=== ln_normalize_stage ===
Figure 1. Signal wires on met2 (ln_normalize_stage).
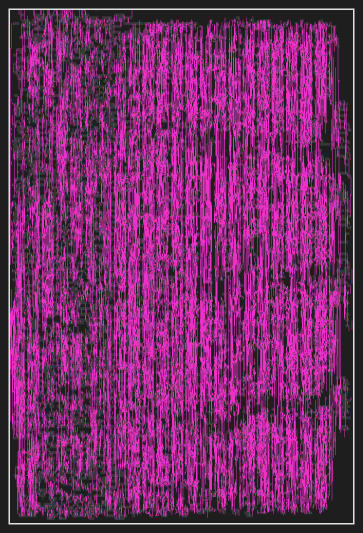

===== src/rtl/ln_normalize_stage.sv =====
// LayerNorm stage-3 normalizer.
// Fetches a pixel's mean / reciprocal deviation from the stats SRAM, then
// streams that pixel's channel beats through a 3-stage per-lane pipeline:
//   y = sat(round(((x - mean) * recip) >>> shift))
// Rounding is half-up toward +inf. The result saturates to the signed
// element range.

// ---------------------------------------------------------------------------
// One lane of the normalizer datapath.
// S1 subtracts the mean. S2 multiplies by the reciprocal.
// S3 rounds, shifts and saturates.
// ---------------------------------------------------------------------------
module ln_norm_lane #(
  parameter int DW = 8
) (
  input  logic            clk,
  input  logic            rst_n,
  input  logic            s1_en,
  input  logic            s2_en,
  input  logic            s3_en,
  input  logic [DW-1:0]   x,
  input  logic [DW-1:0]   mean,
  input  logic [2*DW-1:0] recip,
  input  logic [4:0]      shift,
  output logic [DW-1:0]   y
);

  // Product width: (DW+1) signed times (2*DW+1) signed.
  localparam int PW = 3*DW + 2;
  // Headroom for a rounding constant of up to 1<<30.
  localparam int SW = PW + 32;

  logic signed [DW:0]   diff_r;
  logic [2*DW-1:0]      recip_s1;
  logic signed [PW-1:0] prod_d;
  logic signed [PW-1:0] prod_r;
  logic signed [SW-1:0] rnd;
  logic signed [SW-1:0] sum;
  logic signed [SW-1:0] res;
  logic [DW-1:0]        sat;
  logic                 fits;

  // S1: difference against the mean.
  // The reciprocal rides along with the beat, so later stat updates
  // cannot disturb beats that are already in flight.
  always_ff @(posedge clk or negedge rst_n) begin
    if (!rst_n) begin
      diff_r   <= '0;
      recip_s1 <= '0;
    end else if (s1_en) begin
      diff_r   <= {x[DW-1], x} - {mean[DW-1], mean};
      recip_s1 <= recip;
    end
  end

  // S2 operand: the reciprocal is unsigned, so it gets a zero sign bit.
  always_comb prod_d = diff_r * $signed({1'b0, recip_s1});

  // S2: register the product.
  always_ff @(posedge clk or negedge rst_n) begin
    if (!rst_n)      prod_r <= '0;
    else if (s2_en)  prod_r <= prod_d;
  end

  // S3 datapath: add half an LSB of the shifted result, then shift
  // arithmetically. This gives round-half-up (toward +inf). Saturate if
  // the bits above the sign do not all match it.
  always_comb begin
    rnd = '0;
    if (shift != 5'd0) rnd = SW'(1) << (shift - 5'd1);
    sum  = {{(SW-PW){prod_r[PW-1]}}, prod_r} + rnd;
    res  = sum >>> shift;
    fits = (&res[SW-1:DW-1]) || !(|res[SW-1:DW-1]);
    if (fits)              sat = res[DW-1:0];
    else if (res[SW-1])    sat = {1'b1, {(DW-1){1'b0}}};
    else                   sat = {1'b0, {(DW-1){1'b1}}};
  end

  // S3: register the normalized element.
  always_ff @(posedge clk or negedge rst_n) begin
    if (!rst_n)      y <= '0;
    else if (s3_en)  y <= sat;
  end

endmodule

// ---------------------------------------------------------------------------
// Top: layer sequencer (IDLE/FETCH/WAIT/RUN/DRAIN) plus the lane array.
// ---------------------------------------------------------------------------
module ln_normalize_stage #(
  parameter int MAX_DAT_DW    = 8,
  parameter int LANES         = 4,
  parameter int Log2_LN_pixel = 6,
  parameter int CH_W          = 16
) (
  input  logic                        clk,
  input  logic                        rst_n,
  input  logic                        start,
  input  logic [Log2_LN_pixel:0]      cfg_pix_num,
  input  logic [CH_W-1:0]             cfg_ch_num,
  input  logic [4:0]                  cfg_shift,
  output logic                        busy,
  output logic                        done,
  output logic                        stat_rd_en,
  output logic [Log2_LN_pixel-1:0]    stat_rd_addr,
  input  logic [MAX_DAT_DW-1:0]       stat_mean,
  input  logic [2*MAX_DAT_DW-1:0]     stat_recip,
  input  logic                        stat_vld,
  input  logic                        dat_in_vld,
  output logic                        dat_in_rdy,
  input  logic [MAX_DAT_DW*LANES-1:0] dat_in,
  output logic                        dat_out_vld,
  output logic [MAX_DAT_DW*LANES-1:0] dat_out,
  output logic                        dat_out_last
);

  localparam int DW   = MAX_DAT_DW;
  localparam int AW   = Log2_LN_pixel;
  localparam int AW1  = AW + 1;
  localparam int NSTG = 3;

  typedef enum logic [2:0] {
    ST_IDLE,
    ST_FETCH,
    ST_WAIT,
    ST_RUN,
    ST_DRAIN
  } state_t;

  state_t                     state;
  state_t                     state_nxt;
  logic [AW:0]                pix_num_r;
  logic [CH_W-1:0]            ch_num_r;
  logic [4:0]                 shift_r;
  logic [AW-1:0]              pix_cnt;
  logic [CH_W-1:0]            ch_cnt;
  logic [DW-1:0]              mean_r;
  logic [2*DW-1:0]            recip_r;
  logic [1:0]                 drain_cnt;
  logic                       done_r;
  logic [NSTG-1:0]            vld_pipe;
  logic [NSTG-1:0]            last_pipe;
  logic                       xfer;
  logic                       ch_end;
  logic                       pix_more;
  logic [LANES-1:0][DW-1:0]   x_lanes;
  logic [LANES-1:0][DW-1:0]   y_lanes;

  assign x_lanes = dat_in;
  assign dat_out = y_lanes;

  assign xfer     = (state == ST_RUN) && dat_in_vld;
  assign ch_end   = (ch_cnt == (ch_num_r - CH_W'(1)));
  assign pix_more = (({1'b0, pix_cnt} + AW1'(1)) < pix_num_r);

  assign busy         = (state != ST_IDLE);
  assign stat_rd_en   = (state == ST_FETCH);
  assign stat_rd_addr = stat_rd_en ? pix_cnt : '0;
  assign dat_in_rdy   = (state == ST_RUN);
  assign done         = done_r;
  assign dat_out_vld  = vld_pipe[NSTG-1];
  assign dat_out_last = last_pipe[NSTG-1];

  // State register.
  always_ff @(posedge clk or negedge rst_n) begin
    if (!rst_n) state <= ST_IDLE;
    else        state <= state_nxt;
  end

  // Next-state logic.
  // There is no read-ahead, so each pixel pays FETCH and WAIT as bubbles.
  always_comb begin
    state_nxt = state;
    unique case (state)
      ST_IDLE:  if (start) state_nxt = (cfg_pix_num == '0) ? ST_DRAIN : ST_FETCH;
      ST_FETCH: state_nxt = ST_WAIT;
      ST_WAIT:  if (stat_vld) state_nxt = ST_RUN;
      ST_RUN:   if (xfer && ch_end) state_nxt = pix_more ? ST_FETCH : ST_DRAIN;
      ST_DRAIN: if (drain_cnt == 2'd2) state_nxt = ST_IDLE;
      default:  state_nxt = ST_IDLE;
    endcase
  end

  // Config latch, pixel/channel counters, stats capture and drain timer.
  // pix_cnt stops at the last pixel so the read address never wraps.
  always_ff @(posedge clk or negedge rst_n) begin
    if (!rst_n) begin
      pix_num_r <= '0;
      ch_num_r  <= '0;
      shift_r   <= '0;
      pix_cnt   <= '0;
      ch_cnt    <= '0;
      mean_r    <= '0;
      recip_r   <= '0;
      drain_cnt <= '0;
    end else begin
      unique case (state)
        ST_IDLE: if (start) begin
          pix_num_r <= cfg_pix_num;
          ch_num_r  <= cfg_ch_num;
          shift_r   <= cfg_shift;
          pix_cnt   <= '0;
          ch_cnt    <= '0;
          drain_cnt <= '0;
        end
        ST_WAIT: if (stat_vld) begin
          mean_r  <= stat_mean;
          recip_r <= stat_recip;
        end
        ST_RUN: if (xfer) begin
          if (ch_end) begin
            ch_cnt <= '0;
            if (pix_more) pix_cnt <= pix_cnt + AW'(1);
          end else begin
            ch_cnt <= ch_cnt + CH_W'(1);
          end
        end
        ST_DRAIN: drain_cnt <= (drain_cnt == 2'd2) ? 2'd0 : drain_cnt + 2'd1;
        default: ;
      endcase
    end
  end

  // Done pulses in the cycle after the drain completes, when busy has
  // already fallen.
  always_ff @(posedge clk or negedge rst_n) begin
    if (!rst_n) done_r <= 1'b0;
    else        done_r <= (state == ST_DRAIN) && (drain_cnt == 2'd2);
  end

  // Valid and last shift registers, one bit per pipeline stage.
  always_ff @(posedge clk or negedge rst_n) begin
    if (!rst_n) begin
      vld_pipe  <= '0;
      last_pipe <= '0;
    end else begin
      vld_pipe  <= {vld_pipe[NSTG-2:0], xfer};
      last_pipe <= {last_pipe[NSTG-2:0], xfer && ch_end && !pix_more};
    end
  end

  for (genvar l = 0; l < LANES; l++) begin : g_lane
    ln_norm_lane #(.DW(DW)) u_lane (
      .clk   (clk),
      .rst_n (rst_n),
      .s1_en (xfer),
      .s2_en (vld_pipe[0]),
      .s3_en (vld_pipe[1]),
      .x     (x_lanes[l]),
      .mean  (mean_r),
      .recip (recip_r),
      .shift (shift_r),
      .y     (y_lanes[l])
    );
  end

endmodule


===== config.mk =====
export PLATFORM = sky130hd
export DESIGN_NAME = ln_normalize_stage
export DESIGN_NICKNAME = d
export VERILOG_FILES = /design/src/rtl/ln_normalize_stage.sv
export SDC_FILE = /design/constraint.sdc
export NUM_CORES = 2
export LEC_CHECK = 0
export CAP_MARGIN = 5
export CORE_ASPECT_RATIO = 1.5
export CORE_MARGIN = 1.5
export CORE_UTILIZATION = 40
export CTS_BUF_LIST = sky130_fd_sc_hd__clkbuf_16
export DETAILED_ROUTE_END_ITERATION = 6
export HOLD_SLACK_MARGIN = 0.12
export SKIP_LAST_GASP = 1
export SYNTH_ARGS = -nofsm -noshare
export SYNTH_HDL_FRONTEND = slang
export SYNTH_SLANG_ARGS = --single-unit

===== constraint.sdc =====
create_clock -name clk -period 10.2 [get_ports clk]
set_clock_uncertainty 0.1 [all_clocks]
set_input_delay 2.04 -clock clk [delete_from_list [all_inputs] [get_ports clk]]
set_output_delay 2.04 -clock clk [all_outputs]
set_load 0.01 [all_outputs]

=== mem_port_arbiter ===
<file path="src/rtl/mem_arb_pkg.sv">
// Shared types and defaults for the memory port arbiter.
package mem_arb_pkg;

  localparam int unsigned DEF_ADDR_W      = 8;
  localparam int unsigned DEF_DATA_W      = 12;
  localparam int          DEF_WAIT_CYCLES = 4;

  typedef enum logic [1:0] {
    IDLE,
    ACCESS,
    DONE
  } state_t;

  typedef enum logic {
    OWN_FETCH,
    OWN_DATA
  } owner_t;

  localparam logic RW_READ  = 1'b1;
  localparam logic RW_WRITE = 1'b0;

endpackage

</file>
<file path="src/rtl/mem_arb_pick.sv">
// Combinational winner select between fetch and data requests.
// MEM_ARB_RR_EN selects round-robin tie-break; otherwise data has fixed priority.
module mem_arb_pick
  import mem_arb_pkg::*;
(
  input  logic   f_req,
  input  logic   d_req,
`ifdef MEM_ARB_RR_EN
  input  owner_t last_owner,
`endif
  output logic   valid,
  output owner_t owner
);

  always_comb begin
    valid = f_req | d_req;
    owner = OWN_FETCH;
`ifdef MEM_ARB_RR_EN
    if (f_req && d_req) begin
      // The port granted last time loses the tie.
      if (last_owner == OWN_DATA) begin
        owner = OWN_FETCH;
      end else begin
        owner = OWN_DATA;
      end
    end else if (d_req) begin
      owner = OWN_DATA;
    end
`else
    if (d_req) begin
      owner = OWN_DATA;
    end
`endif
  end

endmodule

</file>
<file path="src/rtl/mem_port_arbiter.sv">
// Shares one memory port between fetch and data paths: one access at a time,
// WAIT_CYCLES of mem_en per access, done pulse afterwards. Optional macro: MEM_ARB_RR_EN.
module mem_port_arbiter
  import mem_arb_pkg::*;
#(
  parameter int unsigned ADDR_W      = DEF_ADDR_W,
  parameter int unsigned DATA_W      = DEF_DATA_W,
  parameter int          WAIT_CYCLES = DEF_WAIT_CYCLES
) (
  input  logic              clk,
  input  logic              rst,
  input  logic              f_req,
  input  logic [ADDR_W-1:0] f_addr,
  output logic              f_gnt,
  output logic              f_done,
  output logic [DATA_W-1:0] f_rdata,
  input  logic              d_req,
  input  logic              d_rwb,
  input  logic [ADDR_W-1:0] d_addr,
  input  logic [DATA_W-1:0] d_wdata,
  output logic              d_gnt,
  output logic              d_done,
  output logic [DATA_W-1:0] d_rdata,
  output logic              mem_en,
  output logic              mem_rwb,
  output logic [ADDR_W-1:0] mem_addr,
  output logic [DATA_W-1:0] mem_wdata,
  input  logic [DATA_W-1:0] mem_rdata,
  output logic              busy
);

  if (WAIT_CYCLES < 1) begin : g_wait_check
    $error("mem_port_arbiter: WAIT_CYCLES must be >= 1");
  end

  localparam int unsigned     CNT_W    = $clog2(WAIT_CYCLES) + 1;
  localparam logic [CNT_W-1:0] CNT_LOAD = CNT_W'(WAIT_CYCLES - 1);
  localparam logic [CNT_W-1:0] CNT_ONE  = CNT_W'(1);

  state_t            state, state_nx;
  logic [CNT_W-1:0]  cnt, cnt_nx;
  owner_t            owner_q, owner_nx;
  logic              pick_valid;
  owner_t            pick_owner;

  logic              f_gnt_nx, d_gnt_nx, f_done_nx, d_done_nx;
  logic              mem_en_nx, mem_rwb_nx, busy_nx;
  logic [ADDR_W-1:0] mem_addr_nx;
  logic [DATA_W-1:0] mem_wdata_nx, f_rdata_nx, d_rdata_nx;

`ifdef MEM_ARB_RR_EN
  owner_t            last_owner;

  always_ff @(posedge clk) begin
    if (rst) begin
      last_owner <= OWN_DATA;
    end else if (state == IDLE && pick_valid) begin
      last_owner <= pick_owner;
    end
  end
`endif

  mem_arb_pick u_pick (
    .f_req      (f_req),
    .d_req      (d_req),
`ifdef MEM_ARB_RR_EN
    .last_owner (last_owner),
`endif
    .valid      (pick_valid),
    .owner      (pick_owner)
  );

  // The memory strobe registers double as the latched request, so late
  // changes on the requester's address/data never reach the access in flight.
  always_comb begin
    state_nx     = state;
    cnt_nx       = cnt;
    owner_nx     = owner_q;
    f_gnt_nx     = 1'b0;
    d_gnt_nx     = 1'b0;
    f_done_nx    = 1'b0;
    d_done_nx    = 1'b0;
    mem_en_nx    = 1'b0;
    mem_rwb_nx   = RW_READ;
    mem_addr_nx  = mem_addr;
    mem_wdata_nx = '0;
    f_rdata_nx   = f_rdata;
    d_rdata_nx   = d_rdata;

    unique case (state)
      IDLE: begin
        if (pick_valid) begin
          state_nx  = ACCESS;
          cnt_nx    = CNT_LOAD;
          owner_nx  = pick_owner;
          mem_en_nx = 1'b1;
          if (pick_owner == OWN_DATA) begin
            d_gnt_nx     = 1'b1;
            mem_rwb_nx   = d_rwb;
            mem_addr_nx  = d_addr;
            mem_wdata_nx = (d_rwb == RW_WRITE) ? d_wdata : '0;
          end else begin
            f_gnt_nx    = 1'b1;
            mem_addr_nx = f_addr;
          end
        end
      end

      ACCESS: begin
        mem_en_nx    = 1'b1;
        mem_rwb_nx   = mem_rwb;
        mem_wdata_nx = mem_wdata;
        if (cnt == '0) begin
          state_nx     = DONE;
          mem_en_nx    = 1'b0;
          mem_rwb_nx   = RW_READ;
          mem_wdata_nx = '0;
          if (owner_q == OWN_FETCH) begin
            f_done_nx  = 1'b1;
            f_rdata_nx = mem_rdata;
          end else begin
            d_done_nx = 1'b1;
            if (mem_rwb == RW_READ) begin
              d_rdata_nx = mem_rdata;
            end
          end
        end else begin
          cnt_nx = cnt - CNT_ONE;
        end
      end

      DONE: begin
        state_nx = IDLE;
      end

      default: begin
        state_nx = IDLE;
      end
    endcase

    busy_nx = (state_nx != IDLE);
  end

  always_ff @(posedge clk) begin
    if (rst) begin
      state     <= IDLE;
      cnt       <= '0;
      owner_q   <= OWN_FETCH;
      f_gnt     <= 1'b0;
      d_gnt     <= 1'b0;
      f_done    <= 1'b0;
      d_done    <= 1'b0;
      f_rdata   <= '0;
      d_rdata   <= '0;
      mem_en    <= 1'b0;
      mem_rwb   <= RW_READ;
      mem_addr  <= '0;
      mem_wdata <= '0;
      busy      <= 1'b0;
    end else begin
      state     <= state_nx;
      cnt       <= cnt_nx;
      owner_q   <= owner_nx;
      f_gnt     <= f_gnt_nx;
      d_gnt     <= d_gnt_nx;
      f_done    <= f_done_nx;
      d_done    <= d_done_nx;
      f_rdata   <= f_rdata_nx;
      d_rdata   <= d_rdata_nx;
      mem_en    <= mem_en_nx;
      mem_rwb   <= mem_rwb_nx;
      mem_addr  <= mem_addr_nx;
      mem_wdata <= mem_wdata_nx;
      busy      <= busy_nx;
    end
  end

endmodule

</file>
<file path="config.mk">
export PLATFORM = sky130hd
export DESIGN_NAME = mem_port_arbiter
export DESIGN_NICKNAME = d
export VERILOG_FILES = /design/src/rtl/mem_arb_pkg.sv /design/src/rtl/mem_arb_pick.sv /design/src/rtl/mem_port_arbiter.sv
export SDC_FILE = /design/constraint.sdc
export NUM_CORES = 1
export LEC_CHECK = 0
export CAP_MARGIN = 5
export CELL_PAD_IN_SITES_DETAIL_PLACEMENT = 1
export CELL_PAD_IN_SITES_GLOBAL_PLACEMENT = 2
export CORE_MARGIN = 3
export CORE_UTILIZATION = 25
export DETAILED_ROUTE_END_ITERATION = 10
export GPL_TIMING_DRIVEN = 1
export PLACE_DENSITY = 0.82
export SETUP_SLACK_MARGIN = 0.5
export SLEW_MARGIN = 30
export SYNTH_ARGS = -nofsm -noshare
export SYNTH_HDL_FRONTEND = slang
export SYNTH_SLANG_ARGS = --single-unit
</file>
<file path="constraint.sdc">
create_clock -name clk -period 2.49 [get_ports clk]
set_clock_uncertainty 0.2 [all_clocks]
set_input_delay 0.498 -clock clk [delete_from_list [all_inputs] [get_ports clk]]
set_output_delay 0.498 -clock clk [all_outputs]
set_load 0.01 [all_outputs]
</file>
Figure 2. Signal wires on met2 (mem_port_arbiter).
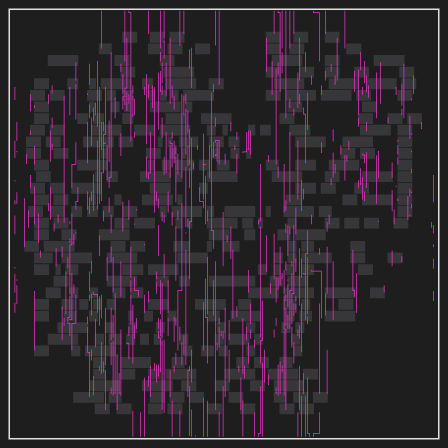
The layer carries 2930 um of wire. The wires run mostly vertical. 328 nets have wire on it. The layer holds 44% of the routed length. The longest straight run is 34.7 um.

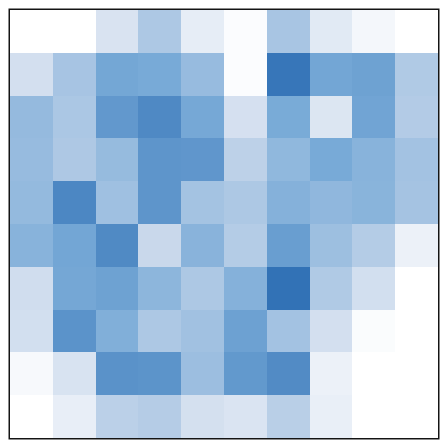
Figure 3: mem_port_arbiter, local utilization.
10 x 10 tiles, from white (low) to dark blue (high), 0 to 100% covered.
The densest ninth of the die: west. The mean over all tiles is 34%. The emptiest ninth of the die: south-east. The fullest tile reaches 73%. 12% of the tiles are nearly empty.

==> qor.tcl, mem_port_arbiter <==
set qor(outcome) {finished, final reports clean}
set qor(synth_area_leader_cell) {sky130_fd_sc_hd__dfxtp_1}
set qor(synth-warning-count) 0
set qor(seq_area_frac_synth_pct) 51.4
set qor(setup_ws_ps) 562
set qor(clock_power_share_pct) 36.0
set qor(post_synthesis_sequential_element_count) 57
set qor(worst_min_delay_path_startpoint) {mem_wdata[10]}
set qor(power_switching_uw) 639
set qor(chipHeight_um) 100
set qor(routed_wl_mm) 6.59
set qor(yosys.area_share.aoi_pct) 22.2
set qor(die_w_um) 100
set qor(final_antenna_net_count) 0
set qor(p_leak_uw) 0.00132
set qor(post-cts-setup-buffers) 1
set qor(netlist-cell-type-count) 32
set qor(logic_family) {AND-OR/OR-AND gates}
set qor(finalSetupViolCount) 0
set qor(combAreaFraction_pct) 27.9
set qor(number_of_design_rule_violations_left_after_detail_routing) 0
set qor(topCellsByArea) {sky130_fd_sc_hd__dfxtp_1 (51%), sky130_fd_sc_hd__a31o_2 (9.5%), sky130_fd_sc_hd__nor4_1 (7.0%)}
set qor(ff_type) {sky130_fd_sc_hd__dfxtp_1}
set qor(min_period_over_period_pct) 77.4
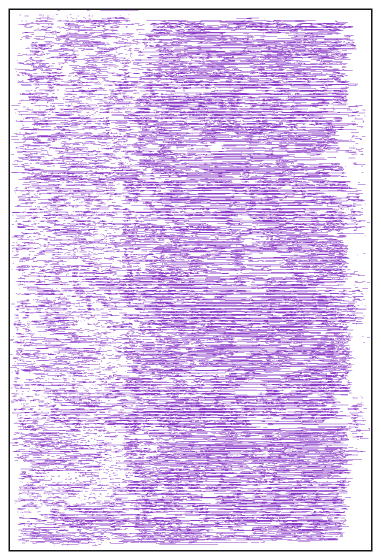
Figure 4: ln_normalize_stage, M1 wires.
8177 nets have wire on it. The layer carries 122 mm of wire. The wires run mostly horizontal.
met1 Use GR: 48.4%
final wirelength: 328 mm
number of vias after detailed routing: 67900

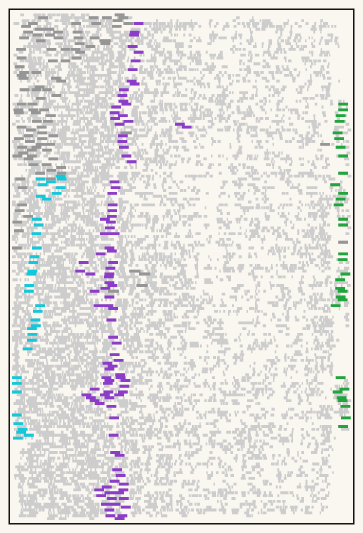
Figure 5: ln_normalize_stage, sequential cells coloured by netlist name.
Other sequential cells in the stronger grey, the rest of the logic in the fainter grey.
Key: g_lane.u_lane.diff_r = cyan [sequential cells 36]; g_lane.u_lane.prod_r = purple [sequential cells 104]; g_lane.u_lane.y = green [sequential cells 32]
Another 102 sequential cells are not coloured.

## Picture notes: Figure 1
The layer holds 44% of the routed length. The layer carries 144 mm of wire.
met2 usage: 63.1%

==> qor.tcl, ln_normalize_stage <==
set qor(top_power_group) {combinational cells}
set qor(htreeDepth) 2
set qor(cts_tree) {built}
set qor(report.final.slew_viol_count) 0
set qor(busiest_layer) {met2}
set qor(max-cap-violations) 0
set qor(wl_per_cell_um) 32.9
set qor(timing.critical_path.buf_inv) 3
set qor(synth_chip_area_um2) 61900
set qor(worst_min_delay_path_startpoint) {last_pipe[1]}
set qor(cp_max_fo) 49
set qor(largestClassByArea) {logic gates}
set qor(syn_avg_cell_area_um2) 7.61
set qor(holdBufCountCts) 0
set qor(worstHoldPathType) {flip-flop to flip-flop}
set qor(number_of_design_rule_violations_left_after_detail_routing) 8
set qor(ir_worst_vdd_mv) 0.136
set qor(firstDrtPassIters) 7
set qor(clock_power_share_pct) 21.6
set qor(failed_checks) {design-rule violations}
set qor(rows) 176
set qor(number_of_antenna_violations_at_the_first_check_in_global_routing) 27
set qor(worstSetupEndpointType) {flip-flop}
set qor(insertion_delay_ps) 670
set qor(worst_slew_margin_rel_pct) 4.68
set qor(worstRegToRegCells) 23
set qor(post-route-util_pct) 43.0
set qor(core_area_um2) 153000
set qor(crit_start) {shift_r[0]}
set qor(min_period_over_period_pct) 82.3
set qor(area_delta_synth_final_pct) 6.73
set qor(hpwl_mm) 250
set qor(seq_power_share_pct) 24.2
set qor(logic_family) {AND-OR/OR-AND gates}
set qor(combined_global_route_utilization_of_all_metal_layers_pct) 41.0
set qor(flops) 274
set qor(outcome) {finished with violations}
set qor(timing.reg2reg.setup_slack_ps) 1810
set qor(fillCellCount) 15900
set qor(clock_tree.root_cell) {sky130_fd_sc_hd__clkbuf_16}
set qor(met1_length_mm) 122
set qor(tap-cell-count) 2047
set qor(mux_share_pct) 4.82
set qor(worstHoldPathCells) 0

==> screenshots <==
Cell outlines without signal wires.
panel A
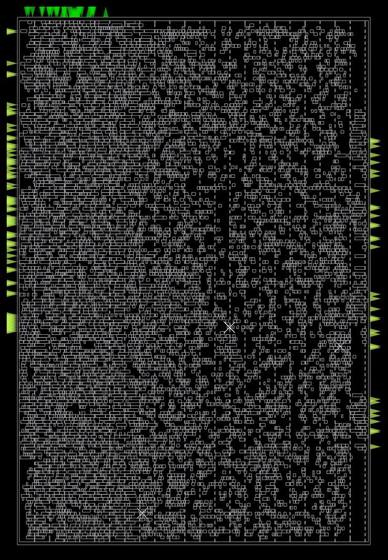
panel B
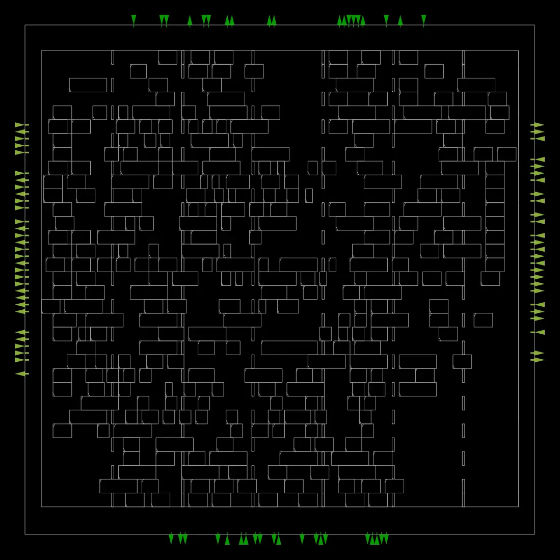
Panel B comes from mem_port_arbiter.
Panel A comes from ln_normalize_stage.
The one with the most sequential cells is panel A.


=== bw_resizer ===
<file path="src/rtl/bw_resizer.sv">
// AXI-Stream lane resizer: per-lane rounding shift, then sign-extend or saturate to OUT_W.
// One cycle from acceptance to output; a skid register keeps full throughput, and tready drops only while it is occupied.
module bw_resizer #(
  parameter int N_LANES = 2,
  parameter int IN_W    = 48,
  parameter int OUT_W   = 64,
  parameter int SHIFT   = 0
) (
  input  logic                     aclk,
  input  logic                     aresetn,
  input  logic [N_LANES*IN_W-1:0]  s_axis_tdata,
  input  logic                     s_axis_tvalid,
  output logic                     s_axis_tready,
  output logic [N_LANES*OUT_W-1:0] m_axis_tdata,
  output logic                     m_axis_tvalid,
  input  logic                     m_axis_tready,
  input  logic                     sat_clear,
  output logic [N_LANES-1:0]       sat_flag,
  output logic [31:0]              sat_count
);

  localparam int RW = IN_W + 1;
  localparam bit CLAMP = OUT_W < (IN_W - SHIFT + 1);
  localparam logic [RW-1:0] RND = (RW'(1) << SHIFT) >> 1;

  logic [N_LANES*OUT_W-1:0] res;
  logic [N_LANES-1:0]       sat;

  for (genvar k = 0; k < N_LANES; k++) begin : g_lane
    logic signed [RW-1:0]    ext;
    logic signed [RW-1:0]    r;
    logic signed [OUT_W-1:0] y;
    logic                    s;

    // One guard bit above the sample keeps the rounding add from overflowing.
    assign ext = $signed({s_axis_tdata[k*IN_W + IN_W-1], s_axis_tdata[k*IN_W +: IN_W]}) + $signed(RND);
    assign r   = ext >>> SHIFT;

    if (CLAMP) begin : g_clamp
      localparam logic signed [RW-1:0] MAXV = {{(RW-OUT_W+1){1'b0}}, {(OUT_W-1){1'b1}}};
      localparam logic signed [RW-1:0] MINV = {{(RW-OUT_W+1){1'b1}}, {(OUT_W-1){1'b0}}};
      logic s_hi;
      logic s_lo;
      assign s_hi = r > MAXV;
      assign s_lo = r < MINV;
      assign y    = s_hi ? MAXV[OUT_W-1:0] : (s_lo ? MINV[OUT_W-1:0] : r[OUT_W-1:0]);
      assign s    = s_hi | s_lo;
    end else begin : g_ext
      assign y = OUT_W'($signed(r));
      assign s = 1'b0;
    end

    assign res[k*OUT_W +: OUT_W] = y;
    assign sat[k]                = s;
  end

  logic                     or_vld_q, or_vld_d;
  logic [N_LANES*OUT_W-1:0] or_dat_q, or_dat_d;
  logic                     sr_vld_q, sr_vld_d;
  logic [N_LANES*OUT_W-1:0] sr_dat_q, sr_dat_d;
  logic                     rdy_q, rdy_d;
  logic [N_LANES-1:0]       flag_q, flag_d;
  logic [31:0]              cnt_q, cnt_d;
  logic [31:0]              cnt_base;
  logic                     acc;
  logic                     drain;
  logic                     sat_ev;

  assign acc    = s_axis_tvalid & rdy_q;
  assign drain  = or_vld_q & m_axis_tready;
  assign sat_ev = acc & (|sat);

  always_comb begin
    or_vld_d = or_vld_q;
    or_dat_d = or_dat_q;
    sr_vld_d = sr_vld_q;
    sr_dat_d = sr_dat_q;
    if (drain) begin
      if (sr_vld_q) begin
        or_dat_d = sr_dat_q;
        sr_vld_d = 1'b0;
      end else if (acc) begin
        or_dat_d = res;
      end else begin
        or_vld_d = 1'b0;
      end
    end else if (acc) begin
      if (!or_vld_q) begin
        or_vld_d = 1'b1;
        or_dat_d = res;
      end else begin
        sr_vld_d = 1'b1;
        sr_dat_d = res;
      end
    end
    rdy_d = !sr_vld_d;

    // A clear coincident with an event keeps that event.
    flag_d   = (sat_clear ? '0 : flag_q) | (acc ? sat : '0);
    cnt_base = sat_clear ? '0 : cnt_q;
    cnt_d    = (sat_ev && cnt_base != 32'hFFFF_FFFF) ? cnt_base + 32'd1 : cnt_base;
  end

  always_ff @(posedge aclk) begin
    if (!aresetn) begin
      or_vld_q <= 1'b0;
      or_dat_q <= '0;
      sr_vld_q <= 1'b0;
      sr_dat_q <= '0;
      rdy_q    <= 1'b0;
      flag_q   <= '0;
      cnt_q    <= '0;
    end else begin
      or_vld_q <= or_vld_d;
      or_dat_q <= or_dat_d;
      sr_vld_q <= sr_vld_d;
      sr_dat_q <= sr_dat_d;
      rdy_q    <= rdy_d;
      flag_q   <= flag_d;
      cnt_q    <= cnt_d;
    end
  end

  assign s_axis_tready = rdy_q;
  assign m_axis_tvalid = or_vld_q;
  assign m_axis_tdata  = or_dat_q;
  assign sat_flag      = flag_q;
  assign sat_count     = cnt_q;

endmodule

</file>
<file path="config.mk">
export PLATFORM = sky130hd
export DESIGN_NAME = bw_resizer
export DESIGN_NICKNAME = d
export VERILOG_FILES = /design/src/rtl/bw_resizer.sv
export SDC_FILE = /design/constraint.sdc
export NUM_CORES = 1
export LEC_CHECK = 0
export CAP_MARGIN = 15
export CORE_UTILIZATION = 47
export CTS_CLUSTER_SIZE = 20
export DETAILED_ROUTE_END_ITERATION = 8
export PLACE_DENSITY = 0.83
export SLEW_MARGIN = 30
export SYNTH_ARGS = -nofsm -noshare
export SYNTH_HDL_FRONTEND = slang
export SYNTH_SLANG_ARGS = --single-unit
</file>
<file path="constraint.sdc">
create_clock -name aclk -period 1.9 [get_ports aclk]
set_input_delay 0.38 -clock aclk [delete_from_list [all_inputs] [get_ports aclk]]
set_output_delay 0.38 -clock aclk [all_outputs]
set_load 0.02 [all_outputs]
</file>
=== riscv_irq_ctrl ===
==> src/rtl/riscv_irq_ctrl.sv <==
// rtl/riscv_irq_ctrl.sv - edge-captured, fixed-priority interrupt controller for the RV32 core
module riscv_irq_ctrl #(
    parameter int NUM_IRQ = 16
) (
    input  logic               clk_i,
    input  logic               rstn_i,
    input  logic [NUM_IRQ-1:0] irq_req_i,
    input  logic [NUM_IRQ-1:0] irq_en_i,
    input  logic               glob_en_i,
    input  logic               core_stall_i,
    input  logic               ic_int_rst_i,
    output logic               ic_int_o,
    output logic [NUM_IRQ-1:0] irq_ack_o,
    output logic [31:0]        mcause_o,
    output logic               busy_o
);

    typedef enum logic [1:0] {
        IDLE    = 2'd0,
        ENTRY   = 2'd1,
        SERVICE = 2'd2
    } state_t;

    state_t             state_q, state_d;
    logic [NUM_IRQ-1:0] req_q;
    logic [NUM_IRQ-1:0] pend_q;
    logic [NUM_IRQ-1:0] rise;
    logic [NUM_IRQ-1:0] elig;
    logic               arm_q;
    logic               cause_vld_q;
    logic               take;
    logic [3:0]         id_q;
    logic [3:0]         sel_id;

    // arm_q suppresses edge detection on the first edge after reset, so a
    // line that is already high when reset releases is not an event.
    assign rise = irq_req_i & ~req_q & {NUM_IRQ{arm_q}};
    assign elig = pend_q & irq_en_i;

    always_comb begin
        sel_id = '0;
        for (int i = NUM_IRQ - 1; i >= 0; i--) begin
            if (elig[i]) begin
                sel_id = 4'(i);
            end
        end
    end

    always_comb begin
        state_d = state_q;
        take    = 1'b0;
        case (state_q)
            IDLE: begin
                if ((|elig) && glob_en_i && !core_stall_i) begin
                    take    = 1'b1;
                    state_d = ENTRY;
                end
            end
            ENTRY:   state_d = SERVICE;
            SERVICE: begin
                if (ic_int_rst_i) begin
                    state_d = IDLE;
                end
            end
            default: state_d = IDLE;
        endcase
    end

    always_ff @(posedge clk_i or negedge rstn_i) begin
        if (!rstn_i) begin
            state_q     <= IDLE;
            req_q       <= '0;
            pend_q      <= '0;
            arm_q       <= 1'b0;
            id_q        <= '0;
            cause_vld_q <= 1'b0;
            ic_int_o    <= 1'b0;
            busy_o      <= 1'b0;
        end else begin
            state_q  <= state_d;
            req_q    <= irq_req_i;
            arm_q    <= 1'b1;
            pend_q   <= (pend_q & ~irq_ack_o) | rise;
            ic_int_o <= take;
            busy_o   <= (state_d != IDLE);
            if (take) begin
                id_q        <= sel_id;
                cause_vld_q <= 1'b1;
            end
        end
    end

    // Both outputs decode flops only: ack follows the entry pulse, and the
    // cause is 0x8000_0010 + id, which is an OR because id < 16.
    assign irq_ack_o = ic_int_o ? (NUM_IRQ'(1) << id_q) : '0;
    assign mcause_o  = {cause_vld_q, 26'd0, cause_vld_q, id_q};

endmodule

==> config.mk <==
export PLATFORM = sky130hd
export DESIGN_NAME = riscv_irq_ctrl
export DESIGN_NICKNAME = d
export VERILOG_FILES = /design/src/rtl/riscv_irq_ctrl.sv
export SDC_FILE = /design/constraint.sdc
export NUM_CORES = 1
export LEC_CHECK = 0
export CORE_ASPECT_RATIO = 1.25
export CORE_MARGIN = 2
export CORE_UTILIZATION = 45
export CTS_CLUSTER_SIZE = 8
export DETAILED_ROUTE_END_ITERATION = 10
export GPL_TIMING_DRIVEN = 0
export PLACE_DENSITY_LB_ADDON = 0.1
export SETUP_SLACK_MARGIN = 0.02
export SLEW_MARGIN = 20
export SYNTH_ARGS = -nofsm -noshare
export SYNTH_HDL_FRONTEND = slang
export SYNTH_SLANG_ARGS = --single-unit
export TNS_END_PERCENT = 30
==> constraint.sdc <==
create_clock -name clk_i -period 4.7 [get_ports clk_i]
set_input_delay 0.94 -clock clk_i [delete_from_list [all_inputs] [get_ports clk_i]]
set_output_delay 0.94 -clock clk_i [all_outputs]
set_load 0.005 [all_outputs]

## Gallery

Local utilization.
image #1
6 x 8 tiles, from white (low) to dark blue (high), 0 to 100% covered.
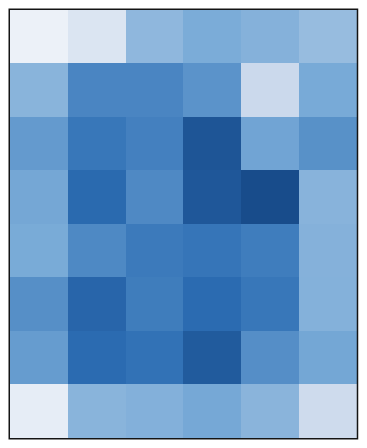
image #2
14 x 14 tiles, from white (low) to dark blue (high), 0 to 100% covered.
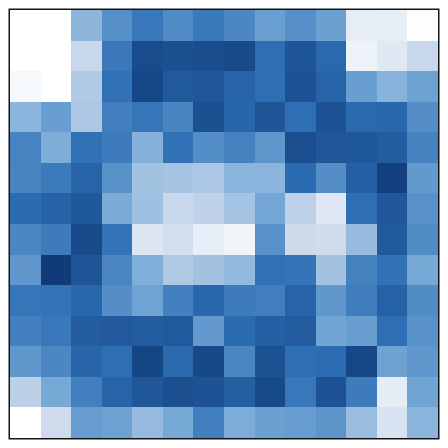
- image #2 = bw_resizer
- image #1 = riscv_irq_ctrl

Key to image #2:
The mean over all tiles is 60%. The fullest tile reaches 95%. 3.6% of the tiles are nearly empty. 30% of the tiles are over 75% full.

Figure 6. M1 wires (bw_resizer).
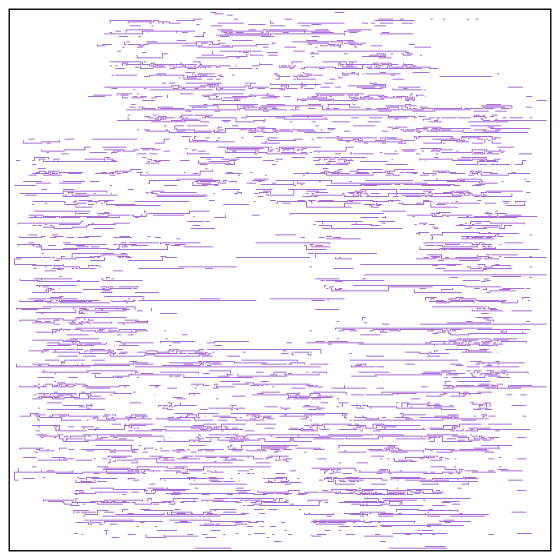
The layer holds 41% of the routed length. 1038 nets have wire on it. The layer carries 9630 um of wire. The wires run mostly horizontal.

==> qor.tcl, bw_resizer <==
set qor(hold_violations) 0
set qor(yosys.area_share.xor_xnor_pct) 0
set qor(topCellsByArea) {sky130_fd_sc_hd__dfxtp_1 (45%), sky130_fd_sc_hd__mux2i_1 (11%), sky130_fd_sc_hd__nand2_1 (8.4%)}
set qor(chain_of_cells_forming_the_critical_path) {clkdlybuf4s50_1}
set qor(met1_length_mm) 9.63
set qor(timing.setup.tns_ps) 0
set qor(outcome) {finished, final reports clean}
set qor(worstSetupPathType) {flip-flop to primary output}
set qor(grt_pass1_wl_mm) 35.9
set qor(gp_congestion) 0.790
set qor(diode_count) 0
set qor(combined_global_route_utilization_of_all_metal_layers_pct) 24.2
set qor(layout_top_cell_excl_fill_tap) {sky130_fd_sc_hd__dfxtp_1}
set qor(edf_count) 0
set qor(detailedRoute.firstIterationViolations) 463
set qor(top_power_group) {sequential cells}
set qor(port-buffer-count) 229
set qor(mux_share_pct) 11.1
set qor(syn_avg_cell_area_um2) 9.10
set qor(synth_area_leader_cell) {sky130_fd_sc_hd__dfxtp_1}
set qor(report.final.slew_viol_count) 0
set qor(power_switching_share_pct) 27.7
set qor(yosys-top-cells-count) {sky130_fd_sc_hd__dfxtp_1 (195), sky130_fd_sc_hd__nand2_1 (194), sky130_fd_sc_hd__a21oi_1 (97), sky130_fd_sc_hd__a31oi_1 (97), sky130_fd_sc_hd__mux2i_1 (96)}
set qor(overflow) 0
set qor(met3_wire_length_mm) 1.41
set qor(internal_power_uw) 7070
set qor(cp_max_fo) 4
set qor(layout.non_clock_buffers) 279
set qor(largestClassByArea) {logic gates}
set qor(cp_data_required_time_ps) 1520
set qor(holdBufCountCts) 0
set qor(post_synthesis_sequential_element_count) 195
set qor(core_area_um2) 18000
set qor(die_w_um) 138
set qor(worstHoldPathType) {flip-flop to flip-flop}
set qor(max_freq_mhz) 537
set qor(logic_family) {AND-OR/OR-AND gates}
set qor(setup_ws_ps) 38.7
set qor(synthSimpleGateAreaFrac_pct) 9.05
set qor(post-layout-total-power_uw) 9780
set qor(worst_path_largest_cell_delay_ps) 650
set qor(met2RoutedLength_mm) 11.3
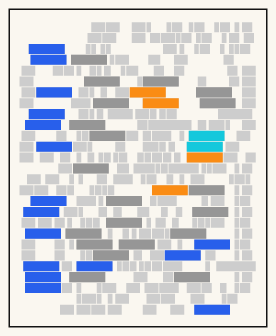
Figure 7: riscv_irq_ctrl, sequential cells coloured by netlist name.
Other sequential cells in the stronger grey, the rest of the logic in the fainter grey.
Key: req_q = blue [sequential cells 16, where spread over the die]; id_q = orange [sequential cells 4]; state_q = cyan [sequential cells 2]
Another 20 sequential cells are not coloured.

==> qor.tcl, riscv_irq_ctrl <==
set qor(final.hold.worst_slack_ps) 439
set qor(final_antenna_net_count) 0
set qor(hpwl_mm) 3.51
set qor(timing.setup.tns_ps) 0
set qor(layout_top_cells_excl_fill_tap) {sky130_fd_sc_hd__clkdlybuf4s50_1 (59), sky130_fd_sc_hd__dfrtp_1 (42), sky130_fd_sc_hd__buf_4 (28)}
set qor(synth_chip_area_um2) 2030
set qor(crit_start) {id_q[3]}
set qor(number_of_antenna_violations_at_the_first_check_in_global_routing) 0
set qor(outcome) {finished, final reports clean}
set qor(timing.critical_path.buf_inv) 2
set qor(worstHoldPathCells) 1
set qor(clock_tree.root_cell) {sky130_fd_sc_hd__clkbuf_8}
set qor(area.sequential_um2) 1050
set qor(grt_max_degree) 25
set qor(hold_violations) 0
set qor(seq_area_frac_synth_pct) 51.8
set qor(flops) 42
set qor(final_instance_area_um2) 2930
set qor(synth-warning-count) 0
set qor(max_freq_mhz) 327
set qor(asyncSetResetFlopFracSynth_pct) 100
set qor(cp_data_required_time_ps) 3760
set qor(dr.max_layer_used) {met4}
set qor(largestClassByArea) {flip-flops and latches}
set qor(deepest_clock_path_buffer_count) 2
set qor(worst_setup_path_start_kind) {flip-flop}
set qor(synthSimpleGateAreaFrac_pct) 20.1
set qor(clock_buffer_count) 6
set qor(synth_top_area_share_pct) 51.8
set qor(wl_per_cell_um) 12.3
set qor(comb_cell_power_uw) 243
set qor(mux_share_pct) 1.29
set qor(critical_path.slowest_cell) {sky130_fd_sc_hd__clkdlybuf4s50_1}
set qor(logic_family) {simple AND/OR/NAND/NOR gates}
set qor(worstReg2RegStart) {pend_q[14]}
set qor(clock_power_share_pct) 29.4
set qor(overflow) 0
set qor(busiest_layer) {met2}
set qor(via_count) 1609
set qor(routed_wl_mm) 4.31
set qor(number_of_instances_in_the_placed_design) 343
set qor(groute.layer.met3.usage_pct) 5.67

=== if_id_register ===
--- src/rtl/if_id_register.sv ---
// IF/ID pipeline boundary: two-entry skid buffer between fetch and decode with
// a valid/ready handshake on both sides and a synchronous flush for redirects.
module if_id_register #(
   parameter int unsigned      XLEN      = 32,
   parameter logic [XLEN-1:0]  NOP_INSTR = 32'h00000013
) (
   input  logic              clk,
   input  logic              reset,
   input  logic              flush,
   input  logic              in_valid,
   output logic              in_ready,
   input  logic [XLEN-1:0]   pc_in,
   input  logic [XLEN-1:0]   instruction_in,
   output logic              out_valid,
   input  logic              out_ready,
   output logic [XLEN-1:0]   pc_out,
   output logic [XLEN-1:0]   pc_plus_4_out,
   output logic [XLEN-1:0]   instruction_out
);

   localparam logic [1:0] S_EMPTY = 2'd0;
   localparam logic [1:0] S_ONE   = 2'd1;
   localparam logic [1:0] S_TWO   = 2'd2;

   logic [1:0]      r_state,      w_state_n;
   logic            r_out_valid,  w_out_valid_n;
   logic            r_in_ready,   w_in_ready_n;
   logic [XLEN-1:0] r_main_pc,    w_main_pc_n;
   logic [XLEN-1:0] r_main_instr, w_main_instr_n;
   logic [XLEN-1:0] r_skid_pc,    w_skid_pc_n;
   logic [XLEN-1:0] r_skid_instr, w_skid_instr_n;
   logic [XLEN-1:0] r_pc_plus_4,  w_pc_plus_4_n;

   logic w_in_fire;
   logic w_out_fire;

   assign w_in_fire  = in_valid & r_in_ready;
   assign w_out_fire = r_out_valid & out_ready;

   // Next-state and next-data; flush overrides any same-cycle transfer.
   always_comb begin
      w_state_n      = r_state;
      w_main_pc_n    = r_main_pc;
      w_main_instr_n = r_main_instr;
      w_skid_pc_n    = r_skid_pc;
      w_skid_instr_n = r_skid_instr;

      if (flush) begin
         w_state_n      = S_EMPTY;
         w_main_pc_n    = '0;
         w_main_instr_n = NOP_INSTR;
         w_skid_pc_n    = '0;
         w_skid_instr_n = NOP_INSTR;
      end else begin
         case (r_state)
            S_EMPTY: begin
               if (w_in_fire) begin
                  w_state_n      = S_ONE;
                  w_main_pc_n    = pc_in;
                  w_main_instr_n = instruction_in;
               end
            end
            S_ONE: begin
               if (w_in_fire && w_out_fire) begin
                  w_main_pc_n    = pc_in;
                  w_main_instr_n = instruction_in;
               end else if (w_in_fire) begin
                  w_state_n      = S_TWO;
                  w_skid_pc_n    = pc_in;
                  w_skid_instr_n = instruction_in;
               end else if (w_out_fire) begin
                  // pc is kept so pc_out holds its last value while idle
                  w_state_n      = S_EMPTY;
                  w_main_instr_n = NOP_INSTR;
               end
            end
            S_TWO: begin
               if (w_out_fire) begin
                  w_state_n      = S_ONE;
                  w_main_pc_n    = r_skid_pc;
                  w_main_instr_n = r_skid_instr;
                  w_skid_pc_n    = '0;
                  w_skid_instr_n = NOP_INSTR;
               end
            end
            default: begin
               w_state_n      = S_EMPTY;
               w_main_instr_n = NOP_INSTR;
            end
         endcase
      end

      w_out_valid_n = (w_state_n != S_EMPTY);
      w_in_ready_n  = (w_state_n != S_TWO);
      w_pc_plus_4_n = w_main_pc_n + XLEN'(32'd4);
   end

   // State and data registers; handshake flags are registered copies of state.
   always_ff @(posedge clk or posedge reset) begin
      if (reset) begin
         r_state      <= S_EMPTY;
         r_out_valid  <= 1'b0;
         r_in_ready   <= 1'b1;
         r_main_pc    <= '0;
         r_main_instr <= NOP_INSTR;
         r_skid_pc    <= '0;
         r_skid_instr <= NOP_INSTR;
         r_pc_plus_4  <= XLEN'(32'd4);
      end else begin
         r_state      <= w_state_n;
         r_out_valid  <= w_out_valid_n;
         r_in_ready   <= w_in_ready_n;
         r_main_pc    <= w_main_pc_n;
         r_main_instr <= w_main_instr_n;
         r_skid_pc    <= w_skid_pc_n;
         r_skid_instr <= w_skid_instr_n;
         r_pc_plus_4  <= w_pc_plus_4_n;
      end
   end

   assign out_valid       = r_out_valid;
   assign in_ready        = r_in_ready;
   assign pc_out          = r_main_pc;
   assign pc_plus_4_out   = r_pc_plus_4;
   assign instruction_out = r_main_instr;

endmodule

--- config.mk ---
export PLATFORM = sky130hd
export DESIGN_NAME = if_id_register
export DESIGN_NICKNAME = d
export VERILOG_FILES = /design/src/rtl/if_id_register.sv
export SDC_FILE = /design/constraint.sdc
export NUM_CORES = 1
export LEC_CHECK = 0
export CAP_MARGIN = 15
export CELL_PAD_IN_SITES_DETAIL_PLACEMENT = 0
export CELL_PAD_IN_SITES_GLOBAL_PLACEMENT = 1
export CORE_UTILIZATION = 30
export CTS_CLUSTER_DIAMETER = 120
export DETAILED_ROUTE_END_ITERATION = 8
export GPL_ROUTABILITY_DRIVEN = 0
export PLACE_DENSITY = 0.72
export SYNTH_ARGS = -nofsm -noshare
export SYNTH_HDL_FRONTEND = slang
export SYNTH_SLANG_ARGS = --single-unit
--- constraint.sdc ---
create_clock -name clk -period 8.4 [get_ports clk]
set_input_delay 1.68 -clock clk [delete_from_list [all_inputs] [get_ports clk]]
set_output_delay 1.68 -clock clk [all_outputs]
set_load 0.03 [all_outputs]
=== four_bit_cla_divider_flat ===
<file path="src/rtl/four_bit_cla_divider_if.sv">
// four_bit_cla_divider_if: start/busy/done handshake and operand/result bus of the divider.
interface four_bit_cla_divider_if #(
    parameter int WIDTH = 4
);
    logic             start;
    logic [WIDTH-1:0] a;
    logic [WIDTH-1:0] b;
    logic             busy;
    logic             done;
    logic [WIDTH-1:0] quotient;
    logic [WIDTH-1:0] remainder;
    logic             div_zero;
    modport master (output start, a, b, input busy, done, quotient, remainder, div_zero);
    modport slave (input start, a, b, output busy, done, quotient, remainder, div_zero);
endinterface

</file>
<file path="src/rtl/four_bit_cla_divider.sv">
// four_bit_cla_divider: sequential restoring divider, one MSB-first step per cycle.
// Each step subtracts through a carry-lookahead a + ~b + 1; b == 0 completes immediately.
module four_bit_cla_divider #(
    parameter int WIDTH = 4
) (
    input logic                  clk,
    input logic                  rst,
    four_bit_cla_divider_if.slave s
);
    localparam int CW = (WIDTH > 1) ? $clog2(WIDTH) : 1;
    typedef enum logic [1:0] {IDLE, RUN, DONE} state_t;
    state_t           r_state, w_next;
    logic [CW-1:0]    r_cnt;
    logic [WIDTH-1:0] r_rem, r_q, r_b, r_quot, r_rem_out;
    logic             r_dz;
    logic             w_accept, w_borrow, w_cout;
    logic [WIDTH:0]   w_x, w_y, w_g, w_p;
    logic [WIDTH-1:0] w_c, w_diff, w_rem_next, w_q_next;

    // carry into bit n as a flat sum of generate terms with carry-in 1
    function automatic logic carry(input logic [WIDTH:0] g, input logic [WIDTH:0] p, input int n);
        logic acc, t;
        acc = 1'b0;
        t = 1'b1;
        for (int i = n - 1; i >= 0; i--) begin
            acc = acc | (t & g[i]);
            t = t & p[i];
        end
        return acc | t;
    endfunction

    assign w_x = {r_rem, r_q[WIDTH-1]};
    assign w_y = ~{1'b0, r_b};
    assign w_g = w_x & w_y;
    assign w_p = w_x ^ w_y;

    genvar i;
    for (i = 0; i < WIDTH; i++) begin : g_c
        assign w_c[i] = carry(w_g, w_p, i);
    end

    assign w_cout = carry(w_g, w_p, WIDTH + 1);
    assign w_borrow = ~w_cout;
    assign w_diff = w_p[WIDTH-1:0] ^ w_c;
    assign w_rem_next = w_borrow ? w_x[WIDTH-1:0] : w_diff;
    assign w_q_next = {r_q[WIDTH-2:0], ~w_borrow};
    assign w_accept = s.start && (r_state != RUN);

    always_comb begin
        w_next = r_state;
        if (w_accept)
            w_next = (s.b == '0) ? DONE : RUN;
        else if (r_state == RUN)
            w_next = (r_cnt == '0) ? DONE : RUN;
        else if (r_state == DONE)
            w_next = IDLE;
    end

    always_ff @(posedge clk) begin
        if (rst)
            r_state <= IDLE;
        else
            r_state <= w_next;
    end

    always_ff @(posedge clk) begin
        if (rst) begin
            r_cnt     <= '0;
            r_rem     <= '0;
            r_q       <= '0;
            r_b       <= '0;
            r_quot    <= '0;
            r_rem_out <= '0;
            r_dz      <= 1'b0;
        end else if (w_accept) begin
            r_cnt <= CW'(WIDTH - 1);
            r_rem <= '0;
            r_q   <= s.a;
            r_b   <= s.b;
            r_dz  <= (s.b == '0);
            if (s.b == '0) begin
                r_quot    <= '1;
                r_rem_out <= s.a;
            end
        end else if (r_state == RUN) begin
            r_rem <= w_rem_next;
            r_q   <= w_q_next;
            r_cnt <= r_cnt - 1'b1;
            if (r_cnt == '0) begin
                r_quot    <= w_q_next;
                r_rem_out <= w_rem_next;
            end
        end
    end

    assign s.busy      = (r_state == RUN);
    assign s.done      = (r_state == DONE);
    assign s.quotient  = r_quot;
    assign s.remainder = r_rem_out;
    assign s.div_zero  = r_dz;
endmodule

</file>
<file path="src/flat_wrapper.sv">
// flat-port wrapper written by rule: the top's interface ports become plain ports
module four_bit_cla_divider_flat 
#(
    parameter int WIDTH = 4
)
  (clk, rst, s_start, s_a, s_b, s_busy, s_done, s_quotient, s_remainder, s_div_zero);
  four_bit_cla_divider_if #(.WIDTH(WIDTH)) s_i ();
  input logic clk;
  input logic rst;
  input wire logic [$bits(s_i.start)-1:0] s_start;
  input wire logic [$bits(s_i.a)-1:0] s_a;
  input wire logic [$bits(s_i.b)-1:0] s_b;
  output wire logic [$bits(s_i.busy)-1:0] s_busy;
  output wire logic [$bits(s_i.done)-1:0] s_done;
  output wire logic [$bits(s_i.quotient)-1:0] s_quotient;
  output wire logic [$bits(s_i.remainder)-1:0] s_remainder;
  output wire logic [$bits(s_i.div_zero)-1:0] s_div_zero;
  assign s_i.start = s_start;
  assign s_i.a = s_a;
  assign s_i.b = s_b;
  assign s_busy = s_i.busy;
  assign s_done = s_i.done;
  assign s_quotient = s_i.quotient;
  assign s_remainder = s_i.remainder;
  assign s_div_zero = s_i.div_zero;
  four_bit_cla_divider #(.WIDTH(WIDTH)) u_core (.clk(clk), .rst(rst), .s(s_i));
endmodule
</file>
<file path="config.mk">
export PLATFORM = sky130hd
export DESIGN_NAME = four_bit_cla_divider_flat
export DESIGN_NICKNAME = d
export VERILOG_FILES = /design/src/rtl/four_bit_cla_divider_if.sv /design/src/rtl/four_bit_cla_divider.sv /design/src/flat_wrapper.sv
export SDC_FILE = /design/constraint.sdc
export NUM_CORES = 1
export LEC_CHECK = 0
export CAP_MARGIN = 20
export CELL_PAD_IN_SITES_DETAIL_PLACEMENT = 0
export CELL_PAD_IN_SITES_GLOBAL_PLACEMENT = 1
export CORE_UTILIZATION = 41
export DETAILED_ROUTE_END_ITERATION = 7
export DONT_BUFFER_PORTS = 1
export PLACE_DENSITY_LB_ADDON = 0.1
export SYNTH_ARGS = -nofsm -noshare
export SYNTH_HDL_FRONTEND = slang
export SYNTH_SLANG_ARGS = --single-unit
</file>
<file path="constraint.sdc">
create_clock -name clk -period 2.07 [get_ports clk]
set_clock_uncertainty 0.2 [all_clocks]
set_input_delay 0.414 -clock clk [delete_from_list [all_inputs] [get_ports clk]]
set_output_delay 0.414 -clock clk [all_outputs]
set_load 0.05 [all_outputs]
</file>
=== nms_window_ctrl_flat ===
--- src/rtl/nms_window_ctrl_if.sv ---
// Pixel-in / window-out handshake bundle for the NMS window controller.
// The controller sits on the slave modport; the pixel source and window consumer use master.
interface nms_window_ctrl_if #(
  parameter int XW = 11,
  parameter int YW = 11
) ();
  logic          in_valid;
  logic          in_ready;
  logic          out_valid;
  logic [XW-1:0] out_cx;
  logic [YW-1:0] out_cy;

  modport master (output in_valid, input in_ready, out_valid, out_cx, out_cy);
  modport slave  (input in_valid, output in_ready, out_valid, out_cx, out_cy);
endinterface

--- src/rtl/nms_window_ctrl.sv ---
// Frame sequencer for the NMS 3-row window datapath: raster intake, flush and interior tagging.
// Optional NMS_CTRL_STATS_EN adds frame_cnt / stall_cnt statistics outputs.
module nms_window_ctrl #(
  parameter int IMG_W     = 1920,
  parameter int IMG_H     = 1080,
  parameter int ALIGN_LAT = 2,
  parameter int XW        = 11,
  parameter int YW        = 11
) (
  input  logic                 clk,
  input  logic                 rst_n,
  input  logic                 start,
  nms_window_ctrl_if.slave     bus,
  output logic                 lb_enable,
  output logic                 lb_zero,
  output logic                 busy,
  output logic                 frame_done
`ifdef NMS_CTRL_STATS_EN
  ,
  output logic [15:0]          frame_cnt,
  output logic [31:0]          stall_cnt
`endif
);

  localparam int FW = (ALIGN_LAT > 1) ? $clog2(ALIGN_LAT) : 1;
  localparam logic [XW-1:0] X_LAST    = XW'(IMG_W - 1);
  localparam logic [YW-1:0] Y_LAST    = YW'(IMG_H - 1);
  localparam logic [FW-1:0] FLUSH_END = FW'(ALIGN_LAT - 1);

  typedef enum logic [1:0] {
    ST_IDLE  = 2'd0,
    ST_RUN   = 2'd1,
    ST_FLUSH = 2'd2,
    ST_DONE  = 2'd3
  } state_t;

  state_t        state_r;
  logic [XW-1:0] x_r;
  logic [YW-1:0] y_r;
  logic [FW-1:0] flush_cnt_r;
  logic          in_ready_r;
  logic          lb_zero_r;
  logic          busy_r;
  logic          frame_done_r;

  logic [ALIGN_LAT-1:0] f_pipe_r;
  logic [XW-1:0]        cx_pipe_r [ALIGN_LAT];
  logic [YW-1:0]        cy_pipe_r [ALIGN_LAT];
  logic                 out_valid_r;
  logic [XW-1:0]        out_cx_r;
  logic [YW-1:0]        out_cy_r;

  logic accept_s;
  logic flag_s;

  assign accept_s  = bus.in_valid & in_ready_r;
  assign lb_enable = accept_s | lb_zero_r;
  assign flag_s    = (x_r >= XW'(2)) & (y_r >= YW'(2));

  assign bus.in_ready  = in_ready_r;
  assign bus.out_valid = out_valid_r;
  assign bus.out_cx    = out_cx_r;
  assign bus.out_cy    = out_cy_r;
  assign lb_zero       = lb_zero_r;
  assign busy          = busy_r;
  assign frame_done    = frame_done_r;

  // Frame FSM with raster coordinate counters and registered status outputs.
  always_ff @(posedge clk or negedge rst_n) begin
    if (!rst_n) begin
      state_r      <= ST_IDLE;
      x_r          <= '0;
      y_r          <= '0;
      flush_cnt_r  <= '0;
      in_ready_r   <= 1'b0;
      lb_zero_r    <= 1'b0;
      busy_r       <= 1'b0;
      frame_done_r <= 1'b0;
    end else begin
      frame_done_r <= 1'b0;
      case (state_r)
        ST_IDLE: begin
          if (start) begin
            state_r    <= ST_RUN;
            x_r        <= '0;
            y_r        <= '0;
            in_ready_r <= 1'b1;
            busy_r     <= 1'b1;
          end
        end
        ST_RUN: begin
          if (accept_s) begin
            if (x_r == X_LAST) begin
              x_r <= '0;
              if (y_r == Y_LAST) begin
                y_r         <= '0;
                state_r     <= ST_FLUSH;
                in_ready_r  <= 1'b0;
                lb_zero_r   <= 1'b1;
                flush_cnt_r <= '0;
              end else begin
                y_r <= y_r + YW'(1);
              end
            end else begin
              x_r <= x_r + XW'(1);
            end
          end
        end
        ST_FLUSH: begin
          if (flush_cnt_r == FLUSH_END) begin
            state_r      <= ST_DONE;
            lb_zero_r    <= 1'b0;
            busy_r       <= 1'b0;
            frame_done_r <= 1'b1;
          end else begin
            flush_cnt_r <= flush_cnt_r + FW'(1);
          end
        end
        ST_DONE: begin
          state_r <= ST_IDLE;
        end
        default: begin
          state_r    <= ST_IDLE;
          in_ready_r <= 1'b0;
          lb_zero_r  <= 1'b0;
          busy_r     <= 1'b0;
        end
      endcase
    end
  end

  // Interior-flag and centre pipeline; it advances only on row-buffer enables so it tracks the taps.
  always_ff @(posedge clk or negedge rst_n) begin
    if (!rst_n) begin
      f_pipe_r    <= '0;
      out_valid_r <= 1'b0;
      out_cx_r    <= '0;
      out_cy_r    <= '0;
      for (int i = 0; i < ALIGN_LAT; i++) begin
        cx_pipe_r[i] <= '0;
        cy_pipe_r[i] <= '0;
      end
    end else begin
      out_valid_r <= lb_enable & f_pipe_r[ALIGN_LAT-1];
      if (lb_enable) begin
        if (f_pipe_r[ALIGN_LAT-1]) begin
          out_cx_r <= cx_pipe_r[ALIGN_LAT-1];
          out_cy_r <= cy_pipe_r[ALIGN_LAT-1];
        end
        f_pipe_r[0]  <= accept_s & flag_s;
        cx_pipe_r[0] <= x_r - XW'(1);
        cy_pipe_r[0] <= y_r - YW'(1);
        for (int i = 1; i < ALIGN_LAT; i++) begin
          f_pipe_r[i]  <= f_pipe_r[i-1];
          cx_pipe_r[i] <= cx_pipe_r[i-1];
          cy_pipe_r[i] <= cy_pipe_r[i-1];
        end
      end
    end
  end

`ifdef NMS_CTRL_STATS_EN
  logic [15:0] frame_cnt_r;
  logic [31:0] stall_cnt_r;

  assign frame_cnt = frame_cnt_r;
  assign stall_cnt = stall_cnt_r;

  // Frame counter wraps; stall counter restarts per frame and saturates.
  always_ff @(posedge clk or negedge rst_n) begin
    if (!rst_n) begin
      frame_cnt_r <= 16'd0;
      stall_cnt_r <= 32'd0;
    end else begin
      if (frame_done_r) begin
        frame_cnt_r <= frame_cnt_r + 16'd1;
      end
      if ((state_r == ST_IDLE) && start) begin
        stall_cnt_r <= 32'd0;
      end else if ((state_r == ST_RUN) && !bus.in_valid && (stall_cnt_r != 32'hFFFF_FFFF)) begin
        stall_cnt_r <= stall_cnt_r + 32'd1;
      end
    end
  end
`endif

endmodule

--- src/flat_wrapper.sv ---
// flat-port wrapper written by rule: the top's interface ports become plain ports
module nms_window_ctrl_flat 
#(
  parameter int IMG_W     = 1920,
  parameter int IMG_H     = 1080,
  parameter int ALIGN_LAT = 2,
  parameter int XW        = 11,
  parameter int YW        = 11
)
  (clk, rst_n, start, lb_enable, lb_zero, busy, frame_done, bus_in_valid, bus_in_ready, bus_out_valid, bus_out_cx, bus_out_cy);
  nms_window_ctrl_if #(.XW(XW), .YW(YW)) bus_i ();
  input  logic clk;
  input  logic rst_n;
  input  logic start;
  output logic lb_enable;
  output logic lb_zero;
  output logic busy;
  output logic frame_done;
  input wire logic [$bits(bus_i.in_valid)-1:0] bus_in_valid;
  output wire logic [$bits(bus_i.in_ready)-1:0] bus_in_ready;
  output wire logic [$bits(bus_i.out_valid)-1:0] bus_out_valid;
  output wire logic [$bits(bus_i.out_cx)-1:0] bus_out_cx;
  output wire logic [$bits(bus_i.out_cy)-1:0] bus_out_cy;
  assign bus_i.in_valid = bus_in_valid;
  assign bus_in_ready = bus_i.in_ready;
  assign bus_out_valid = bus_i.out_valid;
  assign bus_out_cx = bus_i.out_cx;
  assign bus_out_cy = bus_i.out_cy;
  nms_window_ctrl #(.IMG_W(IMG_W), .IMG_H(IMG_H), .ALIGN_LAT(ALIGN_LAT), .XW(XW), .YW(YW)) u_core (.clk(clk), .rst_n(rst_n), .start(start), .bus(bus_i), .lb_enable(lb_enable), .lb_zero(lb_zero), .busy(busy), .frame_done(frame_done));
endmodule
--- config.mk ---
export PLATFORM = sky130hd
export DESIGN_NAME = nms_window_ctrl_flat
export DESIGN_NICKNAME = d
export VERILOG_FILES = /design/src/rtl/nms_window_ctrl_if.sv /design/src/rtl/nms_window_ctrl.sv /design/src/flat_wrapper.sv
export SDC_FILE = /design/constraint.sdc
export NUM_CORES = 1
export LEC_CHECK = 0
export ABC_AREA = 1
export CAP_MARGIN = 20
export CORE_MARGIN = 2
export CORE_UTILIZATION = 39
export CTS_BUF_LIST = sky130_fd_sc_hd__clkbuf_16
export DETAILED_ROUTE_END_ITERATION = 7
export GPL_TIMING_DRIVEN = 0
export MAX_ROUTING_LAYER = met4
export PLACE_DENSITY = 0.65
export SYNTH_ARGS = -nofsm -noshare
export SYNTH_HDL_FRONTEND = slang
export SYNTH_SLANG_ARGS = --single-unit
export TNS_END_PERCENT = 5
--- constraint.sdc ---
create_clock -name clk -period 3.16 [get_ports clk]
set_input_delay 0.474 -clock clk [delete_from_list [all_inputs] [get_ports clk]]
set_output_delay 0.474 -clock clk [all_outputs]
set_load 0.01 [all_outputs]
Figure 8. Cell outlines without signal wires (if_id_register).
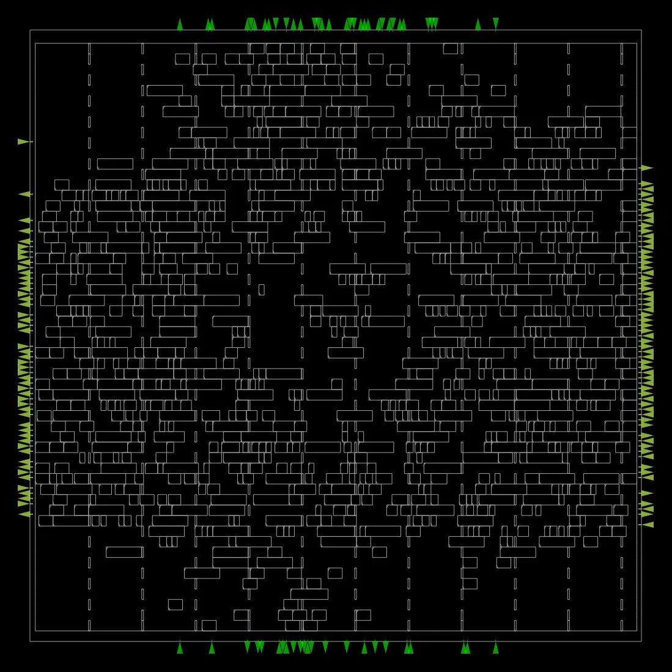
count of inserted tapcells: 319
Seq area share: 41.7%

==> qor.tcl, if_id_register <==
set qor(clock-sinks) 162
set qor(number_of_antenna_violations_at_the_first_check_in_global_routing) 0
set qor(fillCellCount) 2294
set qor(area_delta_synth_final_pct) 32.6
set qor(internal_power_uw) 1460
set qor(outcome) {finished, final reports clean}
set qor(clkCellAreaFrac_pct) 5.55
set qor(post-cts-setup-buffers) 0
set qor(synth_chip_area_um2) 7350
set qor(cellPowerDensity_nw_per_um2) 219
set qor(cts_tree) {built}
set qor(asyncSetResetFlopFracSynth_pct) 100
set qor(cp_max_fo) 34
set qor(cp_data_required_time_ps) 8700
set qor(met1_length_mm) 10.6
set qor(worst_slew_pin_slew_ps) 924
set qor(synth_area_leader_cell) {sky130_fd_sc_hd__dfrtp_1}
set qor(diode_count) 0
set qor(post-route-util_pct) 41.0
set qor(timing.reg2reg.setup_slack_ps) 4890
set qor(finalSetupViolCount) 0
set qor(cell_area_after_synthesis_um2) 7350
set qor(wl_per_cell_um) 18.0
set qor(power_switching_share_pct) 31.4
set qor(synth-warning-count) 0
set qor(deepest_clock_path_buffer_count) 2
set qor(detailedRoute.firstIterationViolations) 346
set qor(worstSetupEndpointType) {flip-flop}
set qor(cts_inserted_buffers) 17
set qor(core_area_um2) 23800
set qor(worst_setup_path_endpoint) {pc_plus_4_out[28]}
set qor(topCellsByArea) {sky130_fd_sc_hd__dfrtp_1 (52%), sky130_fd_sc_hd__nand2_1 (8.8%), sky130_fd_sc_hd__o21ai_0 (4.7%)}
set qor(seq_area_frac_synth_pct) 55.3
set qor(power_switching_uw) 669
set qor(dr.max_layer_used) {met4}
set qor(p_leak_uw) 0.00409
set qor(dpl_worst_slack_ps) 3190
set qor(post_dp_cell_area_um2) 9210
set qor(netlist-cell-type-count) 55
set qor(min_period_over_period_pct) 56.6
set qor(combAreaFraction_pct) 30.7
set qor(nNetsFinal) 930
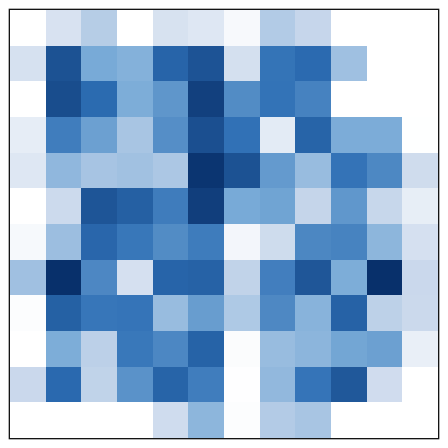
Figure 9: four_bit_cla_divider_flat, local utilization.
12 x 12 tiles, from white (low) to dark blue (high), 0 to 100% covered.
18% of the tiles are over 75% full. The fullest tile reaches 100%. The emptiest ninth of the die: north-east. 18% of the tiles are nearly empty. The densest ninth of the die: centre.
pre-placement core utilization: 44.6%
area of the core region: 2850 um2
fin util: 50.7%

==> qor.tcl, four_bit_cla_divider_flat <==
set qor(seq-cell-share_pct) 34.7
set qor(worst_slew_margin_rel_pct) 45.4
set qor(hpwl_mm) 2.18
set qor(largestClassByArea) {logic gates}
set qor(combinational_gate_area_um2) 733
set qor(worst_path_largest_cell_delay_ps) 350
set qor(clock-sinks) 25
set qor(non_clock_inverter_count) 10
set qor(failed_checks) {design-rule violations}
set qor(outcome) {finished with violations}
set qor(post-synth-top-count-cell) {sky130_fd_sc_hd__dfxtp_1}
set qor(number_of_design_rule_violations_left_after_detail_routing) 1
set qor(ir_worst_vdd_mv) 0.390
set qor(met2RoutedLength_mm) 1.38
set qor(power.share.combinational_pct) 35.6
set qor(hold_violations) 0
set qor(grt_pass1_wl_mm) 4.77
set qor(mux_share_pct) 5.71
set qor(max_freq_mhz) 497
set qor(gp_congestion) 0.783
set qor(clock_tree.root_cell) {sky130_fd_sc_hd__clkbuf_4}
set qor(final_instance_area_um2) 1450
set qor(cts.reportedPaths.clkPinSlew_ps) 140
set qor(final.hold.worst_slack_ps) 1.70
set qor(yosys.area_share.xor_xnor_pct) 0.689
set qor(floorplan.nets) 167
set qor(post-layout-total-power_uw) 1320
set qor(top_level_ports) 22
set qor(layout_top_cells_excl_fill_tap) {sky130_fd_sc_hd__dfxtp_1 (23), sky130_fd_sc_hd__nor2_1 (15), sky130_fd_sc_hd__nand2_1 (13), sky130_fd_sc_hd__buf_4 (13), sky130_fd_sc_hd__a21oi_1 (11)}
set qor(dpl_worst_slack_ps) 19.1
set qor(setup_ws_ps) 57.5
set qor(chip_area_um2) 3330
set qor(cellPowerDensity_nw_per_um2) 913
set qor(cts_inserted_buffers) 3
set qor(syn_avg_cell_area_um2) 8.59
set qor(grt_max_degree) 22
set qor(timing.reg2reg.setup_slack_ps) 60
set qor(internal_power_uw) 820
set qor(timing.setup.tns_ps) 0
set qor(synthSimpleGateAreaFrac_pct) 20.8
set qor(nNetsFinal) 179
set qor(clock_buffer_count) 3
set qor(drive_above_1_share_pct) 21.4
set qor(area.sequential_um2) 503
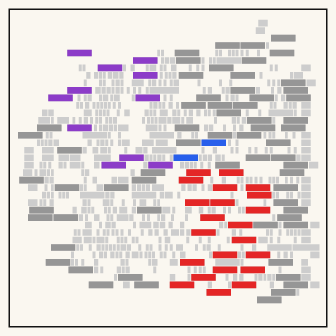
Figure 10: nms_window_ctrl_flat, sequential cells coloured by netlist name.
Other sequential cells in the stronger grey, the rest of the logic in the fainter grey.
Key: u_core.x_r = purple [sequential cells 11]; u_core.cy_pipe_r = red [sequential cells 22]; u_core.f_pipe_r = blue [sequential cells 2]
Another 63 sequential cells are not coloured.
Seq area share: 43.8%
power of the sequential group: 1970 uW
area taken by flip-flops and latches: 2450 um2

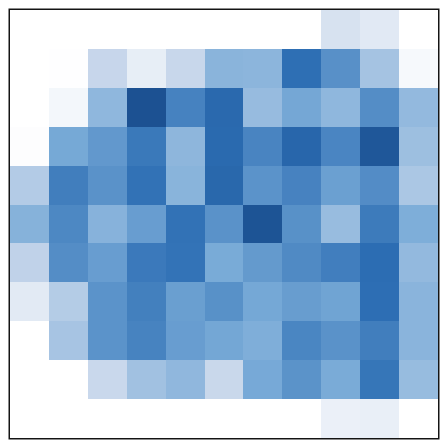
Figure 11: nms_window_ctrl_flat, local utilization.
11 x 11 tiles, from white (low) to dark blue (high), 0 to 100% covered.
21% of the tiles are nearly empty. The mean over all tiles is 41%. The fullest tile reaches 87%. The densest ninth of the die: centre. 7.4% of the tiles are over 75% full.
pre-placement core utilization: 39.9%
fin util: 46.7%
area of the core region: 12000 um2

==> qor.tcl, nms_window_ctrl_flat <==
set qor(outcome) {finished, final reports clean}
set qor(met2RoutedLength_mm) 4.76
set qor(dr.max_layer_used) {met4}
set qor(netlist-cell-type-count) 35
set qor(post_synthesis_sequential_element_count) 98
set qor(ff_type) {sky130_fd_sc_hd__dfrtp_1}
set qor(firstDrtPassIters) 4
set qor(yosys.area_share.aoi_pct) 7.80
set qor(worst_path_dominant_cell_family) {buffers and inverters}
set qor(syn_avg_cell_area_um2) 7.98
set qor(worst_setup_path_start_kind) {input pin}
set qor(chain_of_cells_forming_the_critical_path) {clkdlybuf4s50_1 -> nand2_1 -> inv_2 -> nor2_2 -> inv_2 -> clkbuf_1 -> clkdlybuf4s50_1}
set qor(crit-reg2reg-capture) {u_core.y_r[7]}
set qor(post-synth-top-count-cell) {sky130_fd_sc_hd__nand2_1}
set qor(number_of_design_rule_violations_left_after_detail_routing) 0
set qor(nNetsFinal) 658
set qor(timing.critical_path.buf_inv) 5
set qor(fillCellCount) 1199
set qor(critical_path.slowest_cell) {sky130_fd_sc_hd__clkdlybuf4s50_1}

==> layout pictures side by side <==
Signal wires on met2.
shot_01.png
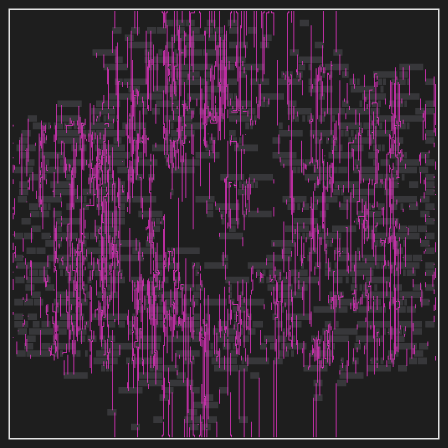
shot_02.png
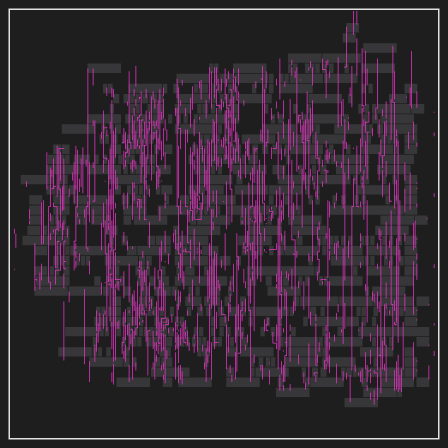
shot_03.png
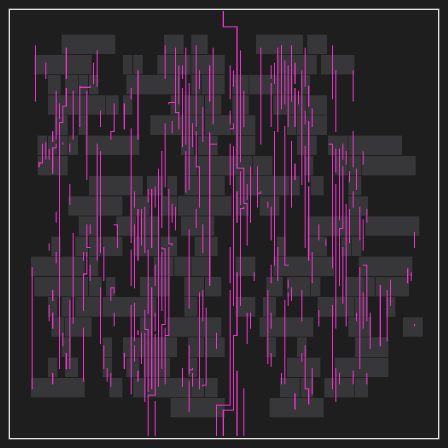
For nms_window_ctrl_flat, see shot_02.png.
For if_id_register, see shot_01.png.
For four_bit_cla_divider_flat, see shot_03.png.

Key to shot_01.png:
The longest straight run is 51.7 um. 737 nets have wire on it.


=== io_port_arbiter ===
Figure 12. Cell outlines without signal wires (io_port_arbiter).
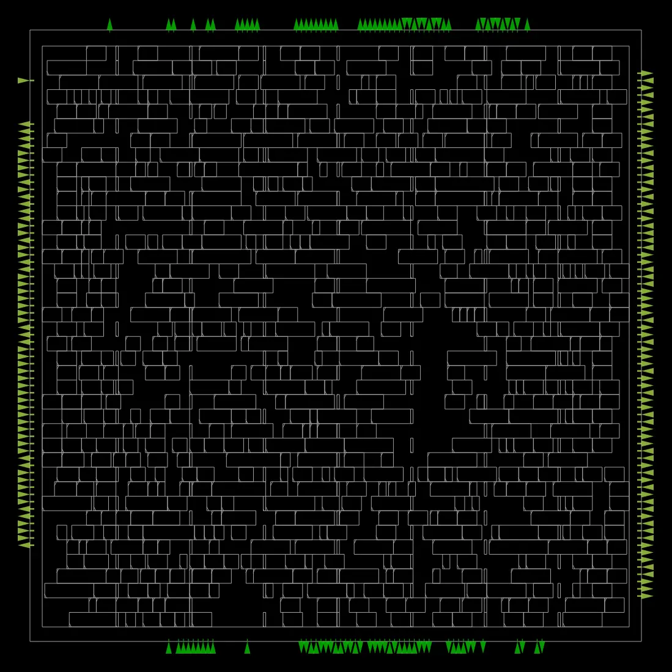

--- src/rtl/io_port_arbiter.sv ---
// Round-robin write arbiter onto the io filter message ports, plus one-entry
// capture mailboxes for the messages coming back from the filter.
module io_port_arbiter #(
  parameter int CORES      = 4,
  parameter int IO_PINS    = 4,
  parameter int DATA_WIDTH = 8,
  parameter int PSEL_WIDTH = 3
) (
  input  logic                                 clk,
  input  logic                                 rst,
  input  logic [CORES-1:0]                     req_valid,
  input  logic [CORES*PSEL_WIDTH-1:0]          req_port,
  input  logic [CORES*DATA_WIDTH-1:0]          req_data,
  output logic [CORES-1:0]                     req_grant,
  output logic [IO_PINS+1:0]                   port_active_out,
  output logic [(IO_PINS+2)*DATA_WIDTH-1:0]    port_data_out,
  input  logic [IO_PINS+1:0]                   port_active_in,
  input  logic [(IO_PINS+2)*DATA_WIDTH-1:0]    port_data_in,
  output logic [IO_PINS+1:0]                   mbox_full,
  output logic [(IO_PINS+2)*DATA_WIDTH-1:0]    mbox_data,
  input  logic [IO_PINS+1:0]                   mbox_pop,
  output logic [IO_PINS+1:0]                   overflow,
  output logic                                 bad_port
);

  localparam int P     = IO_PINS + 2;
  localparam int PTR_W = (CORES > 1) ? $clog2(CORES) : 1;

  logic [PTR_W-1:0]        ptr_q, ptr_d;
  logic [P-1:0]            port_active_q, port_active_d;
  logic [P*DATA_WIDTH-1:0] port_data_q, port_data_d;
  logic [P-1:0]            mbox_full_q, mbox_full_d;
  logic [P*DATA_WIDTH-1:0] mbox_data_q, mbox_data_d;
  logic [P-1:0]            overflow_q, overflow_d;
  logic                    bad_port_q, bad_port_d;

  logic                    gnt_found;
  logic [PTR_W-1:0]        gnt_idx;
  logic [PTR_W-1:0]        cand;
  logic [PSEL_WIDTH-1:0]   gnt_port;
  logic [DATA_WIDTH-1:0]   gnt_data;
  logic                    port_ok;

  // Modular add that also works when CORES is not a power of two.
  function automatic logic [PTR_W-1:0] wrap_add(input logic [PTR_W-1:0] a, input int b);
    int s;
    s = int'(a) + b;
    if (s >= CORES) s = s - CORES;
    return s[PTR_W-1:0];
  endfunction

  // Grant is suppressed while rst is high so nothing is consumed during reset.
  always_comb begin
    // NOTE: every always_comb output gets a default first so no path can infer a latch.
    gnt_found = 1'b0;
    gnt_idx   = '0;
    cand      = '0;
    req_grant = '0;
    for (int i = 0; i < CORES; i++) begin
      cand = wrap_add(ptr_q, i);
      if (!gnt_found && req_valid[cand]) begin
        gnt_found = 1'b1;
        gnt_idx   = cand;
      end
    end
    if (rst) gnt_found = 1'b0;
    if (gnt_found) req_grant[gnt_idx] = 1'b1;
    gnt_port = req_port[int'(gnt_idx)*PSEL_WIDTH +: PSEL_WIDTH];
    gnt_data = req_data[int'(gnt_idx)*DATA_WIDTH +: DATA_WIDTH];
    port_ok  = int'(gnt_port) < P;
  end

  always_comb begin
    port_active_d = '0;
    port_data_d   = '0;
    ptr_d         = ptr_q;
    bad_port_d    = bad_port_q;
    if (gnt_found) begin
      ptr_d = wrap_add(gnt_idx, 1);
      if (!port_ok) bad_port_d = 1'b1;
      for (int p = 0; p < P; p++) begin
        if (port_ok && int'(gnt_port) == p) begin
          port_active_d[p]                       = 1'b1;
          port_data_d[p*DATA_WIDTH +: DATA_WIDTH] = gnt_data;
        end
      end
    end
  end

  // A strobe always wins over a pop; the pop only matters for overflow then.
  always_comb begin
    mbox_full_d = mbox_full_q;
    mbox_data_d = mbox_data_q;
    overflow_d  = overflow_q;
    for (int p = 0; p < P; p++) begin
      if (port_active_in[p]) begin
        mbox_data_d[p*DATA_WIDTH +: DATA_WIDTH] = port_data_in[p*DATA_WIDTH +: DATA_WIDTH];
        mbox_full_d[p] = 1'b1;
        if (mbox_full_q[p] && !mbox_pop[p]) overflow_d[p] = 1'b1;
      end else if (mbox_pop[p]) begin
        mbox_full_d[p] = 1'b0;
      end
    end
  end

  always_ff @(posedge clk) begin
    // NOTE: registers use non-blocking assignments so every flop samples pre-edge values.
    if (rst) begin
      ptr_q         <= '0;
      port_active_q <= '0;
      port_data_q   <= '0;
      mbox_full_q   <= '0;
      // NOTE: mailbox storage is reset too, because its contents are directly visible on mbox_data.
      mbox_data_q   <= '0;
      overflow_q    <= '0;
      bad_port_q    <= 1'b0;
    end else begin
      ptr_q         <= ptr_d;
      port_active_q <= port_active_d;
      port_data_q   <= port_data_d;
      mbox_full_q   <= mbox_full_d;
      mbox_data_q   <= mbox_data_d;
      overflow_q    <= overflow_d;
      bad_port_q    <= bad_port_d;
    end
  end

  assign port_active_out = port_active_q;
  assign port_data_out   = port_data_q;
  assign mbox_full       = mbox_full_q;
  assign mbox_data       = mbox_data_q;
  assign overflow        = overflow_q;
  assign bad_port        = bad_port_q;

endmodule

--- config.mk ---
export PLATFORM = sky130hd
export DESIGN_NAME = io_port_arbiter
export DESIGN_NICKNAME = d
export VERILOG_FILES = /design/src/rtl/io_port_arbiter.sv
export SDC_FILE = /design/constraint.sdc
export NUM_CORES = 1
export LEC_CHECK = 0
export CAP_MARGIN = 20
export CORE_MARGIN = 2
export CORE_UTILIZATION = 36
export DETAILED_ROUTE_END_ITERATION = 16
export HOLD_SLACK_MARGIN = 0.03
export PLACE_DENSITY_LB_ADDON = 0.08
export SLEW_MARGIN = 40
export SYNTH_ARGS = -nofsm -noshare
export SYNTH_HDL_FRONTEND = slang
export SYNTH_SLANG_ARGS = --single-unit
--- constraint.sdc ---
create_clock -name clk -period 2.4 [get_ports clk]
set_input_delay 0.6 -clock clk [delete_from_list [all_inputs] [get_ports clk]]
set_output_delay 0.6 -clock clk [all_outputs]
set_load 0.01 [all_outputs]
=== fifo_wr_arbiter_flat ===
==> config.mk <==
export PLATFORM = sky130hd
export DESIGN_NAME = fifo_wr_arbiter_flat
export DESIGN_NICKNAME = d
export VERILOG_FILES = /design/src/rtl/fifo_wr_arbiter_if.sv /design/src/rtl/fifo_wr_arbiter.sv /design/src/flat_wrapper.sv
export SDC_FILE = /design/constraint.sdc
export NUM_CORES = 1
export LEC_CHECK = 0
export CAP_MARGIN = 20
export CORE_UTILIZATION = 36
export CTS_BUF_LIST = sky130_fd_sc_hd__clkbuf_4 sky130_fd_sc_hd__clkbuf_8
export DETAILED_ROUTE_END_ITERATION = 8
export PLACE_DENSITY_LB_ADDON = 0.15
export SLEW_MARGIN = 10
export SYNTH_ARGS = -nofsm -noshare
export SYNTH_HDL_FRONTEND = slang
export SYNTH_SLANG_ARGS = --single-unit
==> constraint.sdc <==
create_clock -name clk -period 2.13 [get_ports clk]
set_input_delay 0.426 -clock clk [delete_from_list [all_inputs] [get_ports clk]]
set_output_delay 0.426 -clock clk [all_outputs]
set_load 0.005 [all_outputs]
==> src/rtl/fifo_wr_arbiter_if.sv <==
// Handshake bundle between the requesters, the write arbiter and the shared FIFO write port.
// The master modport is the arbiter's view; slave is the requester/FIFO side.
interface fifo_wr_arbiter_if #(
  parameter int NUM_REQ    = 4,
  parameter int DATA_WIDTH = 8
);
  localparam int OW = $clog2(NUM_REQ);

  logic [NUM_REQ-1:0]            req;
  logic [NUM_REQ*DATA_WIDTH-1:0] req_data;
  logic [NUM_REQ-1:0]            gnt;
  logic                          fifo_full;
  logic                          fifo_wr;
  logic [DATA_WIDTH-1:0]         fifo_wdata;
  logic [OW-1:0]                 owner;
  logic                          owner_valid;

  modport master (
    input  req, req_data, fifo_full,
    output gnt, fifo_wr, fifo_wdata, owner, owner_valid
  );

  modport slave (
    output req, req_data, fifo_full,
    input  gnt, fifo_wr, fifo_wdata, owner, owner_valid
  );
endinterface

==> src/rtl/fifo_wr_arbiter.sv <==
// Round-robin burst arbiter: N requesters share one FIFO write port, up to MAX_BURST words per grant.
// One IDLE cycle picks the owner, writes follow combinationally; fifo_full stalls the burst in place.
module fifo_wr_arbiter #(
  parameter int NUM_REQ    = 4,
  parameter int DATA_WIDTH = 8,
  parameter int MAX_BURST  = 4
) (
  input  logic                clk,
  input  logic                reset,
  fifo_wr_arbiter_if.master   bus
);
  localparam int OW = $clog2(NUM_REQ);
  localparam int BW = $clog2(MAX_BURST + 1);

  localparam logic [0:0] ST_IDLE  = 1'b0;
  localparam logic [0:0] ST_GRANT = 1'b1;

  localparam logic [OW-1:0] LAST_RST   = OW'(NUM_REQ - 1);
  localparam logic [BW-1:0] BURST_LAST = BW'(MAX_BURST - 1);

  logic [0:0]            state_q, state_d;
  logic [OW-1:0]         owner_q, owner_d;
  logic [OW-1:0]         last_winner_q, last_winner_d;
  logic [BW-1:0]         burst_cnt_q, burst_cnt_d;
  logic [OW-1:0]         pick_idx, cand;
  logic                  pick_vld;
  logic                  owner_req;
  logic                  wr;
  logic [DATA_WIDTH-1:0] slot_dat [NUM_REQ];

  always_comb begin
    for (int i = 0; i < NUM_REQ; i++) begin
      slot_dat[i] = bus.req_data[i*DATA_WIDTH +: DATA_WIDTH];
    end
  end

  // Search starts just after the previous winner so every requester gets a turn.
  always_comb begin
    pick_vld = 1'b0;
    pick_idx = '0;
    cand     = '0;
    for (int k = 1; k <= NUM_REQ; k++) begin
      cand = OW'((int'(last_winner_q) + k) % NUM_REQ);
      if (!pick_vld && bus.req[cand]) begin
        pick_vld = 1'b1;
        pick_idx = cand;
      end
    end
  end

  assign owner_req = bus.req[owner_q];
  assign wr        = (state_q == ST_GRANT) && owner_req && !bus.fifo_full;

  assign bus.fifo_wr     = wr;
  assign bus.fifo_wdata  = wr ? slot_dat[owner_q] : '0;
  assign bus.gnt         = wr ? (NUM_REQ'(1) << owner_q) : '0;
  assign bus.owner       = owner_q;
  assign bus.owner_valid = (state_q == ST_GRANT);

  always_comb begin
    state_d       = state_q;
    owner_d       = owner_q;
    last_winner_d = last_winner_q;
    burst_cnt_d   = burst_cnt_q;
    case (state_q)
      ST_IDLE: begin
        if (pick_vld) begin
          owner_d     = pick_idx;
          burst_cnt_d = '0;
          state_d     = ST_GRANT;
        end
      end
      default: begin
        if (wr) begin
          burst_cnt_d = burst_cnt_q + BW'(1);
          if (burst_cnt_q == BURST_LAST) begin
            state_d       = ST_IDLE;
            last_winner_d = owner_q;
          end
        end else if (!owner_req && !bus.fifo_full) begin
          // A drop of req during a stall is ignored; only a drained owner releases the port.
          state_d       = ST_IDLE;
          last_winner_d = owner_q;
        end
      end
    endcase
  end

  always_ff @(posedge clk or posedge reset) begin
    if (reset) begin
      state_q       <= ST_IDLE;
      owner_q       <= '0;
      last_winner_q <= LAST_RST;
      burst_cnt_q   <= '0;
    end else begin
      state_q       <= state_d;
      owner_q       <= owner_d;
      last_winner_q <= last_winner_d;
      burst_cnt_q   <= burst_cnt_d;
    end
  end
endmodule

==> src/flat_wrapper.sv <==
// flat-port wrapper written by rule: the top's interface ports become plain ports
module fifo_wr_arbiter_flat 
#(
  parameter int NUM_REQ    = 4,
  parameter int DATA_WIDTH = 8,
  parameter int MAX_BURST  = 4
)
  (clk, reset, bus_req, bus_req_data, bus_fifo_full, bus_gnt, bus_fifo_wr, bus_fifo_wdata, bus_owner, bus_owner_valid);
  fifo_wr_arbiter_if #(.NUM_REQ(NUM_REQ), .DATA_WIDTH(DATA_WIDTH)) bus_i ();
  input  logic clk;
  input  logic reset;
  input wire logic [$bits(bus_i.req)-1:0] bus_req;
  input wire logic [$bits(bus_i.req_data)-1:0] bus_req_data;
  input wire logic [$bits(bus_i.fifo_full)-1:0] bus_fifo_full;
  output wire logic [$bits(bus_i.gnt)-1:0] bus_gnt;
  output wire logic [$bits(bus_i.fifo_wr)-1:0] bus_fifo_wr;
  output wire logic [$bits(bus_i.fifo_wdata)-1:0] bus_fifo_wdata;
  output wire logic [$bits(bus_i.owner)-1:0] bus_owner;
  output wire logic [$bits(bus_i.owner_valid)-1:0] bus_owner_valid;
  assign bus_i.req = bus_req;
  assign bus_i.req_data = bus_req_data;
  assign bus_i.fifo_full = bus_fifo_full;
  assign bus_gnt = bus_i.gnt;
  assign bus_fifo_wr = bus_i.fifo_wr;
  assign bus_fifo_wdata = bus_i.fifo_wdata;
  assign bus_owner = bus_i.owner;
  assign bus_owner_valid = bus_i.owner_valid;
  fifo_wr_arbiter #(.NUM_REQ(NUM_REQ), .DATA_WIDTH(DATA_WIDTH), .MAX_BURST(MAX_BURST)) u_core (.clk(clk), .reset(reset), .bus(bus_i));
endmodule
Figure 13. M1 wires (io_port_arbiter).
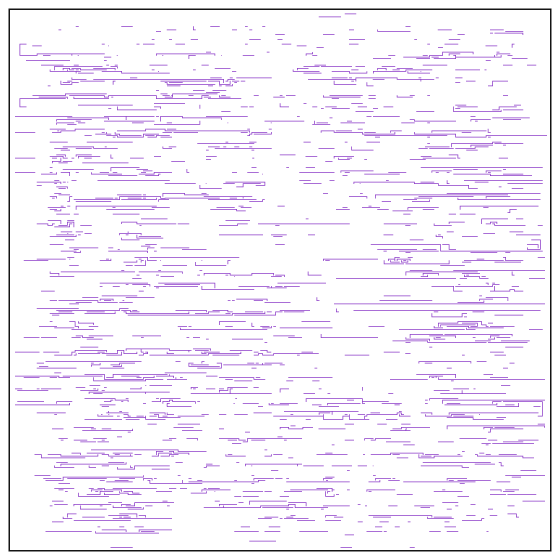
The layer carries 5180 um of wire. The layer holds 39% of the routed length. The longest straight run is 44.6 um. 693 nets have wire on it.

Notes on Figure 12 above:
Seq area share: 30.0%
count of inserted tapcells: 147
fin util: 65.4%
fill cell instance count of the final layout: 1010

==> qor.tcl, io_port_arbiter <==
set qor(outcome) {finished with violations}
set qor(failed_checks) {negative setup slack}
set qor(finalSetupViolCount) 3
set qor(hold_path_end) {bad_port}
set qor(final.hold.worst_slack_ps) 452
set qor(number_of_antenna_violations_at_the_first_check_in_global_routing) 0
set qor(syn_avg_cell_area_um2) 10.4
set qor(floorplan.nets) 535
set qor(met1_length_mm) 5.18
set qor(worst_min_delay_path_startpoint) {bad_port}
set qor(setup_ws_ps) -51.0
set qor(worst_path_largest_cell_delay_ps) 220
set qor(netlist-cell-type-count) 42
set qor(worstHoldPathCells) 2
set qor(grt.met2_usage_pct) 35.7
set qor(via_count) 4040
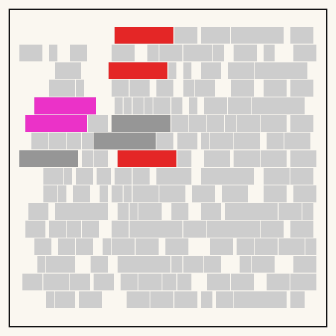
Figure 14: fifo_wr_arbiter_flat, sequential cells coloured by netlist name.
Other sequential cells in the stronger grey, the rest of the logic in the fainter grey.
Key: u_core.last_winner_q = magenta [sequential cells 2]; u_core.burst_cnt_q = red [sequential cells 3]
Another 3 sequential cells are not coloured.

==> qor.tcl, fifo_wr_arbiter_flat <==
set qor(outcome) {finished, final reports clean}
set qor(synth_area_leader_cell) {sky130_fd_sc_hd__mux4_2}
set qor(met3_wire_length_um) 226
set qor(max_reg_flops) 3
set qor(synth_adder_area_share_pct) 3.17
set qor(clock_power_share_pct) 8.2
set qor(post-layout-total-power_uw) 1720
set qor(setup_ws_ps) 1.99
set qor(critical_path_stages) 4
set qor(p_leak_uw) 0.000726
set qor(final_instance_area_um2) 1620
set qor(netlist-cell-type-count) 29
set qor(buf_share_pct) 45.0
set qor(powerClk_uw) 140
set qor(combAreaFraction_pct) 37.3
set qor(routed_wl_mm) 3.39
set qor(finClkSkew_ps) 13.5
set qor(post_synthesis_sequential_element_count) 8
set qor(seq_area_frac_synth_pct) 25.7
set qor(cts_tree) {built}
set qor(layout.non_clock_buffers) 81
set qor(detailedRoute.firstIterationViolations) 56
set qor(power_switching_share_pct) 36.1

=== led_mmio_port ===
Figure 15. Cell outlines without signal wires (led_mmio_port).
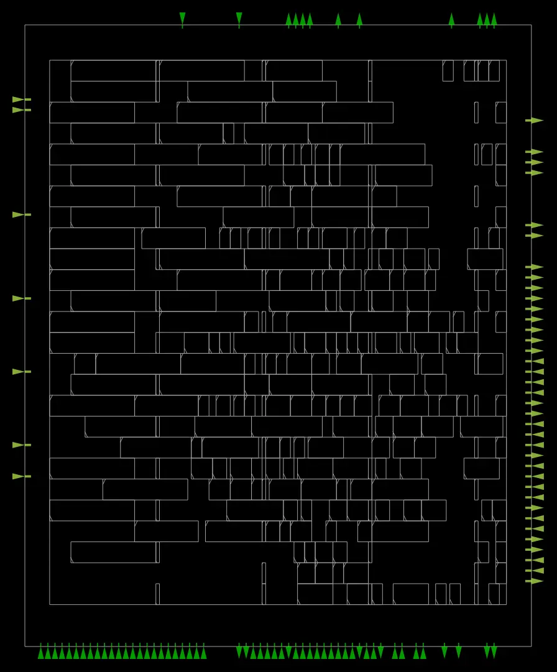

File: config.mk
export PLATFORM = sky130hd
export DESIGN_NAME = led_mmio_port
export DESIGN_NICKNAME = d
export VERILOG_FILES = /design/src/rtl/led_mmio_port.sv
export SDC_FILE = /design/constraint.sdc
export NUM_CORES = 1
export LEC_CHECK = 0
export ABC_CLOCK_PERIOD_IN_PS = 2280
export CORE_ASPECT_RATIO = 1.25
export CORE_MARGIN = 3
export CORE_UTILIZATION = 56
export CTS_BUF_LIST = sky130_fd_sc_hd__clkbuf_16
export DETAILED_ROUTE_END_ITERATION = 12
export DONT_BUFFER_PORTS = 1
export GPL_TIMING_DRIVEN = 1
export PLACE_DENSITY = 0.82
export SYNTH_ARGS = -nofsm -noshare
export SYNTH_HDL_FRONTEND = slang
export SYNTH_SLANG_ARGS = --single-unit
File: constraint.sdc
create_clock -name Clk -period 2.28 [get_ports Clk]
set_input_delay 0.456 -clock Clk [delete_from_list [all_inputs] [get_ports Clk]]
set_output_delay 0.456 -clock Clk [all_outputs]
set_load 0.01 [all_outputs]
File: src/rtl/led_mmio_port.sv
// Memory-mapped LED output stage: CPU stores to LED_ADDR are queued in a small
// FIFO and each byte is shown on Led for at least HOLD_CYCLES cycles.
module led_mmio_port #(
  parameter logic [31:0] LED_ADDR    = 32'h0000002C,
  parameter logic [31:0] STAT_ADDR   = 32'h00000030,
  parameter int          DEPTH       = 4,
  parameter int          HOLD_CYCLES = 4
) (
  input  logic        Clk,
  input  logic        Rst,
  input  logic [31:0] Addr,
  input  logic [31:0] WrData,
  input  logic        MemWrite,
  input  logic        MemRead,
  output logic [31:0] RdData,
  output logic        Hit,
  output logic [7:0]  Led
);

  localparam int AW = (DEPTH > 1) ? $clog2(DEPTH) : 1;
  localparam int CW = (HOLD_CYCLES > 1) ? $clog2(HOLD_CYCLES) : 1;
  localparam logic [CW-1:0] HOLD_LOAD  = CW'(HOLD_CYCLES - 1);
  localparam logic [AW:0]   FULL_COUNT = (AW + 1)'(DEPTH);

  typedef enum logic {
    ST_IDLE = 1'b0,
    ST_SHOW = 1'b1
  } state_t;

  state_t        r_state;
  state_t        w_state_next;
  logic [CW-1:0] r_hold;
  logic [CW-1:0] w_hold_next;
  logic [7:0]    r_mem [DEPTH];
  logic [AW-1:0] r_wr_ptr;
  logic [AW-1:0] r_rd_ptr;
  logic [AW:0]   r_count;
  logic [AW:0]   w_count_next;
  logic          r_overflow;
  logic [7:0]    r_led;

  logic w_led_sel;
  logic w_stat_sel;
  logic w_led_wr;
  logic w_stat_wr;
  logic w_empty;
  logic w_full;
  logic w_busy;
  logic w_pop;
  logic w_push;
  logic w_ovf_set;
  logic [3:0] w_count4;
  logic w_unused;

  assign w_led_sel  = (Addr == LED_ADDR);
  assign w_stat_sel = (Addr == STAT_ADDR);
  assign w_led_wr   = MemWrite && w_led_sel;
  assign w_stat_wr  = MemWrite && w_stat_sel;
  assign w_empty    = (r_count == '0);
  assign w_full     = (r_count == FULL_COUNT);
  assign w_busy     = (r_state == ST_SHOW);
  assign w_count4   = 4'(r_count);
  assign w_unused   = ^WrData[31:8];

  // Pop decision only looks at the pre-edge count, so a store into an empty
  // FIFO is never bypassed straight onto Led.
  always_comb begin
    w_state_next = r_state;
    w_hold_next  = r_hold;
    w_pop        = 1'b0;
    case (r_state)
      ST_IDLE: begin
        if (!w_empty) begin
          w_pop        = 1'b1;
          w_hold_next  = HOLD_LOAD;
          w_state_next = ST_SHOW;
        end
      end
      ST_SHOW: begin
        if (r_hold != '0) begin
          w_hold_next = r_hold - 1'b1;
        end else if (!w_empty) begin
          w_pop       = 1'b1;
          w_hold_next = HOLD_LOAD;
        end else begin
          w_state_next = ST_IDLE;
        end
      end
      default: w_state_next = ST_IDLE;
    endcase
  end

  // A full FIFO still accepts a store when the head leaves on the same edge.
  assign w_push    = w_led_wr && (!w_full || w_pop);
  assign w_ovf_set = w_led_wr && w_full && !w_pop;

  always_comb begin
    w_count_next = r_count;
    case ({w_push, w_pop})
      2'b10:   w_count_next = r_count + 1'b1;
      2'b01:   w_count_next = r_count - 1'b1;
      default: w_count_next = r_count;
    endcase
  end

  always_ff @(posedge Clk) begin
    if (Rst && w_push) begin
      r_mem[r_wr_ptr] <= WrData[7:0];
    end
  end

  always_ff @(posedge Clk) begin
    if (!Rst) begin
      r_state    <= ST_IDLE;
      r_hold     <= '0;
      r_wr_ptr   <= '0;
      r_rd_ptr   <= '0;
      r_count    <= '0;
      r_overflow <= 1'b0;
      r_led      <= 8'h00;
    end else begin
      r_state <= w_state_next;
      r_hold  <= w_hold_next;
      r_count <= w_count_next;
      if (w_push) begin
        r_wr_ptr <= r_wr_ptr + 1'b1;
      end
      if (w_pop) begin
        r_rd_ptr <= r_rd_ptr + 1'b1;
        r_led    <= r_mem[r_rd_ptr];
      end
      // Clearing wins over an overflow raised on the same edge.
      if (w_stat_wr) begin
        r_overflow <= 1'b0;
      end else if (w_ovf_set) begin
        r_overflow <= 1'b1;
      end
    end
  end

  always_comb begin
    RdData = 32'h0;
    if (w_led_sel) begin
      RdData = {24'h0, r_led};
    end else if (w_stat_sel) begin
      RdData = {24'h0, r_overflow, w_busy, w_full, w_empty, w_count4};
    end
  end

  assign Hit = (w_led_sel || w_stat_sel) && (MemRead || MemWrite);
  assign Led = r_led;

endmodule
=== dut_port_arbiter_flat ===
===== src/rtl/dut_port_arbiter_if.sv =====
// Requester-side and DUT-side signals of the port arbiter, bundled as one interface.
// The master modport is the environment (requesters plus DUT); slave is the arbiter.
interface dut_port_arbiter_if #(
    parameter int NUM_REQ = 4,
    parameter int ADDR_W  = 3
);
    logic [NUM_REQ-1:0]        req_wr_valid;
    logic [NUM_REQ*ADDR_W-1:0] req_wr_addr;
    logic [NUM_REQ-1:0]        req_wr_data;
    logic [NUM_REQ-1:0]        req_wr_ready;
    logic [NUM_REQ-1:0]        req_rd_valid;
    logic [NUM_REQ*ADDR_W-1:0] req_rd_addr;
    logic [NUM_REQ-1:0]        req_rd_ready;
    logic [NUM_REQ-1:0]        rsp_rd_valid;
    logic                      rsp_rd_data;
    logic [ADDR_W-1:0]         write_address;
    logic                      write_data;
    logic                      write_en;
    logic                      write_rdy;
    logic [ADDR_W-1:0]         read_address;
    logic                      read_en;
    logic                      read_data;
    logic                      read_rdy;
    logic                      wr_timeout;
    logic                      rd_timeout;

    modport master (
        output req_wr_valid, req_wr_addr, req_wr_data, req_rd_valid, req_rd_addr,
               write_rdy, read_data, read_rdy,
        input  req_wr_ready, req_rd_ready, rsp_rd_valid, rsp_rd_data,
               write_address, write_data, write_en, read_address, read_en,
               wr_timeout, rd_timeout
    );

    modport slave (
        input  req_wr_valid, req_wr_addr, req_wr_data, req_rd_valid, req_rd_addr,
               write_rdy, read_data, read_rdy,
        output req_wr_ready, req_rd_ready, rsp_rd_valid, rsp_rd_data,
               write_address, write_data, write_en, read_address, read_en,
               wr_timeout, rd_timeout
    );
endinterface


===== src/rtl/dut_port_arbiter.sv =====
// Round-robin sharing of the DUT's single write and read ports between NUM_REQ requesters,
// with grant lock, registered read response, RAW hazard stall and per-port stall watchdogs.
module dut_port_arbiter #(
    parameter int NUM_REQ = 4,
    parameter int ADDR_W  = 3,
    parameter int TIMEOUT = 255
) (
    input  logic               clk,
    input  logic               reset,
    dut_port_arbiter_if.slave  bus
);
    localparam int IDX_W = $clog2(NUM_REQ);
    localparam int CNT_W = $clog2(TIMEOUT + 1);
    localparam logic [CNT_W-1:0] CNT_MAX = CNT_W'(TIMEOUT);

    typedef enum logic {IDLE, HOLD} state_t;

    state_t             wr_state, wr_state_nxt, rd_state, rd_state_nxt;
    logic [IDX_W-1:0]   wr_ptr, rd_ptr, wr_gnt, rd_gnt, wr_gnt_q, rd_gnt_q;
    logic               wr_active, wr_acc, rd_pending, rd_hazard, rd_acc;
    logic [CNT_W-1:0]   wr_cnt, wr_cnt_nxt, rd_cnt, rd_cnt_nxt;
    logic [NUM_REQ-1:0] rsp_valid_q;
    logic               rsp_data_q, wr_flag_q, rd_flag_q;

    // First valid requester at or after ptr, wrapping around.
    function automatic logic [IDX_W-1:0] rr_pick(input logic [NUM_REQ-1:0] valid,
                                                 input logic [IDX_W-1:0]   ptr);
        logic [IDX_W-1:0] pick;
        int idx;
        pick = ptr;
        for (int k = NUM_REQ - 1; k >= 0; k--) begin
            idx = (int'(ptr) + k) % NUM_REQ;
            if (valid[idx]) pick = IDX_W'(idx);
        end
        return pick;
    endfunction

    function automatic logic [IDX_W-1:0] next_ptr(input logic [IDX_W-1:0] gnt);
        return (int'(gnt) == NUM_REQ - 1) ? '0 : gnt + 1'b1;
    endfunction

    // NOTE: every output of a combinational block is assigned a default first, so no path can
    // leave a signal unassigned and infer a latch.
    always_comb begin
        wr_state_nxt = wr_state;
        wr_gnt       = (wr_state == HOLD) ? wr_gnt_q : rr_pick(bus.req_wr_valid, wr_ptr);
        wr_active    = !reset && ((wr_state == HOLD) || (|bus.req_wr_valid));
        bus.write_en      = wr_active;
        bus.write_address = wr_active ? bus.req_wr_addr[int'(wr_gnt)*ADDR_W +: ADDR_W] : '0;
        bus.write_data    = wr_active ? bus.req_wr_data[wr_gnt] : 1'b0;
        wr_acc            = wr_active && bus.write_rdy;
        bus.req_wr_ready  = wr_acc ? (NUM_REQ'(1) << wr_gnt) : '0;
        wr_cnt_nxt = wr_acc ? '0 :
                     (wr_active && wr_cnt != CNT_MAX) ? wr_cnt + 1'b1 : wr_cnt;
        case (wr_state)
            IDLE:    if (wr_active && !wr_acc) wr_state_nxt = HOLD;
            HOLD:    if (wr_acc) wr_state_nxt = IDLE;
            default: wr_state_nxt = IDLE;
        endcase
    end

    // A pending read whose address matches the in-flight write waits a cycle, so the
    // stall is counted by the watchdog and the read sees post-write data.
    always_comb begin
        rd_state_nxt = rd_state;
        rd_gnt       = (rd_state == HOLD) ? rd_gnt_q : rr_pick(bus.req_rd_valid, rd_ptr);
        rd_pending   = !reset && ((rd_state == HOLD) || (|bus.req_rd_valid));
        bus.read_address = rd_pending ? bus.req_rd_addr[int'(rd_gnt)*ADDR_W +: ADDR_W] : '0;
        rd_hazard        = bus.write_en && (bus.write_address == bus.read_address);
        bus.read_en      = rd_pending && !rd_hazard;
        rd_acc           = bus.read_en && bus.read_rdy;
        bus.req_rd_ready = rd_acc ? (NUM_REQ'(1) << rd_gnt) : '0;
        rd_cnt_nxt = rd_acc ? '0 :
                     (rd_pending && rd_cnt != CNT_MAX) ? rd_cnt + 1'b1 : rd_cnt;
        case (rd_state)
            IDLE:    if (rd_pending && !rd_acc) rd_state_nxt = HOLD;
            HOLD:    if (rd_acc) rd_state_nxt = IDLE;
            default: rd_state_nxt = IDLE;
        endcase
    end

    // NOTE: sequential state uses non-blocking assignments so every register samples the
    // pre-edge value of its inputs regardless of process ordering.
    always_ff @(posedge clk) begin
        if (reset) begin
            wr_state <= IDLE;
            rd_state <= IDLE;
        end else begin
            wr_state <= wr_state_nxt;
            rd_state <= rd_state_nxt;
        end
    end

    // NOTE: reset clears every register here, including the pending response, so a
    // response accepted just before reset is dropped rather than delivered.
    always_ff @(posedge clk) begin
        if (reset) begin
            wr_ptr      <= '0;
            rd_ptr      <= '0;
            wr_gnt_q    <= '0;
            rd_gnt_q    <= '0;
            wr_cnt      <= '0;
            rd_cnt      <= '0;
            wr_flag_q   <= 1'b0;
            rd_flag_q   <= 1'b0;
            rsp_valid_q <= '0;
            rsp_data_q  <= 1'b0;
        end else begin
            if (wr_acc) wr_ptr <= next_ptr(wr_gnt);
            if (rd_acc) rd_ptr <= next_ptr(rd_gnt);
            if (wr_state == IDLE) wr_gnt_q <= wr_gnt;
            if (rd_state == IDLE) rd_gnt_q <= rd_gnt;
            wr_cnt <= wr_cnt_nxt;
            rd_cnt <= rd_cnt_nxt;
            if (wr_cnt_nxt == CNT_MAX) wr_flag_q <= 1'b1;
            if (rd_cnt_nxt == CNT_MAX) rd_flag_q <= 1'b1;
            rsp_valid_q <= rd_acc ? (NUM_REQ'(1) << rd_gnt) : '0;
            if (rd_acc) rsp_data_q <= bus.read_data;
        end
    end

    assign bus.rsp_rd_valid = rsp_valid_q;
    assign bus.rsp_rd_data  = rsp_data_q;
    assign bus.wr_timeout   = wr_flag_q;
    assign bus.rd_timeout   = rd_flag_q;
endmodule

===== src/flat_wrapper.sv =====
// flat-port wrapper written by rule: the top's interface ports become plain ports
module dut_port_arbiter_flat 
#(
    parameter int NUM_REQ = 4,
    parameter int ADDR_W  = 3,
    parameter int TIMEOUT = 255
)
  (clk, reset, bus_req_wr_valid, bus_req_wr_addr, bus_req_wr_data, bus_req_rd_valid, bus_req_rd_addr, bus_write_rdy, bus_read_data, bus_read_rdy, bus_req_wr_ready, bus_req_rd_ready, bus_rsp_rd_valid, bus_rsp_rd_data, bus_write_address, bus_write_data, bus_write_en, bus_read_address, bus_read_en, bus_wr_timeout, bus_rd_timeout);
  dut_port_arbiter_if #(.NUM_REQ(NUM_REQ), .ADDR_W(ADDR_W)) bus_i ();
  input  logic clk;
  input  logic reset;
  input wire logic [$bits(bus_i.req_wr_valid)-1:0] bus_req_wr_valid;
  input wire logic [$bits(bus_i.req_wr_addr)-1:0] bus_req_wr_addr;
  input wire logic [$bits(bus_i.req_wr_data)-1:0] bus_req_wr_data;
  input wire logic [$bits(bus_i.req_rd_valid)-1:0] bus_req_rd_valid;
  input wire logic [$bits(bus_i.req_rd_addr)-1:0] bus_req_rd_addr;
  input wire logic [$bits(bus_i.write_rdy)-1:0] bus_write_rdy;
  input wire logic [$bits(bus_i.read_data)-1:0] bus_read_data;
  input wire logic [$bits(bus_i.read_rdy)-1:0] bus_read_rdy;
  output wire logic [$bits(bus_i.req_wr_ready)-1:0] bus_req_wr_ready;
  output wire logic [$bits(bus_i.req_rd_ready)-1:0] bus_req_rd_ready;
  output wire logic [$bits(bus_i.rsp_rd_valid)-1:0] bus_rsp_rd_valid;
  output wire logic [$bits(bus_i.rsp_rd_data)-1:0] bus_rsp_rd_data;
  output wire logic [$bits(bus_i.write_address)-1:0] bus_write_address;
  output wire logic [$bits(bus_i.write_data)-1:0] bus_write_data;
  output wire logic [$bits(bus_i.write_en)-1:0] bus_write_en;
  output wire logic [$bits(bus_i.read_address)-1:0] bus_read_address;
  output wire logic [$bits(bus_i.read_en)-1:0] bus_read_en;
  output wire logic [$bits(bus_i.wr_timeout)-1:0] bus_wr_timeout;
  output wire logic [$bits(bus_i.rd_timeout)-1:0] bus_rd_timeout;
  assign bus_i.req_wr_valid = bus_req_wr_valid;
  assign bus_i.req_wr_addr = bus_req_wr_addr;
  assign bus_i.req_wr_data = bus_req_wr_data;
  assign bus_i.req_rd_valid = bus_req_rd_valid;
  assign bus_i.req_rd_addr = bus_req_rd_addr;
  assign bus_i.write_rdy = bus_write_rdy;
  assign bus_i.read_data = bus_read_data;
  assign bus_i.read_rdy = bus_read_rdy;
  assign bus_req_wr_ready = bus_i.req_wr_ready;
  assign bus_req_rd_ready = bus_i.req_rd_ready;
  assign bus_rsp_rd_valid = bus_i.rsp_rd_valid;
  assign bus_rsp_rd_data = bus_i.rsp_rd_data;
  assign bus_write_address = bus_i.write_address;
  assign bus_write_data = bus_i.write_data;
  assign bus_write_en = bus_i.write_en;
  assign bus_read_address = bus_i.read_address;
  assign bus_read_en = bus_i.read_en;
  assign bus_wr_timeout = bus_i.wr_timeout;
  assign bus_rd_timeout = bus_i.rd_timeout;
  dut_port_arbiter #(.NUM_REQ(NUM_REQ), .ADDR_W(ADDR_W), .TIMEOUT(TIMEOUT)) u_core (.clk(clk), .reset(reset), .bus(bus_i));
endmodule

===== config.mk =====
export PLATFORM = sky130hd
export DESIGN_NAME = dut_port_arbiter_flat
export DESIGN_NICKNAME = d
export VERILOG_FILES = /design/src/rtl/dut_port_arbiter_if.sv /design/src/rtl/dut_port_arbiter.sv /design/src/flat_wrapper.sv
export SDC_FILE = /design/constraint.sdc
export NUM_CORES = 1
export LEC_CHECK = 0
export ABC_AREA = 1
export CAP_MARGIN = 20
export CELL_PAD_IN_SITES_DETAIL_PLACEMENT = 0
export CELL_PAD_IN_SITES_GLOBAL_PLACEMENT = 1
export CORE_MARGIN = 2
export CORE_UTILIZATION = 34
export DETAILED_ROUTE_END_ITERATION = 16
export PLACE_DENSITY = 0.8
export SLEW_MARGIN = 20
export SYNTH_ARGS = -nofsm -noshare
export SYNTH_HDL_FRONTEND = slang
export SYNTH_SLANG_ARGS = --single-unit

===== constraint.sdc =====
create_clock -name clk -period 2.9 [get_ports clk]
set_input_delay 0.435 -clock clk [delete_from_list [all_inputs] [get_ports clk]]
set_output_delay 0.435 -clock clk [all_outputs]
set_load 0.05 [all_outputs]

=== mtimer_csr_irq ===
### src/rtl/mtimer_pkg.sv
// Shared definitions for the memory-mapped machine timer.
//   - Register offsets within the 5-word window.
//   - CTRL bit positions.
//   - ctrl_t: the CTRL register as a packed struct.
//   - reg_sel_e: decoded register target of a bus access.
package mtimer_pkg;

  localparam logic [4:0] OFF_MTIME_LO    = 5'h00;
  localparam logic [4:0] OFF_MTIME_HI    = 5'h04;
  localparam logic [4:0] OFF_MTIMECMP_LO = 5'h08;
  localparam logic [4:0] OFF_MTIMECMP_HI = 5'h0C;
  localparam logic [4:0] OFF_CTRL        = 5'h10;

  // Window size in bytes: five 32-bit words.
  localparam int unsigned WIN_BYTES = 20;

  localparam int unsigned CTRL_CNT_EN_BIT = 0;
  localparam int unsigned CTRL_IRQ_EN_BIT = 1;
  localparam int unsigned CTRL_PRESC_LSB  = 8;

  // Storage width of the PRESC field. PRESC_W on the top may be narrower;
  // bits at or above PRESC_W are then held at zero.
  localparam int unsigned CTRL_PRESC_W = 8;

  typedef struct packed {
    logic [CTRL_PRESC_W-1:0] presc;
    logic                    irq_en;
    logic                    cnt_en;
  } ctrl_t;

  typedef enum logic [2:0] {
    REG_MTIME_LO,
    REG_MTIME_HI,
    REG_MTIMECMP_LO,
    REG_MTIMECMP_HI,
    REG_CTRL,
    REG_NONE
  } reg_sel_e;

endpackage

### src/rtl/mtimer_csr_irq_presc.sv
// Prescaler for the machine timer.
// This is the mtimer_presc block.
// It counts 0..reload while enabled and pulses tick on the cycle it sits at reload.
// Ports:
//   clk    in   system clock
//   rst    in   asynchronous reset, active-low
//   en     in   count enable; when low the count is frozen
//   clr    in   synchronous clear, takes priority over counting
//   reload in   terminal count (PRESC)
//   tick   out  high on the cycle the count equals reload while enabled
module mtimer_presc #(
  parameter int unsigned W = 8
) (
  input  logic         clk,
  input  logic         rst,
  input  logic         en,
  input  logic         clr,
  input  logic [W-1:0] reload,
  output logic         tick
);

  logic [W-1:0] presc_cnt_q;
  logic [W-1:0] presc_cnt_d;

  assign tick = en && (presc_cnt_q == reload);

  always_comb begin
    presc_cnt_d = presc_cnt_q;
    if (clr) begin
      presc_cnt_d = '0;
    end else if (en) begin
      presc_cnt_d = tick ? '0 : presc_cnt_q + W'(1);
    end
  end

  always_ff @(posedge clk or negedge rst) begin
    if (!rst) begin
      presc_cnt_q <= '0;
    end else begin
      presc_cnt_q <= presc_cnt_d;
    end
  end

endmodule

### src/rtl/mtimer_csr_irq.sv
// RISC-V machine timer (mtime/mtimecmp) slaved to the data-memory bus.
// The block drives mip.MTIP into the CSR stage.
// Ports:
//   clk         in   system clock, all state on rising edge
//   rst         in   asynchronous reset, active-low
//   bus_addr    in   byte address from LSU
//   bus_wdata   in   store data
//   bus_we      in   store strobe
//   bus_re      in   load strobe
//   bus_rdata   out  load data, registered; holds when bus_rvalid=0
//   bus_rvalid  out  one-cycle pulse one cycle after an accepted load
//   bus_err     out  one-cycle pulse one cycle after a bad or colliding access
//   timer_irq   out  level interrupt: IRQ_EN & (mtime >= mtimecmp), registered
module mtimer_csr_irq
  import mtimer_pkg::*;
#(
  parameter logic [31:0] BASE_ADDR = 32'h0200_0000,
  parameter int unsigned PRESC_W   = 8
) (
  input  logic        clk,
  input  logic        rst,
  input  logic [31:0] bus_addr,
  input  logic [31:0] bus_wdata,
  input  logic        bus_we,
  input  logic        bus_re,
  output logic [31:0] bus_rdata,
  output logic        bus_rvalid,
  output logic        bus_err,
  output logic        timer_irq
);

  logic [63:0] mtime_q, mtime_d;
  logic [63:0] mtimecmp_q, mtimecmp_d;
  ctrl_t       ctrl_q, ctrl_d;
  logic [31:0] shadow_hi_q, shadow_hi_d;
  logic [31:0] rdata_q, rdata_d;
  logic        rvalid_q, rvalid_d;
  logic        err_q, err_d;
  logic        irq_q, irq_d;

  logic [31:0] offset;
  logic        addr_ok;
  reg_sel_e    sel;
  logic        wr_en;
  logic        rd_en;
  logic        ctrl_wr;
  logic        tick;
  logic [31:0] ctrl_rd;

  // BASE_ADDR is word-aligned, so alignment can be checked on the raw address.
  assign offset  = bus_addr - BASE_ADDR;
  assign addr_ok = (bus_addr[1:0] == 2'b00) && (offset < WIN_BYTES);

  always_comb begin
    sel = REG_NONE;
    if (addr_ok) begin
      case (offset[4:0])
        OFF_MTIME_LO:    sel = REG_MTIME_LO;
        OFF_MTIME_HI:    sel = REG_MTIME_HI;
        OFF_MTIMECMP_LO: sel = REG_MTIMECMP_LO;
        OFF_MTIMECMP_HI: sel = REG_MTIMECMP_HI;
        OFF_CTRL:        sel = REG_CTRL;
        default:         sel = REG_NONE;
      endcase
    end
  end

  // A simultaneous store and load performs the store and drops the load.
  assign wr_en   = bus_we && addr_ok;
  assign rd_en   = bus_re && !bus_we;
  assign ctrl_wr = wr_en && (sel == REG_CTRL);

  mtimer_presc #(
    .W(CTRL_PRESC_W)
  ) u_presc (
    .clk   (clk),
    .rst   (rst),
    .en    (ctrl_q.cnt_en),
    .clr   (ctrl_wr),
    .reload(ctrl_q.presc),
    .tick  (tick)
  );

  always_comb begin
    ctrl_rd = '0;
    ctrl_rd[CTRL_CNT_EN_BIT] = ctrl_q.cnt_en;
    ctrl_rd[CTRL_IRQ_EN_BIT] = ctrl_q.irq_en;
    ctrl_rd[CTRL_PRESC_LSB +: CTRL_PRESC_W] = ctrl_q.presc;
  end

  always_comb begin
    mtime_d     = mtime_q + 64'(tick);
    mtimecmp_d  = mtimecmp_q;
    ctrl_d      = ctrl_q;
    shadow_hi_d = shadow_hi_q;
    rdata_d     = rdata_q;
    rvalid_d    = rd_en;
    err_d       = (bus_we || bus_re) && (!addr_ok || (bus_we && bus_re));
    // Compare on the registered values, so the line follows the compare by one cycle.
    irq_d       = ctrl_q.irq_en && (mtime_q >= mtimecmp_q);

    // A half-write overrides the increment; the other half keeps its
    // pre-increment value, so no carry crosses between halves.
    if (wr_en) begin
      case (sel)
        REG_MTIME_LO:    mtime_d = {mtime_q[63:32], bus_wdata};
        REG_MTIME_HI:    mtime_d = {bus_wdata, mtime_q[31:0]};
        REG_MTIMECMP_LO: mtimecmp_d[31:0]  = bus_wdata;
        REG_MTIMECMP_HI: mtimecmp_d[63:32] = bus_wdata;
        REG_CTRL: begin
          ctrl_d.cnt_en = bus_wdata[CTRL_CNT_EN_BIT];
          ctrl_d.irq_en = bus_wdata[CTRL_IRQ_EN_BIT];
          for (int unsigned i = 0; i < CTRL_PRESC_W; i++) begin
            ctrl_d.presc[i] = (i < PRESC_W) ? bus_wdata[CTRL_PRESC_LSB + i] : 1'b0;
          end
        end
        default: ;
      endcase
    end

    // MTIME_LO snapshots the high half so a LO-then-HI pair is consistent.
    if (rd_en) begin
      case (sel)
        REG_MTIME_LO: begin
          rdata_d     = mtime_q[31:0];
          shadow_hi_d = mtime_q[63:32];
        end
        REG_MTIME_HI:    rdata_d = shadow_hi_q;
        REG_MTIMECMP_LO: rdata_d = mtimecmp_q[31:0];
        REG_MTIMECMP_HI: rdata_d = mtimecmp_q[63:32];
        REG_CTRL:        rdata_d = ctrl_rd;
        default:         rdata_d = '0;
      endcase
    end
  end

  always_ff @(posedge clk or negedge rst) begin
    if (!rst) begin
      mtime_q     <= '0;
      mtimecmp_q  <= '1;
      ctrl_q      <= '0;
      shadow_hi_q <= '0;
      rdata_q     <= '0;
      rvalid_q    <= 1'b0;
      err_q       <= 1'b0;
      irq_q       <= 1'b0;
    end else begin
      mtime_q     <= mtime_d;
      mtimecmp_q  <= mtimecmp_d;
      ctrl_q      <= ctrl_d;
      shadow_hi_q <= shadow_hi_d;
      rdata_q     <= rdata_d;
      rvalid_q    <= rvalid_d;
      err_q       <= err_d;
      irq_q       <= irq_d;
    end
  end

  assign bus_rdata  = rdata_q;
  assign bus_rvalid = rvalid_q;
  assign bus_err    = err_q;
  assign timer_irq  = irq_q;

endmodule

### config.mk
export PLATFORM = sky130hd
export DESIGN_NAME = mtimer_csr_irq
export DESIGN_NICKNAME = d
export VERILOG_FILES = /design/src/rtl/mtimer_pkg.sv /design/src/rtl/mtimer_csr_irq_presc.sv /design/src/rtl/mtimer_csr_irq.sv
export SDC_FILE = /design/constraint.sdc
export NUM_CORES = 1
export LEC_CHECK = 0
export ABC_AREA = 1
export CAP_MARGIN = 30
export CORE_UTILIZATION = 60
export CTS_CLUSTER_SIZE = 30
export DETAILED_ROUTE_END_ITERATION = 10
export PLACE_DENSITY = 0.8
export SETUP_SLACK_MARGIN = 0.15
export SKIP_LAST_GASP = 1
export SLEW_MARGIN = 20
export SYNTH_ARGS = -nofsm -noshare
export SYNTH_HDL_FRONTEND = slang
export SYNTH_HIERARCHICAL = 1
export SYNTH_SLANG_ARGS = --single-unit
### constraint.sdc
create_clock -name clk -period 2.7 [get_ports clk]
set_input_delay 0.405 -clock clk [delete_from_list [all_inputs] [get_ports clk]]
set_output_delay 0.405 -clock clk [all_outputs]
set_load 0.02 [all_outputs]
Figure 16. Signal wires on met2 (led_mmio_port).
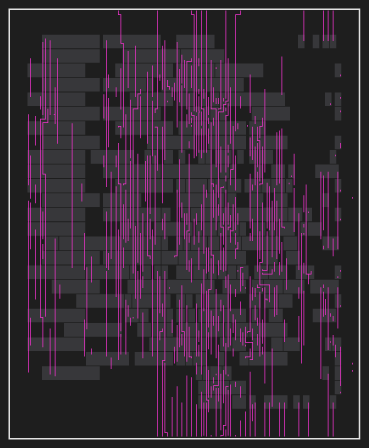
The layer carries 2710 um of wire. The layer holds 55% of the routed length. The longest straight run is 37.4 um. The wires run mostly vertical. 247 nets have wire on it.

Notes on Figure 15 above:
area of the core region: 4200 um2
non-filler instance count after layout: 288
number of core rows: 26

==> qor.tcl, led_mmio_port <==
set qor(initCoreUtil_pct) 59.7
set qor(htreeDepth) 2
set qor(via_count) 1623
set qor(dpl_worst_slack_ps) 3.51
set qor(fillCellCount) 307
set qor(comb_cell_power_uw) 43.2
set qor(synthSimpleGateAreaFrac_pct) 14.9
set qor(deepest_clock_path_buffer_count) 2
set qor(worst_slew_margin_rel_pct) 57.2
set qor(critical_path_stages) 9
set qor(power.share.combinational_pct) 2.5
set qor(area.sequential_um2) 1340
set qor(detailedRoute.firstIterationViolations) 117
set qor(seq_power_share_pct) 55.6
set qor(logic_family) {simple AND/OR/NAND/NOR gates}
set qor(worstRegToRegCells) 9
set qor(met2RoutedLength_mm) 2.71
set qor(cts_inserted_buffers) 5
set qor(global_route.usage.met1_pct) 22.8
set qor(seq_area_frac_synth_pct) 53.6
set qor(hold_violations) 0
set qor(ys_cells) 214
set qor(post-layout-total-power_uw) 1760
set qor(dr.max_layer_used) {met4}
set qor(finClkSkew_ps) 3.93
set qor(pwr.group.sequential_uw) 978
set qor(post_synthesis_sequential_element_count) 51
set qor(outcome) {finished, final reports clean}
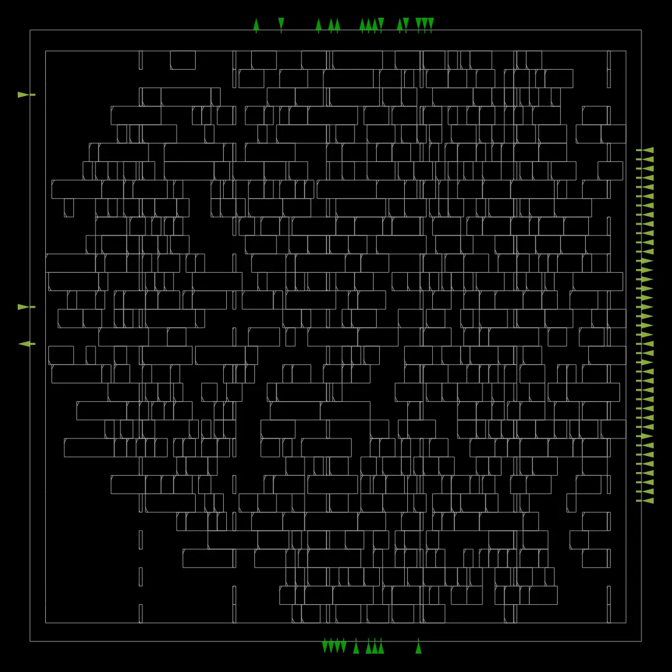
Figure 17: dut_port_arbiter_flat, cell outlines without signal wires.
number of core rows: 31
fill cell instance count of the final layout: 691

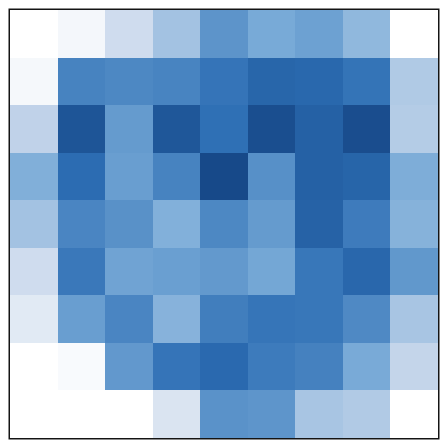
Figure 18: dut_port_arbiter_flat, local utilization.
9 x 9 tiles, from white (low) to dark blue (high), 0 to 100% covered.
The mean over all tiles is 52%. The emptiest ninth of the die: south-west. 8.6% of the tiles are nearly empty. 17% of the tiles are over 75% full.

==> qor.tcl, dut_port_arbiter_flat <==
set qor(dr.max_layer_used) {met4}
set qor(worstHoldPathType) {flip-flop to flip-flop}
set qor(routed_wl_mm) 7.90
set qor(outcome) {finished with violations}
set qor(layout_top_cells_excl_fill_tap) {sky130_fd_sc_hd__nand2_1 (76), sky130_fd_sc_hd__buf_4 (65), sky130_fd_sc_hd__inv_1 (45)}
set qor(gp_congestion) 0.839
set qor(clock_power_share_pct) 11.1
set qor(failed_checks) {negative setup slack}
set qor(number_of_antenna_violations_at_the_first_check_in_global_routing) 0
set qor(synth-warning-count) 0
set qor(clock_buffer_count) 7
set qor(power_switching_share_pct) 46.8
set qor(timing.critical_path.buf_inv) 2
set qor(yosys-top-cells-count) {sky130_fd_sc_hd__nand2_1 (111), sky130_fd_sc_hd__inv_1 (53), sky130_fd_sc_hd__nand3_1 (52)}
set qor(setup_ws_ps) -197
set qor(met2RoutedLength_mm) 3.67
set qor(max_freq_mhz) 323
set qor(finalSetupViolCount) 6
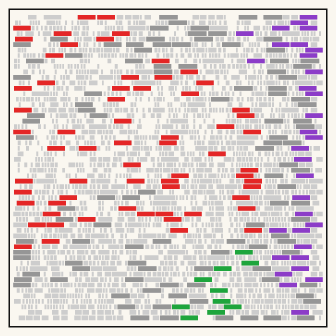
Figure 19: mtimer_csr_irq, sequential cells coloured by netlist name.
Other sequential cells in the stronger grey, the rest of the logic in the fainter grey.
Key: bus_rdata = purple [sequential cells 32, where a vertical strip on the right]; mtime_q = red [sequential cells 64]; ctrl_q = green [sequential cells 10]

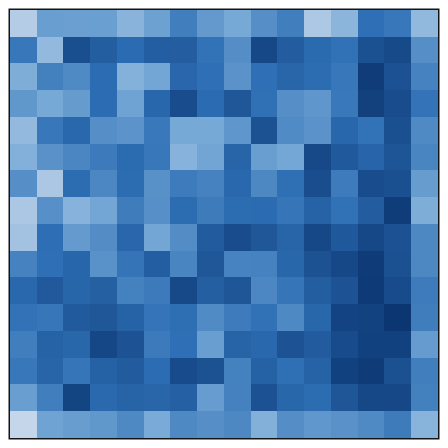
Figure 20: mtimer_csr_irq, local utilization.
16 x 16 tiles, from white (low) to dark blue (high), 0 to 100% covered.
45% of the tiles are over 75% full. The mean over all tiles is 71%. The fullest tile reaches 98%.

==> qor.tcl, mtimer_csr_irq <==
set qor(hpwl_mm) 41.3
set qor(chip_area_um2) 24700
set qor(flops) 213
set qor(final_antenna_net_count) 0
set qor(combined_global_route_utilization_of_all_metal_layers_pct) 44.9
set qor(diode_count) 0
set qor(number_of_warnings_in_the_stage_logs) 28
set qor(worstRegToRegCells) 22
set qor(critical_path_arrival_ps) 3080
set qor(area_delta_synth_final_pct) 24.4
set qor(rows) 56
set qor(number_of_design_rule_violations_left_after_detail_routing) 0
set qor(insertion_delay_ps) 560
set qor(outcome) {finished, final reports clean}
set qor(timing.critical_path.buf_inv) 4
set qor(worst_path_most_repeated_cell) {sky130_fd_sc_hd__nand2_1}
set qor(chipHeight_um) 157
set qor(ys_cells) 2096
set qor(netlist-cell-type-count) 49
set qor(overflow) 0
set qor(dpl_worst_slack_ps) -277
set qor(die_w_um) 157
set qor(grt_max_degree) 67
set qor(seq_area_frac_synth_pct) 37.4
set qor(cts_inserted_buffers) 26
set qor(p_leak_uw) 0.00848
set qor(chain_of_cells_forming_the_critical_path) {nand2_1 -> nand2_1 -> clkinv_1 -> nand2_2 -> nor2_4 -> nand3_4 -> inv_4 -> ha_4 -> ha_4 -> nand3_4 -> nor2_4 -> nand2_2 -> nor2_4 -> nand4_1 -> nor2_2 -> buf_6 -> buf_6 -> nand3_2 -> nand2_1 -> nand2_1 -> nand2_1 -> nand2_1}
set qor(buf_share_pct) 12.5
set qor(power_switching_share_pct) 23.7
set qor(layout.non_clock_buffers) 235

==> layout pictures side by side <==
M1 wires.
picture 1
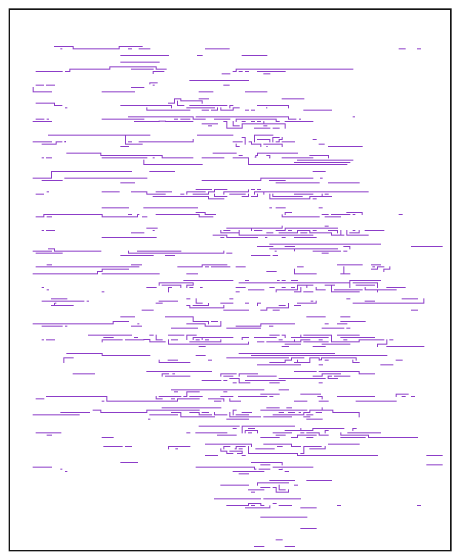
picture 2
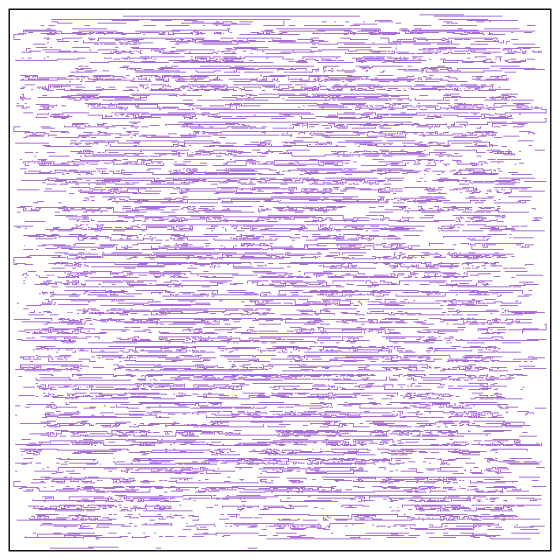
picture 3
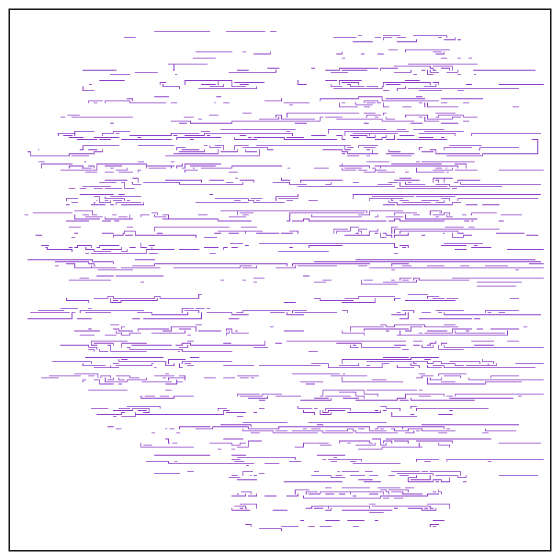
- dut_port_arbiter_flat = picture 3
- led_mmio_port = picture 1
- mtimer_csr_irq = picture 2



==> gallery <==
Local utilization.
Plate I
16 x 16 tiles, from white (low) to dark blue (high), 0 to 100% covered.
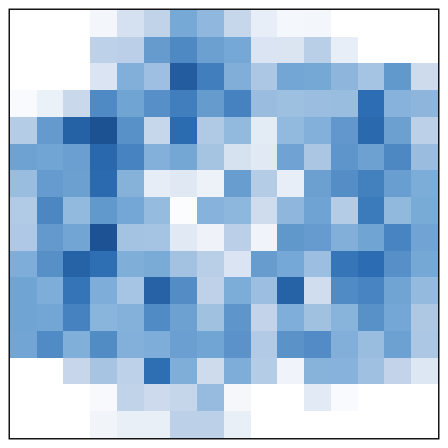
Plate II
10 x 10 tiles, from white (low) to dark blue (high), 0 to 100% covered.
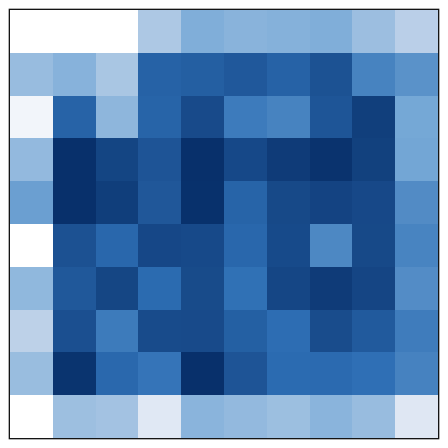
Plate III
7 x 8 tiles, from white (low) to dark blue (high), 0 to 100% covered.
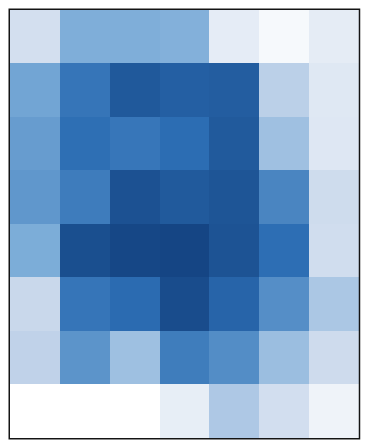
Plate IV
16 x 24 tiles, from white (low) to dark blue (high), 0 to 100% covered.
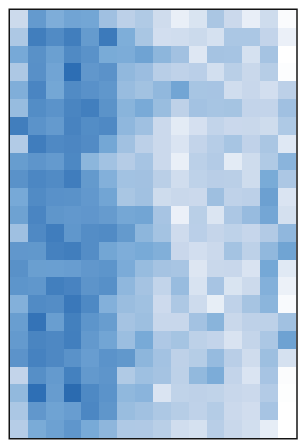
Plate V
11 x 11 tiles, from white (low) to dark blue (high), 0 to 100% covered.
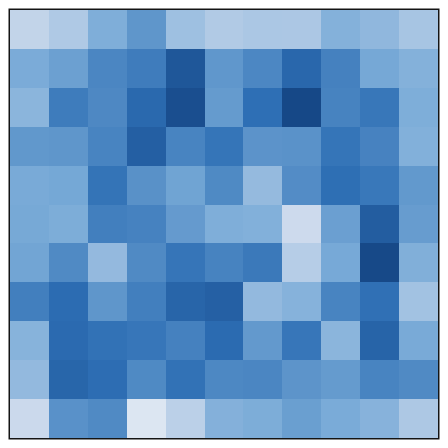
- Plate I = if_id_register
- Plate II = fifo_wr_arbiter_flat
- Plate IV = ln_normalize_stage
- Plate III = led_mmio_port
- Plate V = io_port_arbiter
Of these, highest utilization: Plate II


==> gallery <==
Cell outlines without signal wires.
(a)
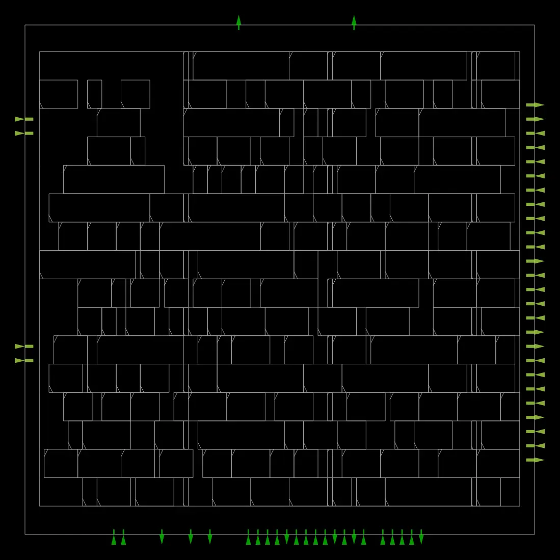
(b)
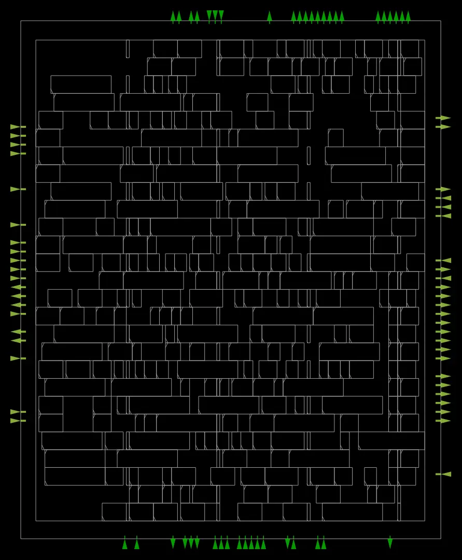
(c)
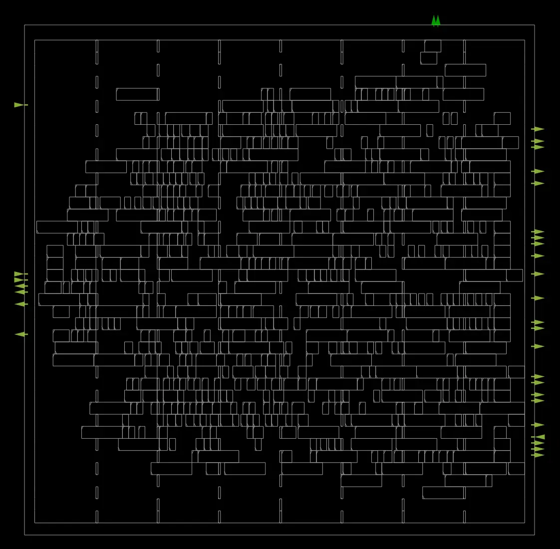
(d)
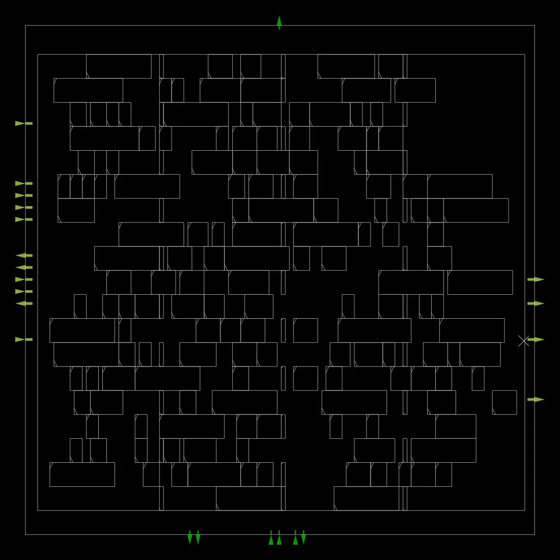
(e)
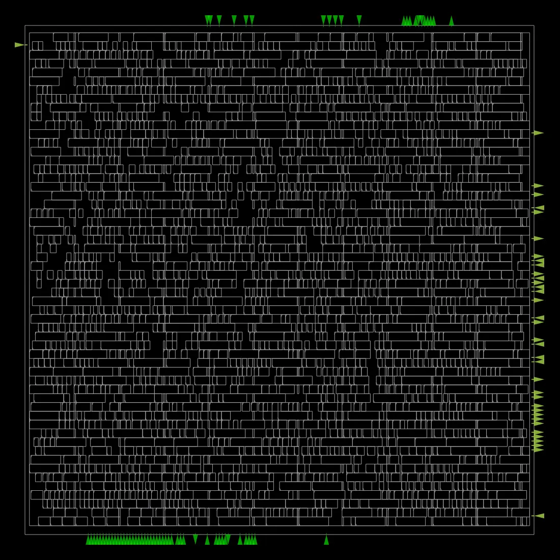
(f)
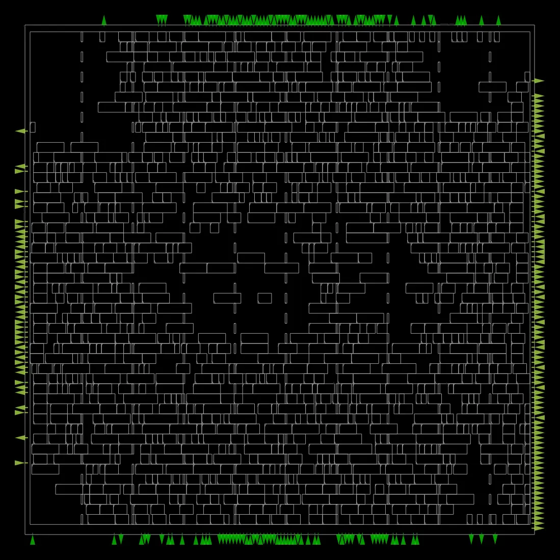
- four_bit_cla_divider_flat = (d)
- riscv_irq_ctrl = (b)
- bw_resizer = (f)
- fifo_wr_arbiter_flat = (a)
- nms_window_ctrl_flat = (c)
- mtimer_csr_irq = (e)

Power and IR drop assume default switching activity.
